==================== count_snapshot_fifo
==> count_snapshot_fifo/gates.png <==
(4 px per um)
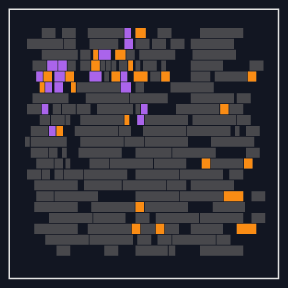
==> count_snapshot_fifo/clock_wires.png <==
(4 px per um)
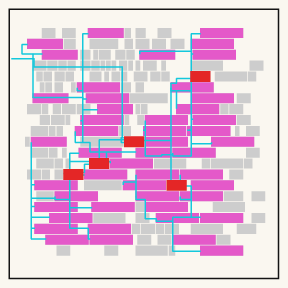
## config.mk

```make
export PLATFORM = sky130hd
export DESIGN_NAME = count_snapshot_fifo
export DESIGN_NICKNAME = d
export VERILOG_FILES = /design/src/rtl/count_snapshot_fifo.sv
export SDC_FILE = /design/constraint.sdc
export NUM_CORES = 1
export LEC_CHECK = 0
export CAP_MARGIN = 30
export CORE_MARGIN = 3
export CORE_UTILIZATION = 58
export DETAILED_ROUTE_END_ITERATION = 10
export PLACE_DENSITY = 0.84
export SLEW_MARGIN = 20
export SYNTH_ARGS = -nofsm -noshare
export SYNTH_HDL_FRONTEND = slang
export SYNTH_SLANG_ARGS = --single-unit
```

## constraint.sdc

```tcl
create_clock -name clk -period 4.03 [get_ports clk]
set_input_delay 1.0075 -clock clk [delete_from_list [all_inputs] [get_ports clk]]
set_output_delay 1.0075 -clock clk [all_outputs]
set_load 0.02 [all_outputs]
```

## src/rtl/count_snapshot_fifo.sv

```systemverilog
// count_snapshot_fifo: captures the upstream event counter value into a small FIFO on each trig pulse.
// Latency: a captured sample is visible on out_data one cycle after trig (no same-cycle bypass); first-word fall-through.
// Backpressure: out_valid/out_ready handshake; a trig into a full FIFO without a pop is dropped and sets sticky ovf.
//
// Ports:
//   clk, rst              clock and asynchronous active-high reset
//   count [W-1:0]         counter value to sample
//   trig                  capture request for this cycle
//   clr                   synchronous flush (empties FIFO, clears ovf), beats trig and pop
//   out_valid/out_ready   output handshake; out_data is the head entry (0 when empty)
//   level                 occupancy 0..DEPTH
//   ovf                   sticky: a trig was dropped since the last rst/clr
//
// Optional build macro SNAPSHOT_PROPS_EN adds embedded formal/simulation properties;
// it adds no logic to the synthesized design.

module count_snapshot_fifo #(
   parameter int W     = 10,
   parameter int DEPTH = 4
) (
   input  logic                       clk,
   input  logic                       rst,
   input  logic [W-1:0]               count,
   input  logic                       trig,
   input  logic                       clr,
   output logic                       out_valid,
   input  logic                       out_ready,
   output logic [W-1:0]               out_data,
   output logic [$clog2(DEPTH+1)-1:0] level,
   output logic                       ovf
);

   localparam int AW = $clog2(DEPTH);
   localparam int LW = $clog2(DEPTH+1);
   localparam logic [LW-1:0] FULL = LW'(DEPTH);

   logic [W-1:0]  mem [DEPTH];
   logic [AW-1:0] rptr;
   logic [AW-1:0] wptr;
   logic          pop;
   logic          push;
   logic          drop;

   assign out_valid = (level != '0);
   // Empty FIFO shows 0 so the output is defined from reset without clearing storage.
   assign out_data  = out_valid ? mem[rptr] : '0;

   assign pop  = out_valid & out_ready;
   // A full FIFO still accepts a sample when the head leaves in the same cycle.
   assign push = trig & ((level < FULL) | pop);
   assign drop = trig & (level == FULL) & ~pop;

   always_ff @(posedge clk or posedge rst) begin
      if (rst) begin
         rptr  <= '0;
         wptr  <= '0;
         level <= '0;
         ovf   <= 1'b0;
      end else if (clr) begin
         rptr  <= '0;
         wptr  <= '0;
         level <= '0;
         ovf   <= 1'b0;
      end else begin
         if (push) wptr <= wptr + 1'b1;
         if (pop)  rptr <= rptr + 1'b1;
         if (push && !pop)      level <= level + 1'b1;
         else if (pop && !push) level <= level - 1'b1;
         if (drop) ovf <= 1'b1;
      end
   end

   // Storage needs no reset; contents are only observed through level-qualified out_data.
   always_ff @(posedge clk) begin
      if (push && !clr) mem[wptr] <= count;
   end

`ifdef SNAPSHOT_PROPS_EN
   logic          past_vld;
   logic          prev_valid;
   logic          prev_ready;
   logic          prev_clr;
   logic          prev_drop;
   logic          prev_ovf;
   logic [W-1:0]  prev_data;

   always @(posedge clk) begin
      assume (!rst && out_ready);
      if (rst) begin
         past_vld <= 1'b0;
      end else begin
         assert (level <= FULL);
         assert (out_valid == (level != '0));
         // A flush legitimately drops a stalled head, so only non-flush cycles are held.
         if (past_vld && prev_valid && !prev_ready && !prev_clr)
            assert (out_valid && (out_data == prev_data));
         if (past_vld && ovf && !prev_ovf)
            assert (prev_drop);
         past_vld   <= 1'b1;
         prev_valid <= out_valid;
         prev_ready <= out_ready;
         prev_clr   <= clr;
         prev_drop  <= drop & ~clr;
         prev_ovf   <= ovf;
         prev_data  <= out_data;
      end
   end

   assume property (@(posedge clk) (level != '0) |-> !trig);
   assert property (@(posedge clk) (level != '0) |-> s_eventually !out_valid);
`endif

endmodule

```

==> run summary <==
Figures from the implementation reports.

- Entering global routing, the biggest net connects 15 pins.
- Sequential cells were found to cover 65.0% of the synthesized design area.
- Measured on the finished design, the core utilization comes to 74.0%.
- The flow reported a cell area power density of 581 nW/um2.
- The clock edge transition at the registers on the reported setup and hold paths reads 80 ps.
- The worst setup path is of the flip-flop to output pin kind.
- In this run the clock root is driven by a sky130_fd_sc_hd__clkbuf_8.
- The leftover overflow at the end of global routing is 0.
- The tightest min-delay check is of the flip-flop to flip-flop type.
- For reference, the final report shows the max-slew violation count at 0.
- CTS reports a maximum clock tree buffer depth of 2.
- Per the OpenROAD floorplan log, the area of the core is roughly 3500 um2.
- The busiest layer in global routing reads met2.
- The shortest period the worst path allows is 3400 ps.
- In the final layout, the registers with the most flip-flops are mem: 40 flops, level: 3 flops.
- The via count is 1226.
- The net count reported at finish is 185.
- The flow ran to the end, and the final reports show no timing, DRC or antenna violations.
- The global routing usage on met2 is a little under a third.
## Picture notes: count_snapshot_fifo/gates.png
| family | colour | cells |
|---|---|---|
| nor cells | orange | 23 |
| aoi and oai cells | purple | 16 |

## Picture notes: count_snapshot_fifo/clock_wires.png
[flip-flops] magenta | count: 48
[clock wires] cyan | length: 458 um
[clock-net drivers] red | count: 5
routed clock nets: 6


==================== neural_layer_ctrl
==> neural_layer_ctrl/clock_nets.png <==
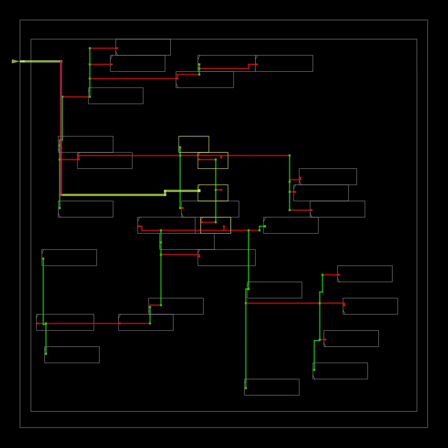
--- config.mk ---
export PLATFORM = sky130hd
export DESIGN_NAME = neural_layer_ctrl
export DESIGN_NICKNAME = d
export VERILOG_FILES = /design/src/rtl/neural_layer_ctrl_pkg.sv /design/src/rtl/nn_index_counter.sv /design/src/rtl/neural_layer_ctrl.sv
export SDC_FILE = /design/constraint.sdc
export NUM_CORES = 1
export LEC_CHECK = 0
export ABC_AREA = 1
export CAP_MARGIN = 30
export CORE_MARGIN = 1.5
export CORE_UTILIZATION = 35
export CTS_CLUSTER_SIZE = 30
export DETAILED_ROUTE_END_ITERATION = 10
export SETUP_SLACK_MARGIN = 0.4
export SLEW_MARGIN = 15
export SYNTH_ARGS = -nofsm -noshare
export SYNTH_HDL_FRONTEND = slang
export SYNTH_SLANG_ARGS = --single-unit
--- constraint.sdc ---
create_clock -name clk -period 1.43 [get_ports clk]
set_clock_uncertainty 0.15 [all_clocks]
set_input_delay 0.286 -clock clk [delete_from_list [all_inputs] [get_ports clk]]
set_output_delay 0.286 -clock clk [all_outputs]
set_load 0.01 [all_outputs]
--- src/rtl/neural_layer_ctrl_pkg.sv ---
// Shared definitions for the neural layer controller family.
// Holds the 3-bit state encodings (kept as plain localparams so that future
// network-level sequencers can reuse the same numbering), the state enum built
// on top of them, and an index-width helper.
package neural_layer_ctrl_pkg;

    localparam logic [2:0] ST_IDLE  = 3'd0;
    localparam logic [2:0] ST_BIAS  = 3'd1;
    localparam logic [2:0] ST_MAC   = 3'd2;
    localparam logic [2:0] ST_ACT   = 3'd3;
    localparam logic [2:0] ST_WRITE = 3'd4;
    localparam logic [2:0] ST_DONE  = 3'd5;

    typedef enum logic [2:0] {
        S_IDLE  = ST_IDLE,
        S_BIAS  = ST_BIAS,
        S_MAC   = ST_MAC,
        S_ACT   = ST_ACT,
        S_WRITE = ST_WRITE,
        S_DONE  = ST_DONE
    } state_t;

    // Width of an index that counts 0..n-1, never narrower than one bit.
    function automatic int unsigned idx_width(input int unsigned n);
        if (n <= 32'd1) begin
            return 32'd1;
        end else begin
            return $clog2(n);
        end
    endfunction

endpackage

--- src/rtl/nn_index_counter.sv ---
// Parameterised modulo index counter.
// Ports:
//   clk, rst_n  - clock and asynchronous active-low reset
//   i_clear     - synchronous clear to 0 (has priority over i_inc)
//   i_inc       - advance by one, wrapping from MODULUS-1 back to 0
//   o_count     - current index (register output)
//   o_last      - high while o_count == MODULUS-1
module nn_index_counter #(
    parameter int unsigned MODULUS = 2,
    parameter int unsigned W       = 1
) (
    input  logic         clk,
    input  logic         rst_n,
    input  logic         i_clear,
    input  logic         i_inc,
    output logic [W-1:0] o_count,
    output logic         o_last
);

    localparam logic [W-1:0] LAST_VAL = W'(MODULUS - 32'd1);

    logic [W-1:0] r_count;

    // Index register: clear wins over increment, wrap at the last value.
    always_ff @(posedge clk or negedge rst_n) begin
        if (!rst_n) begin
            r_count <= {W{1'b0}};
        end else if (i_clear) begin
            r_count <= {W{1'b0}};
        end else if (i_inc) begin
            if (r_count == LAST_VAL) begin
                r_count <= {W{1'b0}};
            end else begin
                r_count <= r_count + W'(1);
            end
        end else begin
            r_count <= r_count;
        end
    end

    assign o_count = r_count;
    assign o_last  = (r_count == LAST_VAL);

endmodule

--- src/rtl/neural_layer_ctrl.sv ---
// Sequencer for one fully connected layer evaluated on an external float
// multiply-accumulate unit. For each neuron: load bias, issue IN_SIZE MAC
// requests, optionally request the activation, then write the result.
// Ports:
//   clk, rst_n            - clock, asynchronous active-low reset
//   start                 - run one layer (only honoured in IDLE)
//   busy, done            - status; done is a one-cycle pulse
//   in_addr, w_addr       - input-vector and weight indices for the MAC
//   b_addr                - bias index (= neuron)
//   acc_load              - load bias[b_addr] into the accumulator
//   mac_valid/mac_ready   - MAC request handshake
//   act_valid/act_ready   - activation request handshake
//   out_we, out_addr      - result write strobe and index (= neuron)
// Every output is a flop; strobes are registered from the next state so they
// line up exactly with the state they belong to.
module neural_layer_ctrl
    import neural_layer_ctrl_pkg::*;
#(
    parameter int unsigned IN_SIZE    = 25,
    parameter int unsigned OUT_SIZE   = 20,
    parameter int unsigned ACTIVATION = 1
) (
    input  logic                                       clk,
    input  logic                                       rst_n,
    input  logic                                       start,
    output logic                                       busy,
    output logic                                       done,
    output logic [idx_width(IN_SIZE)-1:0]              in_addr,
    output logic [idx_width(IN_SIZE*OUT_SIZE)-1:0]     w_addr,
    output logic [idx_width(OUT_SIZE)-1:0]             b_addr,
    output logic                                       acc_load,
    output logic                                       mac_valid,
    input  logic                                       mac_ready,
    output logic                                       act_valid,
    input  logic                                       act_ready,
    output logic                                       out_we,
    output logic [idx_width(OUT_SIZE)-1:0]             out_addr
);

    localparam int unsigned IW = idx_width(IN_SIZE);
    localparam int unsigned OW = idx_width(OUT_SIZE);
    localparam int unsigned WW = idx_width(IN_SIZE * OUT_SIZE);

    state_t          r_state;
    state_t          w_next;
    logic            r_busy;
    logic            r_done;
    logic            r_acc_load;
    logic            r_mac_valid;
    logic            r_act_valid;
    logic            r_out_we;
    logic [WW-1:0]   r_w_addr;

    logic            w_start;
    logic            w_mac_hs;
    logic            w_act_hs;
    logic            w_neuron_inc;
    logic [IW-1:0]   w_in_idx;
    logic            w_in_last;
    logic [OW-1:0]   w_n_idx;
    logic            w_n_last;

    assign w_start      = (r_state == S_IDLE) && start;
    assign w_mac_hs     = r_mac_valid && mac_ready;
    assign w_act_hs     = r_act_valid && act_ready;
    // The neuron index never wraps: the last WRITE goes to DONE instead.
    assign w_neuron_inc = (r_state == S_WRITE) && !w_n_last;

    nn_index_counter #(
        .MODULUS (IN_SIZE),
        .W       (IW)
    ) u_input_cnt (
        .clk     (clk),
        .rst_n   (rst_n),
        .i_clear (w_start),
        .i_inc   (w_mac_hs),
        .o_count (w_in_idx),
        .o_last  (w_in_last)
    );

    nn_index_counter #(
        .MODULUS (OUT_SIZE),
        .W       (OW)
    ) u_neuron_cnt (
        .clk     (clk),
        .rst_n   (rst_n),
        .i_clear (w_start),
        .i_inc   (w_neuron_inc),
        .o_count (w_n_idx),
        .o_last  (w_n_last)
    );

    // Next-state logic.
    always_comb begin
        w_next = r_state;
        case (r_state)
            S_IDLE: begin
                if (start) begin
                    w_next = S_BIAS;
                end else begin
                    w_next = S_IDLE;
                end
            end
            S_BIAS: begin
                w_next = S_MAC;
            end
            S_MAC: begin
                if (w_mac_hs && w_in_last) begin
                    if (ACTIVATION != 32'd0) begin
                        w_next = S_ACT;
                    end else begin
                        w_next = S_WRITE;
                    end
                end else begin
                    w_next = S_MAC;
                end
            end
            S_ACT: begin
                if (w_act_hs) begin
                    w_next = S_WRITE;
                end else begin
                    w_next = S_ACT;
                end
            end
            S_WRITE: begin
                if (w_n_last) begin
                    w_next = S_DONE;
                end else begin
                    w_next = S_BIAS;
                end
            end
            S_DONE: begin
                w_next = S_IDLE;
            end
            default: begin
                w_next = S_IDLE;
            end
        endcase
    end

    // State register.
    always_ff @(posedge clk or negedge rst_n) begin
        if (!rst_n) begin
            r_state <= S_IDLE;
        end else begin
            r_state <= w_next;
        end
    end

    // Registered strobes and status, decoded from the state being entered.
    always_ff @(posedge clk or negedge rst_n) begin
        if (!rst_n) begin
            r_busy      <= 1'b0;
            r_done      <= 1'b0;
            r_acc_load  <= 1'b0;
            r_mac_valid <= 1'b0;
            r_act_valid <= 1'b0;
            r_out_we    <= 1'b0;
        end else begin
            r_busy      <= (w_next != S_IDLE);
            r_done      <= (w_next == S_DONE);
            r_acc_load  <= (w_next == S_BIAS);
            r_mac_valid <= (w_next == S_MAC);
            r_act_valid <= (w_next == S_ACT);
            r_out_we    <= (w_next == S_WRITE);
        end
    end

    // Weight index runs linearly across neurons, so neuron*IN_SIZE + input
    // is just the number of MAC handshakes since start.
    always_ff @(posedge clk or negedge rst_n) begin
        if (!rst_n) begin
            r_w_addr <= {WW{1'b0}};
        end else if (w_start) begin
            r_w_addr <= {WW{1'b0}};
        end else if (w_mac_hs) begin
            r_w_addr <= r_w_addr + WW'(1);
        end else begin
            r_w_addr <= r_w_addr;
        end
    end

    assign busy      = r_busy;
    assign done      = r_done;
    assign acc_load  = r_acc_load;
    assign mac_valid = r_mac_valid;
    assign act_valid = r_act_valid;
    assign out_we    = r_out_we;
    assign in_addr   = w_in_idx;
    assign w_addr    = r_w_addr;
    assign b_addr    = w_n_idx;
    assign out_addr  = w_n_idx;

endmodule

==> run summary <==
Figures from the implementation reports.

- The data required time of the critical path reads 1450 ps.
- In the synthesized netlist, the number of instances is 174.
- The nature of the critical path startpoint is a flip-flop.
- The maximum number of pins on one net before global-route repair is 29.
- In the finished design, the share of the clock period the worst path needs comes to 99.3%.
- The die height reads 68.5 um.
- The clock network fraction of design power reads 11.9%.
- The main kind of combinational logic by area is simple AND/OR/NAND/NOR gates.
- Summing the areas of all and, or, nand and nor instances in the mapped netlist gives 30.4% of the synthesized area.
- The flow reports power dissipated in the clock network as 0.495 mW.
- Cell internal power was estimated by the tool at 2.52 mW.
- Yosys reports that the most numerous cell types are 28 x sky130_fd_sc_hd__dfrtp_1, 26 x sky130_fd_sc_hd__inv_1, 25 x sky130_fd_sc_hd__nand2_1.
- The sequential group power is 1.22 mW.
- The flow ran to the end, and the final reports show no timing, DRC or antenna violations.
- The total met2 wirelength after detailed routing is roughly 2100 um.
- The sequential share of power is 29.5%.
- The count of nets left with antenna violations once routing finished came out at 0.
- Per the detailed placement report, the placed cell area equals 2070 um2.
- The mapped netlist covers 1500 um2.
- The cell class ranked first by area is multi-input combinational cells.
- The yosys synthesis chip area reads 1500 um2.
- Per the timing report, the biggest fanout along the worst path comes to 4.
- The sequential cell count of the final layout reads 28.
- The first TritonRoute pass finished after 6 iterations.
- The insertion delay of the later-clocked pin in the worst-skew pair reads 270 ps.
- The worst-case setup margin in the final layout reads 10.3 ps.
- Counting cells, the worst reg-to-reg path comes to 8.
- The share of synthesized cell area in and-or and or-and compound cells reads just over 6%.
- The shortest period the worst path allows reads 1420 ps.
- The mux cell area share after synthesis is 0%.
Notes on neural_layer_ctrl/clock_nets.png above:
TritonCTS buffer count: 3
clock buf count: 4


==================== regfile_watch_flat
==> regfile_watch_flat/layers.png <==
(2 px per um)
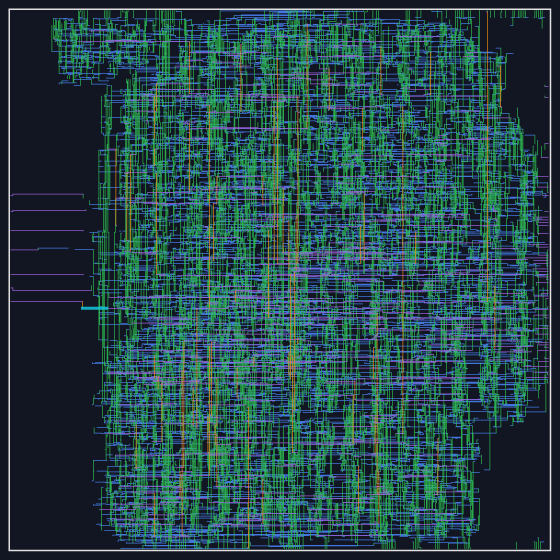
==> regfile_watch_flat/floorplan.png <==
(1.5 px per um) Pins as bars on the die edge.
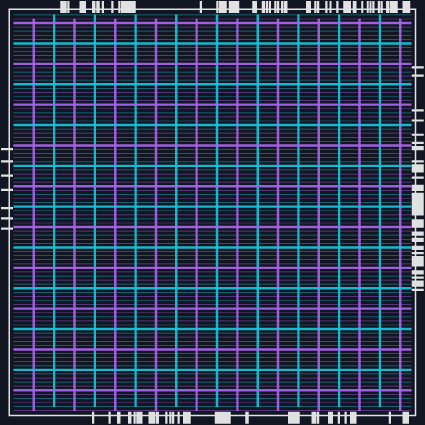
`config.mk`:
```
export PLATFORM = sky130hd
export DESIGN_NAME = regfile_watch_flat
export DESIGN_NICKNAME = d
export VERILOG_FILES = /design/src/rtl/regfile_watch_if.sv /design/src/rtl/regfile_watch.sv /design/src/flat_wrapper.sv
export SDC_FILE = /design/constraint.sdc
export NUM_CORES = 1
export LEC_CHECK = 0
export ABC_AREA = 1
export CAP_MARGIN = 20
export CORE_MARGIN = 2
export CORE_UTILIZATION = 54
export CTS_BUF_LIST = sky130_fd_sc_hd__clkbuf_16
export DETAILED_ROUTE_END_ITERATION = 8
export HOLD_SLACK_MARGIN = 0.1
export PLACE_DENSITY = 0.76
export SLEW_MARGIN = 20
export SYNTH_ARGS = -nofsm -noshare
export SYNTH_HDL_FRONTEND = slang
export SYNTH_SLANG_ARGS = --single-unit
```
`constraint.sdc`:
```
create_clock -name clk -period 6 [get_ports clk]
set_clock_uncertainty 0.1 [all_clocks]
set_input_delay 1.2 -clock clk [delete_from_list [all_inputs] [get_ports clk]]
set_output_delay 1.2 -clock clk [all_outputs]
set_load 0.02 [all_outputs]
```
`src/rtl/regfile_watch_if.sv`:
```
// Bundle of the regfile_watch configuration, write-back snoop and event-drain signals.
// master = the side that configures the tap, feeds write-backs and drains events.
// slave  = the regfile_watch tap itself.
interface regfile_watch_if #(
    parameter int DATA_W = 64,
    parameter int NUM_CH = 4,
    parameter int DEPTH  = 8,
    parameter int TS_W   = 32
);
    localparam int CH_W  = (NUM_CH > 1) ? $clog2(NUM_CH) : 1;
    localparam int CNT_W = $clog2(DEPTH) + 1;

    logic              cfg_we;
    logic [CH_W-1:0]   cfg_ch;
    logic [4:0]        cfg_idx;
    logic              cfg_en;
    logic              wb_we;
    logic [4:0]        wb_addr;
    logic [DATA_W-1:0] wb_data;
    logic              ev_valid;
    logic              ev_ready;
    logic [CH_W-1:0]   ev_ch;
    logic [4:0]        ev_idx;
    logic [DATA_W-1:0] ev_data;
    logic [TS_W-1:0]   ev_stamp;
    logic [CNT_W-1:0]  ev_count;
    logic              overflow;
    logic [15:0]       drop_cnt;
    logic              clr_ovf;

    modport master (
        output cfg_we, cfg_ch, cfg_idx, cfg_en,
        output wb_we, wb_addr, wb_data,
        output ev_ready, clr_ovf,
        input  ev_valid, ev_ch, ev_idx, ev_data, ev_stamp, ev_count,
        input  overflow, drop_cnt
    );

    modport slave (
        input  cfg_we, cfg_ch, cfg_idx, cfg_en,
        input  wb_we, wb_addr, wb_data,
        input  ev_ready, clr_ovf,
        output ev_valid, ev_ch, ev_idx, ev_data, ev_stamp, ev_count,
        output overflow, drop_cnt
    );
endinterface

```
`src/rtl/regfile_watch.sv`:
```
// regfile_watch: snoops the register-file write-back port, watches NUM_CH
// programmable architectural registers and queues qualifying writes as
// {channel, index, data, timestamp} events in a first-word-fall-through FIFO.
// Optional macro REGWATCH_TSTAMP_EN builds the timestamp counter and storage;
// without it ev_stamp is tied to zero.
module regfile_watch #(
    parameter int DATA_W      = 64,
    parameter int NUM_CH      = 4,
    parameter int DEPTH       = 8,
    parameter int TS_W        = 32,
    parameter int CHANGE_ONLY = 1
) (
    input  logic           clk,
    input  logic           reset_n,
    regfile_watch_if.slave bus
);
    localparam int CH_W  = (NUM_CH > 1) ? $clog2(NUM_CH) : 1;
    localparam int PTR_W = $clog2(DEPTH);
    localparam int CNT_W = PTR_W + 1;

    // Channel configuration and shadow state
    logic [4:0]        r_chIdx  [NUM_CH];
    logic [DATA_W-1:0] r_shadow [NUM_CH];
    logic [NUM_CH-1:0] r_chEn;
    logic [NUM_CH-1:0] r_primed;

    // Event storage, addressed by the low pointer bits
    logic [CH_W-1:0]   r_memCh   [DEPTH];
    logic [4:0]        r_memIdx  [DEPTH];
    logic [DATA_W-1:0] r_memData [DEPTH];

    logic [PTR_W:0]    r_wrPtr;
    logic [PTR_W:0]    r_rdPtr;
    logic              r_overflow;
    logic [15:0]       r_dropCnt;

    logic [NUM_CH-1:0] w_match;
    logic [NUM_CH-1:0] w_qual;
    logic              w_push;
    logic [CH_W-1:0]   w_pushCh;
    logic [CNT_W-1:0]  w_count;
    logic              w_empty;
    logic              w_full;
    logic              w_pop;
    logic              w_wrEn;
    logic              w_drop;
    logic [PTR_W-1:0]  w_wrAddr;
    logic [PTR_W-1:0]  w_rdAddr;

    // Match each channel against the write-back and pick the lowest qualifying one to push
    always_comb begin
        w_match  = '0;
        w_qual   = '0;
        w_push   = 1'b0;
        w_pushCh = '0;
        for (int c = 0; c < NUM_CH; c++) begin
            w_match[c] = r_chEn[c] && bus.wb_we && (bus.wb_addr == r_chIdx[c]) && (bus.wb_addr != 5'd0);
            w_qual[c]  = w_match[c] && ((CHANGE_ONLY == 0) || !r_primed[c] || (bus.wb_data != r_shadow[c]));
        end
        for (int c = NUM_CH - 1; c >= 0; c--) begin
            if (w_qual[c]) begin
                w_push   = 1'b1;
                w_pushCh = CH_W'(c);
            end
        end
    end

    // Shadow/primed update on every match; a config write replaces idx/en and unprimes the channel
    always_ff @(posedge clk or negedge reset_n) begin
        if (!reset_n) begin
            r_chEn   <= '0;
            r_primed <= '0;
            for (int c = 0; c < NUM_CH; c++) begin
                r_chIdx[c]  <= 5'd0;
                r_shadow[c] <= '0;
            end
        end else begin
            for (int c = 0; c < NUM_CH; c++) begin
                if (w_match[c]) begin
                    r_shadow[c] <= bus.wb_data;
                    r_primed[c] <= 1'b1;
                end
                if (bus.cfg_we && (bus.cfg_ch == CH_W'(c))) begin
                    r_chIdx[c]  <= bus.cfg_idx;
                    r_chEn[c]   <= bus.cfg_en;
                    r_primed[c] <= 1'b0;
                end
            end
        end
    end

    assign w_count  = r_wrPtr - r_rdPtr;
    assign w_empty  = (w_count == '0);
    assign w_full   = (w_count == CNT_W'(DEPTH));
    assign w_pop    = !w_empty && bus.ev_ready;
    assign w_wrEn   = w_push && (!w_full || w_pop);
    assign w_drop   = w_push && w_full && !w_pop;
    assign w_wrAddr = r_wrPtr[PTR_W-1:0];
    assign w_rdAddr = r_rdPtr[PTR_W-1:0];

    // Event payload storage; contents are only visible while the FIFO is non-empty
    always_ff @(posedge clk) begin
        if (w_wrEn) begin
            r_memCh[w_wrAddr]   <= w_pushCh;
            r_memIdx[w_wrAddr]  <= bus.wb_addr;
            r_memData[w_wrAddr] <= bus.wb_data;
        end
    end

    // Read/write pointers with an extra wrap bit so full and empty are distinguishable
    always_ff @(posedge clk or negedge reset_n) begin
        if (!reset_n) begin
            r_wrPtr <= '0;
            r_rdPtr <= '0;
        end else begin
            if (w_wrEn) begin
                r_wrPtr <= r_wrPtr + {{PTR_W{1'b0}}, 1'b1};
            end
            if (w_pop) begin
                r_rdPtr <= r_rdPtr + {{PTR_W{1'b0}}, 1'b1};
            end
        end
    end

    // Sticky overflow and saturating drop counter; a drop in the clear cycle wins
    always_ff @(posedge clk or negedge reset_n) begin
        if (!reset_n) begin
            r_overflow <= 1'b0;
            r_dropCnt  <= 16'd0;
        end else if (w_drop) begin
            r_overflow <= 1'b1;
            if (bus.clr_ovf) begin
                r_dropCnt <= 16'd1;
            end else if (r_dropCnt != 16'hFFFF) begin
                r_dropCnt <= r_dropCnt + 16'd1;
            end
        end else if (bus.clr_ovf) begin
            r_overflow <= 1'b0;
            r_dropCnt  <= 16'd0;
        end
    end

`ifdef REGWATCH_TSTAMP_EN
    logic [TS_W-1:0] r_ts;
    logic [TS_W-1:0] r_memStamp [DEPTH];

    // Free-running timestamp, wraps naturally at 2^TS_W
    always_ff @(posedge clk or negedge reset_n) begin
        if (!reset_n) begin
            r_ts <= '0;
        end else begin
            r_ts <= r_ts + {{(TS_W-1){1'b0}}, 1'b1};
        end
    end

    // Stamp captured alongside the payload, using the counter value of the sampling cycle
    always_ff @(posedge clk) begin
        if (w_wrEn) begin
            r_memStamp[w_wrAddr] <= r_ts;
        end
    end

    assign bus.ev_stamp = w_empty ? {TS_W{1'b0}} : r_memStamp[w_rdAddr];
`else
    assign bus.ev_stamp = {TS_W{1'b0}};
`endif

    assign bus.ev_valid = !w_empty;
    assign bus.ev_ch    = w_empty ? '0 : r_memCh[w_rdAddr];
    assign bus.ev_idx   = w_empty ? 5'd0 : r_memIdx[w_rdAddr];
    assign bus.ev_data  = w_empty ? '0 : r_memData[w_rdAddr];
    assign bus.ev_count = w_count;
    assign bus.overflow = r_overflow;
    assign bus.drop_cnt = r_dropCnt;

endmodule

```
`src/flat_wrapper.sv`:
```
// flat-port wrapper written by rule: the top's interface ports become plain ports
module regfile_watch_flat 
#(
    parameter int DATA_W      = 64,
    parameter int NUM_CH      = 4,
    parameter int DEPTH       = 8,
    parameter int TS_W        = 32,
    parameter int CHANGE_ONLY = 1
)
  (clk, reset_n, bus_cfg_we, bus_cfg_ch, bus_cfg_idx, bus_cfg_en, bus_wb_we, bus_wb_addr, bus_wb_data, bus_ev_ready, bus_clr_ovf, bus_ev_valid, bus_ev_ch, bus_ev_idx, bus_ev_data, bus_ev_stamp, bus_ev_count, bus_overflow, bus_drop_cnt);
  regfile_watch_if #(.DATA_W(DATA_W), .NUM_CH(NUM_CH), .DEPTH(DEPTH), .TS_W(TS_W)) bus_i ();
  input  logic clk;
  input  logic reset_n;
  input wire logic [$bits(bus_i.cfg_we)-1:0] bus_cfg_we;
  input wire logic [$bits(bus_i.cfg_ch)-1:0] bus_cfg_ch;
  input wire logic [$bits(bus_i.cfg_idx)-1:0] bus_cfg_idx;
  input wire logic [$bits(bus_i.cfg_en)-1:0] bus_cfg_en;
  input wire logic [$bits(bus_i.wb_we)-1:0] bus_wb_we;
  input wire logic [$bits(bus_i.wb_addr)-1:0] bus_wb_addr;
  input wire logic [$bits(bus_i.wb_data)-1:0] bus_wb_data;
  input wire logic [$bits(bus_i.ev_ready)-1:0] bus_ev_ready;
  input wire logic [$bits(bus_i.clr_ovf)-1:0] bus_clr_ovf;
  output wire logic [$bits(bus_i.ev_valid)-1:0] bus_ev_valid;
  output wire logic [$bits(bus_i.ev_ch)-1:0] bus_ev_ch;
  output wire logic [$bits(bus_i.ev_idx)-1:0] bus_ev_idx;
  output wire logic [$bits(bus_i.ev_data)-1:0] bus_ev_data;
  output wire logic [$bits(bus_i.ev_stamp)-1:0] bus_ev_stamp;
  output wire logic [$bits(bus_i.ev_count)-1:0] bus_ev_count;
  output wire logic [$bits(bus_i.overflow)-1:0] bus_overflow;
  output wire logic [$bits(bus_i.drop_cnt)-1:0] bus_drop_cnt;
  assign bus_i.cfg_we = bus_cfg_we;
  assign bus_i.cfg_ch = bus_cfg_ch;
  assign bus_i.cfg_idx = bus_cfg_idx;
  assign bus_i.cfg_en = bus_cfg_en;
  assign bus_i.wb_we = bus_wb_we;
  assign bus_i.wb_addr = bus_wb_addr;
  assign bus_i.wb_data = bus_wb_data;
  assign bus_i.ev_ready = bus_ev_ready;
  assign bus_i.clr_ovf = bus_clr_ovf;
  assign bus_ev_valid = bus_i.ev_valid;
  assign bus_ev_ch = bus_i.ev_ch;
  assign bus_ev_idx = bus_i.ev_idx;
  assign bus_ev_data = bus_i.ev_data;
  assign bus_ev_stamp = bus_i.ev_stamp;
  assign bus_ev_count = bus_i.ev_count;
  assign bus_overflow = bus_i.overflow;
  assign bus_drop_cnt = bus_i.drop_cnt;
  regfile_watch #(.DATA_W(DATA_W), .NUM_CH(NUM_CH), .DEPTH(DEPTH), .TS_W(TS_W), .CHANGE_ONLY(CHANGE_ONLY)) u_core (.clk(clk), .reset_n(reset_n), .bus(bus_i));
endmodule
```
==> run summary <==
Figures from the implementation reports.

- In the layout the commonest cells are 1044 x sky130_fd_sc_hd__nand2_1, 568 x sky130_fd_sc_hd__edfxtp_1, 341 x sky130_fd_sc_hd__o21ai_0.
- The startpoint of the worst register-to-register path is u_core.r_wrPtr[0].
- The number of filler cells placed in the layout is 5382.
- The main kind of combinational logic by area reads simple AND/OR/NAND/NOR gates.
- The number of clock buffer instances in the layout reads 89.
- The post-route non-filler standard cell count reads 4800.
- After routing, the total negative slack on setup checks comes to 0 ps.
- The dominant register cell in the synthesized netlist is sky130_fd_sc_hd__edfxtp_1.
- The longest individual stage delay on the worst path is 750 ps.
- Registers take roughly 25000 um2.
- The mux cell area share after synthesis is 0%.
- The critical path contains buffers and inverters numbering 4 combined.
- The initial antenna violation count is 3.
- The uppermost metal layer occupied by signal nets reads met5.
- TritonCTS created 85 clock buffers.
- At the end of the flow, the number of nets in the layout was 3877.
- Of all the cell area in the finished design, the clock network holds 6.31%.
- The reg-to-reg endpoint reads u_core.r_memData[5][42].
- The maximum buffer depth of the clock tree reads 3.
- Entering global routing, the biggest net connects roughly 160 pins.
- The wire length of the first global-routing pass reads 149000 um.
- The share of total power dissipated in the clock network is 25.4%.
- The deepest level of the CTS H-tree reads 3.
- TritonRoute output was used to compute an average wire per cell of approximately 20 um.
- At the placement stage, the worst setup path has a slack of approximately 770 ps.
- The cell count after synthesis came out at approximately 3700.
- The switching fraction of total power is 36.5%.
- The busiest layer in global routing reads met2.
- The hold buffer count at cts reads 0.
- The global routing usage on met2 is between 40% and 50%.
- The data required time of the critical path is 4700 ps.
- The flow ran to the end, and the final reports show no timing, DRC or antenna violations.
- The final-report max-slew violation count reads 0.
- Counting the inverters off the clock network in the layout gives approximately 220.
- The warning tally printed by Yosys for this design is 0.
## Picture notes: regfile_watch_flat/layers.png
| layer | colour | wire length |
|---|---|---|
| M2 | green | 46.0 mm |
| M4 | orange | 2460 um |
| M1 | blue | 39.6 mm |
| M3 | purple | 7590 um |
| M5 | cyan | 12.0 um |

## Picture notes: regfile_watch_flat/floorplan.png
| net | colour |
|---|---|
| VDD | cyan |
| VSS | purple |
signal pins: 208
met5 straps: 19
met4 straps: 19
rows: 97
met1 rails: 98


==================== branch_resolve_queue
`config.mk`:
```
export PLATFORM = sky130hd
export DESIGN_NAME = branch_resolve_queue
export DESIGN_NICKNAME = d
export VERILOG_FILES = /design/src/rtl/branch_resolve_queue.sv
export SDC_FILE = /design/constraint.sdc
export NUM_CORES = 1
export LEC_CHECK = 0
export CAP_MARGIN = 20
export CORE_UTILIZATION = 25
export CTS_CLUSTER_SIZE = 25
export DETAILED_ROUTE_END_ITERATION = 8
export SLEW_MARGIN = 20
export SYNTH_ARGS = -nofsm -noshare
export SYNTH_HDL_FRONTEND = slang
export SYNTH_SLANG_ARGS = --single-unit
```
`constraint.sdc`:
```
create_clock -name i_clk -period 7 [get_ports i_clk]
set_clock_uncertainty 0.1 [all_clocks]
set_input_delay 1.4 -clock i_clk [delete_from_list [all_inputs] [get_ports i_clk]]
set_output_delay 1.4 -clock i_clk [all_outputs]
set_load 0.05 [all_outputs]
```
`src/rtl/branch_resolve_queue.sv`:
```
// ---------------------------------------------------------------------------
// branch_resolve_queue
//   Tracks in-flight predicted branches in a circular buffer. Branches are
//   resolved out of order by the execute stage and retired in order to train
//   the direction predictor. A resolution that disagrees with the stored
//   prediction squashes all younger entries and emits a one-cycle flush with
//   the corrected global history.
//
// Ports
//   i_clk, i_reset         clock, asynchronous active-high reset
//   i_alloc_valid/_taken/_idx/_hist, o_alloc_ready, o_alloc_tag
//                          enqueue of a predicted branch; tag = tail pointer
//   i_res_valid/_tag/_taken
//                          execute-stage resolution (any order)
//   o_upd_valid/_idx/_taken
//                          in-order predictor training, one per cycle
//   o_flush, o_flush_hist  mispredict redirect and corrected history
//   o_empty                no entries in flight
//   o_stat_branches, o_stat_mispred
//                          retire / mispredict counters, only when the
//                          BRQ_STATS_EN macro is defined
// ---------------------------------------------------------------------------
module branch_resolve_queue #(
   parameter int unsigned DEPTH = 8,
   parameter int unsigned IDXW  = 10,
   parameter int unsigned HISTW = 10,
   localparam int unsigned TAGW = $clog2(DEPTH)
) (
   input  logic             i_clk,
   input  logic             i_reset,
   input  logic             i_alloc_valid,
   output logic             o_alloc_ready,
   input  logic             i_alloc_taken,
   input  logic [IDXW-1:0]  i_alloc_idx,
   input  logic [HISTW-1:0] i_alloc_hist,
   output logic [TAGW-1:0]  o_alloc_tag,
   input  logic             i_res_valid,
   input  logic [TAGW-1:0]  i_res_tag,
   input  logic             i_res_taken,
   output logic             o_upd_valid,
   output logic [IDXW-1:0]  o_upd_idx,
   output logic             o_upd_taken,
   output logic             o_flush,
   output logic [HISTW-1:0] o_flush_hist,
   output logic             o_empty
`ifdef BRQ_STATS_EN
   ,
   output logic [31:0]      o_stat_branches,
   output logic [31:0]      o_stat_mispred
`endif
);

   localparam int unsigned CNTW = TAGW + 1;

   // Per-entry state
   logic [DEPTH-1:0] r_valid;
   logic [DEPTH-1:0] r_resolved;
   logic [DEPTH-1:0] r_pred;
   logic [DEPTH-1:0] r_actual;
   logic [IDXW-1:0]  r_idx  [DEPTH];
   logic [HISTW-1:0] r_hist [DEPTH];

   logic [TAGW-1:0]  r_head;
   logic [TAGW-1:0]  r_tail;
   logic [CNTW-1:0]  r_count;

   logic             r_upd_valid;
   logic [IDXW-1:0]  r_upd_idx;
   logic             r_upd_taken;
   logic             r_flush;
   logic [HISTW-1:0] r_flush_hist;

   logic             w_alloc_ready;
   logic             w_alloc;
   logic             w_res_fire;
   logic             w_mispred;
   logic             w_retire;
   logic [TAGW-1:0]  w_res_off;
   logic [DEPTH-1:0] w_younger;
   logic [TAGW-1:0]  w_head_d;
   logic [TAGW-1:0]  w_tail_d;
   logic [CNTW-1:0]  w_count_d;

   assign w_alloc_ready = (r_count < CNTW'(DEPTH));
   assign w_res_fire    = i_res_valid & r_valid[i_res_tag] & ~r_resolved[i_res_tag];
   assign w_mispred     = w_res_fire & (i_res_taken != r_pred[i_res_tag]);
   // A mispredicting resolution redirects the front end, so whatever it is
   // offering this cycle is on the wrong path.
   assign w_alloc       = i_alloc_valid & w_alloc_ready & ~w_mispred;
   // Only registered resolution state is seen here, which gives the
   // two-cycle minimum resolve-to-update latency.
   assign w_retire      = r_valid[r_head] & r_resolved[r_head];
   // Age of the resolving entry relative to head (0 = oldest).
   assign w_res_off     = i_res_tag - r_head;

   // Entries older-than-head distance beyond the resolving entry are younger
   // than it. Slots outside the live window are already invalid.
   always_comb begin
      w_younger = '0;
      for (int i = 0; i < DEPTH; i++) begin
         if ((TAGW'(i) - r_head) > w_res_off) begin
            w_younger[i] = 1'b1;
         end
      end
   end

   always_comb begin
      w_head_d  = r_head;
      w_tail_d  = r_tail;
      w_count_d = r_count;
      if (w_retire) begin
         w_head_d = r_head + TAGW'(1);
      end
      if (w_mispred) begin
         // Survivors are head..res_tag inclusive; the mispredicted entry is
         // unresolved so it cannot be the one retiring this cycle.
         w_tail_d  = i_res_tag + TAGW'(1);
         w_count_d = {1'b0, w_res_off} + CNTW'(1) - CNTW'(w_retire);
      end else begin
         if (w_alloc) begin
            w_tail_d  = r_tail + TAGW'(1);
            w_count_d = w_count_d + CNTW'(1);
         end
         if (w_retire) begin
            w_count_d = w_count_d - CNTW'(1);
         end
      end
   end

   always_ff @(posedge i_clk or posedge i_reset) begin
      if (i_reset) begin
         r_head       <= '0;
         r_tail       <= '0;
         r_count      <= '0;
         r_valid      <= '0;
         r_resolved   <= '0;
         r_pred       <= '0;
         r_actual     <= '0;
         r_upd_valid  <= 1'b0;
         r_upd_idx    <= '0;
         r_upd_taken  <= 1'b0;
         r_flush      <= 1'b0;
         r_flush_hist <= '0;
         for (int i = 0; i < DEPTH; i++) begin
            r_idx[i]  <= '0;
            r_hist[i] <= '0;
         end
      end else begin
         r_head  <= w_head_d;
         r_tail  <= w_tail_d;
         r_count <= w_count_d;

         for (int i = 0; i < DEPTH; i++) begin
            if (w_retire && (TAGW'(i) == r_head)) begin
               r_valid[i] <= 1'b0;
            end
            if (w_mispred && w_younger[i]) begin
               r_valid[i] <= 1'b0;
            end
            if (w_alloc && (TAGW'(i) == r_tail)) begin
               r_valid[i]    <= 1'b1;
               r_resolved[i] <= 1'b0;
               r_pred[i]     <= i_alloc_taken;
               r_idx[i]      <= i_alloc_idx;
               r_hist[i]     <= i_alloc_hist;
            end
            if (w_res_fire && (TAGW'(i) == i_res_tag)) begin
               r_resolved[i] <= 1'b1;
               r_actual[i]   <= i_res_taken;
            end
         end

         r_upd_valid <= w_retire;
         if (w_retire) begin
            r_upd_idx   <= r_idx[r_head];
            r_upd_taken <= r_actual[r_head];
         end

         r_flush <= w_mispred;
         if (w_mispred) begin
            r_flush_hist <= {r_hist[i_res_tag][HISTW-2:0], i_res_taken};
         end
      end
   end

`ifdef BRQ_STATS_EN
   logic [31:0] r_stat_branches;
   logic [31:0] r_stat_mispred;

   always_ff @(posedge i_clk or posedge i_reset) begin
      if (i_reset) begin
         r_stat_branches <= '0;
         r_stat_mispred  <= '0;
      end else begin
         if (w_retire) begin
            r_stat_branches <= r_stat_branches + 32'd1;
         end
         if (w_mispred) begin
            r_stat_mispred <= r_stat_mispred + 32'd1;
         end
      end
   end

   assign o_stat_branches = r_stat_branches;
   assign o_stat_mispred  = r_stat_mispred;
`endif

   assign o_alloc_ready = w_alloc_ready;
   assign o_alloc_tag   = r_tail;
   assign o_upd_valid   = r_upd_valid;
   assign o_upd_idx     = r_upd_idx;
   assign o_upd_taken   = r_upd_taken;
   assign o_flush       = r_flush;
   assign o_flush_hist  = r_flush_hist;
   assign o_empty       = (r_count == '0);

endmodule

```
==> branch_resolve_queue/floorplan.png <==
(2 px per um) Pins as bars on the die edge.
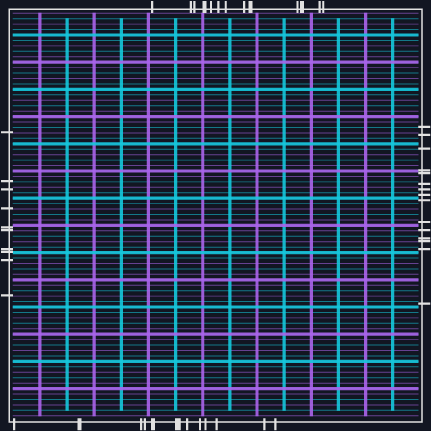
| net | colour |
|---|---|
| VSS | purple |
| VDD | cyan |
met1 rails: 75
signal pins: 57
met4 straps: 14
met5 straps: 14
rows: 74

==> branch_resolve_queue/clock_nets.png <==
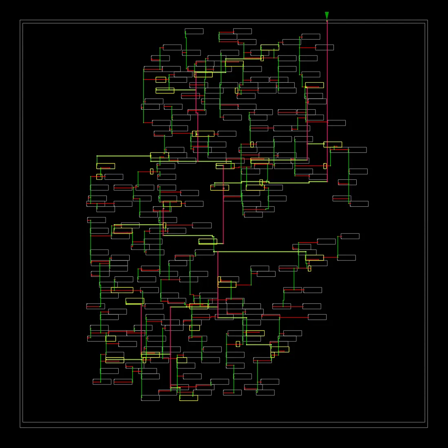
clock-net power: 1.23 mW
Num Clock Sinks: 217
clock buf count: 39
later-pin clock latency in the skew report: 520 ps

==> run summary <==
Figures from the implementation reports.

- The violation tally recorded at the end of detailed-routing iteration 0 is 267.
- The worst-case setup margin in the final layout is 2020 ps.
- The length in cells of the worst reg-to-reg path reads 9.
- The post-route non-filler standard cell count reads approximately 1400.
- The maximum buffer depth of the clock tree is 3.
- In the synthesized netlist the async set-or-reset flop fraction comes to 100%.
- The portion of synthesized cell area occupied by the leading cell type is between 50% and 60%.
- Summed over all failing endpoints, the final setup total negative slack is 0 ps.
- The end point of the most critical hold path is r_hist[60].
- For this design, Yosys synthesis ends with a cell count of 757.
- The cell type that accounts for the most area after synthesis is sky130_fd_sc_hd__dfrtp_1.
- The initial antenna violation count is 2.
- The busiest layer in global routing is met2.
- The final non-filler cell area is 12300 um2.
- The count of maximum capacitance violations reads 0.
- The share of final layout cell area taken by non-clock buffers is 5.57%.
- Per the layout report, the design carries 72 non-clock buffers.
- The internal power reads a little under 4 mW.
- The min-delay analysis places its worst path in the category flip-flop to flip-flop.
- The fraction of area in registers reads 44.1%.
- The post-cts resize count reads 0.
- The fraction of layout instances using a drive strength above 1 is 32.5%.
- The total CTS buffers reads 25.
- Endpoints failing hold in the final report were tallied at 0.
- Summed over all nets, the switching power comes to between 2 and 2.5 mW.
- The worst path buffer plus inverter count reads 1.
- The synthesized area is slightly above 10000 um2.
- The hold buffer count at cts is 0.
- The number of logic inverters in the finished layout is 20.
- The number of buffers inserted to repair setup after CTS reads 0.
- The routed length per placed instance is ~18 um.
- Measured on the finished design, the core utilization comes to 30.2%.
- The kind of critical path is input pin to flip-flop.
- The maximum number of pins on one net before global-route repair reads 170.
- The flow ran to the end, and the final reports show no timing, DRC or antenna violations.
- The layout contains a multi-input combinational cell count of 472.
- Of the total power, the share spent switching nets is 35.1%.

==================== pc_fetch_sequencer
==> pc_fetch_sequencer/gates.png <==
(1.5 px per um)
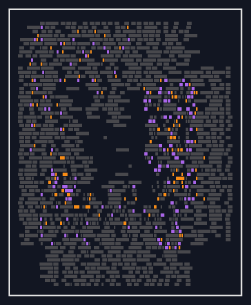
==> pc_fetch_sequencer/clock_wires.png <==
(1.5 px per um)
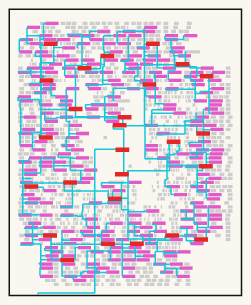
--- src/rtl/pc_seq_pkg.sv ---
// Shared types and constants for the fetch-stage PC sequencer.
// The HALT state only exists when PCSEQ_MISALIGN_TRAP_EN is defined.
package pc_seq_pkg;

  localparam int PC_W        = 64;
  localparam int INSTR_W     = 32;
  localparam int INSTR_BYTES = 4;

  typedef enum logic [2:0] {
    ST_REQ,
    ST_WAIT,
    ST_HOLD,
    ST_SQUASH
`ifdef PCSEQ_MISALIGN_TRAP_EN
    , ST_HALT
`endif
  } fetch_state_e;

  // Sequential successor of a PC; wraps modulo 2^64 by construction.
  function automatic logic [PC_W-1:0] next_seq_pc(input logic [PC_W-1:0] pc);
    return pc + PC_W'(INSTR_BYTES);
  endfunction

endpackage

--- src/rtl/pc_fetch_sequencer_pc_reg64.sv ---
// 64-bit register with load enable and asynchronous active-high reset
// to a parameterised value. Used for the live PC and the delivered PC.
module pc_reg64
  import pc_seq_pkg::*;
#(
  parameter logic [PC_W-1:0] RESET_PC = '0
) (
  input  logic            clk,
  input  logic            reset,
  input  logic            load,
  input  logic [PC_W-1:0] d,
  output logic [PC_W-1:0] q
);

  logic [PC_W-1:0] val_q;
  logic [PC_W-1:0] val_d;

  // Take the new value only when loaded, otherwise hold.
  always_comb begin
    val_d = val_q;
    if (load) val_d = d;
  end

  // Storage with asynchronous reset to the configured value.
  always_ff @(posedge clk or posedge reset) begin
    if (reset) val_q <= RESET_PC;
    else       val_q <= val_d;
  end

  assign q = val_q;

endmodule

--- src/rtl/pc_fetch_sequencer.sv ---
// Fetch-stage controller: owns the PC, issues one instruction fetch at a
// time, hands words to IF/ID under stall control and squashes fetches
// made obsolete by a redirect. All outputs are registered.
// Optional feature macro: PCSEQ_MISALIGN_TRAP_EN (misaligned redirect
// target raises sticky misalign and halts fetch until reset).
//
// state     | meaning
// ----------+-----------------------------------------------------------
// ST_REQ    | issue a request for pc on the next edge
// ST_WAIT   | request outstanding, waiting for imem_valid
// ST_HOLD   | word captured while IF/ID stalled, waiting for stall=0
// ST_SQUASH | obsolete request outstanding, its response is dropped
// ST_HALT   | misaligned redirect seen; terminal until reset (macro only)
module pc_fetch_sequencer
  import pc_seq_pkg::*;
#(
  parameter logic [PC_W-1:0] RESET_PC = 64'h0
) (
  input  logic               clk,
  input  logic               reset,
  input  logic               stall,
  input  logic               redirect,
  input  logic [PC_W-1:0]    redirect_pc,
  output logic               imem_req,
  output logic [PC_W-1:0]    imem_addr,
  input  logic               imem_valid,
  input  logic [INSTR_W-1:0] imem_data,
  output logic               if_valid,
  output logic [PC_W-1:0]    if_pc,
  output logic [INSTR_W-1:0] if_instr,
  output logic               flush,
  output logic               misalign
);

  fetch_state_e       state_q, state_d;
  logic [PC_W-1:0]    pc_q;
  logic [PC_W-1:0]    pc_d;
  logic               pc_load;
  logic               imem_req_q, imem_req_d;
  logic [PC_W-1:0]    imem_addr_q, imem_addr_d;
  logic               if_valid_q, if_valid_d;
  logic [INSTR_W-1:0] if_instr_q, if_instr_d;
  logic [INSTR_W-1:0] hold_q, hold_d;
  logic               flush_q, flush_d;
  logic               deliver;
  logic [INSTR_W-1:0] deliver_word;
`ifdef PCSEQ_MISALIGN_TRAP_EN
  logic               misalign_q, misalign_d;
`endif

  // Next-state, next-PC mux and registered-output values.
  always_comb begin
    state_d      = state_q;
    pc_d         = pc_q;
    imem_req_d   = 1'b0;
    imem_addr_d  = imem_addr_q;
    hold_d       = hold_q;
    flush_d      = 1'b0;
    deliver      = 1'b0;
    deliver_word = imem_data;
`ifdef PCSEQ_MISALIGN_TRAP_EN
    misalign_d   = misalign_q;
`endif

    case (state_q)
      ST_REQ: begin
        imem_req_d  = 1'b1;
        imem_addr_d = pc_q;
        state_d     = ST_WAIT;
      end
      ST_WAIT: begin
        if (imem_valid) begin
          if (!stall) begin
            deliver = 1'b1;
            state_d = ST_REQ;
          end else begin
            hold_d  = imem_data;
            state_d = ST_HOLD;
          end
        end
      end
      ST_HOLD: begin
        if (!stall) begin
          deliver      = 1'b1;
          deliver_word = hold_q;
          state_d      = ST_REQ;
        end
      end
      ST_SQUASH: begin
        if (imem_valid) state_d = ST_REQ;
      end
      default: ;
    endcase

    if (deliver) pc_d = next_seq_pc(pc_q);

    // Redirect overrides delivery. A request issued on this same edge from
    // ST_REQ still goes out, so its response must be squashed. In ST_SQUASH
    // a response arriving together with the redirect is consumed, so the
    // state still returns to ST_REQ rather than waiting for a second one.
    if (redirect) begin
      deliver = 1'b0;
      pc_d    = redirect_pc;
      flush_d = 1'b1;
      hold_d  = hold_q;
      case (state_q)
        ST_REQ:  state_d = ST_SQUASH;
        ST_WAIT: state_d = imem_valid ? ST_REQ : ST_SQUASH;
        ST_HOLD: state_d = ST_REQ;
        default: ;
      endcase
`ifdef PCSEQ_MISALIGN_TRAP_EN
      if (redirect_pc[1:0] != 2'b00) begin
        misalign_d  = 1'b1;
        state_d     = ST_HALT;
        imem_req_d  = 1'b0;
        imem_addr_d = imem_addr_q;
      end
`endif
    end

    pc_load    = deliver | redirect;
    if_valid_d = deliver;
    if_instr_d = deliver ? deliver_word : if_instr_q;
  end

  // State and registered outputs.
  always_ff @(posedge clk or posedge reset) begin
    if (reset) begin
      state_q     <= ST_REQ;
      imem_req_q  <= 1'b0;
      imem_addr_q <= '0;
      if_valid_q  <= 1'b0;
      if_instr_q  <= '0;
      hold_q      <= '0;
      flush_q     <= 1'b0;
    end else begin
      state_q     <= state_d;
      imem_req_q  <= imem_req_d;
      imem_addr_q <= imem_addr_d;
      if_valid_q  <= if_valid_d;
      if_instr_q  <= if_instr_d;
      hold_q      <= hold_d;
      flush_q     <= flush_d;
    end
  end

`ifdef PCSEQ_MISALIGN_TRAP_EN
  // Sticky misaligned-target flag, cleared only by reset.
  always_ff @(posedge clk or posedge reset) begin
    if (reset) misalign_q <= 1'b0;
    else       misalign_q <= misalign_d;
  end

  assign misalign = misalign_q;
`else
  assign misalign = 1'b0;
`endif

  pc_reg64 #(.RESET_PC(RESET_PC)) u_pc (
    .clk   (clk),
    .reset (reset),
    .load  (pc_load),
    .d     (pc_d),
    .q     (pc_q)
  );

  // The PC register still holds the fetched address at delivery time.
  pc_reg64 #(.RESET_PC('0)) u_if_pc (
    .clk   (clk),
    .reset (reset),
    .load  (deliver),
    .d     (pc_q),
    .q     (if_pc)
  );

  assign imem_req  = imem_req_q;
  assign imem_addr = imem_addr_q;
  assign if_valid  = if_valid_q;
  assign if_instr  = if_instr_q;
  assign flush     = flush_q;

endmodule

--- config.mk ---
export PLATFORM = sky130hd
export DESIGN_NAME = pc_fetch_sequencer
export DESIGN_NICKNAME = d
export VERILOG_FILES = /design/src/rtl/pc_seq_pkg.sv /design/src/rtl/pc_fetch_sequencer_pc_reg64.sv /design/src/rtl/pc_fetch_sequencer.sv
export SDC_FILE = /design/constraint.sdc
export NUM_CORES = 1
export LEC_CHECK = 0
export CORE_ASPECT_RATIO = 1.25
export CORE_MARGIN = 5
export CORE_UTILIZATION = 45
export CTS_CLUSTER_DIAMETER = 80
export DETAILED_ROUTE_END_ITERATION = 7
export GPL_ROUTABILITY_DRIVEN = 1
export PLACE_DENSITY = 0.76
export SYNTH_ARGS = -nofsm -noshare
export SYNTH_HDL_FRONTEND = slang
export SYNTH_SLANG_ARGS = --single-unit
--- constraint.sdc ---
create_clock -name clk -period 24.3 [get_ports clk]
set_input_delay 3.645 -clock clk [delete_from_list [all_inputs] [get_ports clk]]
set_output_delay 3.645 -clock clk [all_outputs]
set_load 0.01 [all_outputs]
==> run summary <==
Figures from the implementation reports.

- The run finished with clean final reports.
- The cell at the root of the clock tree is sky130_fd_sc_hd__clkbuf_16.
- The insertion delay of the later-clocked pin in the worst-skew pair reads 520 ps.
- For this run, the final setup violation count is recorded as 0.
- The via count reads roughly 9000.
- The die height reads 190 um.
- The fraction of layout instances using a drive strength above 1 is ~19%.
- The synthesis warning total reads 0.
- The internal power is ~1.3 mW.
- The footprint of the multi-input gates is roughly 4800 um2.
- The worst register-to-register path begins at state_q[0].
- The number of filler cells placed in the layout is 2083.
- The sequential share of the synthesized area is 56.4%.
- The data required time of the critical path reads 24700 ps.
- Of the total power, the clock network draws 23.6%.
- The met3 routing resource usage after global routing reads 4.51%.
- Yosys mapped a number of flops with a built-in enable equal to 0.
- The number of clock buffer instances in the layout is 38.
- The share of final layout cell area taken by non-clock buffers is 17.5%.
- The sequential share of power is 39.7%.
- The standard cell with the maximum stage delay on the critical path is sky130_fd_sc_hd__nor2_4.
- The fraction of area in registers is 42.5%.
- The logic share of the area reads 31.1%.
- The post-route setup TNS is 0 ps.
- The area of the die is 29200 um2.
- STA lists the startpoint of the worst hold path as hold_q[14].
- The fmax is roughly 150 MHz.
- The routed design has 30900 um of wire.
- STA classifies the critical path startpoint as an input pin.
- In the routed design, unresolved DRC markers number 0.
- The routed length per placed instance is 19.6 um.
Notes on pc_fetch_sequencer/gates.png above:
| family | colour | cells |
|---|---|---|
| nor cells | orange | 102 |
| aoi and oai cells | purple | 132 |

Notes on pc_fetch_sequencer/clock_wires.png above:
[flip-flops] magenta | count: 262
[clock-net drivers] red | count: 26
[clock wires] cyan | length: 3180 um
flops lie: all over the die


==================== sync_up_counter_modn_flat
==> sync_up_counter_modn_flat/gates.png <==
(6 px per um)
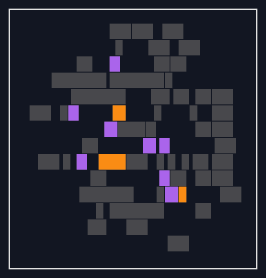
==> sync_up_counter_modn_flat/clock_nets.png <==
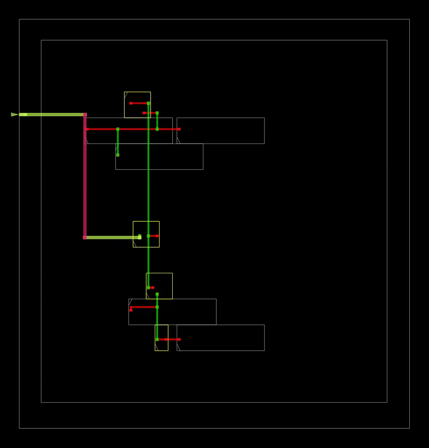
<file path="src/rtl/sync_up_counter_modn_pkg.sv">
// counter_pkg: shared limits, parameter checks and next-state op encoding for the counters library.
package counter_pkg;
  localparam int MAX_WIDTH = 16;
  typedef enum logic [1:0] {OP_HOLD, OP_COUNT, OP_WRAP, OP_LOAD} count_op_e;
  function automatic int clog2(input int v);
    int r = 0;
    for (int n = v - 1; n > 0; n = n >> 1) r++;
    return r;
  endfunction
  function automatic bit modulus_ok(input int w, input int m);
    return w >= 1 && w <= MAX_WIDTH && m >= 2 && clog2(m) <= w;
  endfunction
endpackage

</file>
<file path="src/rtl/sync_up_counter_modn_if.sv">
// sync_up_counter_modn_if: control and count bus of the mod-N up counter.
// COUNTER_OVF_STICKY_EN adds the ovf/ovf_clr pair.
interface sync_up_counter_modn_if #(
  parameter int WIDTH = 4
);
  logic             en;
  logic             load;
  logic [WIDTH-1:0] d;
  logic [WIDTH-1:0] q;
  logic [WIDTH-1:0] q_bar;
  logic             tc;
  logic             wrap;
`ifdef COUNTER_OVF_STICKY_EN
  logic             ovf;
  logic             ovf_clr;
`endif
  modport master (
    output en, load, d,
    input  q, q_bar, tc, wrap
`ifdef COUNTER_OVF_STICKY_EN
    , output ovf_clr
    , input  ovf
`endif
  );
  modport slave (
    input  en, load, d,
    output q, q_bar, tc, wrap
`ifdef COUNTER_OVF_STICKY_EN
    , input  ovf_clr
    , output ovf
`endif
  );
endinterface

</file>
<file path="src/rtl/sync_up_counter_modn_t_ff_cell.sv">
// t_ff_cell: toggle flip-flop with asynchronous clear and complementary outputs.
module t_ff_cell (
  input  logic clk,
  input  logic rst_n,
  input  logic t,
  output logic q,
  output logic q_bar
);
  logic q_q;
  always_ff @(posedge clk or negedge rst_n)
    if (!rst_n) q_q <= 1'b0;
    else q_q <= q_q ^ t;
  assign q     = q_q;
  assign q_bar = ~q_q;
endmodule

</file>
<file path="src/rtl/sync_up_counter_modn.sv">
// sync_up_counter_modn: synchronous modulo-N up counter built from toggle cells.
// COUNTER_OVF_STICKY_EN adds a sticky overflow flag set on every wrap.
module sync_up_counter_modn
  import counter_pkg::*;
#(
  parameter int WIDTH   = 4,
  parameter int MODULUS = 16
) (
  input logic                 clk,
  input logic                 rst_n,
  sync_up_counter_modn_if.slave bus
);
  localparam logic [WIDTH-1:0] LAST = WIDTH'(MODULUS - 1);
  localparam logic [WIDTH:0]   MOD  = (WIDTH + 1)'(MODULUS);
  if (!modulus_ok(WIDTH, MODULUS)) begin : g_bad_param
    $error("sync_up_counter_modn: MODULUS %0d out of range for WIDTH %0d", MODULUS, WIDTH);
  end
  count_op_e        op;
  logic [WIDTH-1:0] cnt_q, cnt_d, cnt_bar, t;
  logic             wrap_q, wrap_d;
  always_comb begin
    op     = bus.load ? OP_LOAD : !bus.en ? OP_HOLD : cnt_q == LAST ? OP_WRAP : OP_COUNT;
    cnt_d  = op == OP_LOAD  ? ({1'b0, bus.d} < MOD ? bus.d : '0) :
             op == OP_COUNT ? cnt_q + WIDTH'(1) :
             op == OP_WRAP  ? '0 : cnt_q;
    wrap_d = op == OP_WRAP;
  end
  // each cell flips exactly the bits that differ between present and next count
  assign t = cnt_q ^ cnt_d;
  for (genvar i = 0; i < WIDTH; i++) begin : g_cell
    t_ff_cell u_cell (
      .clk  (clk),
      .rst_n(rst_n),
      .t    (t[i]),
      .q    (cnt_q[i]),
      .q_bar(cnt_bar[i])
    );
  end
  always_ff @(posedge clk or negedge rst_n)
    if (!rst_n) wrap_q <= 1'b0;
    else wrap_q <= wrap_d;
`ifdef COUNTER_OVF_STICKY_EN
  logic ovf_q, ovf_d;
  // a wrap in the same cycle as a clear keeps the flag set
  assign ovf_d = wrap_d | (ovf_q & ~bus.ovf_clr);
  always_ff @(posedge clk or negedge rst_n)
    if (!rst_n) ovf_q <= 1'b0;
    else ovf_q <= ovf_d;
  assign bus.ovf = ovf_q;
`endif
  assign bus.q     = cnt_q;
  assign bus.q_bar = cnt_bar;
  assign bus.tc    = op == OP_WRAP;
  assign bus.wrap  = wrap_q;
endmodule
</file>
<file path="src/flat_wrapper.sv">
// flat-port wrapper written by rule: the top's interface ports become plain ports
module sync_up_counter_modn_flat import counter_pkg::*;
#(
  parameter int WIDTH   = 4,
  parameter int MODULUS = 16
)
  (clk, rst_n, bus_en, bus_load, bus_d, bus_q, bus_q_bar, bus_tc, bus_wrap);
  sync_up_counter_modn_if #(.WIDTH(WIDTH)) bus_i ();
  input logic clk;
  input logic rst_n;
  input wire logic [$bits(bus_i.en)-1:0] bus_en;
  input wire logic [$bits(bus_i.load)-1:0] bus_load;
  input wire logic [$bits(bus_i.d)-1:0] bus_d;
  output wire logic [$bits(bus_i.q)-1:0] bus_q;
  output wire logic [$bits(bus_i.q_bar)-1:0] bus_q_bar;
  output wire logic [$bits(bus_i.tc)-1:0] bus_tc;
  output wire logic [$bits(bus_i.wrap)-1:0] bus_wrap;
  assign bus_i.en = bus_en;
  assign bus_i.load = bus_load;
  assign bus_i.d = bus_d;
  assign bus_q = bus_i.q;
  assign bus_q_bar = bus_i.q_bar;
  assign bus_tc = bus_i.tc;
  assign bus_wrap = bus_i.wrap;
  sync_up_counter_modn #(.WIDTH(WIDTH), .MODULUS(MODULUS)) u_core (.clk(clk), .rst_n(rst_n), .bus(bus_i));
endmodule
</file>
<file path="config.mk">
export PLATFORM = sky130hd
export DESIGN_NAME = sync_up_counter_modn_flat
export DESIGN_NICKNAME = d
export VERILOG_FILES = /design/src/rtl/sync_up_counter_modn_pkg.sv /design/src/rtl/sync_up_counter_modn_if.sv /design/src/rtl/sync_up_counter_modn_t_ff_cell.sv /design/src/rtl/sync_up_counter_modn.sv /design/src/flat_wrapper.sv
export SDC_FILE = /design/constraint.sdc
export NUM_CORES = 1
export LEC_CHECK = 0
export CORE_AREA = 2 2 39 41
export CTS_CLUSTER_SIZE = 10
export DETAILED_ROUTE_END_ITERATION = 8
export DIE_AREA = 0 0 41 43
export GPL_TIMING_DRIVEN = 0
export MAX_ROUTING_LAYER = met4
export PLACE_DENSITY = 0.55
export SYNTH_ARGS = -nofsm -noshare
export SYNTH_HDL_FRONTEND = slang
export SYNTH_SLANG_ARGS = --single-unit
</file>
<file path="constraint.sdc">
create_clock -name clk -period 2.1 [get_ports clk]
set_clock_uncertainty 0.15 [all_clocks]
set_input_delay 0.21 -clock clk [delete_from_list [all_inputs] [get_ports clk]]
set_output_delay 0.21 -clock clk [all_outputs]
set_load 0.02 [all_outputs]
</file>
==> run summary <==
Figures from the implementation reports.

- The flow ran to the end, and the final reports show no timing, DRC or antenna violations.
- The biggest power consumer among the groups is combinational cells.
- The main kind of combinational logic by area is buffers and inverters.
- The initial antenna violation count came to 0.
- The area recorded from the Yosys report for this design is 328 um2.
- The leakage power figure reads 0.250 nW.
- The sequential cell count of the final layout reads 5.
- The number of cells in the yosys synthesis report reads 39.
- For the final routed database, the setup TNS stands at 0 ps.
- The areal power density over the cells reads 655 nW/um2.
- Setup repair after global routing left no endpoint under its margin.
- The count of different cell masters after synthesis is 17.
- The endpoint of the most critical setup path is bus_tc.
- The hold buffer count at cts reads 0.
- The number of buffers inserted to repair setup after CTS is 0.
- The post-route non-filler standard cell count reads about 76.
- Once placement completed, the tool counted placed cells totaling 72.
- The synthesis warning total reads 0.
- The fraction of final cell area spent on clock buffers and inverters in this run is between 4 and 5%.
- The number of antenna diodes in the final layout is 0.
- The worst path buffer plus inverter count is 1.
- Global routing consumed, on the met1 layer, 10.5% of the routing resources.
- The final-report max-slew violation count reads 0.
About sync_up_counter_modn_flat/gates.png:
| family | colour | cells |
|---|---|---|
| nor cells | orange | 3 |
| aoi and oai cells | purple | 8 |

About sync_up_counter_modn_flat/clock_nets.png:
later-pin clock latency in the skew report: 230 ps
clock buf count: 4
TritonCTS buffer count: 3


==================== debounce_edge
==> debounce_edge/layers.png <==
(12 px per um)
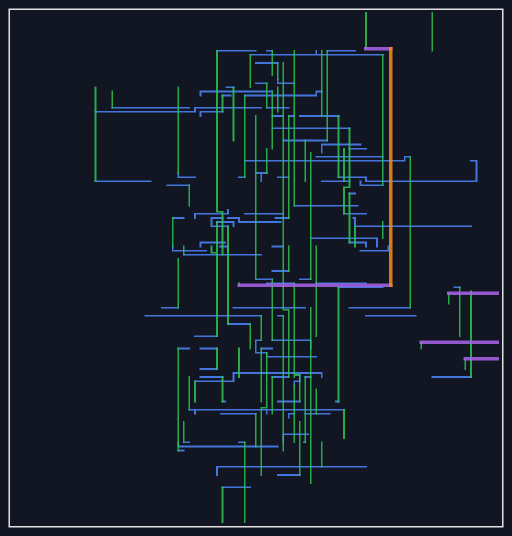
--- src/rtl/debounce_pkg.sv ---
// Shared types and default constants for the debounce_edge block.
package debounce_pkg;

  typedef enum logic {ST_STABLE, ST_CHECK} debounce_state_t;

  localparam int unsigned DEB_STABLE_CYCLES_DEF = 16;
  localparam int unsigned DEB_HOLD_CYCLES_DEF   = 1000;
  localparam int unsigned DEB_REPEAT_CYCLES_DEF = 250;

  function automatic int unsigned deb_max(input int unsigned a, input int unsigned b);
    return (a > b) ? a : b;
  endfunction

endpackage

--- src/rtl/debounce_hold_timer.sv ---
// Long-press / auto-repeat timer: one hold strobe HOLD_CYCLES after start, then every
// REPEAT_CYCLES while run stays high. stop clears the timer and suppresses a same-cycle strobe.
module debounce_hold_timer
  import debounce_pkg::*;
#(
  parameter int unsigned HOLD_CYCLES   = DEB_HOLD_CYCLES_DEF,
  parameter int unsigned REPEAT_CYCLES = DEB_REPEAT_CYCLES_DEF
) (
  input  logic clk,
  input  logic rst_n,
  input  logic start,
  input  logic run,
  input  logic stop,
  output logic hold
);

  localparam int unsigned TW = $clog2(deb_max(HOLD_CYCLES, REPEAT_CYCLES) + 1);

  logic [TW-1:0] cnt_q;
  logic [TW-1:0] cnt_inc;
  logic          rep_q;
  logic          hold_q;

  assign cnt_inc = cnt_q + TW'(1);

  always_ff @(posedge clk or negedge rst_n) begin
    if (!rst_n) begin
      cnt_q  <= '0;
      rep_q  <= 1'b0;
      hold_q <= 1'b0;
    end else begin
      hold_q <= 1'b0;
      if (stop || start || !run) begin
        cnt_q <= '0;
        rep_q <= 1'b0;
      end else if ((!rep_q && cnt_inc == TW'(HOLD_CYCLES)) ||
                   ( rep_q && cnt_inc == TW'(REPEAT_CYCLES))) begin
        hold_q <= 1'b1;
        cnt_q  <= '0;
        rep_q  <= 1'b1;
      end else begin
        cnt_q <= cnt_inc;
      end
    end
  end

  assign hold = hold_q;

endmodule

--- src/rtl/debounce_edge.sv ---
// Debouncer for a pre-synchronized input: clean level plus one-cycle rise/fall strobes.
// Optional long-press/auto-repeat hold strobe when DEBOUNCE_HOLD_EN is defined.
module debounce_edge
  import debounce_pkg::*;
#(
  parameter int unsigned STABLE_CYCLES = DEB_STABLE_CYCLES_DEF,
  parameter logic        INIT_LEVEL    = 1'b0,
  parameter int unsigned HOLD_CYCLES   = DEB_HOLD_CYCLES_DEF,
  parameter int unsigned REPEAT_CYCLES = DEB_REPEAT_CYCLES_DEF
) (
  input  logic clk,
  input  logic rst_n,
  input  logic d_sync,
  output logic level,
  output logic rise,
  output logic fall,
  output logic hold
);

  localparam int unsigned CW = $clog2(STABLE_CYCLES + 1);

  if (STABLE_CYCLES < 2) begin : g_bad_stable
    $error("debounce_edge: STABLE_CYCLES must be >= 2");
  end
  if (HOLD_CYCLES < 2) begin : g_bad_hold
    $error("debounce_edge: HOLD_CYCLES must be >= 2");
  end
  if (REPEAT_CYCLES < 2) begin : g_bad_repeat
    $error("debounce_edge: REPEAT_CYCLES must be >= 2");
  end

  debounce_state_t state_q;
  logic [CW-1:0]   cnt_q;
  logic            level_q;
  logic            rise_q;
  logic            fall_q;
  logic            toggle;

  // Final qualifying sample of a run: level flips on this edge.
  assign toggle = (state_q == ST_CHECK) && (d_sync != level_q) &&
                  (cnt_q == CW'(STABLE_CYCLES - 1));

  always_ff @(posedge clk or negedge rst_n) begin
    if (!rst_n) begin
      state_q <= ST_STABLE;
      cnt_q   <= '0;
      level_q <= INIT_LEVEL;
      rise_q  <= 1'b0;
      fall_q  <= 1'b0;
    end else begin
      rise_q <= 1'b0;
      fall_q <= 1'b0;
      unique case (state_q)
        ST_STABLE: begin
          if (d_sync != level_q) begin
            state_q <= ST_CHECK;
            cnt_q   <= CW'(1);
          end else begin
            cnt_q <= '0;
          end
        end
        ST_CHECK: begin
          if (d_sync == level_q) begin
            state_q <= ST_STABLE;
            cnt_q   <= '0;
          end else if (toggle) begin
            level_q <= ~level_q;
            rise_q  <= ~level_q;
            fall_q  <= level_q;
            state_q <= ST_STABLE;
            cnt_q   <= '0;
          end else begin
            cnt_q <= cnt_q + CW'(1);
          end
        end
      endcase
    end
  end

  assign level = level_q;
  assign rise  = rise_q;
  assign fall  = fall_q;

`ifdef DEBOUNCE_HOLD_EN
  // Timer is fed next-cycle strobes so a hold coinciding with fall is dropped.
  logic start_nx;
  logic stop_nx;
  logic run_nx;

  assign start_nx = toggle & ~level_q;
  assign stop_nx  = toggle & level_q;
  assign run_nx   = level_q ^ toggle;

  debounce_hold_timer #(
    .HOLD_CYCLES  (HOLD_CYCLES),
    .REPEAT_CYCLES(REPEAT_CYCLES)
  ) u_hold_timer (
    .clk  (clk),
    .rst_n(rst_n),
    .start(start_nx),
    .run  (run_nx),
    .stop (stop_nx),
    .hold (hold)
  );
`else
  assign hold = 1'b0;
`endif

endmodule

--- config.mk ---
export PLATFORM = sky130hd
export DESIGN_NAME = debounce_edge
export DESIGN_NICKNAME = d
export VERILOG_FILES = /design/src/rtl/debounce_pkg.sv /design/src/rtl/debounce_hold_timer.sv /design/src/rtl/debounce_edge.sv
export SDC_FILE = /design/constraint.sdc
export NUM_CORES = 1
export LEC_CHECK = 0
export ABC_AREA = 1
export CORE_AREA = 2 2 39 41
export DETAILED_ROUTE_END_ITERATION = 10
export DIE_AREA = 0 0 41 43
export PLACE_DENSITY = 0.53
export SETUP_SLACK_MARGIN = 0.05
export SLEW_MARGIN = 20
export SYNTH_ARGS = -nofsm -noshare
export SYNTH_HDL_FRONTEND = slang
export SYNTH_SLANG_ARGS = --single-unit
export TNS_END_PERCENT = 50
--- constraint.sdc ---
create_clock -name clk -period 1.1 [get_ports clk]
set_input_delay 0.11 -clock clk [delete_from_list [all_inputs] [get_ports clk]]
set_output_delay 0.11 -clock clk [all_outputs]
set_load 0.01 [all_outputs]
==> run summary <==
Figures from the implementation reports.

- The number of ordinary and repair buffers in the finished layout reads 9.
- The leftover overflow at the end of global routing reads 0.
- The sequential group power reads 0.359 mW.
- Prior to clock tree synthesis, the placed netlist has a worst setup slack of -90.2 ps.
- The clock network contribution to total cell area is ~4.6%.
- The flow ran to the end, and the final reports show no timing, DRC or antenna violations.
- The leakage power figure is 0.305 nW.
- Across all stage logs, warnings added up to 28.
- Global routing consumed, on the met3 layer, under 10% of the routing resources.
- The synthesized instance count is 47.
- The flow measured a signed area growth from synthesis to layout of 38.1%.
- The synthesized area per cell is 8.81 um2.
- Summing the areas of all compound-gate instances in the mapped netlist gives 1.21% of the synthesized area.
- The arrival time of data at the worst endpoint is listed as 1230 ps.
- Per the cell usage report, the commonest logic cell in the layout is sky130_fd_sc_hd__nand2_1.
- The number of antenna-violating nets in the routed design reads 0.
- The endpoint of the most critical setup path reads fall.
- The CTS tree is yes.
## Picture notes: debounce_edge/layers.png
| layer | colour | wire length |
|---|---|---|
| M2 | green | 382 um |
| M1 | blue | 322 um |
| M3 | purple | 27.7 um |
| M4 | orange | 19.7 um |


==================== aes_decryptor_ip_buffer
==> aes_decryptor_ip_buffer/layers.png <==
(1.5 px per um)
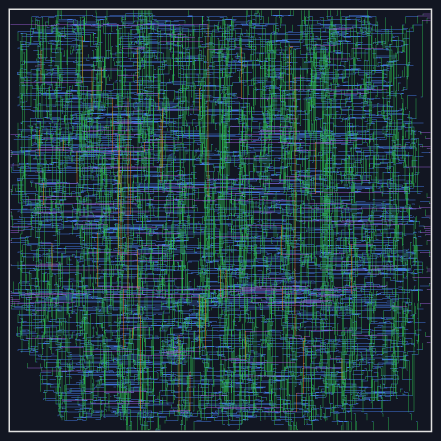
==> aes_decryptor_ip_buffer/clock_nets.png <==
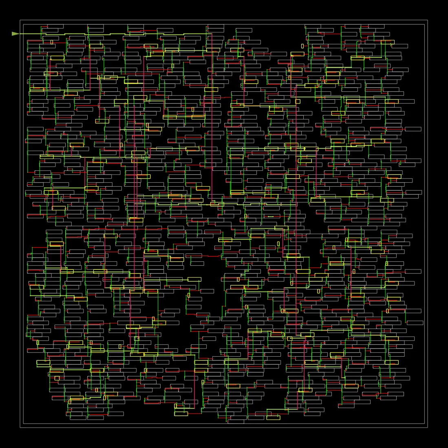
--- config.mk ---
export PLATFORM = sky130hd
export DESIGN_NAME = aes_decryptor_ip_buffer
export DESIGN_NICKNAME = d
export VERILOG_FILES = /design/src/rtl/aes_buf_pkg.sv /design/src/rtl/aes_ip_deserializer.sv /design/src/rtl/aes_decryptor_ip_buffer.sv
export SDC_FILE = /design/constraint.sdc
export NUM_CORES = 1
export LEC_CHECK = 0
export ABC_AREA = 0
export CAP_MARGIN = 10
export CELL_PAD_IN_SITES_DETAIL_PLACEMENT = 0
export CELL_PAD_IN_SITES_GLOBAL_PLACEMENT = 1
export CORE_MARGIN = 2
export CORE_UTILIZATION = 54
export CTS_CLUSTER_SIZE = 10
export DETAILED_ROUTE_END_ITERATION = 10
export PLACE_DENSITY_LB_ADDON = 0.08
export SYNTH_ARGS = -nofsm -noshare
export SYNTH_HDL_FRONTEND = slang
export SYNTH_HIERARCHICAL = 1
export SYNTH_SLANG_ARGS = --single-unit
--- constraint.sdc ---
create_clock -name aes_clk -period 3.75 [get_ports aes_clk]
set_input_delay 0.5625 -clock aes_clk [delete_from_list [all_inputs] [get_ports aes_clk]]
set_output_delay 0.5625 -clock aes_clk [all_outputs]
set_load 0.02 [all_outputs]
--- src/rtl/aes_buf_pkg.sv ---
// Shared types for the AES decryptor input buffer: byte/block types,
// block size and the receive FSM state encoding.
package aes_buf_pkg;

  localparam int BYTES_PER_BLOCK = 16;
  localparam int BYTE_IDX_W      = $clog2(BYTES_PER_BLOCK);

  typedef logic [7:0] byte_t;
  typedef byte_t [BYTES_PER_BLOCK-1:0] block_t;

  typedef enum logic [1:0] {
    RX_IDLE = 2'd0,
    RX_BYTE = 2'd1,
    RX_FULL = 2'd2
  } rx_state_e;

endpackage

--- src/rtl/aes_ip_deserializer.sv ---
// Serial-to-byte converter: collects accepted bits LSB first and strobes
// byte_done_o in the same cycle the eighth bit is accepted, with byte_o
// already holding the completed byte so it can be written on that edge.
module aes_ip_deserializer
  import aes_buf_pkg::*;
(
  input  logic       clk_i,
  input  logic       rst_ni,
  input  logic       bit_vld_i,
  input  logic       bit_i,
  output logic [7:0] byte_o,
  output logic       byte_done_o
);

  logic [2:0] bit_cnt_q, bit_cnt_d;
  logic [7:0] shift_q, shift_d;

  // Next-state: shift new bit in at the MSB so the first bit ends at bit 0.
  always_comb begin
    bit_cnt_d = bit_cnt_q;
    shift_d   = shift_q;
    if (bit_vld_i) begin
      shift_d   = {bit_i, shift_q[7:1]};
      bit_cnt_d = bit_cnt_q + 3'd1;
    end else begin
      shift_d   = shift_q;
      bit_cnt_d = bit_cnt_q;
    end
  end

  assign byte_o      = shift_d;
  assign byte_done_o = bit_vld_i && (bit_cnt_q == 3'd7);

  // Bit counter and shift register; reset discards any partial byte.
  always_ff @(posedge clk_i or negedge rst_ni) begin
    if (!rst_ni) begin
      bit_cnt_q <= 3'd0;
      shift_q   <= 8'h00;
    end else begin
      bit_cnt_q <= bit_cnt_d;
      shift_q   <= shift_d;
    end
  end

endmodule

--- src/rtl/aes_decryptor_ip_buffer.sv ---
// Circular block buffer between the serial OFDM cipher-text stream and the
// AES decryptor. Bytes are stored per block; complete blocks are presented
// as a NO_ROWS x NO_COLS byte matrix with a valid/ready handshake.
// Optional status ports (buf_level, ofdm_overrun) are built when
// AES_DEC_IP_BUF_STATUS_EN is defined.
module aes_decryptor_ip_buffer
  import aes_buf_pkg::*;
#(
  parameter int BUF_SIZE = 8,
  parameter int NO_ROWS  = 4,
  parameter int NO_COLS  = 4
) (
  input  logic                                  aes_clk,
  input  logic                                  resetn,
  input  logic                                  ofdm_sdata_vld,
  output logic                                  ofdm_sdata_rdy,
  input  logic                                  ofdm_sdata,
  output logic                                  cipher_txt_vld,
  input  logic                                  cipher_txt_rdy,
  output logic [NO_ROWS-1:0][NO_COLS-1:0][7:0]  aes_cipher_txt
`ifdef AES_DEC_IP_BUF_STATUS_EN
  ,
  output logic [$clog2(BUF_SIZE+1)-1:0]         buf_level,
  output logic                                  ofdm_overrun
`endif
);

  localparam int PTR_W = $clog2(BUF_SIZE);
  localparam int CNT_W = $clog2(BUF_SIZE + 1);
  localparam int MEM_D = BUF_SIZE * BYTES_PER_BLOCK;
  localparam logic [CNT_W-1:0] CNT_MAX = CNT_W'(BUF_SIZE);
  localparam logic [CNT_W-1:0] CNT_ONE = CNT_W'(1);

  rx_state_e             state_q, state_d;
  logic [PTR_W-1:0]      wr_ptr_q, wr_ptr_d;
  logic [PTR_W-1:0]      rd_ptr_q, rd_ptr_d;
  logic [CNT_W-1:0]      count_q, count_d;
  logic [BYTE_IDX_W-1:0] byte_cnt_q, byte_cnt_d;
  logic                  vld_q;
  byte_t                 mem_q [MEM_D];

  logic   rdy_s;
  logic   accept_s;
  logic   pop_s;
  logic   blk_done_s;
  logic   byte_done_s;
  byte_t  byte_s;
  block_t rd_blk_s;

  aes_ip_deserializer u_deser (
    .clk_i       (aes_clk),
    .rst_ni      (resetn),
    .bit_vld_i   (accept_s),
    .bit_i       (ofdm_sdata),
    .byte_o      (byte_s),
    .byte_done_o (byte_done_s)
  );

  // Ready decode: never accept while full, so unread blocks are never overwritten.
  always_comb begin
    rdy_s = 1'b0;
    if (state_q == RX_FULL) begin
      rdy_s = 1'b0;
    end else begin
      rdy_s = (count_q < CNT_MAX);
    end
  end

  assign ofdm_sdata_rdy = rdy_s;
  assign accept_s       = ofdm_sdata_vld && rdy_s;
  assign pop_s          = vld_q && cipher_txt_rdy;
  assign blk_done_s     = byte_done_s && (byte_cnt_q == BYTE_IDX_W'(BYTES_PER_BLOCK - 1));
  assign cipher_txt_vld = vld_q;

  // Pointer, byte counter and block count next-state.
  always_comb begin
    wr_ptr_d   = wr_ptr_q;
    rd_ptr_d   = rd_ptr_q;
    count_d    = count_q;
    byte_cnt_d = byte_cnt_q;
    if (byte_done_s) begin
      byte_cnt_d = byte_cnt_q + BYTE_IDX_W'(1);
    end else begin
      byte_cnt_d = byte_cnt_q;
    end
    if (blk_done_s) begin
      wr_ptr_d = wr_ptr_q + PTR_W'(1);
    end else begin
      wr_ptr_d = wr_ptr_q;
    end
    if (pop_s) begin
      rd_ptr_d = rd_ptr_q + PTR_W'(1);
    end else begin
      rd_ptr_d = rd_ptr_q;
    end
    case ({blk_done_s, pop_s})
      2'b10:   count_d = count_q + CNT_ONE;
      2'b01:   count_d = count_q - CNT_ONE;
      default: count_d = count_q;
    endcase
  end

  // Receive FSM next-state.
  always_comb begin
    state_d = state_q;
    case (state_q)
      RX_IDLE: begin
        if (accept_s) begin
          state_d = RX_BYTE;
        end else begin
          state_d = RX_IDLE;
        end
      end
      RX_BYTE: begin
        if (blk_done_s) begin
          if (((count_q + CNT_ONE) < CNT_MAX) || pop_s) begin
            state_d = RX_IDLE;
          end else begin
            state_d = RX_FULL;
          end
        end else begin
          state_d = RX_BYTE;
        end
      end
      RX_FULL: begin
        if (pop_s) begin
          state_d = RX_IDLE;
        end else begin
          state_d = RX_FULL;
        end
      end
      default: state_d = RX_IDLE;
    endcase
  end

  // Control state registers; valid tracks a non-zero next count.
  always_ff @(posedge aes_clk or negedge resetn) begin
    if (!resetn) begin
      state_q    <= RX_IDLE;
      wr_ptr_q   <= {PTR_W{1'b0}};
      rd_ptr_q   <= {PTR_W{1'b0}};
      count_q    <= {CNT_W{1'b0}};
      byte_cnt_q <= {BYTE_IDX_W{1'b0}};
      vld_q      <= 1'b0;
    end else begin
      state_q    <= state_d;
      wr_ptr_q   <= wr_ptr_d;
      rd_ptr_q   <= rd_ptr_d;
      count_q    <= count_d;
      byte_cnt_q <= byte_cnt_d;
      vld_q      <= (count_d != {CNT_W{1'b0}});
    end
  end

  // Block storage; contents are not cleared by reset.
  always_ff @(posedge aes_clk) begin
    if (byte_done_s) begin
      mem_q[{wr_ptr_q, byte_cnt_q}] <= byte_s;
    end
  end

  // Gather the block addressed by the read pointer.
  always_comb begin
    for (int k = 0; k < BYTES_PER_BLOCK; k++) begin
      rd_blk_s[k] = mem_q[{rd_ptr_q, BYTE_IDX_W'(k)}];
    end
  end

  // Received byte k lands at row NO_ROWS-1-k/NO_COLS, column NO_COLS-1-k%NO_COLS.
  for (genvar k = 0; k < BYTES_PER_BLOCK; k++) begin : g_map
    localparam int R = NO_ROWS - 1 - (k / NO_COLS);
    localparam int C = NO_COLS - 1 - (k % NO_COLS);
    assign aes_cipher_txt[R][C] = vld_q ? rd_blk_s[k] : 8'h00;
  end

`ifdef AES_DEC_IP_BUF_STATUS_EN
  logic overrun_q;

  // Sticky overrun flag: a bit was offered while the buffer refused it.
  always_ff @(posedge aes_clk or negedge resetn) begin
    if (!resetn) begin
      overrun_q <= 1'b0;
    end else if (ofdm_sdata_vld && !rdy_s) begin
      overrun_q <= 1'b1;
    end
  end

  assign buf_level    = count_q;
  assign ofdm_overrun = overrun_q;
`endif

endmodule

==> run summary <==
Figures from the implementation reports.

- The run finished with clean final reports.
- Across the whole layout, multi-input logic makes up 19.0% of the cell area.
- The leakage power figure reads 14.8 nW.
- Per the power-grid run, VDD falls by no more than roughly 0.00036 V.
- For this run, the number of Yosys warnings is 6.
- Per the detail_route report, the via count comes to 19307.
- The registers reported with the highest flop counts are mem_q: 1024 flops, u_deser/shift_q: 8 flops.
- The post-cts resize count reads 5.
- The sequential share of power reads 55.3%.
- The endpoint of the most critical setup path reads aes_cipher_txt[65].
- The count of boundary I/O pins reads 135.
- The footprint of the multi-input gates is between 9000 and 10000 um2.
- The biggest fanout along the worst timing path reads 19.
- The sequential cell count of the final layout reads 1052.
- The final critical-path share of the clock period reads a little over nine tenths.
- The wire length of the first global-routing pass reads 131000 um.
- The combinational cell power is 1.45 mW.
- In the per-layer summary, the met1 wirelength comes to approximately 38000 um.
- The synthesized design contains 1024 enable-type register cells.
- The number of iterations in the first detailed-routing pass reads 5.
- The setup slack of the worst register-to-register path is 870 ps.
- The register bit count reported by yosys reads 1052.
- The fmax reads 274 MHz.
- The final layout report lists a non-clock inverter count of 5.
- Setup slack on the worst path after placement came out at ~490 ps.
- STA lists the startpoint of the worst register-to-register path as state_q[1].
- Per the post-run analysis, buffers plus inverters along the critical path come to 3.
- In this run, the synthesized area fraction spent on adder and majority cells is recorded as 0.273%.
- The violation tally recorded at the end of detailed-routing iteration 0 is 1670.
- The total setup violations reported at the end of the flow reads 0.
Notes on aes_decryptor_ip_buffer/layers.png above:
| layer | colour | wire length |
|---|---|---|
| M4 | orange | 1590 um |
| M2 | green | 43.7 mm |
| M3 | purple | 4720 um |
| M1 | blue | 37.5 mm |

Notes on aes_decryptor_ip_buffer/clock_nets.png above:
worst setup skew after layout: 25.2 ps
clock-net power: 9.77 mW
Num Clock Sinks: 1052
later-pin clock latency in the skew report: 670 ps
clock buf count: 150


==================== fetch_exc
==> fetch_exc/clock_wires.png <==
(2 px per um)
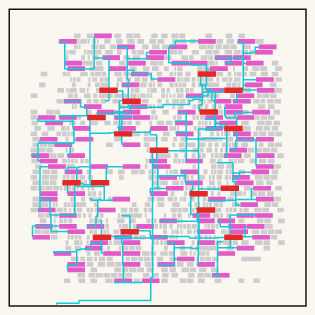
==> fetch_exc/layers.png <==
(3 px per um)
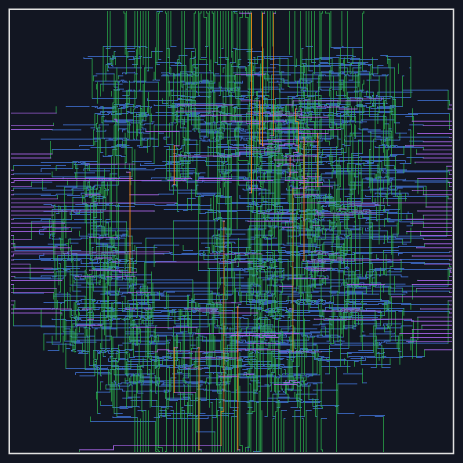
## src/rtl/fetch_exc_pkg.sv

```systemverilog
// Shared types and constants for the exception-capable fetch stage.
// The state enum, the next-PC select codes and the internal cause codes live here.
package fetch_exc_pkg;

    typedef enum logic [1:0] {
        RUN     = 2'd0,
        HANDLER = 2'd1,
        HALT    = 2'd2
    } fetch_state_t;

    typedef enum logic [2:0] {
        SEL_SEQ    = 3'd0,
        SEL_HOLD   = 3'd1,
        SEL_BRANCH = 3'd2,
        SEL_VECTOR = 3'd3,
        SEL_ERET   = 3'd4
    } pc_sel_t;

    localparam logic [3:0] CAUSE_MISALIGN     = 4'hF;
    localparam logic [3:0] CAUSE_ILLEGAL_ERET = 4'hE;

    // An externally raised exception always reports its own cause code.
    function automatic logic [3:0] pick_cause(input logic       ext_exc,
                                              input logic [3:0] ext_cause,
                                              input logic       misalign);
        if (ext_exc)
            return ext_cause;
        else if (misalign)
            return CAUSE_MISALIGN;
        else
            return CAUSE_ILLEGAL_ERET;
    endfunction

endpackage

```

## src/rtl/fetch_exc_ctrl.sv

```systemverilog
// Handler-mode FSM and next-PC priority decode for the fetch stage.
// Produces the PC select, the ELR/ESR capture strobe and the mode flags.
module fetch_exc_ctrl
    import fetch_exc_pkg::*;
(
    input  logic       clk,
    input  logic       reset,
    input  logic       pcsrc,
    input  logic [1:0] branch_lo,
    input  logic       exc,
    input  logic [3:0] exc_cause,
    input  logic       eret,
    input  logic       stall,
    output pc_sel_t    pc_sel,
    output logic       exc_entry,
    output logic [3:0] cause,
    output logic       in_handler,
    output logic       halt
);

    fetch_state_t state_reg;
    fetch_state_t state_next;

    logic misalign;
    logic illegal_eret;
    logic exc_any;

    assign misalign     = pcsrc & (branch_lo != 2'b00);
    assign illegal_eret = eret & (state_reg == RUN);
    assign exc_any      = exc | misalign | illegal_eret;
    assign cause        = pick_cause(exc, exc_cause, misalign);

    always_ff @(posedge clk or posedge reset) begin
        if (reset)
            state_reg <= RUN;
        else
            state_reg <= state_next;
    end

    // HALT is absorbing; only reset leaves it.
    always_comb begin
        state_next = state_reg;
        case (state_reg)
            RUN:     if (exc_any) state_next = HANDLER;
            HANDLER: begin
                if (exc_any)
                    state_next = HALT;
                else if (eret)
                    state_next = RUN;
            end
            HALT:    state_next = HALT;
            default: state_next = RUN;
        endcase
    end

    // Exceptions and ERet ignore stall; stall only blocks the sequential/branch update.
    always_comb begin
        pc_sel    = SEL_HOLD;
        exc_entry = 1'b0;
        case (state_reg)
            RUN: begin
                if (exc_any) begin
                    pc_sel    = SEL_VECTOR;
                    exc_entry = 1'b1;
                end else if (stall)
                    pc_sel = SEL_HOLD;
                else if (pcsrc)
                    pc_sel = SEL_BRANCH;
                else
                    pc_sel = SEL_SEQ;
            end
            HANDLER: begin
                if (exc_any)
                    pc_sel = SEL_HOLD;
                else if (eret)
                    pc_sel = SEL_ERET;
                else if (stall)
                    pc_sel = SEL_HOLD;
                else if (pcsrc)
                    pc_sel = SEL_BRANCH;
                else
                    pc_sel = SEL_SEQ;
            end
            default: pc_sel = SEL_HOLD;
        endcase
    end

    assign in_handler = (state_reg == HANDLER);
    assign halt       = (state_reg == HALT);

endmodule

```

## src/rtl/fetch_exc.sv

```systemverilog
// Fetch stage with exception support: PC, ELR and ESR registers plus the next-PC mux.
// Sequencing and priority come from fetch_exc_ctrl.
module fetch_exc
    import fetch_exc_pkg::*;
#(
    parameter int          N          = 64,
    parameter logic [63:0] RESET_PC   = 64'h0,
    parameter logic [63:0] EXC_VECTOR = 64'hD8,
    parameter int          ERET_SKIP  = 0
) (
    input  logic         clk,
    input  logic         reset,
    input  logic         PCSrc_F,
    input  logic [N-1:0] PCBranch_F,
    input  logic         Exc_F,
    input  logic [3:0]   ExcCause_F,
    input  logic         ERet_F,
    input  logic         Stall_F,
    output logic [N-1:0] imem_addr_F,
    output logic [N-1:0] ELR_F,
    output logic [3:0]   ESR_F,
    output logic         InHandler_F,
    output logic         Halt_F
);

    localparam logic [N-1:0] RESET_VAL = RESET_PC[N-1:0];
    localparam logic [N-1:0] VECTOR    = EXC_VECTOR[N-1:0];
    localparam logic [N-1:0] STEP      = N'(4);
    localparam logic [N-1:0] ERET_OFS  = (ERET_SKIP != 0) ? STEP : '0;

    logic [N-1:0] pc_reg,  pc_next;
    logic [N-1:0] elr_reg;
    logic [3:0]   esr_reg;

    pc_sel_t    pc_sel;
    logic       exc_entry;
    logic [3:0] cause;

    fetch_exc_ctrl u_ctrl (
        .clk        (clk),
        .reset      (reset),
        .pcsrc      (PCSrc_F),
        .branch_lo  (PCBranch_F[1:0]),
        .exc        (Exc_F),
        .exc_cause  (ExcCause_F),
        .eret       (ERet_F),
        .stall      (Stall_F),
        .pc_sel     (pc_sel),
        .exc_entry  (exc_entry),
        .cause      (cause),
        .in_handler (InHandler_F),
        .halt       (Halt_F)
    );

    // N-bit adders give the required modulo-2^N wrap for free.
    always_comb begin
        pc_next = pc_reg;
        case (pc_sel)
            SEL_SEQ:    pc_next = pc_reg + STEP;
            SEL_BRANCH: pc_next = PCBranch_F;
            SEL_VECTOR: pc_next = VECTOR;
            SEL_ERET:   pc_next = elr_reg + ERET_OFS;
            default:    pc_next = pc_reg;
        endcase
    end

    always_ff @(posedge clk or posedge reset) begin
        if (reset) begin
            pc_reg  <= RESET_VAL;
            elr_reg <= '0;
            esr_reg <= '0;
        end else begin
            pc_reg <= pc_next;
            if (exc_entry) begin
                elr_reg <= pc_reg;
                esr_reg <= cause;
            end
        end
    end

    assign imem_addr_F = pc_reg;
    assign ELR_F       = elr_reg;
    assign ESR_F       = esr_reg;

endmodule

```

## config.mk

```make
export PLATFORM = sky130hd
export DESIGN_NAME = fetch_exc
export DESIGN_NICKNAME = d
export VERILOG_FILES = /design/src/rtl/fetch_exc_pkg.sv /design/src/rtl/fetch_exc_ctrl.sv /design/src/rtl/fetch_exc.sv
export SDC_FILE = /design/constraint.sdc
export NUM_CORES = 1
export LEC_CHECK = 0
export CAP_MARGIN = 40
export CORE_MARGIN = 10
export CORE_UTILIZATION = 44
export DETAILED_ROUTE_END_ITERATION = 8
export HOLD_SLACK_MARGIN = 0.15
export PLACE_DENSITY = 0.78
export SLEW_MARGIN = 0
export SYNTH_ARGS = -nofsm -noshare
export SYNTH_HDL_FRONTEND = slang
export SYNTH_SLANG_ARGS = --single-unit
```

## constraint.sdc

```tcl
create_clock -name clk -period 5.5 [get_ports clk]
set_input_delay 1.65 -clock clk [delete_from_list [all_inputs] [get_ports clk]]
set_output_delay 1.65 -clock clk [all_outputs]
set_load 0.02 [all_outputs]
```

==> run summary <==
Figures from the implementation reports.

- The xor-xnor portion of the synthesized cell area is 0.367%.
- The areal power density over the cells reads 478 nW/um2.
- Per the placement report, the placed cell count is between 1000 and 1500.
- The number of filler cells placed in the layout is ~1300.
- The end point of the most critical hold path is imem_addr_F[0].
- At the end of routability-driven placement, the weighted congestion stood at 0.908.
- The floorplan step set the die width to 148 um.
- The sequential group power reads about 1.6 mW.
- The analysis attributes to net switching a power of 1.89 mW.
- The post-synth tally of flip-flops with integrated enable is 0.
- The maximum VDD drop is 0.000308 V.
- The fraction of area in registers is 33.0%.
- The synthesized area is 7160 um2.
- The run finished with clean final reports.
- The library cell with the highest instance count after synthesis is sky130_fd_sc_hd__dfrtp_1.
- The number of iterations in the first detailed-routing pass is 6.
- The startpoint of the worst register-to-register path reads imem_addr_F[2].
- The number of buffers and inverters on the critical path is 2.
- The synthesis warning total is 0.
- The maximum buffer depth of the clock tree is 2.
- The count of endpoints failing hold in the final timing report reads 0.
- The uppermost metal layer occupied by signal nets reads met4.
- The number of antenna-violating nets in the routed design reads 0.
- The total setup violations reported at the end of the flow is 0.
- The leftover overflow at the end of global routing is 0.
- The internal power reads slightly below 3 mW.
- The via count is 7130.
- The met3 routing resource usage after global routing reads 7.14%.
- The adder-cell area share of the yosys netlist is 0.175%.
- The number of stages on the worst hold path is 1.
- In the synthesized netlist the dominant register cell turns out to be sky130_fd_sc_hd__dfrtp_1.
- The number of inserted diodes is 2.
- The reg-to-reg endpoint is imem_addr_F[48].
- The insertion delay of the later-clocked pin in the worst-skew pair reads 430 ps.
- The part of the total power dissipated in combinational logic reads 41.5%.
- The met1 layer usage reported by global route reads 28.8%.
- Counting the buffers created by CTS gives 17.
- Summing all placed instances gives a cell area of 9520 um2.
- The switching fraction of total power is 39.0%.
- The clock network contribution to total cell area is 6.21%.
- Summed over all nets, wire length on met2 after detailed routing comes to 12100 um.
- The cell at the root of the clock tree is sky130_fd_sc_hd__clkbuf_16.
- On the worst setup and hold paths after CTS, the clock-pin slew comes to 60 ps.
- The worst hold margin is 520 ps.
- The sequential cell count of the final layout is 134.
## Picture notes: fetch_exc/clock_wires.png
[clock wires] cyan | length: 1900 um
[flip-flops] magenta | count: 134
[clock-net drivers] red | count: 17
routed clock nets: 18

## Picture notes: fetch_exc/layers.png
| layer | colour | wire length |
|---|---|---|
| M4 | orange | 512 um |
| M3 | purple | 2270 um |
| M2 | green | 12100 um |
| M1 | blue | 10500 um |


==================== lb_lockstep_monitor_flat
==> lb_lockstep_monitor_flat/clock_nets.png <==
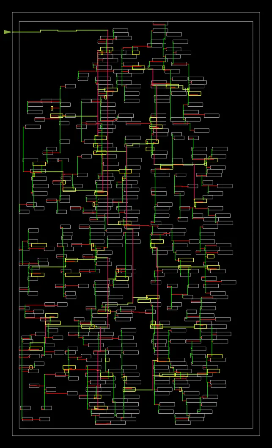
==> lb_lockstep_monitor_flat/layers.png <==
(2 px per um)
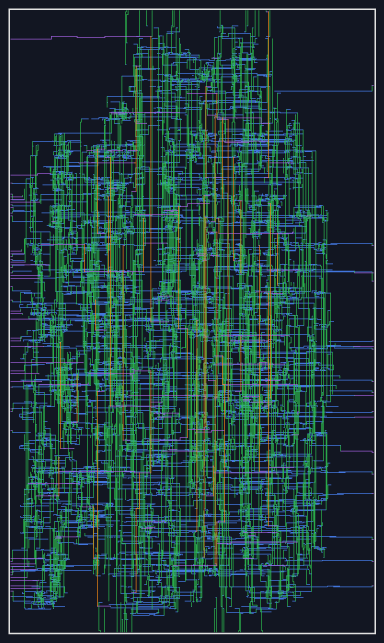
==> lb_lockstep_monitor_flat/clock_wires.png <==
(1 px per um)
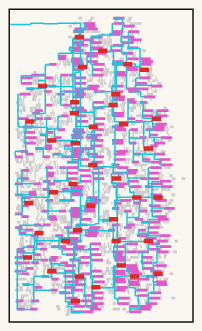
--- src/rtl/lb_mon_pkg.sv ---
// Shared types and constants for the lockstep load-buffer divergence monitor.
// Optional data comparison is enabled by defining LB_MON_DATA_CMP_EN.
package lb_mon_pkg;

    typedef enum logic [2:0] {
        ST_IDLE     = 3'd0,
        ST_RUN      = 3'd1,
        ST_DRAIN    = 3'd2,
        ST_DONE     = 3'd3,
        ST_DIVERGED = 3'd4
    } lb_mon_state_e;

    localparam logic [1:0] CAUSE_NONE = 2'd0;
    localparam logic [1:0] CAUSE_ADDR = 2'd1;
    localparam logic [1:0] CAUSE_DATA = 2'd2;
    localparam logic [1:0] CAUSE_CNT  = 2'd3;

    localparam int LB_ADDR_W = 32;
    localparam int LB_DATA_W = 32;

    // A FIFO entry is {addr, data} with data comparison, otherwise just addr.
`ifdef LB_MON_DATA_CMP_EN
    localparam int LB_ENTRY_W = LB_ADDR_W + LB_DATA_W;
`else
    localparam int LB_ENTRY_W = LB_ADDR_W;
`endif

endpackage

--- src/rtl/lb_lockstep_monitor_if.sv ---
// Bundle of the monitor's control, observation and status signals.
// master drives arm and the lb_table observations; slave is the monitor.
interface lb_lockstep_monitor_if #(
    parameter int CNT_W = 8
);
    logic             arm;
    logic [CNT_W-1:0] window_len;
    logic             lb_valid1;
    logic             lb_valid2;
    logic [31:0]      lb_addr1;
    logic [31:0]      lb_addr2;
    logic [31:0]      lb_data1;
    logic [31:0]      lb_data2;
    logic             busy;
    logic             done;
    logic             diverge;
    logic [1:0]       diverge_cause;
    logic [CNT_W-1:0] diverge_cycle;
    logic [CNT_W-1:0] match_count;

    modport master (
        output arm, window_len,
        output lb_valid1, lb_valid2, lb_addr1, lb_addr2, lb_data1, lb_data2,
        input  busy, done, diverge, diverge_cause, diverge_cycle, match_count
    );

    modport slave (
        input  arm, window_len,
        input  lb_valid1, lb_valid2, lb_addr1, lb_addr2, lb_data1, lb_data2,
        output busy, done, diverge, diverge_cause, diverge_cycle, match_count
    );

endinterface

--- src/rtl/lb_mon_fifo.sv ---
// Synchronous per-copy event FIFO with combinational head and flush.
// Push on a full FIFO is dropped unless a pop happens in the same cycle.
module lb_mon_fifo #(
    parameter int WIDTH = 32,
    parameter int DEPTH = 4
) (
    input  logic             clock,
    input  logic             reset,
    input  logic             flush,
    input  logic             push,
    input  logic             pop,
    input  logic [WIDTH-1:0] din,
    output logic [WIDTH-1:0] head,
    output logic             full,
    output logic             empty
);
    localparam int AW = $clog2(DEPTH);
    localparam logic [AW:0] PTR_ZERO = {(AW + 1){1'b0}};
    localparam logic [AW:0] PTR_ONE  = {{AW{1'b0}}, 1'b1};

    logic [WIDTH-1:0] mem_r [DEPTH];
    logic [AW:0]      wr_ptr_r;
    logic [AW:0]      rd_ptr_r;
    logic             do_push_s;
    logic             do_pop_s;

    assign empty     = (wr_ptr_r == rd_ptr_r);
    assign full      = (wr_ptr_r[AW] != rd_ptr_r[AW]) &&
                       (wr_ptr_r[AW-1:0] == rd_ptr_r[AW-1:0]);
    assign do_pop_s  = pop && !empty;
    assign do_push_s = push && (!full || do_pop_s);
    assign head      = mem_r[rd_ptr_r[AW-1:0]];

    // Read/write pointers; the extra MSB distinguishes full from empty.
    always_ff @(posedge clock) begin
        if (reset || flush) begin
            wr_ptr_r <= PTR_ZERO;
            rd_ptr_r <= PTR_ZERO;
        end else begin
            if (do_push_s) begin
                wr_ptr_r <= wr_ptr_r + PTR_ONE;
            end
            if (do_pop_s) begin
                rd_ptr_r <= rd_ptr_r + PTR_ONE;
            end
        end
    end

    // Storage array; contents are don't-care outside the valid range.
    always_ff @(posedge clock) begin
        if (do_push_s) begin
            mem_r[wr_ptr_r[AW-1:0]] <= din;
        end
    end

endmodule

--- src/rtl/lb_lockstep_monitor.sv ---
// Skew-tolerant lockstep monitor comparing lb_table event streams of two cores.
// Define LB_MON_DATA_CMP_EN to include load data in event detection and compare.
module lb_lockstep_monitor #(
    parameter int DEPTH    = 4,
    parameter int MAX_SKEW = 8,
    parameter int CNT_W    = 8
) (
    input logic                  clock,
    input logic                  reset,
    lb_lockstep_monitor_if.slave bus
);
    import lb_mon_pkg::*;

    localparam logic [CNT_W-1:0] CNT_ZERO  = {CNT_W{1'b0}};
    localparam logic [CNT_W-1:0] CNT_ONE   = {{(CNT_W - 1){1'b0}}, 1'b1};
    localparam logic [CNT_W-1:0] CNT_MAX   = {CNT_W{1'b1}};
    localparam logic [CNT_W-1:0] SKEW_LAST = CNT_W'(MAX_SKEW - 1);

    function automatic logic [CNT_W-1:0] sat_inc(input logic [CNT_W-1:0] v);
        return (v == CNT_MAX) ? v : v + CNT_ONE;
    endfunction

    lb_mon_state_e         state_r;
    lb_mon_state_e         state_nxt_s;
    logic [CNT_W-1:0]      win_len_r;
    logic [CNT_W-1:0]      win_cnt_r;
    logic [CNT_W-1:0]      win_cnt_inc_s;
    logic [CNT_W-1:0]      cyc_r;
    logic [CNT_W-1:0]      skew_r;
    logic [CNT_W-1:0]      match_r;
    logic [CNT_W-1:0]      div_cycle_r;
    logic [1:0]            cause_r;
    logic [1:0]            cause_s;
    logic                  busy_r;
    logic                  done_r;
    logic                  diverge_r;
    logic                  prev_valid1_r;
    logic                  prev_valid2_r;
    logic [LB_ADDR_W-1:0]  prev_addr1_r;
    logic [LB_ADDR_W-1:0]  prev_addr2_r;
    logic                  arm_ok_s;
    logic                  active_s;
    logic                  ev1_s;
    logic                  ev2_s;
    logic                  cmp_s;
    logic                  addr_ne_s;
    logic                  data_ne_s;
    logic                  one_ne_s;
    logic                  skew_hit_s;
    logic                  ovf_s;
    logic                  drain_miss_s;
    logic [LB_ENTRY_W-1:0] entry1_s;
    logic [LB_ENTRY_W-1:0] entry2_s;
    logic [LB_ENTRY_W-1:0] head1_s;
    logic [LB_ENTRY_W-1:0] head2_s;
    logic                  full1_s;
    logic                  full2_s;
    logic                  empty1_s;
    logic                  empty2_s;

    assign arm_ok_s = bus.arm && ((state_r == ST_IDLE) || (state_r == ST_DONE) ||
                                  (state_r == ST_DIVERGED));
    assign active_s = (state_r == ST_RUN) || (state_r == ST_DRAIN);
    assign win_cnt_inc_s = win_cnt_r + CNT_ONE;

`ifdef LB_MON_DATA_CMP_EN
    logic [LB_DATA_W-1:0] prev_data1_r;
    logic [LB_DATA_W-1:0] prev_data2_r;

    assign entry1_s  = {bus.lb_addr1, bus.lb_data1};
    assign entry2_s  = {bus.lb_addr2, bus.lb_data2};
    assign data_ne_s = (head1_s[LB_DATA_W-1:0] != head2_s[LB_DATA_W-1:0]);

    // Per-copy event detection: new valid, new address or new data.
    always_comb begin
        ev1_s = 1'b0;
        ev2_s = 1'b0;
        if (state_r == ST_RUN) begin
            ev1_s = bus.lb_valid1 && (!prev_valid1_r || (bus.lb_addr1 != prev_addr1_r) ||
                                      (bus.lb_data1 != prev_data1_r));
            ev2_s = bus.lb_valid2 && (!prev_valid2_r || (bus.lb_addr2 != prev_addr2_r) ||
                                      (bus.lb_data2 != prev_data2_r));
        end else begin
            ev1_s = 1'b0;
            ev2_s = 1'b0;
        end
    end

    always_ff @(posedge clock) begin
        if (reset || arm_ok_s) begin
            prev_data1_r <= {LB_DATA_W{1'b0}};
            prev_data2_r <= {LB_DATA_W{1'b0}};
        end else if (state_r == ST_RUN) begin
            prev_data1_r <= bus.lb_data1;
            prev_data2_r <= bus.lb_data2;
        end
    end
`else
    logic unused_data_s;

    assign unused_data_s = ^{bus.lb_data1, bus.lb_data2};
    assign entry1_s      = bus.lb_addr1;
    assign entry2_s      = bus.lb_addr2;
    assign data_ne_s     = 1'b0;

    // Per-copy event detection: new valid or new address.
    always_comb begin
        ev1_s = 1'b0;
        ev2_s = 1'b0;
        if (state_r == ST_RUN) begin
            ev1_s = bus.lb_valid1 && (!prev_valid1_r || (bus.lb_addr1 != prev_addr1_r));
            ev2_s = bus.lb_valid2 && (!prev_valid2_r || (bus.lb_addr2 != prev_addr2_r));
        end else begin
            ev1_s = 1'b0;
            ev2_s = 1'b0;
        end
    end
`endif

    lb_mon_fifo #(.WIDTH(LB_ENTRY_W), .DEPTH(DEPTH)) u_fifo1 (
        .clock (clock),
        .reset (reset),
        .flush (arm_ok_s),
        .push  (ev1_s),
        .pop   (cmp_s),
        .din   (entry1_s),
        .head  (head1_s),
        .full  (full1_s),
        .empty (empty1_s)
    );

    lb_mon_fifo #(.WIDTH(LB_ENTRY_W), .DEPTH(DEPTH)) u_fifo2 (
        .clock (clock),
        .reset (reset),
        .flush (arm_ok_s),
        .push  (ev2_s),
        .pop   (cmp_s),
        .din   (entry2_s),
        .head  (head2_s),
        .full  (full2_s),
        .empty (empty2_s)
    );

    assign cmp_s        = active_s && !empty1_s && !empty2_s;
    assign addr_ne_s    = (head1_s[LB_ENTRY_W-1 -: LB_ADDR_W] != head2_s[LB_ENTRY_W-1 -: LB_ADDR_W]);
    assign one_ne_s     = empty1_s ^ empty2_s;
    assign skew_hit_s   = active_s && one_ne_s && (skew_r == SKEW_LAST);
    assign ovf_s        = (ev1_s && full1_s && !cmp_s) || (ev2_s && full2_s && !cmp_s);
    assign drain_miss_s = (state_r == ST_DRAIN) && one_ne_s;

    // Cause priority: the lowest non-zero code wins.
    always_comb begin
        cause_s = CAUSE_NONE;
        if (cmp_s && addr_ne_s) begin
            cause_s = CAUSE_ADDR;
        end else if (cmp_s && data_ne_s) begin
            cause_s = CAUSE_DATA;
        end else if (ovf_s || skew_hit_s || drain_miss_s) begin
            cause_s = CAUSE_CNT;
        end else begin
            cause_s = CAUSE_NONE;
        end
    end

    // Next-state logic.
    always_comb begin
        state_nxt_s = state_r;
        case (state_r)
            ST_IDLE, ST_DONE, ST_DIVERGED: begin
                if (bus.arm) begin
                    state_nxt_s = (bus.window_len == CNT_ZERO) ? ST_DRAIN : ST_RUN;
                end else begin
                    state_nxt_s = state_r;
                end
            end
            ST_RUN: begin
                if (cause_s != CAUSE_NONE) begin
                    state_nxt_s = ST_DIVERGED;
                end else if (win_cnt_inc_s == win_len_r) begin
                    state_nxt_s = ST_DRAIN;
                end else begin
                    state_nxt_s = ST_RUN;
                end
            end
            ST_DRAIN: begin
                if (cause_s != CAUSE_NONE) begin
                    state_nxt_s = ST_DIVERGED;
                end else if (empty1_s && empty2_s) begin
                    state_nxt_s = ST_DONE;
                end else begin
                    state_nxt_s = ST_DRAIN;
                end
            end
            default: state_nxt_s = ST_IDLE;
        endcase
    end

    // State register and registered status flags decoded from the next state.
    always_ff @(posedge clock) begin
        if (reset) begin
            state_r   <= ST_IDLE;
            busy_r    <= 1'b0;
            done_r    <= 1'b0;
            diverge_r <= 1'b0;
        end else begin
            state_r   <= state_nxt_s;
            busy_r    <= (state_nxt_s == ST_RUN) || (state_nxt_s == ST_DRAIN);
            done_r    <= (state_nxt_s == ST_DONE);
            diverge_r <= (state_nxt_s == ST_DIVERGED);
        end
    end

    // Window bookkeeping, counters, prev-sample registers and divergence stamp.
    always_ff @(posedge clock) begin
        if (reset || arm_ok_s) begin
            win_len_r     <= reset ? CNT_ZERO : bus.window_len;
            win_cnt_r     <= CNT_ZERO;
            cyc_r         <= CNT_ZERO;
            skew_r        <= CNT_ZERO;
            match_r       <= CNT_ZERO;
            cause_r       <= CAUSE_NONE;
            div_cycle_r   <= CNT_ZERO;
            prev_valid1_r <= 1'b0;
            prev_valid2_r <= 1'b0;
            prev_addr1_r  <= {LB_ADDR_W{1'b0}};
            prev_addr2_r  <= {LB_ADDR_W{1'b0}};
        end else if (active_s) begin
            cyc_r  <= sat_inc(cyc_r);
            skew_r <= one_ne_s ? sat_inc(skew_r) : CNT_ZERO;
            if (state_r == ST_RUN) begin
                win_cnt_r     <= win_cnt_inc_s;
                prev_valid1_r <= bus.lb_valid1;
                prev_valid2_r <= bus.lb_valid2;
                prev_addr1_r  <= bus.lb_addr1;
                prev_addr2_r  <= bus.lb_addr2;
            end
            if (cmp_s && !addr_ne_s && !data_ne_s) begin
                match_r <= sat_inc(match_r);
            end
            if (cause_s != CAUSE_NONE) begin
                cause_r     <= cause_s;
                div_cycle_r <= cyc_r;
            end
        end
    end

    assign bus.busy          = busy_r;
    assign bus.done          = done_r;
    assign bus.diverge       = diverge_r;
    assign bus.diverge_cause = cause_r;
    assign bus.diverge_cycle = div_cycle_r;
    assign bus.match_count   = match_r;

endmodule

--- src/flat_wrapper.sv ---
// flat-port wrapper written by rule: the top's interface ports become plain ports
module lb_lockstep_monitor_flat import lb_mon_pkg::*;
#(
    parameter int DEPTH    = 4,
    parameter int MAX_SKEW = 8,
    parameter int CNT_W    = 8
)
  (clock, reset, bus_arm, bus_window_len, bus_lb_valid1, bus_lb_valid2, bus_lb_addr1, bus_lb_addr2, bus_lb_data1, bus_lb_data2, bus_busy, bus_done, bus_diverge, bus_diverge_cause, bus_diverge_cycle, bus_match_count);
  lb_lockstep_monitor_if #(.CNT_W(CNT_W)) bus_i ();
  input logic clock;
  input logic reset;
  input wire logic [$bits(bus_i.arm)-1:0] bus_arm;
  input wire logic [$bits(bus_i.window_len)-1:0] bus_window_len;
  input wire logic [$bits(bus_i.lb_valid1)-1:0] bus_lb_valid1;
  input wire logic [$bits(bus_i.lb_valid2)-1:0] bus_lb_valid2;
  input wire logic [$bits(bus_i.lb_addr1)-1:0] bus_lb_addr1;
  input wire logic [$bits(bus_i.lb_addr2)-1:0] bus_lb_addr2;
  input wire logic [$bits(bus_i.lb_data1)-1:0] bus_lb_data1;
  input wire logic [$bits(bus_i.lb_data2)-1:0] bus_lb_data2;
  output wire logic [$bits(bus_i.busy)-1:0] bus_busy;
  output wire logic [$bits(bus_i.done)-1:0] bus_done;
  output wire logic [$bits(bus_i.diverge)-1:0] bus_diverge;
  output wire logic [$bits(bus_i.diverge_cause)-1:0] bus_diverge_cause;
  output wire logic [$bits(bus_i.diverge_cycle)-1:0] bus_diverge_cycle;
  output wire logic [$bits(bus_i.match_count)-1:0] bus_match_count;
  assign bus_i.arm = bus_arm;
  assign bus_i.window_len = bus_window_len;
  assign bus_i.lb_valid1 = bus_lb_valid1;
  assign bus_i.lb_valid2 = bus_lb_valid2;
  assign bus_i.lb_addr1 = bus_lb_addr1;
  assign bus_i.lb_addr2 = bus_lb_addr2;
  assign bus_i.lb_data1 = bus_lb_data1;
  assign bus_i.lb_data2 = bus_lb_data2;
  assign bus_busy = bus_i.busy;
  assign bus_done = bus_i.done;
  assign bus_diverge = bus_i.diverge;
  assign bus_diverge_cause = bus_i.diverge_cause;
  assign bus_diverge_cycle = bus_i.diverge_cycle;
  assign bus_match_count = bus_i.match_count;
  lb_lockstep_monitor #(.DEPTH(DEPTH), .MAX_SKEW(MAX_SKEW), .CNT_W(CNT_W)) u_core (.clock(clock), .reset(reset), .bus(bus_i));
endmodule
--- config.mk ---
export PLATFORM = sky130hd
export DESIGN_NAME = lb_lockstep_monitor_flat
export DESIGN_NICKNAME = d
export VERILOG_FILES = /design/src/rtl/lb_mon_pkg.sv /design/src/rtl/lb_lockstep_monitor_if.sv /design/src/rtl/lb_mon_fifo.sv /design/src/rtl/lb_lockstep_monitor.sv /design/src/flat_wrapper.sv
export SDC_FILE = /design/constraint.sdc
export NUM_CORES = 1
export LEC_CHECK = 0
export ABC_AREA = 1
export CAP_MARGIN = 20
export CORE_ASPECT_RATIO = 1.75
export CORE_MARGIN = 5
export CORE_UTILIZATION = 34
export DETAILED_ROUTE_END_ITERATION = 10
export GPL_TIMING_DRIVEN = 0
export PLACE_DENSITY = 0.5
export SYNTH_ARGS = -nofsm -noshare
export SYNTH_HDL_FRONTEND = slang
export SYNTH_SLANG_ARGS = --single-unit
--- constraint.sdc ---
create_clock -name clock -period 5.05 [get_ports clock]
set_input_delay 1.515 -clock clock [delete_from_list [all_inputs] [get_ports clock]]
set_output_delay 1.515 -clock clock [all_outputs]
set_load 0.005 [all_outputs]
==> run summary <==
Figures from the implementation reports.

- The endpoint of the worst hold path is reported as u_core.prev_addr2_r[27].
- The dominant register cell in the synthesized netlist is sky130_fd_sc_hd__edfxtp_1.
- Per the area breakdown, the dominant cell category is registers.
- The switching fraction of total power is approximately a quarter.
- The endpoint of the most critical setup path is u_core.u_fifo2.mem_r[1][14].
- The initial utilization of the core area, before any placement, comes to 34.3%.
- The count of endpoints failing hold in the final timing report is 0.
- Summed over all nets, the switching power comes to 1.96 mW.
- The post-synthesis async set-or-reset flop share is 0%.
- Cells fill 40.9% of the core in the end.
- The tapcell count is 672.
- The count of different cell masters after synthesis reads 36.
- Across all stage logs, warnings added up to 96.
- The footprint of the multi-input gates reads just over 6000 um2.
- The maximum buffer depth of the clock tree is 3.
- met1 track demand over resource after global routing is 18.5%.
- The longest individual stage delay on the worst path reads 670 ps.
- The initial antenna violation count is 1.
- The signal on the critical path passes through clkdlybuf4s50_1, inv_1, or2_2, nand4_1, nor2_1, nand2_1, nor2_1, nand2_1, nand3b_1, nor2_4, buf_12.
- The total met2 wirelength after detailed routing is 28600 um.
- The number of antenna-violating nets in the routed design reads 0.
- The internal power reads 5.73 mW.
- In this run, placement finished with an instance count of between 2000 and 3000.
- Per the layout report, the design carries 5119 filler cells.
- The worst slew slack as a fraction of its limit is 36.8%.
- The final critical-path share of the clock period reads 80.3%.
- The kind of critical path is input pin to flip-flop.
- The fraction of area in registers is roughly half.
- Detailed-route iteration 0 reported a violation count of 818.
- The post-route non-filler standard cell count reads 2871.
- The die height reads approximately 310 um.
- The final report gives the standard cell area, fillers excluded, as 21100 um2.
- The count of multi-input gates reads between 1000 and 1500.
- The via count of the first global-routing pass came to 13570.
- The category of cells accounting for the largest share of critical-path delay is simple AND/OR/NAND/NOR gates.
- According to the floorplan report, the die width is 182 um.
- The adder-cell area share of the yosys netlist is 1.06%.
- The logic share of the area reads 28.8%.
- The sequential group power is 3.66 mW.
- In this run, power in combinational logic comes to 0.937 mW.
- The cell type with the largest total area after synthesis is sky130_fd_sc_hd__edfxtp_1.
- The biggest slice of the total power is consumed by sequential cells.
- The nature of the critical path startpoint reads an input pin.
- Setup slack on the worst path after placement came out at 423 ps.
- The H-tree was split into 2 levels.
- The share of final layout cell area taken by non-clock buffers reads 7.30%.
- TritonCTS built the clock tree.
- The number of inserted diodes reads 1.
- The met3 routing resource usage after global routing reads 2.16%.
- Per the final report, max-transition violations number 0.
- After floorplanning, the core was sized to cover 51500 um2.
- Global routing used roughly 36% of the available met2 tracks.
- The shortest period the worst path allows is 4050 ps.
- In this run, the clock network consumes 40.2% of the power.
- The number of ordinary and repair buffers in the finished layout is 182.
- The length in cells of the worst reg-to-reg path reads 15.
- The run finished with clean final reports.
- In this run the power density over the cells is between 300 and 400 nW/um2.
- The standard cell with the maximum stage delay on the critical path reads sky130_fd_sc_hd__clkdlybuf4s50_1.
- The fraction of layout instances using a drive strength above 1 reads under 10%.
- The setup slack of the worst register-to-register path reads 1780 ps.
- The biggest fanout along the worst timing path is 24.
Notes on lb_lockstep_monitor_flat/clock_nets.png above:
number of flip-flops and latches: 394
worst setup skew after layout: 33.5 ps
TritonCTS buffer count: 39
later-pin clock latency in the skew report: 550 ps
clock buf count: 53

Notes on lb_lockstep_monitor_flat/layers.png above:
| layer | colour | wire length |
|---|---|---|
| M2 | green | 28.6 mm |
| M4 | orange | 2550 um |
| M1 | blue | 19100 um |
| M3 | purple | 1700 um |

Notes on lb_lockstep_monitor_flat/clock_wires.png above:
[clock-net drivers] red | count: 39
[clock wires] cyan | length: 5030 um
[flip-flops] magenta | count: 394
routed clock nets: 40


==================== booth_radix4_seq_mult
[config.mk]
export PLATFORM = sky130hd
export DESIGN_NAME = booth_radix4_seq_mult
export DESIGN_NICKNAME = d
export VERILOG_FILES = /design/src/rtl/booth_radix4_seq_mult.sv
export SDC_FILE = /design/constraint.sdc
export NUM_CORES = 1
export LEC_CHECK = 0
export ABC_CLOCK_PERIOD_IN_PS = 4100
export CAP_MARGIN = 40
export CORE_MARGIN = 3
export CORE_UTILIZATION = 58
export CTS_CLUSTER_SIZE = 20
export DETAILED_ROUTE_END_ITERATION = 16
export PLACE_DENSITY_LB_ADDON = 0.08
export SLEW_MARGIN = 25
export SYNTH_ARGS = -nofsm -noshare
export SYNTH_HDL_FRONTEND = slang
export SYNTH_SLANG_ARGS = --single-unit
[constraint.sdc]
create_clock -name clk -period 4.1 [get_ports clk]
set_input_delay 0.615 -clock clk [delete_from_list [all_inputs] [get_ports clk]]
set_output_delay 0.615 -clock clk [all_outputs]
set_load 0.005 [all_outputs]
[src/rtl/booth_radix4_seq_mult.sv]
// Iterative radix-4 Booth multiplier: one Booth digit per clock, signed or
// unsigned per operation, optional early exit once the remaining digits are zero.
module booth_radix4_seq_mult #(
  parameter int WIDTH      = 8,
  parameter int EARLY_TERM = 1
) (
  input  logic                 clk,
  input  logic                 rst,
  input  logic                 in_valid,
  output logic                 in_ready,
  input  logic                 in_signed,
  input  logic [WIDTH-1:0]     multiplicand,
  input  logic [WIDTH-1:0]     multiplier,
  output logic                 out_valid,
  input  logic                 out_ready,
  output logic [2*WIDTH-1:0]   product,
  output logic                 busy
);

  localparam int PW = 2 * WIDTH;
  // extended multiplier (W+2 bits) plus the implicit b[-1] in bit 0
  localparam int BW = WIDTH + 3;
  localparam int CW = $clog2(WIDTH / 2 + 2);
  localparam logic [CW-1:0] LAST_S = CW'(WIDTH / 2 - 1);
  localparam logic [CW-1:0] LAST_U = CW'(WIDTH / 2);

  typedef enum logic [1:0] {IDLE, CALC, DONE} state_t;

  state_t          state, state_nxt;
  logic [PW-1:0]   acc, areg, product_r;
  logic [BW-1:0]   breg;
  logic [CW-1:0]   cnt;
  logic            sgn;

  logic [2:0]      triple;
  logic            single, double, neg;
  logic [PW-1:0]   mag, addend, acc_nxt;
  logic            last_digit, rest_zero, finish, accept;

  assign in_ready  = (state == IDLE);
  assign busy      = (state == CALC);
  assign out_valid = (state == DONE);
  assign product   = product_r;
  assign accept    = in_valid & in_ready;

  // Booth recode of the current triple; areg already carries the << 2i weight
  always_comb begin
    triple  = breg[2:0];
    single  = triple[0] ^ triple[1];
    double  = (triple == 3'b011) | (triple == 3'b100);
    neg     = triple[2];
    mag     = double ? (areg << 1) : (single ? areg : '0);
    addend  = neg ? (~mag + PW'(1)) : mag;
    acc_nxt = acc + addend;
  end

  always_comb begin
    last_digit = (cnt == (sgn ? LAST_S : LAST_U));
    // every bit from b[2i+1] upward matches b[2i+1] -> all later digits are zero
    rest_zero  = (breg[BW-1:2] == {(BW-2){breg[2]}});
    finish     = last_digit | ((EARLY_TERM != 0) & rest_zero);
  end

  always_comb begin
    state_nxt = state;
    case (state)
      IDLE:    if (accept)    state_nxt = CALC;
      CALC:    if (finish)    state_nxt = DONE;
      DONE:    if (out_ready) state_nxt = IDLE;
      default:                state_nxt = IDLE;
    endcase
  end

  always_ff @(posedge clk or posedge rst) begin
    if (rst) state <= IDLE;
    else     state <= state_nxt;
  end

  always_ff @(posedge clk or posedge rst) begin
    if (rst) begin
      acc       <= '0;
      areg      <= '0;
      breg      <= '0;
      cnt       <= '0;
      sgn       <= 1'b0;
      product_r <= '0;
    end else begin
      case (state)
        IDLE: if (accept) begin
          sgn  <= in_signed;
          acc  <= '0;
          cnt  <= '0;
          areg <= in_signed ? {{WIDTH{multiplicand[WIDTH-1]}}, multiplicand}
                            : {{WIDTH{1'b0}}, multiplicand};
          breg <= {(in_signed ? {2{multiplier[WIDTH-1]}} : 2'b00), multiplier, 1'b0};
        end
        CALC: begin
          acc  <= acc_nxt;
          areg <= areg << 2;
          breg <= {breg[BW-1], breg[BW-1], breg[BW-1:2]};
          cnt  <= cnt + CW'(1);
          if (finish) product_r <= acc_nxt;
        end
        default: ;
      endcase
    end
  end

endmodule
==> booth_radix4_seq_mult/layers.png <==
(4 px per um)
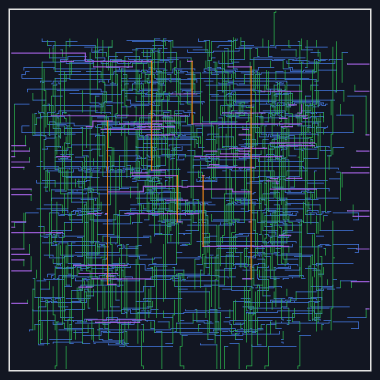
| layer | colour | wire length |
|---|---|---|
| M1 | blue | 4290 um |
| M2 | green | 4530 um |
| M4 | orange | 166 um |
| M3 | purple | 601 um |

==> booth_radix4_seq_mult/gates.png <==
(3 px per um)
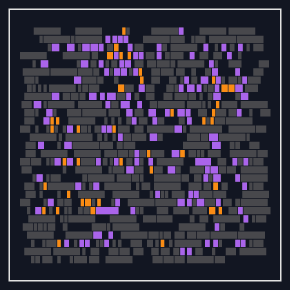
| family | colour | cells |
|---|---|---|
| aoi and oai cells | purple | 125 |
| nor cells | orange | 40 |

==> run summary <==
Figures from the implementation reports.

- The number of buffers and inverters on the critical path is 2.
- Dividing the final minimum period by the clock period gives 92.4%.
- For this configuration, the core starts out at a cell density of around 62%.
- The met1 layer usage reported by global route reads 31.3%.
- The category of the worst setup path capture point is a flip-flop.
- The clock net sink count reads 65.
- The share of final layout cell area taken by non-clock buffers reads 10.1%.
- The clock reaches the later pin of the worst-skew pair after 350 ps.
- The routed length on met1 reads 4290 um.
- The longest individual stage delay on the worst path is 400 ps.
- The sequential share of the synthesized area is slightly below 40%.
- The startpoint of the worst register-to-register path reads breg[0].
- During placement, the flow inserted port buffers numbering 39.
- The count of endpoints failing hold in the final timing report is 0.
- The final-report max-slew violation count reads 0.
- Per the cell usage report, the commonest logic cell in the layout is sky130_fd_sc_hd__nand2_1.
- The number of buffers inserted to repair setup after CTS is 0.
- In this run the maximum-capacitance check reported violations numbering 0.
- The final non-filler cell area is just under 5000 um2.
- The tapcell count reads between 90 and 100.
- For reference, the top cells by count after synthesis are 91 x sky130_fd_sc_hd__nand2_1, 65 x sky130_fd_sc_hd__dfrtp_1, 43 x sky130_fd_sc_hd__o21ai_0.
- In this run, synthesis inferred 0 flip-flops with an integrated enable.
- The largest clock skew in the final design reads 6.58 ps.
- The portion of synthesized area spent on multiplexers is 3.70%.
- The run finished with clean final reports.
- Clock buffers in the final layout number 11.
- The placement summary gives the final routability congestion estimate as 0.874.
- The post-synthesis async set-or-reset flop share reads 100%.
- The leftover overflow at the end of global routing reads 0.
- The kind of critical path is flip-flop to flip-flop.
- The end point of the most critical hold path reads product[5].
- The worst hold margin reads between 400 and 500 ps.
- The number of ordinary and repair buffers in the finished layout is 49.
- The maximum number of pins on one net before global-route repair reads 63.
- The net count of the mapped netlist reads 527.
- Per the Yosys statistics, synthesis produced 485 cells.
- The detailed router reports a met3 wire length of 600 um.
- The footprint of the multi-input gates reads 2350 um2.
- The post-route setup TNS is 0 ps.
- The via count is between 3000 and 4000.
- The fmax reads 264 MHz.
- The hold buffer count at cts is 0.

==================== enemy_ammo_controller
==> src/rtl/enemy_ammo_pkg.sv <==
// Shared constants and slot types for the enemy projectile pool.
package enemy_ammo_pkg;

  localparam int unsigned NUM_SLOTS = 4;
  localparam int unsigned AMMO_W    = 8;
  localparam int unsigned AMMO_H    = 8;
  localparam int unsigned SCREEN_H  = 480;

  localparam int unsigned SLOT_IW = (NUM_SLOTS > 1) ? $clog2(NUM_SLOTS) : 1;
  localparam int unsigned ROM_AW  = $clog2(AMMO_W * AMMO_H);
  localparam int unsigned COL_W   = $clog2(AMMO_W);
  localparam int unsigned ROW_W   = $clog2(AMMO_H);

  typedef logic [SLOT_IW-1:0] slot_idx_t;

  typedef struct packed {
    logic       valid;
    logic [9:0] x;
    logic [9:0] y;
  } ammo_slot_t;

endpackage

==> src/rtl/enemy_ammo_controller_priority_enc.sv <==
// Generic lowest-set-bit encoder: reports whether any request bit is set and the lowest such index.
module ammo_priority_enc #(
  parameter int unsigned N  = 4,
  parameter int unsigned IW = 2
) (
  input  logic [N-1:0]  req,
  output logic          found,
  output logic [IW-1:0] index
);

  always_comb begin
    found = 1'b0;
    index = '0;
    for (int unsigned i = 0; i < N; i++) begin
      if (req[i] && !found) begin
        found = 1'b1;
        index = IW'(i);
      end
    end
  end

endmodule

==> src/rtl/enemy_ammo_controller.sv <==
// Enemy projectile pool: fire allocation, per-frame motion/retirement and pixel-to-sprite-address lookup.
// Optional fire cooldown enabled by defining ENEMY_AMMO_COOLDOWN_EN.
module enemy_ammo_controller
  import enemy_ammo_pkg::*;
#(
  parameter int unsigned SPEED    = 3,
  parameter int unsigned COOLDOWN = 10
) (
  input  logic                 Clk,
  input  logic                 Reset,
  input  logic                 frame_tick,
  input  logic                 fire_req,
  input  logic [9:0]           fire_x,
  input  logic [9:0]           fire_y,
  output logic                 fire_ack,
  input  logic [NUM_SLOTS-1:0] hit_clear,
  input  logic [9:0]           DrawX,
  input  logic [9:0]           DrawY,
  output logic                 ammo_on,
  output logic [ROM_AW-1:0]    rom_addr,
  output logic [NUM_SLOTS-1:0] active_mask
);

  if (COOLDOWN > 255) begin : g_cooldown_range
    $error("COOLDOWN must fit the 8-bit frame counter");
  end

  ammo_slot_t           slots [NUM_SLOTS];
  logic [NUM_SLOTS-1:0] valid_vec;
  logic [NUM_SLOTS-1:0] cover_vec;
  logic [10:0]          ysum  [NUM_SLOTS];
  logic [10:0]          dx    [NUM_SLOTS];
  logic [10:0]          dy    [NUM_SLOTS];

  logic                 free_found;
  slot_idx_t            free_idx;
  logic                 win_found;
  slot_idx_t            win_idx;
  logic                 cooldown_ok;
  logic [ROM_AW-1:0]    rom_next;

  // Offsets are 11-bit so the upper bound check never wraps near the screen edge.
  always_comb begin
    valid_vec = '0;
    cover_vec = '0;
    ysum      = '{default: '0};
    dx        = '{default: '0};
    dy        = '{default: '0};
    for (int unsigned i = 0; i < NUM_SLOTS; i++) begin
      valid_vec[i] = slots[i].valid;
      ysum[i]      = {1'b0, slots[i].y} + 11'(SPEED);
      dx[i]        = {1'b0, DrawX} - {1'b0, slots[i].x};
      dy[i]        = {1'b0, DrawY} - {1'b0, slots[i].y};
      cover_vec[i] = slots[i].valid
                  && (DrawX >= slots[i].x) && (dx[i] < 11'(AMMO_W))
                  && (DrawY >= slots[i].y) && (dy[i] < 11'(AMMO_H));
    end
  end

  assign active_mask = valid_vec;

  ammo_priority_enc #(
    .N  (NUM_SLOTS),
    .IW (SLOT_IW)
  ) u_free_enc (
    .req   (~valid_vec),
    .found (free_found),
    .index (free_idx)
  );

  ammo_priority_enc #(
    .N  (NUM_SLOTS),
    .IW (SLOT_IW)
  ) u_pixel_enc (
    .req   (cover_vec),
    .found (win_found),
    .index (win_idx)
  );

`ifdef ENEMY_AMMO_COOLDOWN_EN
  logic [7:0] cd_cnt;

  always_ff @(posedge Clk) begin
    if (Reset) begin
      cd_cnt <= '0;
    end else if (fire_ack) begin
      cd_cnt <= 8'(COOLDOWN);
    end else if (frame_tick && (cd_cnt != '0)) begin
      cd_cnt <= cd_cnt - 8'd1;
    end
  end

  assign cooldown_ok = (cd_cnt == '0);
`else
  assign cooldown_ok = 1'b1;
`endif

  assign fire_ack = fire_req && free_found && cooldown_ok;

  // A freshly loaded slot takes fire_y as-is, so a same-edge frame_tick never moves it.
  always_ff @(posedge Clk) begin
    if (Reset) begin
      for (int unsigned i = 0; i < NUM_SLOTS; i++) begin
        slots[i] <= '0;
      end
    end else begin
      for (int unsigned i = 0; i < NUM_SLOTS; i++) begin
        if (fire_ack && (free_idx == slot_idx_t'(i))) begin
          slots[i].valid <= 1'b1;
          slots[i].x     <= fire_x;
          slots[i].y     <= fire_y;
        end else if (hit_clear[i]) begin
          slots[i].valid <= 1'b0;
        end else if (frame_tick && slots[i].valid) begin
          slots[i].y <= ysum[i][9:0];
          if (ysum[i] >= 11'(SCREEN_H)) begin
            slots[i].valid <= 1'b0;
          end
        end
      end
    end
  end

  always_comb begin
    rom_next = '0;
    if (win_found) begin
      rom_next = {dy[win_idx][ROW_W-1:0], dx[win_idx][COL_W-1:0]};
    end
  end

  always_ff @(posedge Clk) begin
    if (Reset) begin
      ammo_on  <= 1'b0;
      rom_addr <= '0;
    end else begin
      ammo_on  <= win_found;
      rom_addr <= rom_next;
    end
  end

endmodule

==> config.mk <==
export PLATFORM = sky130hd
export DESIGN_NAME = enemy_ammo_controller
export DESIGN_NICKNAME = d
export VERILOG_FILES = /design/src/rtl/enemy_ammo_pkg.sv /design/src/rtl/enemy_ammo_controller_priority_enc.sv /design/src/rtl/enemy_ammo_controller.sv
export SDC_FILE = /design/constraint.sdc
export NUM_CORES = 1
export LEC_CHECK = 0
export CORE_MARGIN = 2
export CORE_UTILIZATION = 45
export DETAILED_ROUTE_END_ITERATION = 10
export GPL_TIMING_DRIVEN = 0
export PLACE_DENSITY = 0.64
export SYNTH_ARGS = -nofsm -noshare
export SYNTH_HDL_FRONTEND = slang
export SYNTH_SLANG_ARGS = --single-unit
export TNS_END_PERCENT = 10
==> constraint.sdc <==
create_clock -name Clk -period 5.45 [get_ports Clk]
set_input_delay 1.09 -clock Clk [delete_from_list [all_inputs] [get_ports Clk]]
set_output_delay 1.09 -clock Clk [all_outputs]
set_load 0.05 [all_outputs]
==> run summary <==
Figures from the implementation reports.

- The initial antenna violation count is 0.
- In the final layout, non-clock buffers account for a little over 7% of the cell area.
- The maximum buffer depth of the clock tree reads 2.
- Per the synthesis report, the single largest cell type by area occupies between 20% and 30% of cell area.
- The routed length per placed instance is 18.1 um.
- The chip width reads ~140 um.
- Once the clock tree was built, the resizer swapped 0 gates to a different size.
- The registers reported with the highest flop counts are slots: 84 flops, rom_addr: 6 flops, ammo_on: 1 flops.
- Among all cell classes, the greatest summed area belongs to multi-input combinational cells.
- The uppermost metal layer occupied by signal nets reads met4.
- The number of maximum-capacitance violations recorded for the run is 0.
- After detailed routing, the number of remaining DRC violations is 0.
- Following the worst setup path forward leads to its endpoint at rom_addr[0].
- The end point of the most critical hold path is rom_addr[0].
- The count of placed standard cells including taps is 1362.
- The CTS tree is yes.
- The final non-filler cell area is 10100 um2.
- The library cell with the highest instance count after synthesis reads sky130_fd_sc_hd__inv_1.
- The flow ran to the end, and the final reports show no timing, DRC or antenna violations.
- The fmax reads 206 MHz.
- The worst path buffer plus inverter count is 2.
- The number of iterations in the first detailed-routing pass is 8.
- Synthesis produced a netlist with a net count of 1176.
- The category of cells accounting for the largest share of critical-path delay is AND-OR/OR-AND gates.
- The fraction of layout instances using a drive strength above 1 reads about 4.3%.
- The standard cell area after detailed placement is 9760 um2.
- The number of filler cells placed in the layout is 1841.
- Summed over all nets, the half-perimeter wirelength after detailed placement is 20200 um.
- The logic share of the area reads 55.6%.
- The cell sequence reported for the critical path is clkdlybuf4s50_1, inv_1, fa_1, nor2b_1, o211ai_1, a32oi_1, xnor2_1, o2111ai_1, nor4_2, o21ai_2, o311ai_1.
- The tree is rooted in a sky130_fd_sc_hd__clkbuf_16.
- The number of stages on the worst hold path reads 2.
- Clock cells make up approximately 3.1% of the layout cell area.
- The final-report max-slew violation count is 0.
- STA classifies the critical path startpoint as an input pin.
- Hold repair after CTS inserted 0 buffers.
- The worst hold path begins at slots[3][10].
- The switching fraction of total power is between 30% and 40%.
- The combinational cell power reads between 0.7 and 0.8 mW.
- In this run the remaining antenna-violating nets after routing total 0.
- According to the timing report, the arrival time at the worst endpoint equals 5080 ps.
- The yosys synthesis chip area is 8820 um2.
- STA shows the worst reg2reg path with a cell count of 10.
- The synthesized area per cell is 8.51 um2.
- OpenROAD emitted warnings numbering 26.
- The largest clock skew in the final design reads 10.3 ps.
- The startpoint of the worst register-to-register path is slots[1][0].
- The final timing summary puts the cycle share of the worst path at 89.2%.
- The floorplan-stage core utilization reads 45.6%.
- The shortest period the worst path allows is 4860 ps.
- During synthesis, Yosys emitted a total of 0 warnings.
- Setup total negative slack on the finished layout was measured at 0 ps.
- In this design, the stage delay of the slowest critical-path cell is 800 ps.
- The switching power is roughly 0.75 mW.
- The post-synth tally of flip-flops with integrated enable is 84.
- The number of inserted diodes reads 0.
- The data required time of the critical path reads 5670 ps.
==> enemy_ammo_controller/floorplan.png <==
(2 px per um) Pins as bars on the die edge.
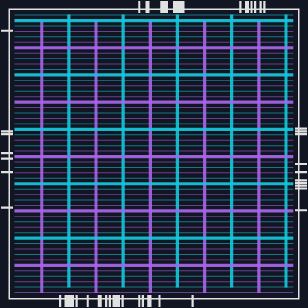
| net | colour |
|---|---|
| VDD | cyan |
| VSS | purple |
signal pins: 60
rows: 51
met5 straps: 10
met4 straps: 10


==================== spi_mel_readout_ctrl
[config.mk]
export PLATFORM = sky130hd
export DESIGN_NAME = spi_mel_readout_ctrl
export DESIGN_NICKNAME = d
export VERILOG_FILES = /design/src/rtl/spi_mel_readout_ctrl.sv
export SDC_FILE = /design/constraint.sdc
export NUM_CORES = 1
export LEC_CHECK = 0
export CAP_MARGIN = 20
export CORE_MARGIN = 3
export CORE_UTILIZATION = 43
export CTS_CLUSTER_SIZE = 30
export DETAILED_ROUTE_END_ITERATION = 8
export SLEW_MARGIN = 20
export SYNTH_ARGS = -nofsm -noshare
export SYNTH_HDL_FRONTEND = slang
export SYNTH_SLANG_ARGS = --single-unit
[constraint.sdc]
create_clock -name i_clk -period 3.34 [get_ports i_clk]
set_input_delay 0.668 -clock i_clk [delete_from_list [all_inputs] [get_ports i_clk]]
set_output_delay 0.668 -clock i_clk [all_outputs]
set_load 0.02 [all_outputs]
[src/rtl/spi_mel_readout_ctrl.sv]
// Buffers one mel-spectrogram frame from the decoder and streams it to the host
// over an oversampled mode-0 SPI slave link, MSB first, mel-major order.
`timescale 1ns/1ps
module spi_mel_readout_ctrl #(
  parameter int unsigned DATA_WIDTH         = 16,
  parameter int unsigned N_MELS             = 2,
  parameter int unsigned FIXED_FRAMES_FINAL = 4
) (
  input  logic                  i_clk,
  input  logic                  i_rst,
  input  logic                  i_in_valid,
  input  logic [DATA_WIDTH-1:0] i_in_data,
  output logic                  o_in_ready,
  input  logic                  i_cs_n,
  input  logic                  i_sclk,
  input  logic                  i_mosi,
  output logic                  o_miso,
  output logic                  o_frame_ready,
  output logic                  o_xfer_abort,
  output logic                  o_underrun
);

  localparam int unsigned TOTAL_WORDS = N_MELS * FIXED_FRAMES_FINAL;
  localparam int unsigned PTR_W       = (TOTAL_WORDS > 1) ? $clog2(TOTAL_WORDS) : 1;
  localparam int unsigned BIT_W       = (DATA_WIDTH > 1) ? $clog2(DATA_WIDTH) : 1;

  typedef enum logic [1:0] {S_FILL, S_FULL, S_XMIT, S_DONE} state_t;

  state_t                r_state, w_state_n;
  logic [DATA_WIDTH-1:0] r_buf [TOTAL_WORDS];
  logic [PTR_W-1:0]      r_wr_ptr, r_rd_word;
  logic [BIT_W-1:0]      r_bit_cnt;
  logic [DATA_WIDTH-1:0] r_shreg;
  logic                  r_cs_s1, r_cs_s2, r_cs_d;
  logic                  r_sclk_s1, r_sclk_s2, r_sclk_d;
  logic                  r_post_rst, r_cs_arm;
  logic                  r_miso, r_frame_ready, r_in_ready, r_xfer_abort, r_underrun;
  logic                  w_cs_fall, w_cs_rise, w_sclk_fall;
  logic                  w_accept, w_start, w_shift, w_abort, w_rearm;
  logic                  w_last_bit, w_last_word;
  logic                  w_unused_mosi;

  assign w_unused_mosi = i_mosi;

  // Two-stage synchronizers plus edge-detect stage on the host pins.
  always_ff @(posedge i_clk) begin
    if (i_rst) begin
      r_cs_s1    <= 1'b1;
      r_cs_s2    <= 1'b1;
      r_cs_d     <= 1'b1;
      r_sclk_s1  <= 1'b0;
      r_sclk_s2  <= 1'b0;
      r_sclk_d   <= 1'b0;
      r_post_rst <= 1'b0;
      r_cs_arm   <= 1'b0;
    end else begin
      r_cs_s1    <= i_cs_n;
      r_cs_s2    <= r_cs_s1;
      r_cs_d     <= r_cs_s2;
      r_sclk_s1  <= i_sclk;
      r_sclk_s2  <= r_sclk_s1;
      r_sclk_d   <= r_sclk_s2;
      r_post_rst <= 1'b1;
      // A cs_n fall only counts once the pin itself has been seen high after reset.
      if (r_post_rst && r_cs_s1) r_cs_arm <= 1'b1;
    end
  end

  assign w_cs_fall   = r_cs_arm & r_cs_d & ~r_cs_s2;
  assign w_cs_rise   = ~r_cs_d & r_cs_s2;
  assign w_sclk_fall = r_sclk_d & ~r_sclk_s2;
  assign w_last_bit  = (r_bit_cnt == '0);
  assign w_last_word = (r_rd_word == PTR_W'(TOTAL_WORDS - 1));

  always_ff @(posedge i_clk) begin
    if (i_rst) r_state <= S_FILL;
    else       r_state <= w_state_n;
  end

  always_comb begin
    w_state_n = r_state;
    w_accept  = 1'b0;
    w_start   = 1'b0;
    w_shift   = 1'b0;
    w_abort   = 1'b0;
    w_rearm   = 1'b0;
    case (r_state)
      S_FILL: begin
        w_accept = i_in_valid;
        if (i_in_valid && (r_wr_ptr == PTR_W'(TOTAL_WORDS - 1))) w_state_n = S_FULL;
      end
      S_FULL: begin
        if (w_cs_fall) begin
          w_start   = 1'b1;
          w_state_n = S_XMIT;
        end
      end
      S_XMIT: begin
        // Abort takes priority over a coincident sclk fall.
        if (w_cs_rise) begin
          w_abort   = 1'b1;
          w_state_n = S_FULL;
        end else if (w_sclk_fall) begin
          w_shift = 1'b1;
          if (w_last_bit && w_last_word) w_state_n = S_DONE;
        end
      end
      S_DONE: begin
        if (w_cs_rise) begin
          w_rearm   = 1'b1;
          w_state_n = S_FILL;
        end
      end
      default: w_state_n = S_FILL;
    endcase
  end

  always_ff @(posedge i_clk) begin
    if (w_accept) r_buf[r_wr_ptr] <= i_in_data;
  end

  always_ff @(posedge i_clk) begin
    if (i_rst) begin
      r_wr_ptr      <= '0;
      r_rd_word     <= '0;
      r_bit_cnt     <= '0;
      r_shreg       <= '0;
      r_miso        <= 1'b0;
      r_frame_ready <= 1'b0;
      r_in_ready    <= 1'b1;
      r_xfer_abort  <= 1'b0;
      r_underrun    <= 1'b0;
    end else begin
      if (w_accept)     r_wr_ptr <= r_wr_ptr + PTR_W'(1);
      else if (w_rearm) r_wr_ptr <= '0;

      if (w_start) begin
        r_shreg   <= r_buf[0];
        r_rd_word <= '0;
        r_bit_cnt <= BIT_W'(DATA_WIDTH - 1);
      end else if (w_shift) begin
        if (w_last_bit && !w_last_word) begin
          r_shreg   <= r_buf[r_rd_word + PTR_W'(1)];
          r_rd_word <= r_rd_word + PTR_W'(1);
          r_bit_cnt <= BIT_W'(DATA_WIDTH - 1);
        end else begin
          r_shreg   <= r_shreg << 1;
          r_bit_cnt <= r_bit_cnt - BIT_W'(1);
        end
      end

      if (r_state == S_FILL && w_cs_fall)      r_underrun <= 1'b1;
      else if (r_state == S_FULL && w_cs_fall) r_underrun <= 1'b0;

      r_miso        <= (r_state == S_XMIT) && !r_cs_s2 && r_shreg[DATA_WIDTH-1];
      r_frame_ready <= (w_state_n != S_FILL);
      r_in_ready    <= (w_state_n == S_FILL);
      r_xfer_abort  <= w_abort;
    end
  end

  assign o_miso        = r_miso;
  assign o_frame_ready = r_frame_ready;
  assign o_in_ready    = r_in_ready;
  assign o_xfer_abort  = r_xfer_abort;
  assign o_underrun    = r_underrun;

endmodule

==> spi_mel_readout_ctrl/clock_nets.png <==
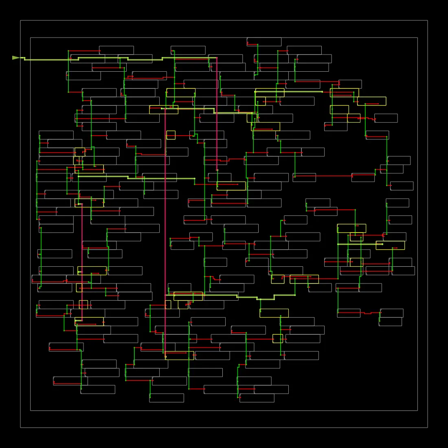
TritonCTS buffer count: 17
clock-net power: 1.85 mW
Num Clock Sinks: 169
later-pin clock latency in the skew report: 430 ps

==> run summary <==
Figures from the implementation reports.

- The flow ran to the end, and the final reports show no timing, DRC or antenna violations.
- After clock tree synthesis, the setup repair step added 0 buffers.
- Across all stage logs, warnings added up to 27.
- The final layout report lists a non-clock buffer count of 40.
- The sequential group power is 2.31 mW.
- The global router reports that the layer with the highest usage is met2.
- The post-route non-filler standard cell count is 624.
- The area added between synthesis and finish is 15.7%.
- The dominant register cell in the synthesized netlist reads sky130_fd_sc_hd__edfxtp_1.
- Per the timing report, the most critical flop-to-flop path originates at r_state[1].
- The register with the most flip-flops reads r_buf.
- A synthesized cell averages 17.1 um2.
- The footprint of the multi-input gates reads 1880 um2.
- The total met2 wirelength after detailed routing is ~6300 um.
- Summing all multiplexer cells gives an area fraction of roughly 14%.
- The sequential share of the synthesized area is ~70%.
- Clock skew on the completed layout was measured at 7.98 ps.
- The adder-cell area share of the yosys netlist is 0.937%.
- The final critical-path share of the clock period reads 69.9%.
- The post-synthesis async set-or-reset flop share reads 0%.
- The total power of the final layout reads around 4.3 mW.
- The post-synth tally of flip-flops with integrated enable reads 128.
- Registers represent a cell area share of about three fifths.
- The number of stages on the worst hold path reads 1.
- The fmax is approximately 430 MHz.
- Per report_power, the clock group accounts for 43.3% of the total.
- The count of endpoints failing hold in the final timing report is 0.
- The dominant logic cell type in the layout is sky130_fd_sc_hd__edfxtp_1.
- The portion of synthesized cell area occupied by the leading cell type is 57.5%.
- Summing all placed instances gives a cell area of 7170 um2.
- The worst-case setup margin in the final layout is 1000 ps.
- The number of cells in the yosys synthesis report is 390.
- Per the cell usage report, the commonest logic cells after layout are 128 x sky130_fd_sc_hd__edfxtp_1, 40 x sky130_fd_sc_hd__dfxtp_1, 32 x sky130_fd_sc_hd__mux4_2.
- The maximum number of pins on one net before global-route repair is 34.
- The initial antenna violation count came to 0.
- The CTS tree reads yes.
- The sequential share of power is 54.1%.
- The endpoint arrival time on the critical path reads between 2000 and 2500 ps.
- The end point of the most critical hold path is r_sclk_s2.
- Looking at area per cell type in the netlist, the leader is sky130_fd_sc_hd__edfxtp_1.
- In this run the full chip footprint comes out at 17100 um2.
- The hold buffer count at cts reads 0.
- For this design the static power due to leakage is 2.46 nW.
- The floorplan step records an initial core utilization of between 40% and 50%.
- The nature of the critical path startpoint reads an input pin.
- The number of iterations in the first detailed-routing pass reads 4.
- The number of antenna-violating nets in the routed design reads 0.
- The flow inserted 184 tap cells.
- The fraction of layout instances using a drive strength above 1 is 21.6%.
- The count of input and output buffers is 25.
- For reference, the critical path cell chain is clkdlybuf4s50_1, nor3b_1, nand2b_1, nor2_1, buf_4.
- RePlAce ended its routability-driven mode at a weighted congestion of 0.737.
- The count of boundary I/O pins is 27.
- The share of final layout cell area taken by non-clock buffers is 4.69%.
- The worst hold path begins at r_sclk_s1.
- CTS placed an instance of sky130_fd_sc_hd__clkbuf_16 at the clock tree root.
- The die height is 131 um.
- Cells fill approximately half of the core in the end.
- The worst-case setup slack after placement reads between 500 and 600 ps.
- The number of logic inverters in the finished layout reads 7.
- After global routing the overflow that remains totals 0.
- Across the whole layout, multi-input logic makes up between 20% and 30% of the cell area.
- The HPWL after detailed placement reads approximately 7500 um.
- The worst hold margin is 450 ps.
- The final-report max-slew violation count reads 0.
- The number of clock buffer instances in the layout reads 17.
- The synthesized area is around 6700 um2.
- The combinational cell power reads 0.111 mW.
- The maximum VDD drop is a little under 0.0004 V.
==> spi_mel_readout_ctrl/clock_wires.png <==
(2 px per um)
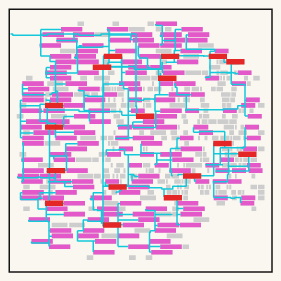
[clock-net drivers] red | count: 17
[flip-flops] magenta | count: 169
[clock wires] cyan | length: 1900 um
routed clock nets: 18


==================== iguana_usb_padmux
==> iguana_usb_padmux/gates.png <==
(2 px per um)
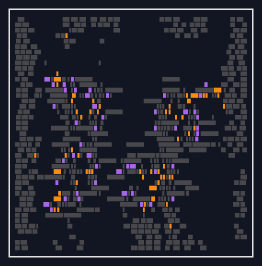
==> iguana_usb_padmux/clock_wires.png <==
(2 px per um)
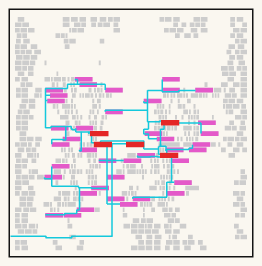
### src/rtl/iguana_pkg.sv
// Shared SoC constants and types used by the USB/GPIO pad-sharing logic.
package iguana_pkg;

  localparam int unsigned UsbEnBitOffset   = 28;
  localparam int unsigned UsbPadTurnCycles = 4;

  typedef enum logic [1:0] {
    GPIO = 2'd0,
    G2U  = 2'd1,
    USB  = 2'd2,
    U2G  = 2'd3
  } usb_pad_state_e;

endpackage

### src/rtl/iguana_usb_pad_port.sv
// One USB port's ownership FSM and pad-pair mux. Drivers are released for a
// fixed number of cycles on every ownership change so GPIO and USB never fight.
module iguana_usb_pad_port
  import iguana_pkg::*;
#(
  parameter int unsigned TurnCycles = UsbPadTurnCycles
) (
  input  logic       clk_i,
  input  logic       rst_ni,
  input  logic       en_i,
  input  logic [1:0] gpio_o_i,
  input  logic [1:0] gpio_en_i,
  input  logic [1:0] pad_i,
  input  logic       usb_dm_o_i,
  input  logic       usb_dm_oe_i,
  input  logic       usb_dp_o_i,
  input  logic       usb_dp_oe_i,
  output logic [1:0] pad_o,
  output logic [1:0] pad_en_o,
  output logic       usb_dm_i_o,
  output logic       usb_dp_i_o,
  output logic       active_o,
  output logic       busy_o
);

  localparam logic [7:0] TurnLoad = 8'(TurnCycles - 1);

  usb_pad_state_e state_reg;
  logic [7:0]     cnt_reg;

  always_ff @(posedge clk_i or negedge rst_ni) begin
    if (!rst_ni) begin
      state_reg <= GPIO;
      cnt_reg   <= 8'd0;
    end else begin
      case (state_reg)
        GPIO: if (en_i) begin
          state_reg <= G2U;
          cnt_reg   <= TurnLoad;
        end
        USB: if (!en_i) begin
          state_reg <= U2G;
          cnt_reg   <= TurnLoad;
        end
        G2U, U2G: begin
          // Turn length is fixed; only the landing state follows the request.
          if (cnt_reg == 8'd0) state_reg <= en_i ? USB : GPIO;
          else                 cnt_reg   <= cnt_reg - 8'd1;
        end
        default: state_reg <= GPIO;
      endcase
    end
  end

  always_comb begin
    pad_o      = gpio_o_i;
    pad_en_o   = gpio_en_i;
    usb_dm_i_o = 1'b0;
    usb_dp_i_o = 1'b1;
    case (state_reg)
      G2U, U2G: begin
        pad_o    = 2'b00;
        pad_en_o = 2'b00;
      end
      USB: begin
        pad_o      = {usb_dp_o_i, usb_dm_o_i};
        pad_en_o   = {usb_dp_oe_i, usb_dm_oe_i};
        usb_dm_i_o = pad_i[0];
        usb_dp_i_o = pad_i[1];
      end
      default: ;
    endcase
  end

  assign active_o = (state_reg == USB);
  assign busy_o   = (state_reg == G2U) || (state_reg == U2G);

endmodule

### src/rtl/iguana_usb_padmux.sv
// Pad-sharing controller between the core GPIO and the USB ports. Each port
// owns pads 2p/2p+1 when requested; all other pads pass the core GPIO through.
module iguana_usb_padmux
  import iguana_pkg::*;
#(
  parameter int unsigned NumPorts    = 4,
  parameter int unsigned NumPads     = 32,
  parameter int unsigned EnBitOffset = UsbEnBitOffset,
  parameter int unsigned TurnCycles  = UsbPadTurnCycles
) (
  input  logic                clk_i,
  input  logic                rst_ni,
  input  logic [NumPads-1:0]  gpio_core_o_i,
  input  logic [NumPads-1:0]  gpio_core_en_i,
  output logic [NumPads-1:0]  gpio_core_i_o,
  input  logic [NumPorts-1:0] usb_dm_o_i,
  input  logic [NumPorts-1:0] usb_dp_o_i,
  input  logic [NumPorts-1:0] usb_dm_oe_i,
  input  logic [NumPorts-1:0] usb_dp_oe_i,
  output logic [NumPorts-1:0] usb_dm_i_o,
  output logic [NumPorts-1:0] usb_dp_i_o,
  input  logic [NumPads-1:0]  pad_i,
  output logic [NumPads-1:0]  pad_o,
  output logic [NumPads-1:0]  pad_en_o,
  output logic [NumPorts-1:0] usb_active_o,
  output logic [NumPorts-1:0] busy_o
);

  assign gpio_core_i_o = pad_i;

  for (genvar gi = 0; gi < NumPorts; gi++) begin : g_port
    iguana_usb_pad_port #(
      .TurnCycles(TurnCycles)
    ) i_port (
      .clk_i      (clk_i),
      .rst_ni     (rst_ni),
      .en_i       (gpio_core_o_i[EnBitOffset+gi]),
      .gpio_o_i   (gpio_core_o_i[2*gi +: 2]),
      .gpio_en_i  (gpio_core_en_i[2*gi +: 2]),
      .pad_i      (pad_i[2*gi +: 2]),
      .usb_dm_o_i (usb_dm_o_i[gi]),
      .usb_dm_oe_i(usb_dm_oe_i[gi]),
      .usb_dp_o_i (usb_dp_o_i[gi]),
      .usb_dp_oe_i(usb_dp_oe_i[gi]),
      .pad_o      (pad_o[2*gi +: 2]),
      .pad_en_o   (pad_en_o[2*gi +: 2]),
      .usb_dm_i_o (usb_dm_i_o[gi]),
      .usb_dp_i_o (usb_dp_i_o[gi]),
      .active_o   (usb_active_o[gi]),
      .busy_o     (busy_o[gi])
    );
  end

  // Upper pads, including the enable request bits, are never muxed.
  if (NumPads > 2 * NumPorts) begin : g_pass
    assign pad_o[NumPads-1:2*NumPorts]    = gpio_core_o_i[NumPads-1:2*NumPorts];
    assign pad_en_o[NumPads-1:2*NumPorts] = gpio_core_en_i[NumPads-1:2*NumPorts];
  end

endmodule

### config.mk
export PLATFORM = sky130hd
export DESIGN_NAME = iguana_usb_padmux
export DESIGN_NICKNAME = d
export VERILOG_FILES = /design/src/rtl/iguana_pkg.sv /design/src/rtl/iguana_usb_pad_port.sv /design/src/rtl/iguana_usb_padmux.sv
export SDC_FILE = /design/constraint.sdc
export NUM_CORES = 1
export LEC_CHECK = 0
export ABC_AREA = 1
export CAP_MARGIN = 30
export CORE_AREA = 2 2 119 121
export CTS_CLUSTER_DIAMETER = 200
export DETAILED_ROUTE_END_ITERATION = 8
export DIE_AREA = 0 0 121 123
export GPL_TIMING_DRIVEN = 0
export SETUP_SLACK_MARGIN = 0.3
export SYNTH_ARGS = -nofsm -noshare
export SYNTH_HDL_FRONTEND = slang
export SYNTH_SLANG_ARGS = --single-unit
### constraint.sdc
create_clock -name clk_i -period 3.3 [get_ports clk_i]
set_clock_uncertainty 0.1 [all_clocks]
set_input_delay 0.66 -clock clk_i [delete_from_list [all_inputs] [get_ports clk_i]]
set_output_delay 0.66 -clock clk_i [all_outputs]
set_load 0.02 [all_outputs]
==> run summary <==
Figures from the implementation reports.

- The run finished with clean final reports.
- The reg-to-reg endpoint reads g_port[2].i_port.cnt_reg[7].
- Routability-driven placement finished with a final weighted congestion of 0.809.
- The report lists the cells along the critical path as clkdlybuf4s50_1, or2_2, buf_4, clkdlybuf4s50_1.
- The met3 wire length reads 798 um.
- The simple-gate share of the synthesized area reads about a quarter.
- The number of logic inverters in the finished layout reads between 50 and 60.
- The sequential cell count of the final layout reads 40.
- The sequential group power is 0.925 mW.
- The nature of the critical path startpoint is an input pin.
- The net count reported at finish reads 751.
- The CTS tree is yes.
- The post-route setup TNS reads 0 ps.
- The data required time of the critical path is 2540 ps.
- The post-CTS hold buffer count recorded in the log is 0.
- After synthesis, the most frequently instantiated cells are 99 x sky130_fd_sc_hd__buf_4, 95 x sky130_fd_sc_hd__nand2_1, 49 x sky130_fd_sc_hd__inv_1.
- Per the synth log, the flip-flop and latch total comes to 40.
- Global routing used 19.0% of the available met2 tracks.
- The footprint of the multi-input gates is 1370 um2.
- The logic share of the area reads around a quarter.
- The floorplan-stage core utilization is 24.7%.
- The beginning of the critical path is pad_i[3].
- The deepest level of the CTS H-tree reads 2.
- The clock network contribution to total cell area reads 3.07%.
- The min-delay analysis places its worst path in the category input pin to asynchronous set/reset pin.
- The final-report max-slew violation count reads 0.
- The total overflow left after global routing is 0.
- Multiplexer cells account for 0% of the synthesized area.
- The worst-case setup margin in the final layout reads 519 ps.
- The internal power is 1.91 mW.
- The dominant register cell in the synthesized netlist is sky130_fd_sc_hd__dfrtp_1.
- The clock net sink count reads 40.
- The horizontal die dimension reported for this design is 121 um.
- Setup repair after global routing left no endpoint under its margin.
- The busiest layer in global routing reads met2.
- At the placement stage, the worst setup path has a slack of 511 ps.
## Picture notes: iguana_usb_padmux/gates.png
| family | colour | cells |
|---|---|---|
| aoi and oai cells | purple | 48 |
| nor cells | orange | 57 |

## Picture notes: iguana_usb_padmux/clock_wires.png
[clock wires] cyan | length: 619 um
[clock-net drivers] red | count: 5
[flip-flops] magenta | count: 40
routed clock nets: 6


==================== fp_result_stage
`src/rtl/fp_result_stage.sv`:
```
// fp_result_stage: registered output stage behind the combinational FP16 multiplier.
//
// Accepts a 16-bit FP16 result plus its {negative, zero, overflow, cout} flags over
// a valid/ready handshake. Each result is classified on entry and stored with it.
// A 2-entry skid buffer (main + skid register) decouples in_ready from out_ready.
// The stage also keeps sticky status bits and a saturating overflow-event counter.
//
// Ports:
//   clk, reset_n            clock, synchronous active-low reset
//   in_valid/in_ready       upstream handshake (in_ready is registered)
//   in_result, in_flags     multiplier result and flags
//   out_valid/out_ready     downstream handshake
//   out_result, out_flags   buffered result and flags
//   out_class               0=zero 1=subnormal 2=normal 3=inf 4=NaN
//   sticky_clear            clears sticky_status and ovf_count
//   sticky_status           {nan_seen, inf_seen, ovf_seen, zero_seen, neg_seen}
//   ovf_count               saturating count of accepted overflow-flagged results

module fp_result_stage #(
   parameter int unsigned CNT_W = 8
) (
   input  logic             clk,
   input  logic             reset_n,
   input  logic             in_valid,
   output logic             in_ready,
   input  logic [15:0]      in_result,
   input  logic [3:0]       in_flags,
   output logic             out_valid,
   input  logic             out_ready,
   output logic [15:0]      out_result,
   output logic [3:0]       out_flags,
   output logic [2:0]       out_class,
   input  logic             sticky_clear,
   output logic [4:0]       sticky_status,
   output logic [CNT_W-1:0] ovf_count
);

   localparam logic [CNT_W-1:0] CntMax = '1;

   typedef enum logic [1:0] {StEmpty, StOne, StFull} state_e;

   state_e            state;
   logic [15:0]       skid_result;
   logic [3:0]        skid_flags;
   logic [2:0]        skid_class;

   logic              accept;
   logic              pop;
   logic [2:0]        in_class;
   logic [4:0]        sticky_next;
   logic [CNT_W-1:0]  cnt_base;
   logic [CNT_W-1:0]  cnt_next;

   function automatic logic [2:0] classify(input logic [15:0] r);
      logic [4:0] e;
      logic [9:0] m;
      e = r[14:10];
      m = r[9:0];
      if (e == 5'd0)       classify = (m == 10'd0) ? 3'd0 : 3'd1;
      else if (e == 5'd31) classify = (m == 10'd0) ? 3'd3 : 3'd4;
      else                 classify = 3'd2;
   endfunction

   assign accept = in_valid & in_ready;
   assign pop    = out_valid & out_ready;

   // Clear is applied before the accepted entry's contribution.
   always_comb begin
      in_class    = classify(in_result);
      sticky_next = sticky_clear ? 5'd0 : sticky_status;
      cnt_base    = sticky_clear ? '0 : ovf_count;
      cnt_next    = cnt_base;
      if (accept) begin
         sticky_next = sticky_next | {in_class == 3'd4, in_class == 3'd3,
                                      in_flags[1], in_flags[2], in_flags[3]};
         if (in_flags[1] && (cnt_base != CntMax)) begin
            cnt_next = cnt_base + CNT_W'(1);
         end
      end
   end

   always_ff @(posedge clk) begin
      if (!reset_n) begin
         state         <= StEmpty;
         in_ready      <= 1'b1;
         out_valid     <= 1'b0;
         out_result    <= '0;
         out_flags     <= '0;
         out_class     <= '0;
         skid_result   <= '0;
         skid_flags    <= '0;
         skid_class    <= '0;
         sticky_status <= '0;
         ovf_count     <= '0;
      end else begin
         sticky_status <= sticky_next;
         ovf_count     <= cnt_next;
         unique case (state)
            StEmpty: begin
               if (accept) begin
                  out_result <= in_result;
                  out_flags  <= in_flags;
                  out_class  <= in_class;
                  out_valid  <= 1'b1;
                  state      <= StOne;
               end
            end
            StOne: begin
               if (accept && pop) begin
                  out_result <= in_result;
                  out_flags  <= in_flags;
                  out_class  <= in_class;
               end else if (accept) begin
                  skid_result <= in_result;
                  skid_flags  <= in_flags;
                  skid_class  <= in_class;
                  in_ready    <= 1'b0;
                  state       <= StFull;
               end else if (pop) begin
                  out_valid <= 1'b0;
                  state     <= StEmpty;
               end
            end
            StFull: begin
               // in_ready is low here, so only a pop can happen.
               if (pop) begin
                  out_result <= skid_result;
                  out_flags  <= skid_flags;
                  out_class  <= skid_class;
                  in_ready   <= 1'b1;
                  state      <= StOne;
               end
            end
            default: begin
               state     <= StEmpty;
               in_ready  <= 1'b1;
               out_valid <= 1'b0;
            end
         endcase
      end
   end

endmodule

```
`config.mk`:
```
export PLATFORM = sky130hd
export DESIGN_NAME = fp_result_stage
export DESIGN_NICKNAME = d
export VERILOG_FILES = /design/src/rtl/fp_result_stage.sv
export SDC_FILE = /design/constraint.sdc
export NUM_CORES = 1
export LEC_CHECK = 0
export CAP_MARGIN = 20
export CORE_AREA = 2 2 85 87
export DETAILED_ROUTE_END_ITERATION = 8
export DIE_AREA = 0 0 87 89
export PLACE_DENSITY = 0.71
export SYNTH_ARGS = -nofsm -noshare
export SYNTH_HDL_FRONTEND = slang
export SYNTH_SLANG_ARGS = --single-unit
```
`constraint.sdc`:
```
create_clock -name clk -period 1.9 [get_ports clk]
set_clock_uncertainty 0.05 [all_clocks]
set_input_delay 0.19 -clock clk [delete_from_list [all_inputs] [get_ports clk]]
set_output_delay 0.19 -clock clk [all_outputs]
set_load 0.01 [all_outputs]
```
==> fp_result_stage/clock_nets.png <==
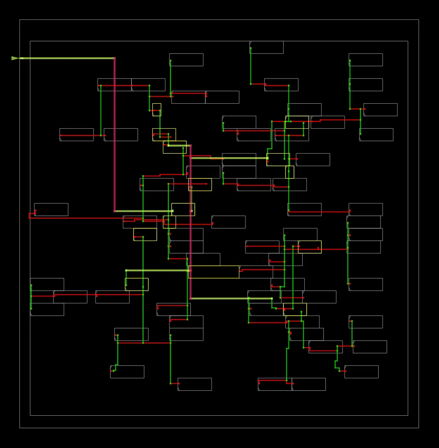
clock-net power: 1.12 mW
Num Clock Sinks: 63
number of flip-flops and latches: 63
later-pin clock latency in the skew report: 330 ps

==> fp_result_stage/gates.png <==
(3 px per um)
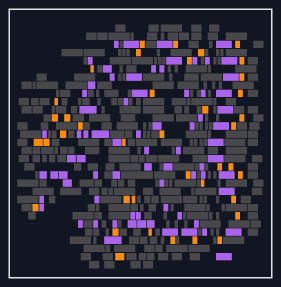
| family | colour | cells |
|---|---|---|
| aoi and oai cells | purple | 74 |
| nor cells | orange | 39 |

==> run summary <==
Figures from the implementation reports.

- The run finished with clean final reports.
- The met1 layer usage reported by global route is roughly a quarter.
- Among the non-sequential cells, simple AND/OR/NAND/NOR gates take the most area.
- For reference, the placement row count at floorplan is 30.
- The maximum number of pins on one net before global-route repair reads 26.
- The fraction of area in registers reads 31.4%.
- The total met2 wirelength after detailed routing reads 3850 um.
- The critical path maximum fanout is 3.
- The beginning of the critical path reads ovf_count[0].
- The deepest level of the CTS H-tree reads 3.
- The main area contributors are sky130_fd_sc_hd__dfxtp_1 42%, sky130_fd_sc_hd__nand2_1 12%, sky130_fd_sc_hd__a311oi_2 9.6%.
- The critical path endpoint has a required time of between 2000 and 2500 ps.
- For this design, the slowest cell found on the critical path is sky130_fd_sc_hd__or3_4.
- The HPWL after detailed placement reads 5330 um.
- The detailed router used layers up to and including met4.
- The weighted congestion at the end of routability-driven global placement is 0.882.
- For met2 alone, demand over resource in global routing was 36.4%.
- The library cell with the highest instance count after synthesis is sky130_fd_sc_hd__nand2_1.
- The dominant register cell in the synthesized netlist reads sky130_fd_sc_hd__dfxtp_1.
- In this run the tools logged warnings totalling 26.
- The count of different cell masters after synthesis is approximately 49.
- The switching power reads roughly 0.95 mW.
- The worst-case setup margin in the final layout is 173 ps.
- The count of multi-input gates is between 200 and 300.
- The synthesized area per cell is 8.61 um2.
- The number of logic inverters in the finished layout reads 4.
- Setup repair after global routing left no endpoint under its margin.
- The mean number of vias per cell reads 5.50.
- The cell class ranked first by area reads multi-input combinational cells.
- The adder-cell area share of the yosys netlist reads 0.420%.
- The largest registers in the layout are out_result: 16 flops, skid_result: 16 flops, ovf_count: 8 flops.
- STA on the placed design reports a worst setup slack of -148 ps.
- The worst hold margin is 406 ps.
- Once the floorplan was initialized, standard cells occupied 44.4% of the core.
- The routed length per placed instance is ~15 um.
- On the worst path, the slowest cell contributes a delay of 380 ps.
- The count of endpoints failing hold in the final timing report reads 0.
- The chip width is 87 um.
- Clock cells make up 4.61% of the layout cell area.
- The portion of synthesized cell area occupied by the leading cell type is 42.3%.
- The number of filler cells placed in the layout reads 606.
- The endpoint of the most critical setup path is ovf_count[6].
- Per the breakdown, switching nets consume 27.9% of all power.
- The clock edge transition at the registers on the reported setup and hold paths reads around 70 ps.
- The detailed router put a total of roughly 3400 um of wire on met1.
- The simple-gate share of the synthesized area is a little over a quarter.
- Once the clock tree was built, the setup fixing pass inserted 0 buffers.
- The global routing report lists met3 layer usage as about 5.3%.
- The worst setup path is captured at a flip-flop.
- The part of the total power dissipated in combinational logic reads 22.8%.
- For this run, the share of the core covered by cells in the final layout is 59.7%.
- The reg-to-reg endpoint reads ovf_count[6].
- The net count of the finished layout is 449.
- STA classifies the critical path startpoint as a flip-flop.
- The net count of the mapped netlist reads 372.

==================== gcd_ctrl
File: src/rtl/gcd_pkg.sv
// Shared types and default widths for the GCD controller and the gcd_dp datapath.
package gcd_pkg;

   localparam int DATA_WIDTH_DEF = 8;
   localparam int ITER_WIDTH_DEF = 8;
   localparam int MAX_ITER_DEF   = 200;

   typedef enum logic [2:0] {
      IDLE    = 3'd0,
      INIT    = 3'd1,
      COMPUTE = 3'd2,
      FINISH  = 3'd3,
      RESP    = 3'd4
   } gcd_state_e;

   // Layout of gcd_dp's gcd_o; the controller consumes only the result field.
   typedef struct packed {
      logic [DATA_WIDTH_DEF-1:0] result;
      logic                      done;
   } gcd_data;

endpackage

File: src/rtl/gcd_iter_cnt.sv
// Saturating compute-cycle counter with synchronous clear and a terminal-count flag.
module gcd_iter_cnt
   import gcd_pkg::*;
#(
   parameter int ITER_WIDTH = ITER_WIDTH_DEF,
   parameter int MAX_ITER   = MAX_ITER_DEF
) (
   input  logic                  clk_i,
   input  logic                  nreset_i,
   input  logic                  clear,
   input  logic                  enable,
   output logic [ITER_WIDTH-1:0] count,
   output logic                  terminal
);

   localparam logic [ITER_WIDTH-1:0] TERM_VAL = ITER_WIDTH'(MAX_ITER - 1);

   // NOTE: state registers use non-blocking assignment so every flop samples pre-edge values.
   always_ff @(posedge clk_i or negedge nreset_i) begin
      if (!nreset_i) begin
         count <= '0;
      end else if (clear) begin
         count <= '0;
      end else if (enable && (count != '1)) begin
         count <= count + 1'b1;
      end
   end

   assign terminal = (count == TERM_VAL);

endmodule

File: src/rtl/gcd_ctrl.sv
// Request/response front-end that sequences gcd_dp through init, compute and finish.
module gcd_ctrl
   import gcd_pkg::*;
#(
   parameter int DATA_WIDTH = DATA_WIDTH_DEF,
   parameter int ITER_WIDTH = ITER_WIDTH_DEF,
   parameter int MAX_ITER   = MAX_ITER_DEF
) (
   input  logic                  clk_i,
   input  logic                  nreset_i,
   input  logic                  req_valid_i,
   output logic                  req_ready_o,
   input  logic [DATA_WIDTH-1:0] req_a_i,
   input  logic [DATA_WIDTH-1:0] req_b_i,
   output logic [DATA_WIDTH-1:0] operand_a_o,
   output logic [DATA_WIDTH-1:0] operand_b_o,
   output logic                  gcd_enable_o,
   output logic                  flag_init_o,
   output logic                  flag_compute_o,
   output logic                  flag_finish_o,
   input  logic                  compare_zero_i,
   input  logic [DATA_WIDTH-1:0] gcd_result_i,
   output logic                  resp_valid_o,
   input  logic                  resp_ready_i,
   output logic [DATA_WIDTH-1:0] resp_data_o,
   output logic [ITER_WIDTH-1:0] resp_iter_o,
   output logic                  resp_timeout_o
);

   gcd_state_e            state_q, state_d;
   logic                  timeout_q;
   logic                  accept;
   logic [ITER_WIDTH-1:0] iter_count;
   logic                  iter_terminal;

   assign accept = req_valid_i && req_ready_o;

   gcd_iter_cnt #(
      .ITER_WIDTH (ITER_WIDTH),
      .MAX_ITER   (MAX_ITER)
   ) u_iter_cnt (
      .clk_i    (clk_i),
      .nreset_i (nreset_i),
      .clear    (accept),
      .enable   (state_q == COMPUTE),
      .count    (iter_count),
      .terminal (iter_terminal)
   );

   always_ff @(posedge clk_i or negedge nreset_i) begin
      if (!nreset_i) begin
         state_q <= IDLE;
      end else begin
         state_q <= state_d;
      end
   end

   // Timeout is only flagged when the limit, not compare_zero, ends COMPUTE.
   always_ff @(posedge clk_i or negedge nreset_i) begin
      if (!nreset_i) begin
         operand_a_o <= '0;
         operand_b_o <= '0;
         timeout_q   <= 1'b0;
      end else if (accept) begin
         operand_a_o <= req_a_i;
         operand_b_o <= req_b_i;
         timeout_q   <= 1'b0;
      end else if ((state_q == COMPUTE) && !compare_zero_i && iter_terminal) begin
         timeout_q   <= 1'b1;
      end
   end

   // NOTE: every output and next-state is given a default first so no path infers a latch.
   always_comb begin
      state_d        = state_q;
      req_ready_o    = 1'b0;
      gcd_enable_o   = 1'b0;
      flag_init_o    = 1'b0;
      flag_compute_o = 1'b0;
      flag_finish_o  = 1'b0;
      resp_valid_o   = 1'b0;
      unique case (state_q)
         IDLE: begin
            req_ready_o = 1'b1;
            if (req_valid_i) state_d = INIT;
         end
         INIT: begin
            flag_init_o  = 1'b1;
            gcd_enable_o = 1'b1;
            state_d      = compare_zero_i ? FINISH : COMPUTE;
         end
         COMPUTE: begin
            flag_compute_o = 1'b1;
            gcd_enable_o   = 1'b1;
            if (compare_zero_i || iter_terminal) state_d = FINISH;
         end
         FINISH: begin
            flag_finish_o = 1'b1;
            state_d       = RESP;
         end
         RESP: begin
            resp_valid_o = 1'b1;
            if (resp_ready_i) state_d = IDLE;
         end
         default: state_d = IDLE;
      endcase
   end

   assign resp_data_o    = resp_valid_o ? gcd_result_i : '0;
   assign resp_iter_o    = resp_valid_o ? iter_count   : '0;
   assign resp_timeout_o = resp_valid_o && timeout_q;

endmodule

File: config.mk
export PLATFORM = sky130hd
export DESIGN_NAME = gcd_ctrl
export DESIGN_NICKNAME = d
export VERILOG_FILES = /design/src/rtl/gcd_pkg.sv /design/src/rtl/gcd_iter_cnt.sv /design/src/rtl/gcd_ctrl.sv
export SDC_FILE = /design/constraint.sdc
export NUM_CORES = 1
export LEC_CHECK = 0
export ABC_AREA = 1
export CORE_ASPECT_RATIO = 1.25
export CORE_MARGIN = 2
export CORE_UTILIZATION = 42
export CTS_BUF_LIST = sky130_fd_sc_hd__clkbuf_8
export CTS_CLUSTER_SIZE = 12
export DETAILED_ROUTE_END_ITERATION = 8
export GPL_ROUTABILITY_DRIVEN = 0
export MAX_ROUTING_LAYER = met4
export PLACE_DENSITY_LB_ADDON = 0.15
export SYNTH_ARGS = -nofsm -noshare
export SYNTH_HDL_FRONTEND = slang
export SYNTH_SLANG_ARGS = --single-unit
export TNS_END_PERCENT = 5
File: constraint.sdc
create_clock -name clk_i -period 1.52 [get_ports clk_i]
set_input_delay 0.228 -clock clk_i [delete_from_list [all_inputs] [get_ports clk_i]]
set_output_delay 0.228 -clock clk_i [all_outputs]
set_load 0.05 [all_outputs]
==> run summary <==
Figures from the implementation reports.

- The run finished, with violations left.
- The final reports fail on negative setup slack.
- Of the synthesized area, sequential elements account for 47.4%.
- The library cell with the highest instance count after synthesis is sky130_fd_sc_hd__nand2_1.
- The post-route non-filler standard cell count is 318.
- The endpoint of the most critical setup path reads resp_iter_o[7].
- The biggest fanout along the worst timing path reads 4.
- The area added between synthesis and finish reads 87.2%.
- In the final layout, the registers with the most flip-flops are operand_a_o: 8 flops, operand_b_o: 8 flops, u_iter_cnt.count: 8 flops.
- The count of boundary I/O pins reads between 60 and 70.
- The class of the worst hold path is input pin to asynchronous set/reset pin.
- The standard cell with the maximum stage delay on the critical path reads sky130_fd_sc_hd__dfrtp_1.
- The clock edge transition at the registers on the reported setup and hold paths is 90 ps.
- The post-detailed-routing wire length reads 4300 um.
- The last timing report of the flow puts the setup violation total at 23.
- The buffer_ports step reported a buffer count of 67.
- The switching power reads 2.75 mW.
- The startpoint of the worst register-to-register path reads state_q[0].
- Counting flops and latches in the post-synthesis netlist gives 28.
- The leftover overflow at the end of global routing is 0.
- The final non-filler cell area reads 2770 um2.
- The beginning of the critical path reads state_q[0].
- In this run the power density over the cells is between 2000 and 2500 nW/um2.
- The main kind of combinational logic by area is simple AND/OR/NAND/NOR gates.
- Final hold analysis gives a worst-case slack of 329 ps.
- Of the total standard cell area in the layout, the sequential portion is 25.4%.
- Counting distinct cell types in the post-synthesis netlist gives 26.
- The tapcell count is 39.
- The share of final layout cell area taken by non-clock buffers is 36.8%.
- The count of placed standard cells including taps is 307.
- For the finished layout, the period the worst path requires is 1630 ps.
- The cell at the root of the clock tree is sky130_fd_sc_hd__clkbuf_8.
- The worst-case setup margin in the final layout is -106 ps.
- The cell area that synthesis handed to floorplanning was 1480 um2.
- In the synthesized netlist, mux cells make up 0% of the area.
- The core area is 3420 um2.
- Adding up every negative setup slack in the final design gives -1840 ps.
- STA classifies the critical path endpoint as an output pin.
- For this run, the leading register cell type out of synthesis is sky130_fd_sc_hd__dfrtp_1.
- The xor-xnor portion of the synthesized cell area is less than 1%.
- The fmax reads 615 MHz.
- The final critical-path share of the clock period reads 107%.
==> gcd_ctrl/layers.png <==
(6 px per um)
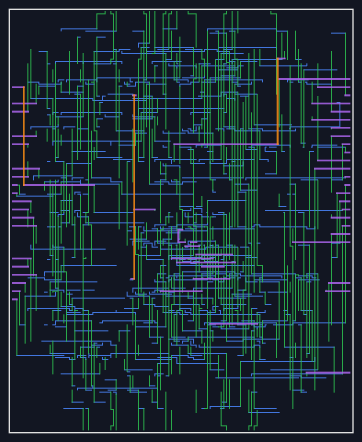
| layer | colour | wire length |
|---|---|---|
| M1 | blue | 1550 um |
| M3 | purple | 227 um |
| M4 | orange | 61.2 um |
| M2 | green | 2460 um |

==> gcd_ctrl/floorplan.png <==
(6 px per um) Pins as bars on the die edge.
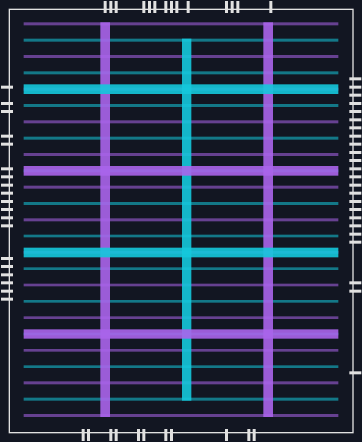
| net | colour |
|---|---|
| VSS | purple |
| VDD | cyan |
met1 rails: 25
rows: 24
signal pins: 68
met5 straps: 4
met4 straps: 3

==> gcd_ctrl/gates.png <==
(4 px per um)
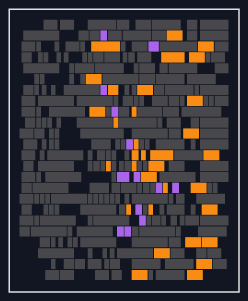
| family | colour | cells |
|---|---|---|
| nor cells | orange | 33 |
| aoi and oai cells | purple | 13 |


==================== mips_multicycle_controller
**config.mk**
```make
export PLATFORM = sky130hd
export DESIGN_NAME = mips_multicycle_controller
export DESIGN_NICKNAME = d
export VERILOG_FILES = /design/src/rtl/mips_ctrl_pkg.sv /design/src/rtl/mips_ctrl_decode.sv /design/src/rtl/mips_multicycle_controller.sv
export SDC_FILE = /design/constraint.sdc
export NUM_CORES = 1
export LEC_CHECK = 0
export CAP_MARGIN = 5
export CORE_MARGIN = 2
export CORE_UTILIZATION = 42
export DETAILED_ROUTE_END_ITERATION = 8
export HOLD_SLACK_MARGIN = 0.1
export PLACE_DENSITY = 0.84
export SLEW_MARGIN = 20
export SYNTH_ARGS = -nofsm -noshare
export SYNTH_HDL_FRONTEND = slang
export SYNTH_SLANG_ARGS = --single-unit
```
**constraint.sdc**
```tcl
create_clock -name clk -period 2.4 [get_ports clk]
set_input_delay 0.48 -clock clk [delete_from_list [all_inputs] [get_ports clk]]
set_output_delay 0.48 -clock clk [all_outputs]
set_load 0.05 [all_outputs]
```
**src/rtl/mips_ctrl_pkg.sv**
```systemverilog
// Shared encodings for the multi-cycle MIPS controller: opcodes, states, mux selects, control word.
// Pure declarations; no timing or flow control of its own.
package mips_ctrl_pkg;

    localparam logic [5:0] OP_R    = 6'b000000;
    localparam logic [5:0] OP_LW   = 6'b100011;
    localparam logic [5:0] OP_SW   = 6'b101011;
    localparam logic [5:0] OP_BEQ  = 6'b000100;
    localparam logic [5:0] OP_ADDI = 6'b001000;
    localparam logic [5:0] OP_J    = 6'b000010;
    localparam logic [5:0] OP_JAL  = 6'b000011;

    // Codes 13..15 are unused and decode to an all-zero control word.
    typedef enum logic [3:0] {
        S_FETCH   = 4'd0,
        S_DECODE  = 4'd1,
        S_MEMADR  = 4'd2,
        S_MEMRD   = 4'd3,
        S_MEMWB   = 4'd4,
        S_MEMWR   = 4'd5,
        S_RTYPEEX = 4'd6,
        S_RTYPEWB = 4'd7,
        S_BEQEX   = 4'd8,
        S_ADDIEX  = 4'd9,
        S_ADDIWB  = 4'd10,
        S_JEX     = 4'd11,
        S_JALEX   = 4'd12
    } state_e;

    localparam logic [1:0] REGDST_RT     = 2'b00;
    localparam logic [1:0] REGDST_RD     = 2'b01;
    localparam logic [1:0] REGDST_RA     = 2'b10;

    localparam logic [1:0] MEM2REG_ALU   = 2'b00;
    localparam logic [1:0] MEM2REG_MDR   = 2'b01;
    localparam logic [1:0] MEM2REG_PC    = 2'b10;

    localparam logic [1:0] SRCB_B        = 2'b00;
    localparam logic [1:0] SRCB_FOUR     = 2'b01;
    localparam logic [1:0] SRCB_IMM      = 2'b10;
    localparam logic [1:0] SRCB_BR       = 2'b11;

    localparam logic [1:0] ALUOP_ADD     = 2'b00;
    localparam logic [1:0] ALUOP_SUB     = 2'b01;
    localparam logic [1:0] ALUOP_FUNCT   = 2'b10;

    localparam logic [1:0] PCSRC_ALU     = 2'b00;
    localparam logic [1:0] PCSRC_ALUOUT  = 2'b01;
    localparam logic [1:0] PCSRC_JUMP    = 2'b10;

    typedef struct packed {
        logic       mem_read;
        logic       mem_write;
        logic       i_or_d;
        logic       ir_write;
        logic       pc_write;
        logic       pc_write_cond;
        logic       reg_write;
        logic [1:0] reg_dst;
        logic [1:0] mem_to_reg;
        logic       alu_src_a;
        logic [1:0] alu_src_b;
        logic [1:0] alu_op;
        logic [1:0] pc_source;
    } ctrl_t;

endpackage

```
**src/rtl/mips_ctrl_decode.sv**
```systemverilog
// Combinational state-to-control-word map; zero latency.
// Only FETCH looks at mem_ready_i, so irWrite/pcWrite pulse once when the fetch completes.
module mips_ctrl_decode
    import mips_ctrl_pkg::*;
(
    input  logic [3:0] state_i,
    input  logic       mem_ready_i,
    output ctrl_t      ctrl_o
);

    always_comb begin
        ctrl_o = '0;
        case (state_i)
            S_FETCH: begin
                ctrl_o.mem_read  = 1'b1;
                ctrl_o.ir_write  = mem_ready_i;
                ctrl_o.pc_write  = mem_ready_i;
                ctrl_o.alu_src_b = SRCB_FOUR;
            end
            S_DECODE: begin
                ctrl_o.alu_src_b = SRCB_BR;
            end
            S_MEMADR: begin
                ctrl_o.alu_src_a = 1'b1;
                ctrl_o.alu_src_b = SRCB_IMM;
            end
            S_MEMRD: begin
                ctrl_o.mem_read = 1'b1;
                ctrl_o.i_or_d   = 1'b1;
            end
            S_MEMWB: begin
                ctrl_o.reg_write  = 1'b1;
                ctrl_o.reg_dst    = REGDST_RT;
                ctrl_o.mem_to_reg = MEM2REG_MDR;
            end
            S_MEMWR: begin
                ctrl_o.mem_write = 1'b1;
                ctrl_o.i_or_d    = 1'b1;
            end
            S_RTYPEEX: begin
                ctrl_o.alu_src_a = 1'b1;
                ctrl_o.alu_src_b = SRCB_B;
                ctrl_o.alu_op    = ALUOP_FUNCT;
            end
            S_RTYPEWB: begin
                ctrl_o.reg_write  = 1'b1;
                ctrl_o.reg_dst    = REGDST_RD;
                ctrl_o.mem_to_reg = MEM2REG_ALU;
            end
            S_BEQEX: begin
                ctrl_o.alu_src_a     = 1'b1;
                ctrl_o.alu_op        = ALUOP_SUB;
                ctrl_o.pc_write_cond = 1'b1;
                ctrl_o.pc_source     = PCSRC_ALUOUT;
            end
            S_ADDIEX: begin
                ctrl_o.alu_src_a = 1'b1;
                ctrl_o.alu_src_b = SRCB_IMM;
                ctrl_o.alu_op    = ALUOP_ADD;
            end
            S_ADDIWB: begin
                ctrl_o.reg_write  = 1'b1;
                ctrl_o.reg_dst    = REGDST_RT;
                ctrl_o.mem_to_reg = MEM2REG_ALU;
            end
            S_JEX: begin
                ctrl_o.pc_write  = 1'b1;
                ctrl_o.pc_source = PCSRC_JUMP;
            end
            // Link and jump share one cycle: PC still holds PC+4 when r31 is written.
            S_JALEX: begin
                ctrl_o.pc_write   = 1'b1;
                ctrl_o.pc_source  = PCSRC_JUMP;
                ctrl_o.reg_write  = 1'b1;
                ctrl_o.reg_dst    = REGDST_RA;
                ctrl_o.mem_to_reg = MEM2REG_PC;
            end
            default: ;
        endcase
    end

endmodule

```
**src/rtl/mips_multicycle_controller.sv**
```systemverilog
// Multi-cycle MIPS main control FSM: state register, next-state logic and pcEn gate.
// 3-5 cycles per instruction; memReady=0 stalls FETCH/MEMRD/MEMWR with outputs held steady.
module mips_multicycle_controller
    import mips_ctrl_pkg::*;
(
    input  logic       clk,
    input  logic       rstN,
    input  logic [5:0] opcode,
    input  logic       zero,
    input  logic       memReady,
    output logic       memRead,
    output logic       memWrite,
    output logic       IorD,
    output logic       irWrite,
    output logic       pcEn,
    output logic       regWrite,
    output logic [1:0] regDst,
    output logic [1:0] memToReg,
    output logic       aluSrcA,
    output logic [1:0] aluSrcB,
    output logic [1:0] aluOp,
    output logic [1:0] pcSource,
    output logic [3:0] state
);

    state_e state_q;
    state_e state_d;
    ctrl_t  dec_ctrl;
    ctrl_t  ctrl;

    always_ff @(posedge clk or negedge rstN) begin
        if (!rstN) begin
            state_q <= S_FETCH;
        end else begin
            state_q <= state_d;
        end
    end

    always_comb begin
        state_d = S_FETCH;
        case (state_q)
            S_FETCH:   state_d = memReady ? S_DECODE : S_FETCH;
            S_DECODE: begin
                case (opcode)
                    OP_LW, OP_SW: state_d = S_MEMADR;
                    OP_R:         state_d = S_RTYPEEX;
                    OP_BEQ:       state_d = S_BEQEX;
                    OP_ADDI:      state_d = S_ADDIEX;
                    OP_J:         state_d = S_JEX;
                    OP_JAL:       state_d = S_JALEX;
                    default:      state_d = S_FETCH;
                endcase
            end
            S_MEMADR:  state_d = (opcode == OP_LW) ? S_MEMRD : S_MEMWR;
            S_MEMRD:   state_d = memReady ? S_MEMWB : S_MEMRD;
            S_MEMWR:   state_d = memReady ? S_FETCH : S_MEMWR;
            S_RTYPEEX: state_d = S_RTYPEWB;
            S_ADDIEX:  state_d = S_ADDIWB;
            default:   state_d = S_FETCH;
        endcase
    end

    mips_ctrl_decode u_decode (
        .state_i     (state_q),
        .mem_ready_i (memReady),
        .ctrl_o      (dec_ctrl)
    );

    // Reset must silence FETCH's memRead immediately, so the control word is gated by rstN.
    assign ctrl     = rstN ? dec_ctrl : '0;

    assign memRead  = ctrl.mem_read;
    assign memWrite = ctrl.mem_write;
    assign IorD     = ctrl.i_or_d;
    assign irWrite  = ctrl.ir_write;
    assign pcEn     = ctrl.pc_write | (ctrl.pc_write_cond & zero);
    assign regWrite = ctrl.reg_write;
    assign regDst   = ctrl.reg_dst;
    assign memToReg = ctrl.mem_to_reg;
    assign aluSrcA  = ctrl.alu_src_a;
    assign aluSrcB  = ctrl.alu_src_b;
    assign aluOp    = ctrl.alu_op;
    assign pcSource = ctrl.pc_source;
    assign state    = state_q;

endmodule

```
==> mips_multicycle_controller/layers.png <==
(12 px per um)
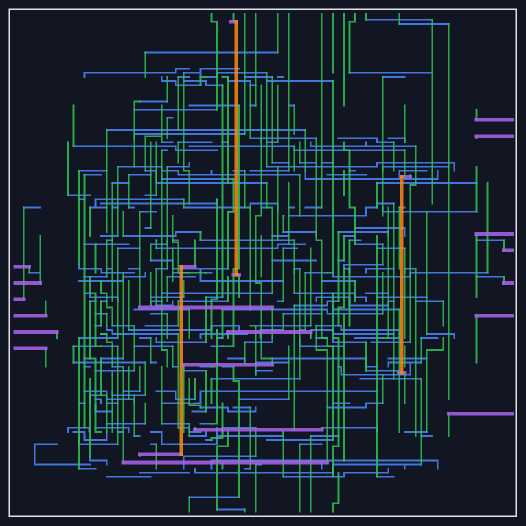
| layer | colour | wire length |
|---|---|---|
| M1 | blue | 890 um |
| M2 | green | 1080 um |
| M3 | purple | 89.9 um |
| M4 | orange | 53.0 um |

==> run summary <==
Figures from the implementation reports.

- The largest part of the power goes to combinational cells.
- Sequential elements use ~16% of the synthesized area.
- The cell class ranked first by area reads multi-input combinational cells.
- The CTS tree reads yes.
- The core area is 1330 um2.
- The register with the most flip-flops in the layout has 4 of them.
- The site row count is 13.
- Relative to the synthesized area, the layout overhead comes to 87.9%.
- The footprint of the flip-flops and latches is 100 um2.
- The beginning of the critical path reads rstN.
- The detailed-route DRC error count is 0.
- The met3 wire length is 89 um.
- The global route stage reports its total congestion overflow as 0.
- The logic depth of the worst path, buffers included reads 4.
- The sequential share of power reads 19.9%.
- The met3 routing resource usage after global routing is 3.02%.
- In this run, the synthesized area fraction spent on adder and majority cells is recorded as 0%.
- The clock network contribution to total cell area is 1.96%.
- The part of the total power dissipated in combinational logic reads 66.1%.
- The routed length per placed instance is about 17 um.
- The most common logic cell in the final layout is sky130_fd_sc_hd__buf_12.
- The final critical-path share of the clock period reads 97.3%.
- After synthesis the cells add up to 611 um2.
- In this run the number of H-tree levels came out at 1.
- The share of synthesized cell area in and-or and or-and compound cells reads 21.9%.
- Global routing consumed, on the met1 layer, 31.5% of the routing resources.
- The uppermost metal layer occupied by signal nets reads met4.
- Setup repair after global routing could not meet its margin everywhere.
- The share of total power dissipated in the clock network is 14.0%.
- The startpoint identified for the worst register-to-register timing path is state[0].
- The area of the die is about 1800 um2.
- The floorplan-stage core utilization reads a little under half.
- After clock tree synthesis, the clock-pin slew on the worst setup and hold paths is 40 ps.
- The switching fraction of total power is 48.9%.
- Measured on the finished design, the core utilization comes to 86.0%.
- Counting flops with a built-in enable in the synthesized netlist gives 0.
- The number of inserted diodes reads 0.
- The register bit count reported by yosys reads 4.
- The count of multi-input gates reads 71.
- Listed in order, past its start point the critical path passes clkdlybuf4s50_1, nand3b_1, nor3_1, buf_12.
- Per the OpenROAD power report, leakage power amounts to 0.439 nW.
- The number of cells in the yosys synthesis report is 83.
- The synthesis warning total is 0.
- The synthesis report lists the most area-consuming cells as sky130_fd_sc_hd__dfrtp_1 16%, sky130_fd_sc_hd__nor3b_1 7.4%, sky130_fd_sc_hd__nor2_1 6.8%.
- The yosys synthesis chip area reads 611 um2.
- The sequential cell count of the final layout is 4.
- The initial antenna violation count reads 0.
- Per the synth stats, the flop cell with the highest instance count is sky130_fd_sc_hd__dfrtp_1.
- The net count reported at finish is between 100 and 150.
- The run finished with clean final reports.
- The worst hold margin reads 686 ps.
- The layout has 69 filler cells.
- The count of different cell masters after synthesis is 37.
- The die height reads 42.1 um.
- The share of final layout cell area taken by non-clock buffers is around 43%.
- Of the total standard cell area in the layout, the sequential portion is under 10%.
- The number of clock buffer instances in the layout is 3.
- The longest individual stage delay on the worst path is ~570 ps.
- The power consumed by the clock network reads 0.0822 mW.
- The biggest fanout along the worst timing path reads 6.
- The total CTS buffers is 3.
- In the final report, the number of pins over their slew limit comes to 0.
- The net count of the mapped netlist reads 93.
- The chip width is 42.1 um.
- Leaving out fill and tap cells, the most frequent cells in the layout are 17 x sky130_fd_sc_hd__buf_12, 10 x sky130_fd_sc_hd__nor2_1, 10 x sky130_fd_sc_hd__clkdlybuf4s50_1.
==> mips_multicycle_controller/gates.png <==
(6 px per um)
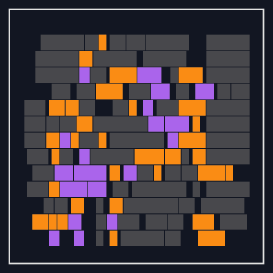
| family | colour | cells |
|---|---|---|
| nor cells | orange | 32 |
| aoi and oai cells | purple | 19 |


==================== fetch_stage_flat
==> fetch_stage_flat/floorplan.png <==
(2 px per um) Pins as bars on the die edge.
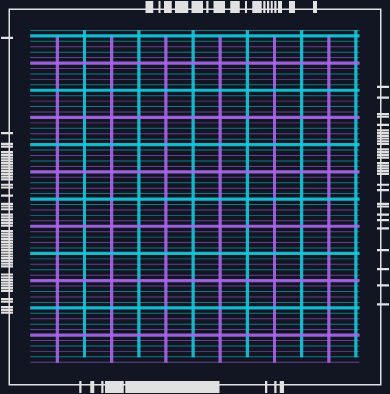
==> fetch_stage_flat/clock_wires.png <==
(1.5 px per um)
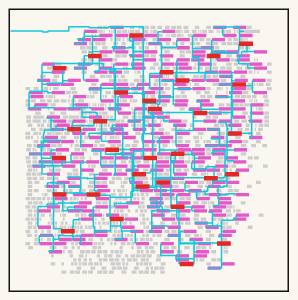
<file path="src/rtl/fetch_stage_if.sv">
// Instruction-memory fetch bus: request/grant on the address side,
// in-order rvalid/rdata on the response side.
interface fetch_stage_if #(
   parameter int ADDR_W = 32
);
   logic              imem_req;
   logic [ADDR_W-1:0] imem_addr;
   logic              imem_gnt;
   logic              imem_rvalid;
   logic [31:0]       imem_rdata;

   // Fetch stage side
   modport master (
      output imem_req,
      output imem_addr,
      input  imem_gnt,
      input  imem_rvalid,
      input  imem_rdata
   );

   // Instruction memory side
   modport slave (
      input  imem_req,
      input  imem_addr,
      output imem_gnt,
      output imem_rvalid,
      output imem_rdata
   );
endinterface

</file>
<file path="src/rtl/fetch_stage.sv">
// Instruction-fetch stage: owns the PC, issues in-order requests, buffers
// responses in a small prefetch FIFO and loads the IF/ID register.
// Redirects (trap over branch) flush the FIFO and drop in-flight responses.
// Optional FETCH_PERF_EN adds fetch_cnt / bubble_cnt performance counters.
module fetch_stage #(
   parameter int                ADDR_W     = 32,
   parameter logic [ADDR_W-1:0] RESET_PC   = '0,
   parameter int                FIFO_DEPTH = 2
) (
   input  logic              clk,
   input  logic              Rst,
   input  logic              dbg,
   input  logic              mem_hold,
   input  logic              hz,
   input  logic              branch,
   input  logic [ADDR_W-1:0] branoff,
   input  logic              trap,
   input  logic [ADDR_W-1:0] trap_vec,
   fetch_stage_if.master     imem,
   output logic [31:0]       ins,
   output logic [ADDR_W-1:0] IF_ID_pres_addr,
   output logic              IF_ID_valid
`ifdef FETCH_PERF_EN
   ,
   output logic [31:0]       fetch_cnt,
   output logic [31:0]       bubble_cnt
`endif
);
   localparam int PTR_W = $clog2(FIFO_DEPTH);
   localparam int CNT_W = PTR_W + 1;
   localparam logic [CNT_W:0] DEPTH_C = (CNT_W+1)'(FIFO_DEPTH);

   logic [ADDR_W-1:0] pc_reg;
   logic [CNT_W-1:0]  outstanding_reg, outstanding_next;
   logic [CNT_W-1:0]  drop_reg, drop_next;
   logic [CNT_W-1:0]  count_reg, count_next;
   logic [PTR_W-1:0]  wr_ptr_reg, rd_ptr_reg;
   logic [PTR_W-1:0]  ra_wr_ptr_reg, ra_rd_ptr_reg;
   logic [31:0]       word_mem [FIFO_DEPTH];
   logic [ADDR_W-1:0] addr_mem [FIFO_DEPTH];
   logic [ADDR_W-1:0] req_addr_mem [FIFO_DEPTH];

   logic              adv, redir, load, keep, pop, bypass, push, gnt_acc, resp;
   logic [ADDR_W-1:0] target, resp_addr;
   logic [CNT_W:0]    inflight;

   // Stall / redirect decode and the credit-limited request
   always_comb begin
      adv       = !dbg && !mem_hold && !hz;
      redir     = adv && (trap || branch);
      target    = trap ? trap_vec : branoff;
      inflight  = {1'b0, outstanding_reg} + {1'b0, count_reg};
      gnt_acc   = imem.imem_req && imem.imem_gnt;
      resp      = imem.imem_rvalid;
      resp_addr = req_addr_mem[ra_rd_ptr_reg];
      // A response during a redirect cycle is stale by definition.
      keep      = resp && (drop_reg == '0) && !redir;
      load      = adv && !redir;
      pop       = load && (count_reg != '0);
      bypass    = load && (count_reg == '0) && keep;
      push      = keep && !bypass;
      outstanding_next = outstanding_reg + CNT_W'(gnt_acc) - CNT_W'(resp);
      drop_next = drop_reg;
      if (redir)
         drop_next = outstanding_next;
      else if (resp && (drop_reg != '0))
         drop_next = drop_reg - CNT_W'(1);
      count_next = redir ? '0 : count_reg + CNT_W'(push) - CNT_W'(pop);
   end

   // Reset is applied combinationally so no request escapes while Rst is high
   assign imem.imem_req  = !Rst && !dbg && !redir && (inflight < DEPTH_C);
   assign imem.imem_addr = pc_reg;

   // PC, credit counters, FIFO pointers and the IF/ID register
   always_ff @(posedge clk or posedge Rst) begin
      if (Rst) begin
         pc_reg          <= RESET_PC;
         outstanding_reg <= '0;
         drop_reg        <= '0;
         count_reg       <= '0;
         wr_ptr_reg      <= '0;
         rd_ptr_reg      <= '0;
         ra_wr_ptr_reg   <= '0;
         ra_rd_ptr_reg   <= '0;
         ins             <= '0;
         IF_ID_pres_addr <= RESET_PC;
         IF_ID_valid     <= 1'b0;
      end else begin
         if (redir)
            pc_reg <= target;
         else if (gnt_acc)
            pc_reg <= pc_reg + ADDR_W'(4);
         outstanding_reg <= outstanding_next;
         drop_reg        <= drop_next;
         count_reg       <= count_next;
         if (gnt_acc) ra_wr_ptr_reg <= ra_wr_ptr_reg + PTR_W'(1);
         if (resp)    ra_rd_ptr_reg <= ra_rd_ptr_reg + PTR_W'(1);
         if (redir) begin
            wr_ptr_reg  <= '0;
            rd_ptr_reg  <= '0;
            ins         <= '0;
            IF_ID_valid <= 1'b0;
         end else begin
            if (push) wr_ptr_reg <= wr_ptr_reg + PTR_W'(1);
            if (pop)  rd_ptr_reg <= rd_ptr_reg + PTR_W'(1);
            if (pop) begin
               ins             <= word_mem[rd_ptr_reg];
               IF_ID_pres_addr <= addr_mem[rd_ptr_reg];
               IF_ID_valid     <= 1'b1;
            end else if (bypass) begin
               ins             <= imem.imem_rdata;
               IF_ID_pres_addr <= resp_addr;
               IF_ID_valid     <= 1'b1;
            end else if (load) begin
               ins         <= '0;
               IF_ID_valid <= 1'b0;
            end
         end
      end
   end

   // Storage for prefetched {addr, word} entries and granted request addresses
   always_ff @(posedge clk or posedge Rst) begin
      if (Rst) begin
         for (int i = 0; i < FIFO_DEPTH; i++) begin
            word_mem[i]     <= '0;
            addr_mem[i]     <= '0;
            req_addr_mem[i] <= '0;
         end
      end else begin
         if (push) begin
            word_mem[wr_ptr_reg] <= imem.imem_rdata;
            addr_mem[wr_ptr_reg] <= resp_addr;
         end
         if (gnt_acc)
            req_addr_mem[ra_wr_ptr_reg] <= pc_reg;
      end
   end

`ifdef FETCH_PERF_EN
   // Count real IF/ID loads and bubble loads on every advancing cycle
   always_ff @(posedge clk or posedge Rst) begin
      if (Rst) begin
         fetch_cnt  <= '0;
         bubble_cnt <= '0;
      end else if (adv) begin
         if (pop || bypass)
            fetch_cnt <= fetch_cnt + 32'd1;
         else
            bubble_cnt <= bubble_cnt + 32'd1;
      end
   end
`endif

   // A response with nothing outstanding is a memory protocol violation
   assert property (@(posedge clk) disable iff (Rst)
      imem.imem_rvalid |-> (outstanding_reg != '0));

endmodule

</file>
<file path="src/flat_wrapper.sv">
// flat-port wrapper written by rule: the top's interface ports become plain ports
module fetch_stage_flat 
#(
   parameter int                ADDR_W     = 32,
   parameter logic [ADDR_W-1:0] RESET_PC   = '0,
   parameter int                FIFO_DEPTH = 2
)
  (clk, Rst, dbg, mem_hold, hz, branch, branoff, trap, trap_vec, ins, IF_ID_pres_addr, IF_ID_valid, imem_imem_req, imem_imem_addr, imem_imem_gnt, imem_imem_rvalid, imem_imem_rdata);
  fetch_stage_if #(.ADDR_W(ADDR_W)) imem_i ();
  input  logic clk;
  input  logic Rst;
  input  logic dbg;
  input  logic mem_hold;
  input  logic hz;
  input  logic branch;
  input  logic [ADDR_W-1:0] branoff;
  input  logic trap;
  input  logic [ADDR_W-1:0] trap_vec;
  output logic [31:0] ins;
  output logic [ADDR_W-1:0] IF_ID_pres_addr;
  output logic IF_ID_valid;
  output wire logic [$bits(imem_i.imem_req)-1:0] imem_imem_req;
  output wire logic [$bits(imem_i.imem_addr)-1:0] imem_imem_addr;
  input wire logic [$bits(imem_i.imem_gnt)-1:0] imem_imem_gnt;
  input wire logic [$bits(imem_i.imem_rvalid)-1:0] imem_imem_rvalid;
  input wire logic [$bits(imem_i.imem_rdata)-1:0] imem_imem_rdata;
  assign imem_imem_req = imem_i.imem_req;
  assign imem_imem_addr = imem_i.imem_addr;
  assign imem_i.imem_gnt = imem_imem_gnt;
  assign imem_i.imem_rvalid = imem_imem_rvalid;
  assign imem_i.imem_rdata = imem_imem_rdata;
  fetch_stage #(.ADDR_W(ADDR_W), .RESET_PC(RESET_PC), .FIFO_DEPTH(FIFO_DEPTH)) u_core (.clk(clk), .Rst(Rst), .dbg(dbg), .mem_hold(mem_hold), .hz(hz), .branch(branch), .branoff(branoff), .trap(trap), .trap_vec(trap_vec), .imem(imem_i), .ins(ins), .IF_ID_pres_addr(IF_ID_pres_addr), .IF_ID_valid(IF_ID_valid));
endmodule
</file>
<file path="config.mk">
export PLATFORM = sky130hd
export DESIGN_NAME = fetch_stage_flat
export DESIGN_NICKNAME = d
export VERILOG_FILES = /design/src/rtl/fetch_stage_if.sv /design/src/rtl/fetch_stage.sv /design/src/flat_wrapper.sv
export SDC_FILE = /design/constraint.sdc
export NUM_CORES = 1
export LEC_CHECK = 0
export ABC_CLOCK_PERIOD_IN_PS = 11400
export CORE_AREA = 10 10 175 177
export CTS_BUF_LIST = sky130_fd_sc_hd__clkbuf_16
export CTS_CLUSTER_SIZE = 14
export DETAILED_ROUTE_END_ITERATION = 16
export DIE_AREA = 0 0 185 187
export PLACE_DENSITY = 0.76
export SYNTH_ARGS = -nofsm -noshare
export SYNTH_HDL_FRONTEND = slang
export SYNTH_SLANG_ARGS = --single-unit
</file>
<file path="constraint.sdc">
create_clock -name clk -period 11.4 [get_ports clk]
set_clock_uncertainty 0.1 [all_clocks]
set_input_delay 2.28 -clock clk [delete_from_list [all_inputs] [get_ports clk]]
set_output_delay 2.28 -clock clk [all_outputs]
set_load 0.02 [all_outputs]
</file>
==> run summary <==
Figures from the implementation reports.

- The fraction of layout instances using a drive strength above 1 reads 26.6%.
- The post-route setup TNS is 0 ps.
- The footprint of the multi-input gates reads around 6100 um2.
- Non-clock inverters in the final layout number 10.
- The run finished with clean final reports.
- The category of the worst setup path capture point is an output pin.
- The global routing usage on met2 reads 33.8%.
- The count of boundary I/O pins reads 203.
- The critical path ends at imem_imem_req.
- Per the layout area report, the combinational fraction of cell area is 35.5%.
- Walking the worst path, the cells encountered are clkdlybuf4s50_1, nor3_4, buf_4, nand2_2, buf_4, and2_1, clkdlybuf4s50_1.
- RePlAce ended its routability-driven mode at a weighted congestion of slightly above 0.8.
- The largest single stage delay on the critical path is 610 ps.
- The part of the total power dissipated in combinational logic is 33.8%.
- The cell class ranked first by area is registers.
- The report puts the hold buffer count at CTS at 0.
- The layout has 31 clock buffers.
- The end point of the most critical hold path is u_core.addr_mem[20].
- The net count reported at finish is around 1400.
- Of the total standard cell area in the layout, the sequential portion is 43.6%.
- The script reports the combined buffer and inverter count of the critical path as 4.
- Per the final report, max-transition violations number 0.
- In the post-route analysis, the smallest setup slack over all paths is about 4300 ps.
- The post-synthesis async set-or-reset flop share reads 100%.
- The site row count is between 60 and 70.
- The final critical-path share of the clock period reads between 60 and 70%.
- For met1 alone, demand over resource in global routing was between 20% and 30%.
- Per the post-synthesis stats, the area per cell is ~12 um2.
- In the global route stage, overall resource usage came out at 19.3%.
## Picture notes: fetch_stage_flat/floorplan.png
| net | colour |
|---|---|
| VSS | purple |
| VDD | cyan |
met1 rails: 62
rows: 61
met4 straps: 12

## Picture notes: fetch_stage_flat/clock_wires.png
[clock-net drivers] red | count: 31
[flip-flops] magenta | count: 299
[clock wires] cyan | length: 3510 um
routed clock nets: 32


==================== sw_out_arbiter
$ cat src/rtl/sw_out_arbiter.sv
// sw_out_arbiter: per-output switch allocator with round-robin heads, per-VC credits and wormhole locking
module sw_out_arbiter #(
    parameter int PORT_N    = 5,
    parameter int VCH_N     = 2,
    parameter int BUF_DEPTH = 4,
    parameter int VCH_W     = $clog2(VCH_N),
    parameter int CRD_W     = $clog2(BUF_DEPTH + 1)
) (
    input  logic                      clk,
    input  logic                      rst_n,
    input  logic [PORT_N-1:0]         req_i,
    input  logic [PORT_N*VCH_W-1:0]   req_vch_i,
    input  logic [PORT_N-1:0]         head_i,
    input  logic [PORT_N-1:0]         tail_i,
    input  logic [VCH_N-1:0]          credit_i,
    output logic [PORT_N-1:0]         sel_o,
    output logic                      busy_o,
    output logic                      crd_err_o
);
    localparam int PTR_W = $clog2(PORT_N);

    typedef enum logic {IDLE, LOCKED} state_t;

    state_t            state_q, state_d;
    logic [PTR_W-1:0]  rr_q, rr_d, owner_q, owner_d, win_idx, cur_idx;
    logic [VCH_W-1:0]  lock_vch_q, lock_vch_d, fire_vch;
    logic [CRD_W-1:0]  crd_q [VCH_N];
    logic [CRD_W-1:0]  crd_d [VCH_N];
    logic              crd_err_q, crd_err_d;
    logic [PORT_N-1:0] elig, sel;
    logic              win_found, fire, fire_v;
    int                c;

    function automatic logic [PTR_W-1:0] nxt(input logic [PTR_W-1:0] p);
        return (p == PTR_W'(PORT_N - 1)) ? '0 : p + 1'b1;
    endfunction

    always_comb begin
        for (int i = 0; i < PORT_N; i++)
            elig[i] = req_i[i] && (crd_q[req_vch_i[i*VCH_W +: VCH_W]] != '0);
    end

    // first eligible head at or after rr, wrapping
    always_comb begin
        win_found = 1'b0;
        win_idx   = '0;
        c         = 0;
        for (int k = 0; k < PORT_N; k++) begin
            c = (int'(rr_q) + k) % PORT_N;
            if (!win_found && elig[c] && head_i[c]) begin
                win_found = 1'b1;
                win_idx   = PTR_W'(c);
            end
        end
    end

    always_comb begin
        cur_idx    = (state_q == LOCKED) ? owner_q : win_idx;
        fire_vch   = (state_q == LOCKED) ? lock_vch_q : req_vch_i[cur_idx*VCH_W +: VCH_W];
        fire       = rst_n && ((state_q == LOCKED) ? (req_i[owner_q] && crd_q[lock_vch_q] != '0) : win_found);
        sel        = fire ? (PORT_N'(1) << cur_idx) : '0;
        state_d    = state_q;
        rr_d       = rr_q;
        owner_d    = owner_q;
        lock_vch_d = lock_vch_q;
        crd_err_d  = crd_err_q;
        fire_v     = 1'b0;
        if (fire && tail_i[cur_idx]) begin
            state_d = IDLE;
            rr_d    = nxt(cur_idx);
        end else if (fire && state_q == IDLE) begin
            state_d    = LOCKED;
            owner_d    = cur_idx;
            lock_vch_d = fire_vch;
        end
        for (int v = 0; v < VCH_N; v++) begin
            fire_v   = fire && (fire_vch == VCH_W'(v));
            crd_d[v] = crd_q[v];
            if (fire_v && !credit_i[v])
                crd_d[v] = crd_q[v] - 1'b1;
            else if (!fire_v && credit_i[v] && crd_q[v] == CRD_W'(BUF_DEPTH))
                crd_err_d = 1'b1;
            else if (!fire_v && credit_i[v])
                crd_d[v] = crd_q[v] + 1'b1;
        end
    end

    always_ff @(posedge clk) begin
        if (!rst_n) begin
            state_q    <= IDLE;
            rr_q       <= '0;
            owner_q    <= '0;
            lock_vch_q <= '0;
            crd_err_q  <= 1'b0;
            for (int v = 0; v < VCH_N; v++)
                crd_q[v] <= CRD_W'(BUF_DEPTH);
        end else begin
            state_q    <= state_d;
            rr_q       <= rr_d;
            owner_q    <= owner_d;
            lock_vch_q <= lock_vch_d;
            crd_err_q  <= crd_err_d;
            for (int v = 0; v < VCH_N; v++)
                crd_q[v] <= crd_d[v];
        end
    end

    assign sel_o     = sel;
    assign busy_o    = (state_q == LOCKED);
    assign crd_err_o = crd_err_q;
endmodule

$ cat config.mk
export PLATFORM = sky130hd
export DESIGN_NAME = sw_out_arbiter
export DESIGN_NICKNAME = d
export VERILOG_FILES = /design/src/rtl/sw_out_arbiter.sv
export SDC_FILE = /design/constraint.sdc
export NUM_CORES = 1
export LEC_CHECK = 0
export ABC_CLOCK_PERIOD_IN_PS = 7700
export CAP_MARGIN = 20
export CORE_UTILIZATION = 35
export CTS_CLUSTER_SIZE = 25
export DETAILED_ROUTE_END_ITERATION = 8
export PLACE_DENSITY = 0.58
export REMOVE_ABC_BUFFERS = 1
export SYNTH_ARGS = -nofsm -noshare
export SYNTH_HDL_FRONTEND = slang
export SYNTH_SLANG_ARGS = --single-unit
export TNS_END_PERCENT = 30
$ cat constraint.sdc
create_clock -name clk -period 7.7 [get_ports clk]
set_clock_uncertainty 0.2 [all_clocks]
set_input_delay 1.54 -clock clk [delete_from_list [all_inputs] [get_ports clk]]
set_output_delay 1.54 -clock clk [all_outputs]
set_load 0.1 [all_outputs]
==> sw_out_arbiter/clock_nets.png <==
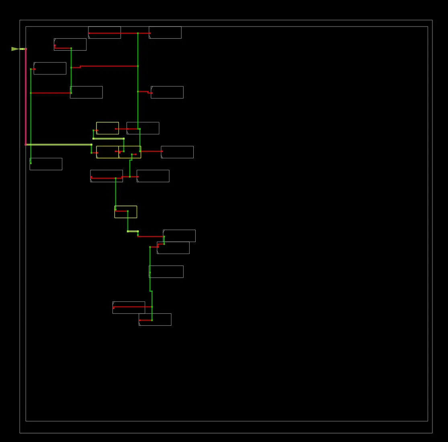
later-pin clock latency in the skew report: 250 ps
TritonCTS buffer count: 3
clock buf count: 4
Num Clock Sinks: 16

==> run summary <==
Figures from the implementation reports.

- The synthesis run identifies the leading combinational cell family as AND-OR/OR-AND gates.
- Multi-input logic gates represent a cell area share of a little under three quarters.
- Yosys reports the multiplexer fraction of the synthesized area as around 7.6%.
- Note that the worst hold path type here is flip-flop to flip-flop.
- The capture point of the critical path was reported as sel_o[4].
- Setup repair after global routing left no endpoint under its margin.
- Measured against its own limit, the worst slew margin works out to approximately 36%.
- Entering global routing, the biggest net connects 34 pins.
- The xor-xnor portion of the synthesized cell area reads between 2 and 3%.
- The flow ran to the end, and the final reports show no timing, DRC or antenna violations.
- The final layout report lists a filler cell count of 816.
- The via count of the first global-routing pass was approximately 2800.
- The library cells used most frequently in the layout, excluding fill and tap cells, are 25 x sky130_fd_sc_hd__inv_1, 25 x sky130_fd_sc_hd__nor2_1, 25 x sky130_fd_sc_hd__clkdlybuf4s50_1.
- The kind of critical path is flip-flop to output pin.
- The initial antenna violation count is 0.
- The timing report gives the clock slew at the launch and capture registers of the worst setup and hold paths as around 70 ps.
- The final max-slew violation count recorded for this run is 0.
- The signal on the critical path passes through inv_1, ha_1, inv_1, ha_1, inv_1, ha_1, inv_1, ha_1, nor2b_1, o221ai_1, and3_1, nor3_1, or4b_4, o21ai_4, nand2_1, a31oi_2, or2_2, nand2_1, inv_1, ha_1, nand2_1, nor2_1, buf_12.
- The sequential cell count of the final layout reads 16.
- The all-layer global routing usage reads 18.7%.
- The number of antenna-violating nets in the routed design is 0.
- The final critical-path share of the clock period is between 90 and 100%.
- The adder-cell area share of the yosys netlist is between 10 and 15%.

==================== load_unit
==> load_unit/clock_wires.png <==
(2 px per um)
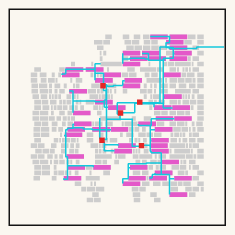
==> load_unit/clock_nets.png <==
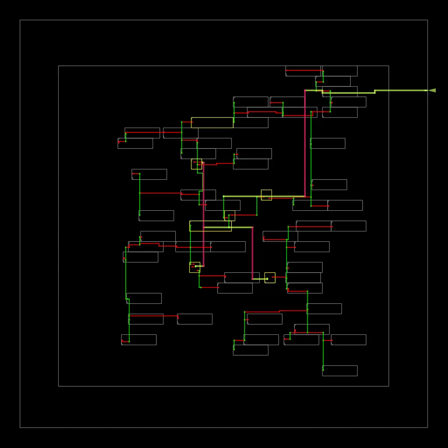
==> load_unit/layers.png <==
(4 px per um)
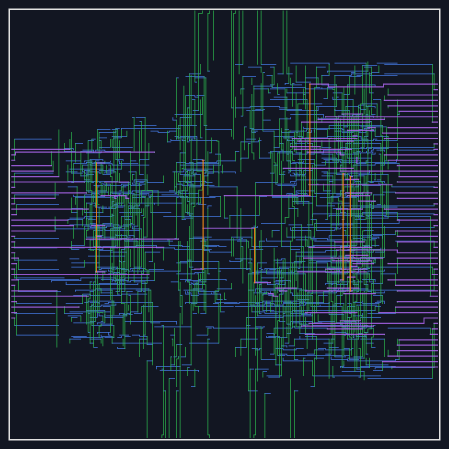
===== src/rtl/load_unit.sv =====
// Execute-stage load unit: computes rs1+imm, issues a single word read to
// data memory, waits MEM_LAT cycles, then extends and writes back the
// selected byte/half/word. Stalls the PC while the access is in flight.
module load_unit #(
    parameter int MEM_LAT = 1,   // read latency in cycles, 1..3
    parameter int ADDR_W  = 10   // word-address width
) (
    input  logic              i_clk,
    input  logic              i_rst_n,
    input  logic              load_valid,
    input  logic [2:0]        load_control,
    input  logic [31:0]       rs1_val,
    input  logic [31:0]       imm,
    input  logic [31:0]       mem_read_data,
    output logic              mem_rd_en,
    output logic [ADDR_W-1:0] mem_addr,
    output logic              rd_we,
    output logic [31:0]       rd_val,
    output logic              load_misaligned,
    output logic              stall_pc,
    output logic              stall_other_exec
);

    typedef enum logic [1:0] {
        S_IDLE  = 2'd0,
        S_ISSUE = 2'd1,
        S_WAIT  = 2'd2,
        S_DONE  = 2'd3
    } state_t;

    localparam logic [2:0] C_LB  = 3'b000;
    localparam logic [2:0] C_LH  = 3'b001;
    localparam logic [2:0] C_LW  = 3'b010;
    localparam logic [2:0] C_LBU = 3'b100;
    localparam logic [2:0] C_LHU = 3'b101;

    state_t              r_state, w_state_nxt;
    logic [ADDR_W-1:0]   r_addr;
    logic [1:0]          r_off;
    logic [2:0]          r_ctrl;
    logic [1:0]          r_cnt;
    logic [31:0]         r_data;
    logic                r_misal;

    logic [31:0]         w_ea;
    logic                w_rsvd;
    logic                w_accept;
    logic                w_mis;
    logic                w_go;
    logic [7:0]          w_byte;
    logic [15:0]         w_half;
    logic [31:0]         w_ext;
    logic                w_unused_ea;

    assign w_ea        = rs1_val + imm;
    // Bits above the word address are deliberately dropped.
    assign w_unused_ea = &{1'b0, w_ea[31:ADDR_W+2]};

    // Decode the request: reserved codes never start anything.
    always_comb begin
        w_rsvd   = !(load_control == C_LB  || load_control == C_LH ||
                     load_control == C_LW  || load_control == C_LBU ||
                     load_control == C_LHU);
        w_accept = (r_state == S_IDLE) && load_valid && !w_rsvd;
        w_mis    = ((load_control[1:0] == 2'b01) && w_ea[0]) ||
                   ((load_control == C_LW) && (w_ea[1:0] != 2'b00));
        w_go     = w_accept && !w_mis;
    end

    // State register.
    always_ff @(posedge i_clk or negedge i_rst_n) begin
        if (!i_rst_n) r_state <= S_IDLE;
        else          r_state <= w_state_nxt;
    end

    // Next state and state-decoded outputs.
    always_comb begin
        w_state_nxt      = r_state;
        mem_rd_en        = 1'b0;
        stall_pc         = 1'b0;
        stall_other_exec = 1'b0;
        rd_we            = 1'b0;
        case (r_state)
            S_IDLE: begin
                stall_pc = w_go;
                if (w_go) w_state_nxt = S_ISSUE;
            end
            S_ISSUE: begin
                mem_rd_en   = 1'b1;
                stall_pc    = 1'b1;
                w_state_nxt = S_WAIT;
            end
            S_WAIT: begin
                stall_pc = 1'b1;
                if (r_cnt == 2'd1) w_state_nxt = S_DONE;
            end
            S_DONE: begin
                rd_we            = 1'b1;
                stall_other_exec = 1'b1;
                w_state_nxt      = S_IDLE;
            end
            default: w_state_nxt = S_IDLE;
        endcase
    end

    // Request latch, latency counter, data capture and misalign pulse.
    always_ff @(posedge i_clk or negedge i_rst_n) begin
        if (!i_rst_n) begin
            r_addr  <= '0;
            r_off   <= '0;
            r_ctrl  <= '0;
            r_cnt   <= '0;
            r_data  <= '0;
            r_misal <= 1'b0;
        end else begin
            r_misal <= w_accept && w_mis;
            if (w_go) begin
                r_addr <= w_ea[ADDR_W+1:2];
                r_off  <= w_ea[1:0];
                r_ctrl <= load_control;
            end
            if (r_state == S_ISSUE) r_cnt <= 2'(MEM_LAT);
            else if (r_state == S_WAIT) begin
                r_cnt <= r_cnt - 2'd1;
                if (r_cnt == 2'd1) r_data <= mem_read_data;
            end
        end
    end

    // Lane select and sign/zero extension of the captured word.
    always_comb begin
        case (r_off)
            2'd0:    w_byte = r_data[7:0];
            2'd1:    w_byte = r_data[15:8];
            2'd2:    w_byte = r_data[23:16];
            default: w_byte = r_data[31:24];
        endcase
        w_half = r_off[1] ? r_data[31:16] : r_data[15:0];
        case (r_ctrl)
            C_LB:    w_ext = {{24{w_byte[7]}}, w_byte};
            C_LH:    w_ext = {{16{w_half[15]}}, w_half};
            C_LW:    w_ext = r_data;
            C_LBU:   w_ext = {24'd0, w_byte};
            C_LHU:   w_ext = {16'd0, w_half};
            default: w_ext = '0;
        endcase
    end

    assign rd_val          = rd_we ? w_ext : 32'd0;
    assign mem_addr        = (r_state == S_IDLE) ? '0 : r_addr;
    assign load_misaligned = r_misal;

endmodule


===== config.mk =====
export PLATFORM = sky130hd
export DESIGN_NAME = load_unit
export DESIGN_NICKNAME = d
export VERILOG_FILES = /design/src/rtl/load_unit.sv
export SDC_FILE = /design/constraint.sdc
export NUM_CORES = 1
export LEC_CHECK = 0
export CAP_MARGIN = 20
export CORE_MARGIN = 10
export CORE_UTILIZATION = 44
export CTS_BUF_LIST = sky130_fd_sc_hd__clkbuf_4
export CTS_CLUSTER_DIAMETER = 50
export DETAILED_ROUTE_END_ITERATION = 7
export PLACE_DENSITY = 0.91
export SYNTH_ARGS = -nofsm -noshare
export SYNTH_HDL_FRONTEND = slang
export SYNTH_SLANG_ARGS = --single-unit

===== constraint.sdc =====
create_clock -name i_clk -period 3.8 [get_ports i_clk]
set_input_delay 0.95 -clock i_clk [delete_from_list [all_inputs] [get_ports i_clk]]
set_output_delay 0.95 -clock i_clk [all_outputs]
set_load 0.005 [all_outputs]

==> run summary <==
Figures from the implementation reports.

- Counting instances in the post-synthesis netlist gives the leading cell types as 52 x sky130_fd_sc_hd__dfrtp_1, 35 x sky130_fd_sc_hd__a21oi_1, 34 x sky130_fd_sc_hd__nand2_1.
- The tapcell count is 99.
- The routed length per placed instance is between 15 and 20 um.
- The all-layer global routing usage is 16.5%.
- Per the detail_route log, met3 wirelength is 1310 um.
- Across the VDD grid, the largest voltage drop is 0.000246 V.
- The areal power density over the cells reads just over 700 nW/um2.
- The chip width is 107 um.
- The internal power reads 2.03 mW.
- The floorplan step records an initial core utilization of a little under half.
- The sequential group power is 1.10 mW.
- Counting the warning lines in the Yosys log gives 0.
- The standard cell area after detailed placement is 4530 um2.
- The total power of the final layout reads 3.29 mW.
- The sequential share of the synthesized area is about two fifths.
- Looking at the reg2reg group, the worst path starts from r_state[0].
- The largest individual stage delay along the critical path comes from the cell sky130_fd_sc_hd__fa_1.
- The hold buffer count at cts is 0.
- The length in cells of the worst reg-to-reg path is 7.
- The yosys synthesis chip area reads 3350 um2.
- The beginning of the critical path reads rs1_val[0].
- The deepest level of the CTS H-tree is 2.
- The number of clock buffer instances in the layout is 5.
- The dominant register cell in the synthesized netlist reads sky130_fd_sc_hd__dfrtp_1.
- The flow ran to the end, and the final reports show no timing, DRC or antenna violations.
- The number of inserted diodes is 0.
Notes on load_unit/clock_wires.png above:
[flip-flops] magenta | count: 52
[clock-net drivers] red | count: 5
[clock wires] cyan | length: 588 um
routed clock nets: 6

Notes on load_unit/clock_nets.png above:
TritonCTS buffer count: 5
later-pin clock latency in the skew report: 360 ps
clock-net power: 0.369 mW
Num Clock Sinks: 52

Notes on load_unit/layers.png above:
| layer | colour | wire length |
|---|---|---|
| M1 | blue | 3650 um |
| M4 | orange | 151 um |
| M2 | green | 4610 um |
| M3 | purple | 1310 um |


==================== bias_group_sequencer_flat
==> bias_group_sequencer_flat/clock_wires.png <==
(1 px per um)
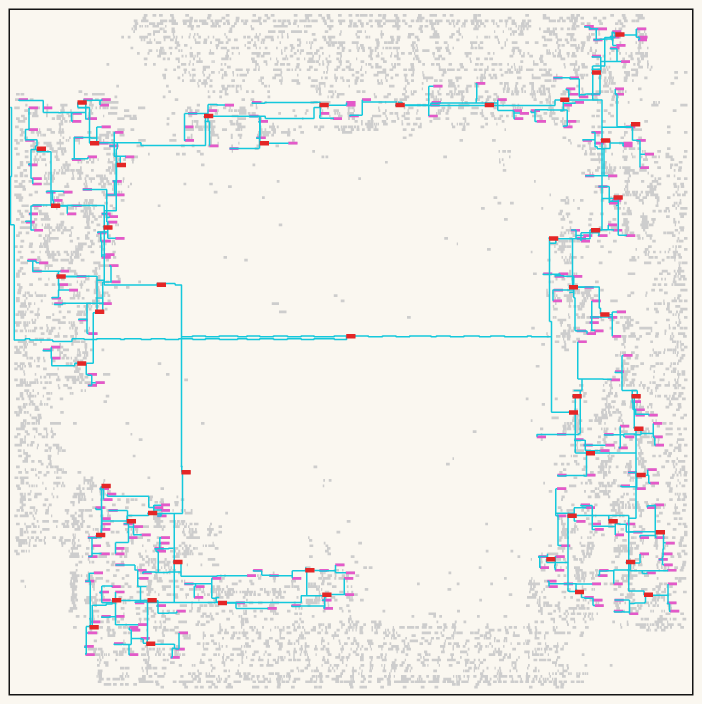
==> bias_group_sequencer_flat/layers.png <==
(1 px per um)
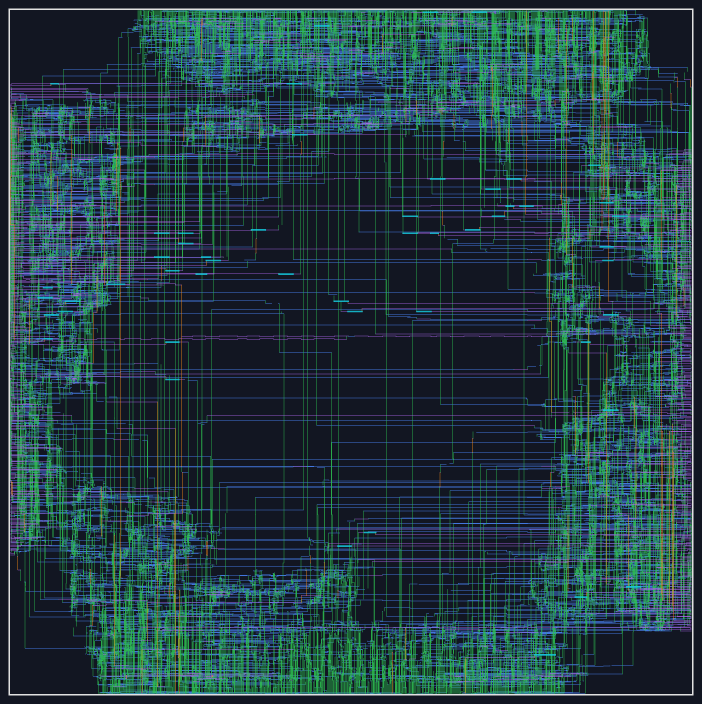
==> bias_group_sequencer_flat/clock_nets.png <==
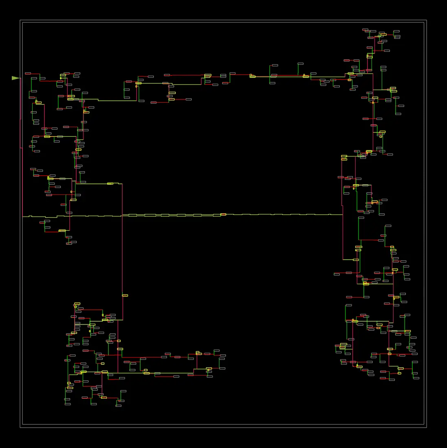
$ cat src/rtl/bias_group_sequencer_if.sv
// Adder-tree beat stream in, biased group vector out; both valid/ready.
// The sequencer takes the slave side and the producer/consumer pair takes the master side.
interface bias_group_sequencer_if #(
  parameter int LANES = 16
);
  logic                  in_valid;
  logic                  in_ready;
  logic [LANES*18-1:0]   in_data;
  logic                  out_valid;
  logic                  out_ready;
  logic [LANES*18-1:0]   out_data;

  modport slave (
    input  in_valid,
    input  in_data,
    input  out_ready,
    output in_ready,
    output out_valid,
    output out_data
  );

  modport master (
    output in_valid,
    output in_data,
    output out_ready,
    input  in_ready,
    input  out_valid,
    input  out_data
  );
endinterface

$ cat src/rtl/bias_group_sequencer.sv
// Adds each group's bias bank to N_ACC saturating-accumulated adder-tree beats; out_valid 1 cycle after the
// last beat, held (in_ready=0) until out_ready; done pulses once after the final group is taken.
module bias_group_sequencer #(
  parameter int N_adder_tree = 16,
  parameter int N_GROUPS     = 4,
  parameter int N_ACC        = 9,
  localparam int GW          = (N_GROUPS > 1) ? $clog2(N_GROUPS) : 1
) (
  input  logic                               clk,
  input  logic                               rst_n,
  input  logic                               start,
  input  logic [N_GROUPS*N_adder_tree*18-1:0] bias_bus,
  bias_group_sequencer_if.slave              bus,
  output logic [GW-1:0]                      group_idx,
  output logic                               busy,
  output logic                               done
);

  localparam int BW = N_adder_tree * 18;
  localparam int CW = $clog2(N_ACC + 1);

  localparam logic [1:0] S_IDLE  = 2'd0;
  localparam logic [1:0] S_ACCUM = 2'd1;
  localparam logic [1:0] S_HOLD  = 2'd2;

  localparam logic [CW-1:0] LAST_BEAT  = CW'(N_ACC - 1);
  localparam logic [GW-1:0] LAST_GROUP = GW'(N_GROUPS - 1);

  logic [1:0]          state;
  logic [CW-1:0]       beat_cnt;
  logic signed [17:0]  acc [N_adder_tree];
  logic [BW-1:0]       bank;
  logic                beat_take;

  // 19-bit sum clamped back into 18-bit two's complement.
  function automatic logic signed [17:0] sat18(input logic signed [17:0] a,
                                               input logic signed [17:0] b);
    logic signed [18:0] s;
    s = {a[17], a} + {b[17], b};
    if (s[18] != s[17])
      sat18 = s[18] ? 18'sh20000 : 18'sh1FFFF;
    else
      sat18 = s[17:0];
  endfunction

  always_comb begin
    bank = '0;
    for (int g = 0; g < N_GROUPS; g++) begin
      if (group_idx == GW'(g))
        bank = bias_bus[g*BW +: BW];
    end
  end

  assign beat_take     = (state == S_ACCUM) && bus.in_valid;
  assign bus.in_ready  = (state == S_ACCUM);
  assign bus.out_valid = (state == S_HOLD);
  assign busy          = (state != S_IDLE);

  // The first beat of a group seeds the accumulator from the bias bank instead of acc.
  always_ff @(posedge clk or negedge rst_n) begin
    if (!rst_n) begin
      for (int i = 0; i < N_adder_tree; i++)
        acc[i] <= '0;
    end else if (beat_take) begin
      for (int i = 0; i < N_adder_tree; i++)
        acc[i] <= sat18((beat_cnt == '0) ? bank[18*i +: 18] : acc[i],
                        bus.in_data[18*i +: 18]);
    end
  end

  for (genvar i = 0; i < N_adder_tree; i++) begin : g_pack
    assign bus.out_data[18*i +: 18] = acc[i];
  end

  always_ff @(posedge clk or negedge rst_n) begin
    if (!rst_n) begin
      state     <= S_IDLE;
      beat_cnt  <= '0;
      group_idx <= '0;
      done      <= 1'b0;
    end else begin
      done <= 1'b0;
      case (state)
        S_IDLE: begin
          if (start) begin
            state     <= S_ACCUM;
            group_idx <= '0;
            beat_cnt  <= '0;
          end
        end
        S_ACCUM: begin
          if (bus.in_valid) begin
            beat_cnt <= beat_cnt + CW'(1);
            if (beat_cnt == LAST_BEAT)
              state <= S_HOLD;
          end
        end
        S_HOLD: begin
          if (bus.out_ready) begin
            beat_cnt <= '0;
            if (group_idx == LAST_GROUP) begin
              group_idx <= '0;
              state     <= S_IDLE;
              done      <= 1'b1;
            end else begin
              group_idx <= group_idx + GW'(1);
              state     <= S_ACCUM;
            end
          end
        end
        default: state <= S_IDLE;
      endcase
    end
  end

endmodule
$ cat src/flat_wrapper.sv
// flat-port wrapper written by rule: the top's interface ports become plain ports
module bias_group_sequencer_flat 
#(
  parameter int N_adder_tree = 16,
  parameter int N_GROUPS     = 4,
  parameter int N_ACC        = 9,
  localparam int GW          = (N_GROUPS > 1) ? $clog2(N_GROUPS) : 1
)
  (clk, rst_n, start, bias_bus, group_idx, busy, done, bus_in_valid, bus_in_data, bus_out_ready, bus_in_ready, bus_out_valid, bus_out_data);
  bias_group_sequencer_if bus_i ();
  input  logic clk;
  input  logic rst_n;
  input  logic start;
  input  logic [N_GROUPS*N_adder_tree*18-1:0] bias_bus;
  output logic [GW-1:0] group_idx;
  output logic busy;
  output logic done;
  input wire logic [$bits(bus_i.in_valid)-1:0] bus_in_valid;
  input wire logic [$bits(bus_i.in_data)-1:0] bus_in_data;
  input wire logic [$bits(bus_i.out_ready)-1:0] bus_out_ready;
  output wire logic [$bits(bus_i.in_ready)-1:0] bus_in_ready;
  output wire logic [$bits(bus_i.out_valid)-1:0] bus_out_valid;
  output wire logic [$bits(bus_i.out_data)-1:0] bus_out_data;
  assign bus_i.in_valid = bus_in_valid;
  assign bus_i.in_data = bus_in_data;
  assign bus_i.out_ready = bus_out_ready;
  assign bus_in_ready = bus_i.in_ready;
  assign bus_out_valid = bus_i.out_valid;
  assign bus_out_data = bus_i.out_data;
  bias_group_sequencer #(.N_adder_tree(N_adder_tree), .N_GROUPS(N_GROUPS), .N_ACC(N_ACC)) u_core (.clk(clk), .rst_n(rst_n), .start(start), .bias_bus(bias_bus), .bus(bus_i), .group_idx(group_idx), .busy(busy), .done(done));
endmodule
$ cat config.mk
export PLATFORM = sky130hd
export DESIGN_NAME = bias_group_sequencer_flat
export DESIGN_NICKNAME = d
export VERILOG_FILES = /design/src/rtl/bias_group_sequencer_if.sv /design/src/rtl/bias_group_sequencer.sv /design/src/flat_wrapper.sv
export SDC_FILE = /design/constraint.sdc
export NUM_CORES = 2
export LEC_CHECK = 0
export CORE_AREA = 4 4 678 680
export DETAILED_ROUTE_END_ITERATION = 12
export DIE_AREA = 0 0 682 684
export PLACE_DENSITY = 0.3
export SLEW_MARGIN = 25
export SYNTH_ARGS = -nofsm -noshare
export SYNTH_HDL_FRONTEND = slang
export SYNTH_SLANG_ARGS = --single-unit
$ cat constraint.sdc
create_clock -name clk -period 6.3 [get_ports clk]
set_input_delay 1.26 -clock clk [delete_from_list [all_inputs] [get_ports clk]]
set_output_delay 1.26 -clock clk [all_outputs]
set_load 0.01 [all_outputs]
==> run summary <==
Figures from the implementation reports.

- For reference, the mux area share after synthesis is 0.148%.
- The beginning of the critical path is u_core.group_idx[1].
- The leftover overflow at the end of global routing is 0.
- The actual transition at the worst max-transition pin reads between 1000 and 1500 ps.
- The number of gates resized after CTS was 1.
- The layout report lists the multi-input gate area as around 28000 um2.
- The CTS tree reads yes.
- The count of placed standard cells including taps is 13306.
- In this run the VDD rail shows a maximum IR drop of 0.000286 V.
- The critical path is of the flip-flop to flip-flop type.
- Of the combinational cells, the family taking the most area is AND-OR/OR-AND gates.
- The post-synthesis async set-or-reset flop share reads 100%.
- The worst-case setup slack after placement is -50.4 ps.
- The standard cell with the maximum stage delay on the critical path reads sky130_fd_sc_hd__a2111oi_0.
- The category of cells accounting for the largest share of critical-path delay is AND-OR/OR-AND gates.
- The synthesized instance count is 5630.
- The share of total power dissipated in sequential elements is 10.9%.
- The worst path buffer plus inverter count reads 6.
- The run finished with clean final reports.
- The site row count reads 248.
- The post-detailed-routing wire length is 379000 um.
- The global routing usage on met2 is 25.7%.
- The main area contributors are sky130_fd_sc_hd__dfrtp_1 20%, sky130_fd_sc_hd__a21oi_1 17%, sky130_fd_sc_hd__nor2_1 13%.
- The design received a total of 6000 well taps at floorplan.
- For reference, the final report shows the max-slew violation count at 0.
- The nature of the critical path startpoint reads a flip-flop.
- The endpoint arrival time on the critical path is 6490 ps.
- The routed length per placed instance is 28.2 um.
- The combinational cell power reads 31.5 mW.
- The number of clock buffer instances in the layout reads 71.
- The area of the die is between 400000 and 500000 um2.
- Nets still carrying antenna violations after routing amount to 0.
- The count of boundary I/O pins reads 1739.
- The synthesized area reads 37200 um2.
- The hold buffer count at cts reads 0.
- The xor-xnor portion of the synthesized cell area reads under 10%.
- The first global-routing pass estimated 485000 um of wire.
- The sequential power reported by the tool is roughly 4.3 mW.
- In this run the post-CTS setup repair buffer count came out at 0.
- The share of synthesized cell area in and-or and or-and compound cells reads a little over a third.
- The number of inserted diodes is 39.
- The total setup violations reported at the end of the flow reads 0.
- Fill cells in the final layout number 52407.
- The maximum buffer depth of the clock tree reads 3.
- The chip width is 682 um.
- At the end of the flow the core is filled with cells to 14.4%.
- In this run the maximum-capacitance check reported violations numbering 0.
- The die height reads about 700 um.
- The core area is 454000 um2.
- The clock edge transition at the registers on the reported setup and hold paths is around 60 ps.
- The simple-gate share of the synthesized area is 21.9%.
- The clock period could shrink to ~5900 ps.
- The all-layer global routing usage reads 15.5%.
- Cell internal power was estimated by the tool at 17.6 mW.
- On met1, the global router reports a usage of 19.3%.
- The insertion delay of the later-clocked pin in the worst-skew pair reads ~720 ps.
## Picture notes: bias_group_sequencer_flat/clock_wires.png
[clock-net drivers] red | count: 52
[clock wires] cyan | length: 9340 um
[flip-flops] magenta | count: 297
routed clock nets: 53

## Picture notes: bias_group_sequencer_flat/layers.png
| layer | colour | wire length |
|---|---|---|
| M3 | purple | 35.0 mm |
| M4 | orange | 6980 um |
| M2 | green | 175 mm |
| M5 | cyan | 648 um |
| M1 | blue | 161 mm |

## Picture notes: bias_group_sequencer_flat/clock_nets.png
Num Clock Sinks: 297
worst setup skew after layout: 68.4 ps
clock-net power: 3.18 mW


==================== dmem_access_ctrl
===== src/rtl/dmem_access_ctrl.sv =====
// MEM-stage data-memory access controller: turns load/store instructions into
// word-wide request/response transactions and freezes the pipeline while busy.
module dmem_access_ctrl #(
    parameter int unsigned TIMEOUT_CYCLES = 255
) (
    input  logic        clk,
    input  logic        rst,
    input  logic        mem_valid,
    input  logic        mem_read,
    input  logic        mem_write,
    input  logic [2:0]  mem_funct3,
    input  logic [31:0] mem_addr,
    input  logic [31:0] mem_wdata,
    output logic        dreq_valid,
    input  logic        dreq_ready,
    output logic        dreq_we,
    output logic [31:0] dreq_addr,
    output logic [31:0] dreq_wdata,
    output logic [3:0]  dreq_be,
    input  logic        drsp_valid,
    input  logic [31:0] drsp_rdata,
    output logic        stall_mem,
    output logic        wb_bubble,
    output logic [31:0] load_data,
    output logic        misalign_err,
    output logic        timeout_err
);

    localparam logic [1:0] IDLE     = 2'd0;
    localparam logic [1:0] REQ      = 2'd1;
    localparam logic [1:0] WAIT_RSP = 2'd2;
    localparam logic [1:0] DONE     = 2'd3;

    localparam int unsigned      CNT_W    = $clog2(TIMEOUT_CYCLES + 1);
    localparam logic [CNT_W-1:0] CNT_LAST = CNT_W'(TIMEOUT_CYCLES - 1);

    logic [1:0]       state;
    logic [1:0]       state_d;
    logic [CNT_W-1:0] cnt;
    logic             we_q;
    logic [31:0]      addr_q;
    logic [31:0]      wdata_q;
    logic [3:0]       be_q;
    logic [1:0]       lane_q;
    logic [2:0]       funct3_q;
    logic [31:0]      load_q;

    logic        access_req;
    logic        aligned;
    logic        access_start;
    logic        busy;
    logic        rsp_take;
    logic        tmo_hit;
    logic [3:0]  be_next;
    logic [31:0] wdata_next;
    logic [31:0] shifted;
    logic [31:0] load_ext;

    assign access_req = mem_valid & (mem_read | mem_write);

    // funct3[1:0] gives the access size; the unused encoding 11 behaves as a word.
    always_comb begin
        aligned    = 1'b1;
        be_next    = 4'b1111;
        wdata_next = mem_wdata;
        case (mem_funct3[1:0])
            2'b00: begin
                aligned    = 1'b1;
                be_next    = 4'b0001 << mem_addr[1:0];
                wdata_next = {4{mem_wdata[7:0]}};
            end
            2'b01: begin
                aligned    = ~mem_addr[0];
                be_next    = 4'b0011 << mem_addr[1:0];
                wdata_next = {2{mem_wdata[15:0]}};
            end
            default: begin
                aligned    = (mem_addr[1:0] == 2'b00);
                be_next    = 4'b1111;
                wdata_next = mem_wdata;
            end
        endcase
    end

    // Gated by rst so the combinational outputs are quiet during reset.
    assign access_start = ~rst & (state == IDLE) & access_req & aligned;
    assign misalign_err = ~rst & (state == IDLE) & access_req & ~aligned;

    assign busy     = (state == REQ) | (state == WAIT_RSP);
    assign rsp_take = (state == WAIT_RSP) & drsp_valid;

    // An acceptance or response in the final budget cycle beats the timeout.
    assign tmo_hit = (cnt >= CNT_LAST) &
                     (((state == REQ) & ~dreq_ready) | ((state == WAIT_RSP) & ~drsp_valid));

    always_comb begin
        shifted  = drsp_rdata >> {lane_q, 3'b000};
        load_ext = drsp_rdata;
        case (funct3_q)
            3'b000:  load_ext = {{24{shifted[7]}}, shifted[7:0]};
            3'b001:  load_ext = {{16{shifted[15]}}, shifted[15:0]};
            3'b100:  load_ext = {24'd0, shifted[7:0]};
            3'b101:  load_ext = {16'd0, shifted[15:0]};
            default: load_ext = drsp_rdata;
        endcase
    end

    always_comb begin
        state_d = state;
        case (state)
            IDLE: begin
                if (access_start) state_d = REQ;
            end
            REQ: begin
                if (dreq_ready)   state_d = we_q ? DONE : WAIT_RSP;
                else if (tmo_hit) state_d = DONE;
            end
            WAIT_RSP: begin
                if (drsp_valid | tmo_hit) state_d = DONE;
            end
            default: state_d = IDLE;
        endcase
    end

    always_ff @(posedge clk or posedge rst) begin
        if (rst) begin
            state    <= IDLE;
            cnt      <= '0;
            we_q     <= 1'b0;
            addr_q   <= 32'd0;
            wdata_q  <= 32'd0;
            be_q     <= 4'd0;
            lane_q   <= 2'd0;
            funct3_q <= 3'd0;
            load_q   <= 32'd0;
        end else begin
            state <= state_d;
            if (access_start) begin
                cnt      <= '0;
                we_q     <= mem_write & ~mem_read;
                addr_q   <= {mem_addr[31:2], 2'b00};
                wdata_q  <= wdata_next;
                be_q     <= be_next;
                lane_q   <= mem_addr[1:0];
                funct3_q <= mem_funct3;
            end else if (busy) begin
                cnt <= cnt + CNT_W'(1);
            end
            if (rsp_take) begin
                load_q <= load_ext;
            end else if (tmo_hit) begin
                load_q <= 32'd0;
            end
        end
    end

    assign dreq_valid  = (state == REQ);
    assign dreq_we     = we_q;
    assign dreq_addr   = addr_q;
    assign dreq_wdata  = wdata_q;
    assign dreq_be     = be_q;
    assign stall_mem   = access_start | busy;
    assign wb_bubble   = stall_mem;
    assign load_data   = load_q;
    assign timeout_err = tmo_hit;

endmodule


===== config.mk =====
export PLATFORM = sky130hd
export DESIGN_NAME = dmem_access_ctrl
export DESIGN_NICKNAME = d
export VERILOG_FILES = /design/src/rtl/dmem_access_ctrl.sv
export SDC_FILE = /design/constraint.sdc
export NUM_CORES = 1
export LEC_CHECK = 0
export ABC_AREA = 1
export ABC_CLOCK_PERIOD_IN_PS = 4950
export CAP_MARGIN = 30
export CORE_AREA = 2 2 116 118
export CTS_CLUSTER_SIZE = 24
export DETAILED_ROUTE_END_ITERATION = 12
export DIE_AREA = 0 0 118 120
export GPL_ROUTABILITY_DRIVEN = 0
export PLACE_DENSITY = 0.8
export SLEW_MARGIN = 20
export SYNTH_ARGS = -nofsm -noshare
export SYNTH_HDL_FRONTEND = slang
export SYNTH_SLANG_ARGS = --single-unit
export TNS_END_PERCENT = 10

===== constraint.sdc =====
create_clock -name clk -period 4.95 [get_ports clk]
set_input_delay 0.495 -clock clk [delete_from_list [all_inputs] [get_ports clk]]
set_output_delay 0.495 -clock clk [all_outputs]
set_load 0.01 [all_outputs]

==> dmem_access_ctrl/clock_nets.png <==
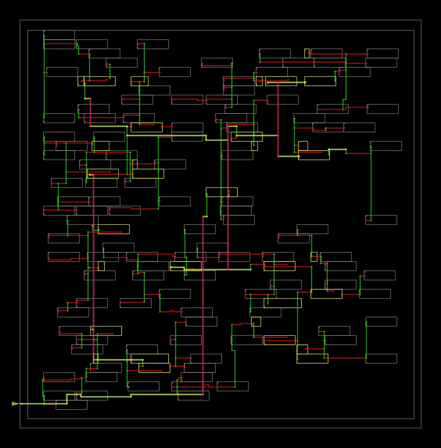
TritonCTS buffer count: 17
clock buf count: 22
later-pin clock latency in the skew report: 410 ps
number of flip-flops and latches: 114
clock-net power: 1.18 mW

==> run summary <==
Figures from the implementation reports.

- The number of buffers inserted to repair setup after CTS reads 0.
- The category of cells accounting for the largest share of critical-path delay is buffers and inverters.
- The footprint of the flip-flops and latches is 2850 um2.
- The mean number of vias per cell is 5.02.
- For the combinational group, total power comes out at 2.20 mW.
- The completed layout was analyzed and its total power is 5.09 mW.
- The final-report max-slew violation count is 0.
- Of the total synthesized cell area, the portion taken by XOR and XNOR cells is 0.155%.
- The standard cell area after detailed placement reads 7820 um2.
- The synthesized area reads roughly 5700 um2.
- The critical path crosses 9 cells after its start point.
- The switching power reads 1.84 mW.
- For reference, the clock transition at the flip-flops on the worst setup and hold paths is around 50 ps.
- The biggest power consumer among the groups is combinational cells.
- Of the total standard cell area in the layout, the multi-input combinational portion is between 20% and 30%.
- The all-layer global routing usage reads 24.2%.
- The setup slack of the worst register-to-register path is between 1500 and 2000 ps.
- The cell class ranked first by area reads registers.
- The post-CTS hold buffer count recorded in the log is 0.
- The run finished with clean final reports.
- The final critical-path share of the clock period reads approximately 65%.
- The longest individual stage delay on the worst path is roughly 560 ps.
- The worst path buffer plus inverter count is 4.
- Of the post-synthesis cell area, the dominant cell type holds 50.5%.
- The initial antenna violation count is 0.
- For reference, full adder, half adder and majority cells occupy 1.33% of the area reported after synthesis.
- Global route summary, busiest routing layer listed as met2.
- The post-synth tally of flip-flops with integrated enable is 0.
- The routed length per placed instance reads roughly 15 um.
- The largest clock skew in the final design reads just over 7 ps.
- The cell at the root of the clock tree is sky130_fd_sc_hd__clkbuf_16.
- The sequential share of the synthesized area reads roughly 50%.
- The chip width reads 118 um.
- The nature of the critical path startpoint is an input pin.
- In this run the tightest slew margin relative to its limit is 42.0%.
- The kind of critical path is input pin to output pin.
- The count of different cell masters after synthesis is 28.
- The share of total power dissipated in sequential elements is 33.6%.
- The clock network fraction of design power is between 20% and 30%.
- The count of placed standard cells including taps is about 1100.
- The launch point of the worst min-delay path is recorded as dreq_addr[17].
==> dmem_access_ctrl/clock_wires.png <==
(2 px per um)
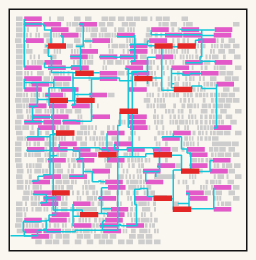
[clock-net drivers] red | count: 17
[flip-flops] magenta | count: 114
[clock wires] cyan | length: 1560 um
routed clock nets: 18
flops lie: all over the die


==================== pc_ras
==> pc_ras/clock_wires.png <==
(2 px per um)
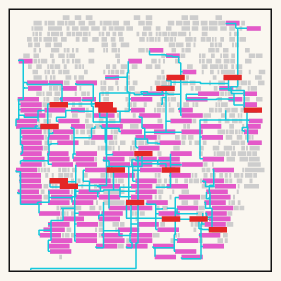
==> pc_ras/floorplan.png <==
(3 px per um) Pins as bars on the die edge.
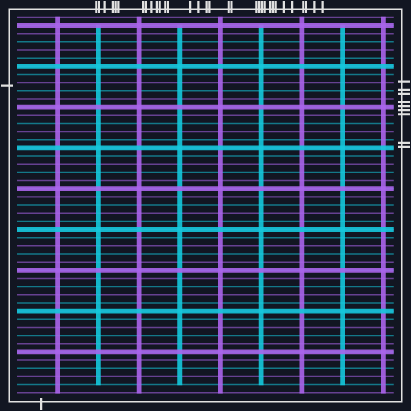
==> pc_ras/layers.png <==
(4 px per um)
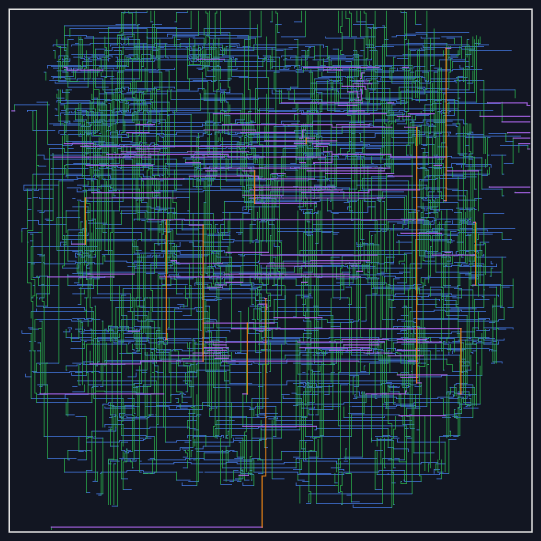
<file path="src/rtl/pc_pkg.sv">
// Shared op-code encoding for the program counter and its decode source.
package pc_pkg;
  localparam int PC_OP_W = 3;

  localparam logic [PC_OP_W-1:0] PC_OP_HOLD = 3'd0;
  localparam logic [PC_OP_W-1:0] PC_OP_INC  = 3'd1;
  localparam logic [PC_OP_W-1:0] PC_OP_JMP  = 3'd2;
  localparam logic [PC_OP_W-1:0] PC_OP_BRR  = 3'd3;
  localparam logic [PC_OP_W-1:0] PC_OP_CALL = 3'd4;
  localparam logic [PC_OP_W-1:0] PC_OP_RET  = 3'd5;
endpackage

</file>
<file path="src/rtl/pc_ras_stack.sv">
// Return-address LIFO: DEPTH x WIDTH storage, occupancy count, registered full/empty.
module pc_ras_stack #(
  parameter int WIDTH = 16,
  parameter int DEPTH = 8
) (
  input  logic             clk,
  input  logic             rst_n,
  input  logic             push,
  input  logic             pop,
  input  logic [WIDTH-1:0] din,
  output logic [WIDTH-1:0] dout,
  output logic             full,
  output logic             empty
);
  localparam int CW = $clog2(DEPTH + 1);

  logic [WIDTH-1:0] mem_q [DEPTH];
  logic [CW-1:0]    cnt_q, cnt_d;
  logic [CW-1:0]    top_idx;
  logic             full_q, empty_q;

  assign top_idx = cnt_q - 1'b1;

  always_comb begin
    cnt_d = cnt_q;
    if (push)     cnt_d = cnt_q + 1'b1;
    else if (pop) cnt_d = cnt_q - 1'b1;
  end

  // Explicit compare mux keeps the read index width independent of DEPTH.
  always_comb begin
    dout = '0;
    for (int i = 0; i < DEPTH; i++)
      if (top_idx == CW'(i)) dout = mem_q[i];
  end

  always_ff @(posedge clk) begin
    for (int i = 0; i < DEPTH; i++)
      if (push && cnt_q == CW'(i)) mem_q[i] <= din;
  end

  always_ff @(posedge clk) begin
    if (!rst_n) begin
      cnt_q   <= '0;
      full_q  <= 1'b0;
      empty_q <= 1'b1;
    end else begin
      cnt_q   <= cnt_d;
      full_q  <= (cnt_d == CW'(DEPTH));
      empty_q <= (cnt_d == '0);
    end
  end

  assign full  = full_q;
  assign empty = empty_q;
endmodule

</file>
<file path="src/rtl/pc_ras.sv">
// Fetch-stage program counter with relative branch, hold and CALL/RET return-address stack.
module pc_ras
  import pc_pkg::*;
#(
  parameter int                WIDTH     = 16,
  parameter int                DEPTH     = 8,
  parameter logic [WIDTH-1:0]  RESET_VEC = '0
) (
  input  logic               clk,
  input  logic               rst_n,
  input  logic               en,
  input  logic [PC_OP_W-1:0] op,
  input  logic [WIDTH-1:0]   addr,
  input  logic               err_clr,
  output logic [WIDTH-1:0]   out,
  output logic               ras_full,
  output logic               ras_empty,
  output logic               err_ovf,
  output logic               err_unf
);
  logic [WIDTH-1:0] pc_q, pc_d;
  logic [WIDTH-1:0] pc_inc, ras_top;
  logic             ovf_q, ovf_d, unf_q, unf_d;
  logic             push, pop, ovf_set, unf_set;

  assign pc_inc = pc_q + 1'b1;

  always_comb begin
    pc_d    = pc_q;
    push    = 1'b0;
    pop     = 1'b0;
    ovf_set = 1'b0;
    unf_set = 1'b0;
    if (en) begin
      case (op)
        PC_OP_INC: pc_d = pc_inc;
        PC_OP_JMP: pc_d = addr;
        PC_OP_BRR: pc_d = pc_q + addr;
        PC_OP_CALL: begin
          if (ras_full) ovf_set = 1'b1;
          else begin
            push = 1'b1;
            pc_d = addr;
          end
        end
        PC_OP_RET: begin
          if (ras_empty) unf_set = 1'b1;
          else begin
            pop  = 1'b1;
            pc_d = ras_top;
          end
        end
        default: pc_d = pc_q;
      endcase
    end
  end

  // A fresh error outranks a coincident clear.
  assign ovf_d = ovf_set | (ovf_q & ~err_clr);
  assign unf_d = unf_set | (unf_q & ~err_clr);

  always_ff @(posedge clk) begin
    if (!rst_n) begin
      pc_q  <= RESET_VEC;
      ovf_q <= 1'b0;
      unf_q <= 1'b0;
    end else begin
      pc_q  <= pc_d;
      ovf_q <= ovf_d;
      unf_q <= unf_d;
    end
  end

  pc_ras_stack #(.WIDTH(WIDTH), .DEPTH(DEPTH)) u_stack (
    .clk   (clk),
    .rst_n (rst_n),
    .push  (push),
    .pop   (pop),
    .din   (pc_inc),
    .dout  (ras_top),
    .full  (ras_full),
    .empty (ras_empty)
  );

  assign out     = pc_q;
  assign err_ovf = ovf_q;
  assign err_unf = unf_q;
endmodule

</file>
<file path="config.mk">
export PLATFORM = sky130hd
export DESIGN_NAME = pc_ras
export DESIGN_NICKNAME = d
export VERILOG_FILES = /design/src/rtl/pc_pkg.sv /design/src/rtl/pc_ras_stack.sv /design/src/rtl/pc_ras.sv
export SDC_FILE = /design/constraint.sdc
export NUM_CORES = 1
export LEC_CHECK = 0
export CORE_MARGIN = 2
export CORE_UTILIZATION = 50
export DETAILED_ROUTE_END_ITERATION = 6
export PLACE_DENSITY = 0.69
export SETUP_SLACK_MARGIN = 0.15
export SYNTH_ARGS = -nofsm -noshare
export SYNTH_HDL_FRONTEND = slang
export SYNTH_SLANG_ARGS = --single-unit
</file>
<file path="constraint.sdc">
create_clock -name clk -period 6 [get_ports clk]
set_input_delay 1.2 -clock clk [delete_from_list [all_inputs] [get_ports clk]]
set_output_delay 1.2 -clock clk [all_outputs]
set_load 0.05 [all_outputs]
</file>
==> run summary <==
Figures from the implementation reports.

- The run finished with clean final reports.
- The footprint of the flip-flops and latches reads 4320 um2.
- Per the post-route antenna check, the number of violating nets is 0.
- The synthesis warning total reads 0.
- The tapcell count is 216.
- The clock edge transition at the registers on the reported setup and hold paths reads 70 ps.
- The cell at the root of the clock tree is sky130_fd_sc_hd__clkbuf_16.
- By area the synthesized netlist is led by sky130_fd_sc_hd__edfxtp_1 48%, sky130_fd_sc_hd__dfxtp_1 6.0%, sky130_fd_sc_hd__ha_1 3.5%.
- The biggest power consumer among the groups reads sequential cells.
- The worst-case setup margin in the final layout reads approximately 2200 ps.
- The uppermost metal layer occupied by signal nets reads met4.
- The number of stages on the worst hold path is 2.
- The post-synth tally of flip-flops with integrated enable is 128.
- The busiest layer in global routing reads met2.
- The endpoint of the most critical setup path is out[14].
- The clock drives approximately 150 sinks.
- The number of filler cells placed in the layout reads 1320.
- The largest register by flop count is u_stack.mem_q.
- Summed over all instances, the cell type with the most area after synthesis is sky130_fd_sc_hd__edfxtp_1.
- The wire length of the first global-routing pass reads 33500 um.
- The clock H-tree reported by CTS has 4 levels.
- The commonest cells after synthesis are 128 x sky130_fd_sc_hd__edfxtp_1, 61 x sky130_fd_sc_hd__nand2_1, 45 x sky130_fd_sc_hd__a21oi_1.
- Setup slack on the worst path after placement came out at approximately 1800 ps.
- The end point of the most critical hold path reads err_ovf.
- The cell sequence reported for the critical path is clkdlybuf4s50_1, nand3b_4, nor3_2, nor2b_1, a211o_1, a221o_1, o31a_1.
- Switching power as a fraction of the total was reported as 25.6%.
- The largest clock skew in the final design is 9.94 ps.
- The met3 wire length reads 1690 um.
- The class of the worst hold path is flip-flop to flip-flop.
- The OpenROAD warning count reads 31.
Notes on pc_ras/clock_wires.png above:
[clock wires] cyan | length: 1800 um
[clock-net drivers] red | count: 17
[flip-flops] magenta | count: 152
routed clock nets: 18

Notes on pc_ras/floorplan.png above:
| net | colour |
|---|---|
| VSS | purple |
| VDD | cyan |
met4 straps: 9
met1 rails: 47
rows: 46

Notes on pc_ras/layers.png above:
| layer | colour | wire length |
|---|---|---|
| M2 | green | 10500 um |
| M1 | blue | 9760 um |
| M4 | orange | 295 um |
| M3 | purple | 1690 um |


==================== hazard_controller
==> hazard_controller/pinout.png <==
(6 px per um) Pins as bars across the die edge, other pins in grey.
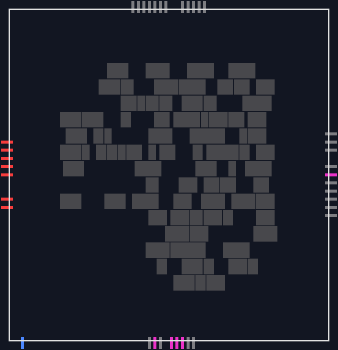
==> hazard_controller/layers.png <==
(8 px per um)
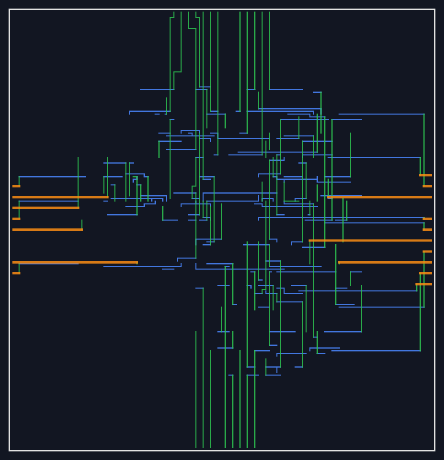
--- src/rtl/hazard_controller.sv ---
// hazard_controller: load-use, taken-branch and stall resolution
// between the X and W stages; purely combinational.
module hazard_controller (
  input  logic       Clock,
  input  logic       Reset,
  input  logic       stall,
  input  logic [6:0] OpcodeX,
  input  logic [6:0] OpcodeW,
  input  logic [4:0] rd,
  input  logic [4:0] rs1,
  input  logic [4:0] rs2,
  input  logic       isZero,
  output logic       CWE2,
  output logic       noop,
  output logic       ForwardA,
  output logic       ForwardB,
  output logic       PCDelay
);

  localparam logic [6:0] LUI       = 7'b0110111;
  localparam logic [6:0] AUIPC     = 7'b0010111;
  localparam logic [6:0] JAL       = 7'b1101111;
  localparam logic [6:0] JALR      = 7'b1100111;
  localparam logic [6:0] BRANCH    = 7'b1100011;
  localparam logic [6:0] LOAD      = 7'b0000011;
  localparam logic [6:0] STORE     = 7'b0100011;
  localparam logic [6:0] ARI_ITYPE = 7'b0010011;
  localparam logic [6:0] ARI_RTYPE = 7'b0110011;

  // Clock only kept for port uniformity; nothing is clocked.
  logic unusedClock;
  assign unusedClock = Clock;

  logic wWrites;
  logic wLoad;
  logic usesRs1;
  logic usesRs2;
  logic hit1;
  logic hit2;
  logic loadUse;
  logic hold;
  logic brTaken;

  // Classify what the W instruction writes back; x0 never counts.
  always_comb begin
    wWrites = 1'b0;
    wLoad   = 1'b0;
    unique case (OpcodeW)
      ARI_RTYPE,
      ARI_ITYPE,
      LUI,
      AUIPC,
      JAL,
      JALR:    wWrites = (rd != 5'd0);
      LOAD:    wLoad   = (rd != 5'd0);
      default: ;
    endcase
  end

  // Classify which source registers the X instruction reads.
  always_comb begin
    usesRs1 = 1'b0;
    usesRs2 = 1'b0;
    unique case (OpcodeX)
      ARI_RTYPE,
      STORE,
      BRANCH: begin
        usesRs1 = 1'b1;
        usesRs2 = 1'b1;
      end
      ARI_ITYPE,
      LOAD,
      JALR:    usesRs1 = 1'b1;
      default: ;
    endcase
  end

  // Register matches, hazard detection and branch resolution.
  always_comb begin
    hit1    = usesRs1 & (rs1 == rd);
    hit2    = usesRs2 & (rs2 == rd);
    loadUse = wLoad & (hit1 | hit2);
    hold    = stall | loadUse;
    brTaken = (OpcodeX == BRANCH) & isZero;
  end

  // Output drive; reset forces a bubble with PC and X register held.
  always_comb begin
    CWE2     = ~hold;
    PCDelay  = hold;
    noop     = hold | brTaken;
    ForwardA = wWrites & hit1 & ~hold;
    ForwardB = wWrites & hit2 & ~hold;
    if (!Reset) begin
      CWE2     = 1'b0;
      PCDelay  = 1'b1;
      noop     = 1'b1;
      ForwardA = 1'b0;
      ForwardB = 1'b0;
    end
  end

endmodule

--- config.mk ---
export PLATFORM = sky130hd
export DESIGN_NAME = hazard_controller
export DESIGN_NICKNAME = d
export VERILOG_FILES = /design/src/rtl/hazard_controller.sv
export SDC_FILE = /design/constraint.sdc
export NUM_CORES = 1
export LEC_CHECK = 0
export CORE_AREA = 8 8 45 47
export DETAILED_ROUTE_END_ITERATION = 8
export DIE_AREA = 0 0 53 55
export PLACE_DENSITY = 0.75
export SYNTH_ARGS = -nofsm -noshare
export SYNTH_HDL_FRONTEND = slang
export SYNTH_SLANG_ARGS = --single-unit
export TNS_END_PERCENT = 30
--- constraint.sdc ---
create_clock -name vclk -period 1.9
set_input_delay 0.285 -clock vclk [all_inputs]
set_output_delay 0.285 -clock vclk [all_outputs]
set_load 0.02 [all_outputs]
==> run summary <==
Figures from the implementation reports.

- The region available for standard cell placement spans 1380 um2.
- The longest individual stage delay on the worst path reads 520 ps.
- Clock buffers in the final layout number 0.
- The maximum VDD drop reads 0.0000642 V.
- The switching fraction of total power is 36.4%.
- The beginning of the critical path is rd[1].
- The nature of the critical path startpoint is an input pin.
- The post-detailed-routing wire length reads 1220 um.
- The number of nets in the synthesized netlist is between 70 and 80.
- The net count of the finished layout is 118.
- Multi-input gates account for 40.1% of the area.
- Setup repair after global routing could not meet its margin everywhere.
- In this run the worst setup path terminates at noop.
- The library cell with the highest instance count after synthesis is sky130_fd_sc_hd__xor2_1.
- The category of cells accounting for the largest share of critical-path delay is simple AND/OR/NAND/NOR gates.
- Of all the cell area in the finished design, non-clock buffers hold 56.7%.
- The tapcell count is 16.
- Yosys attributes the largest share of cell area to sky130_fd_sc_hd__xor2_1 31%, sky130_fd_sc_hd__nor2_1 8.8%, sky130_fd_sc_hd__nor4_1 7.4%.
- The OpenROAD warning count is 36.
- In the log, the iteration count for the first detailed-route pass is 3.
- The sequential share of power is 0%.
- The internal power is 0.0800 mW.
- The clock network fraction of design power reads 0%.
- The Yosys step of the flow raised 0 warnings.
- The worst-case setup margin in the final layout reads -63.9 ps.
- Pin placement for this block handled 38 I/O pins.
- The flow ran to the end, but the final reports show violations.
- The category of the worst setup path capture point is an output pin.
- The final non-filler cell area reads 731 um2.
- The total setup violations reported at the end of the flow reads 4.
- The xor-xnor portion of the synthesized cell area reads between 30% and 40%.
- For this design the ratio of total power to cell area is around 170 nW/um2.
- The sequential share of the synthesized area is 0%.
- The start point of the worst hold path reads rd[1].
- The number of stages on the worst hold path is 6.
- The site row count reads 14.
- The cell type with the largest total area after synthesis reads sky130_fd_sc_hd__xor2_1.
- The checks that failed: negative setup slack.
- Across every metal layer, demand over resource in global routing totals roughly 7.5%.
- The synthesized area is 255 um2.
About hazard_controller/pinout.png:
| port | colour | pins | direction | edge |
|---|---|---|---|---|
| OpcodeW | red | 7 | input | left |
| Clock | blue | 1 | input | bottom |
| rs2 | magenta | 5 | input | 4 bottom, 1 right |

About hazard_controller/layers.png:
| layer | colour | wire length |
|---|---|---|
| M2 | green | 666 um |
| M3 | orange | 92.9 um |
| M1 | blue | 459 um |



==> gallery <==
The clock network.
Plate I
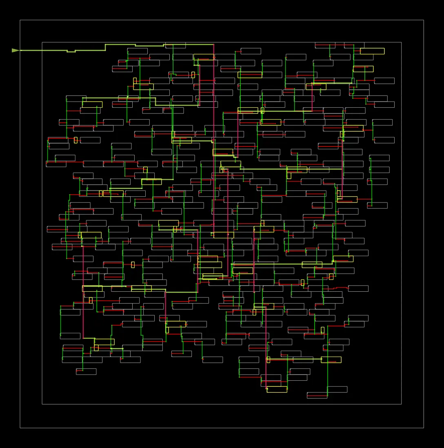
Plate II
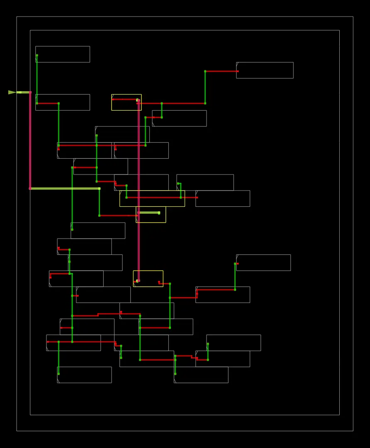
Plate III
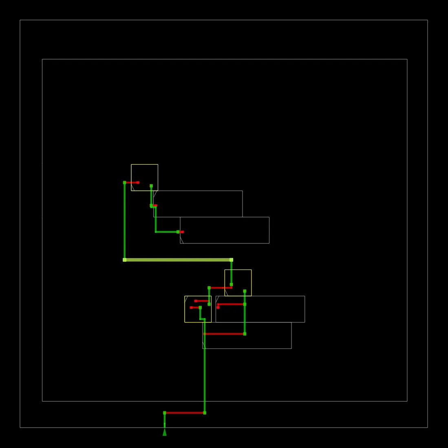
Plate IV
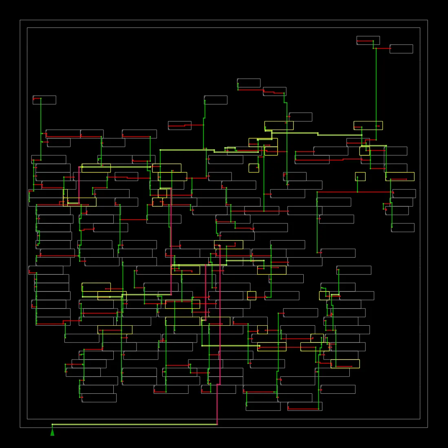
Plate V
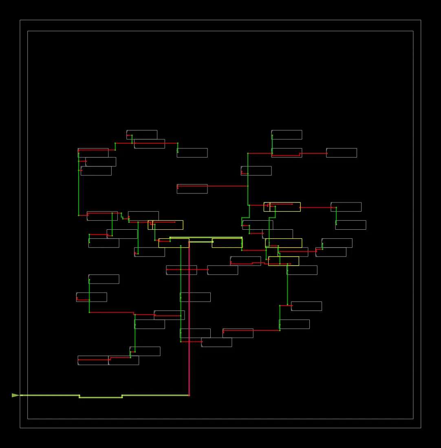
Plate VI
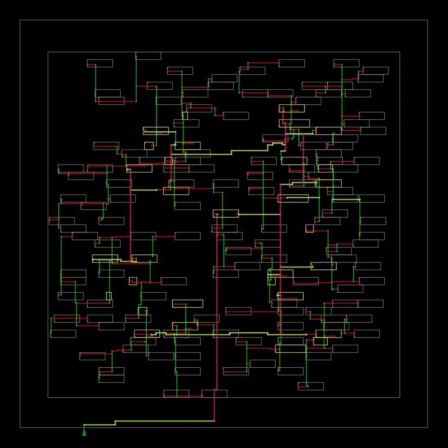
The one with the fewest sequential cells is Plate III.
The one with the most clock buffers is Plate I.
| picture | from |
|---|---|
| Plate VI | fetch_exc |
| Plate IV | pc_ras |
| Plate I | fetch_stage_flat |
| Plate V | iguana_usb_padmux |
| Plate II | gcd_ctrl |
| Plate III | mips_multicycle_controller |


## Gallery

Floorplan with the power grid.
panel A
(8 px per um) Pins as bars on the die edge.
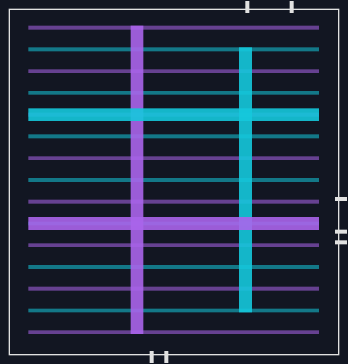
panel B
(6 px per um) Pins as bars on the die edge.
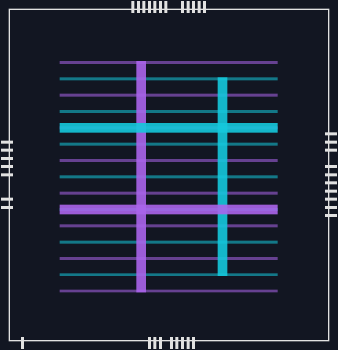
panel C
(1.5 px per um) Pins as bars on the die edge.
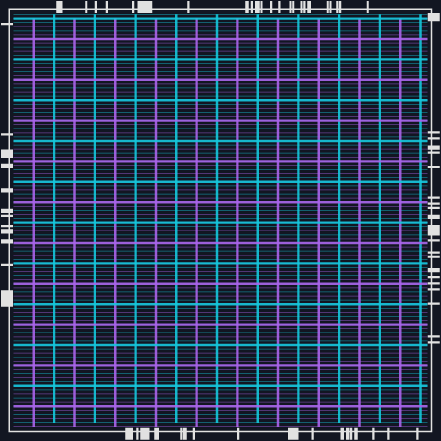
panel D
(2 px per um) Pins as bars on the die edge.
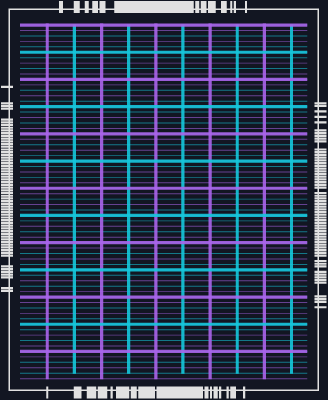
panel E
(4 px per um) Pins as bars on the die edge.
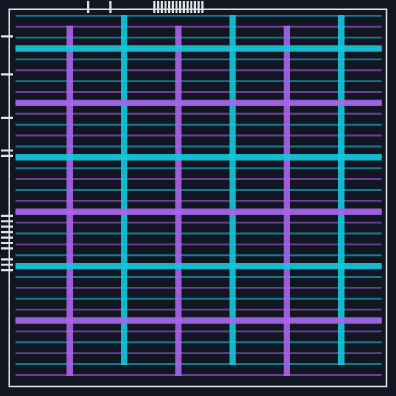
panel F
(6 px per um) Pins as bars on the die edge.
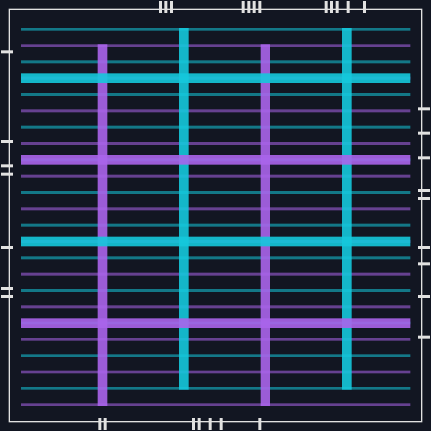
The one with the smallest die is panel A.
The one with the fewest pins is panel A.
| from | picture |
|---|---|
| neural_layer_ctrl | panel F |
| pc_fetch_sequencer | panel D |
| sw_out_arbiter | panel E |
| hazard_controller | panel B |
| aes_decryptor_ip_buffer | panel C |
| debounce_edge | panel A |

Key to panel D:
| net | colour |
|---|---|
| VSS | purple |
| VDD | cyan |
met4 straps: 10
signal pins: 265

Power is estimated from default activity; no workload was simulated.
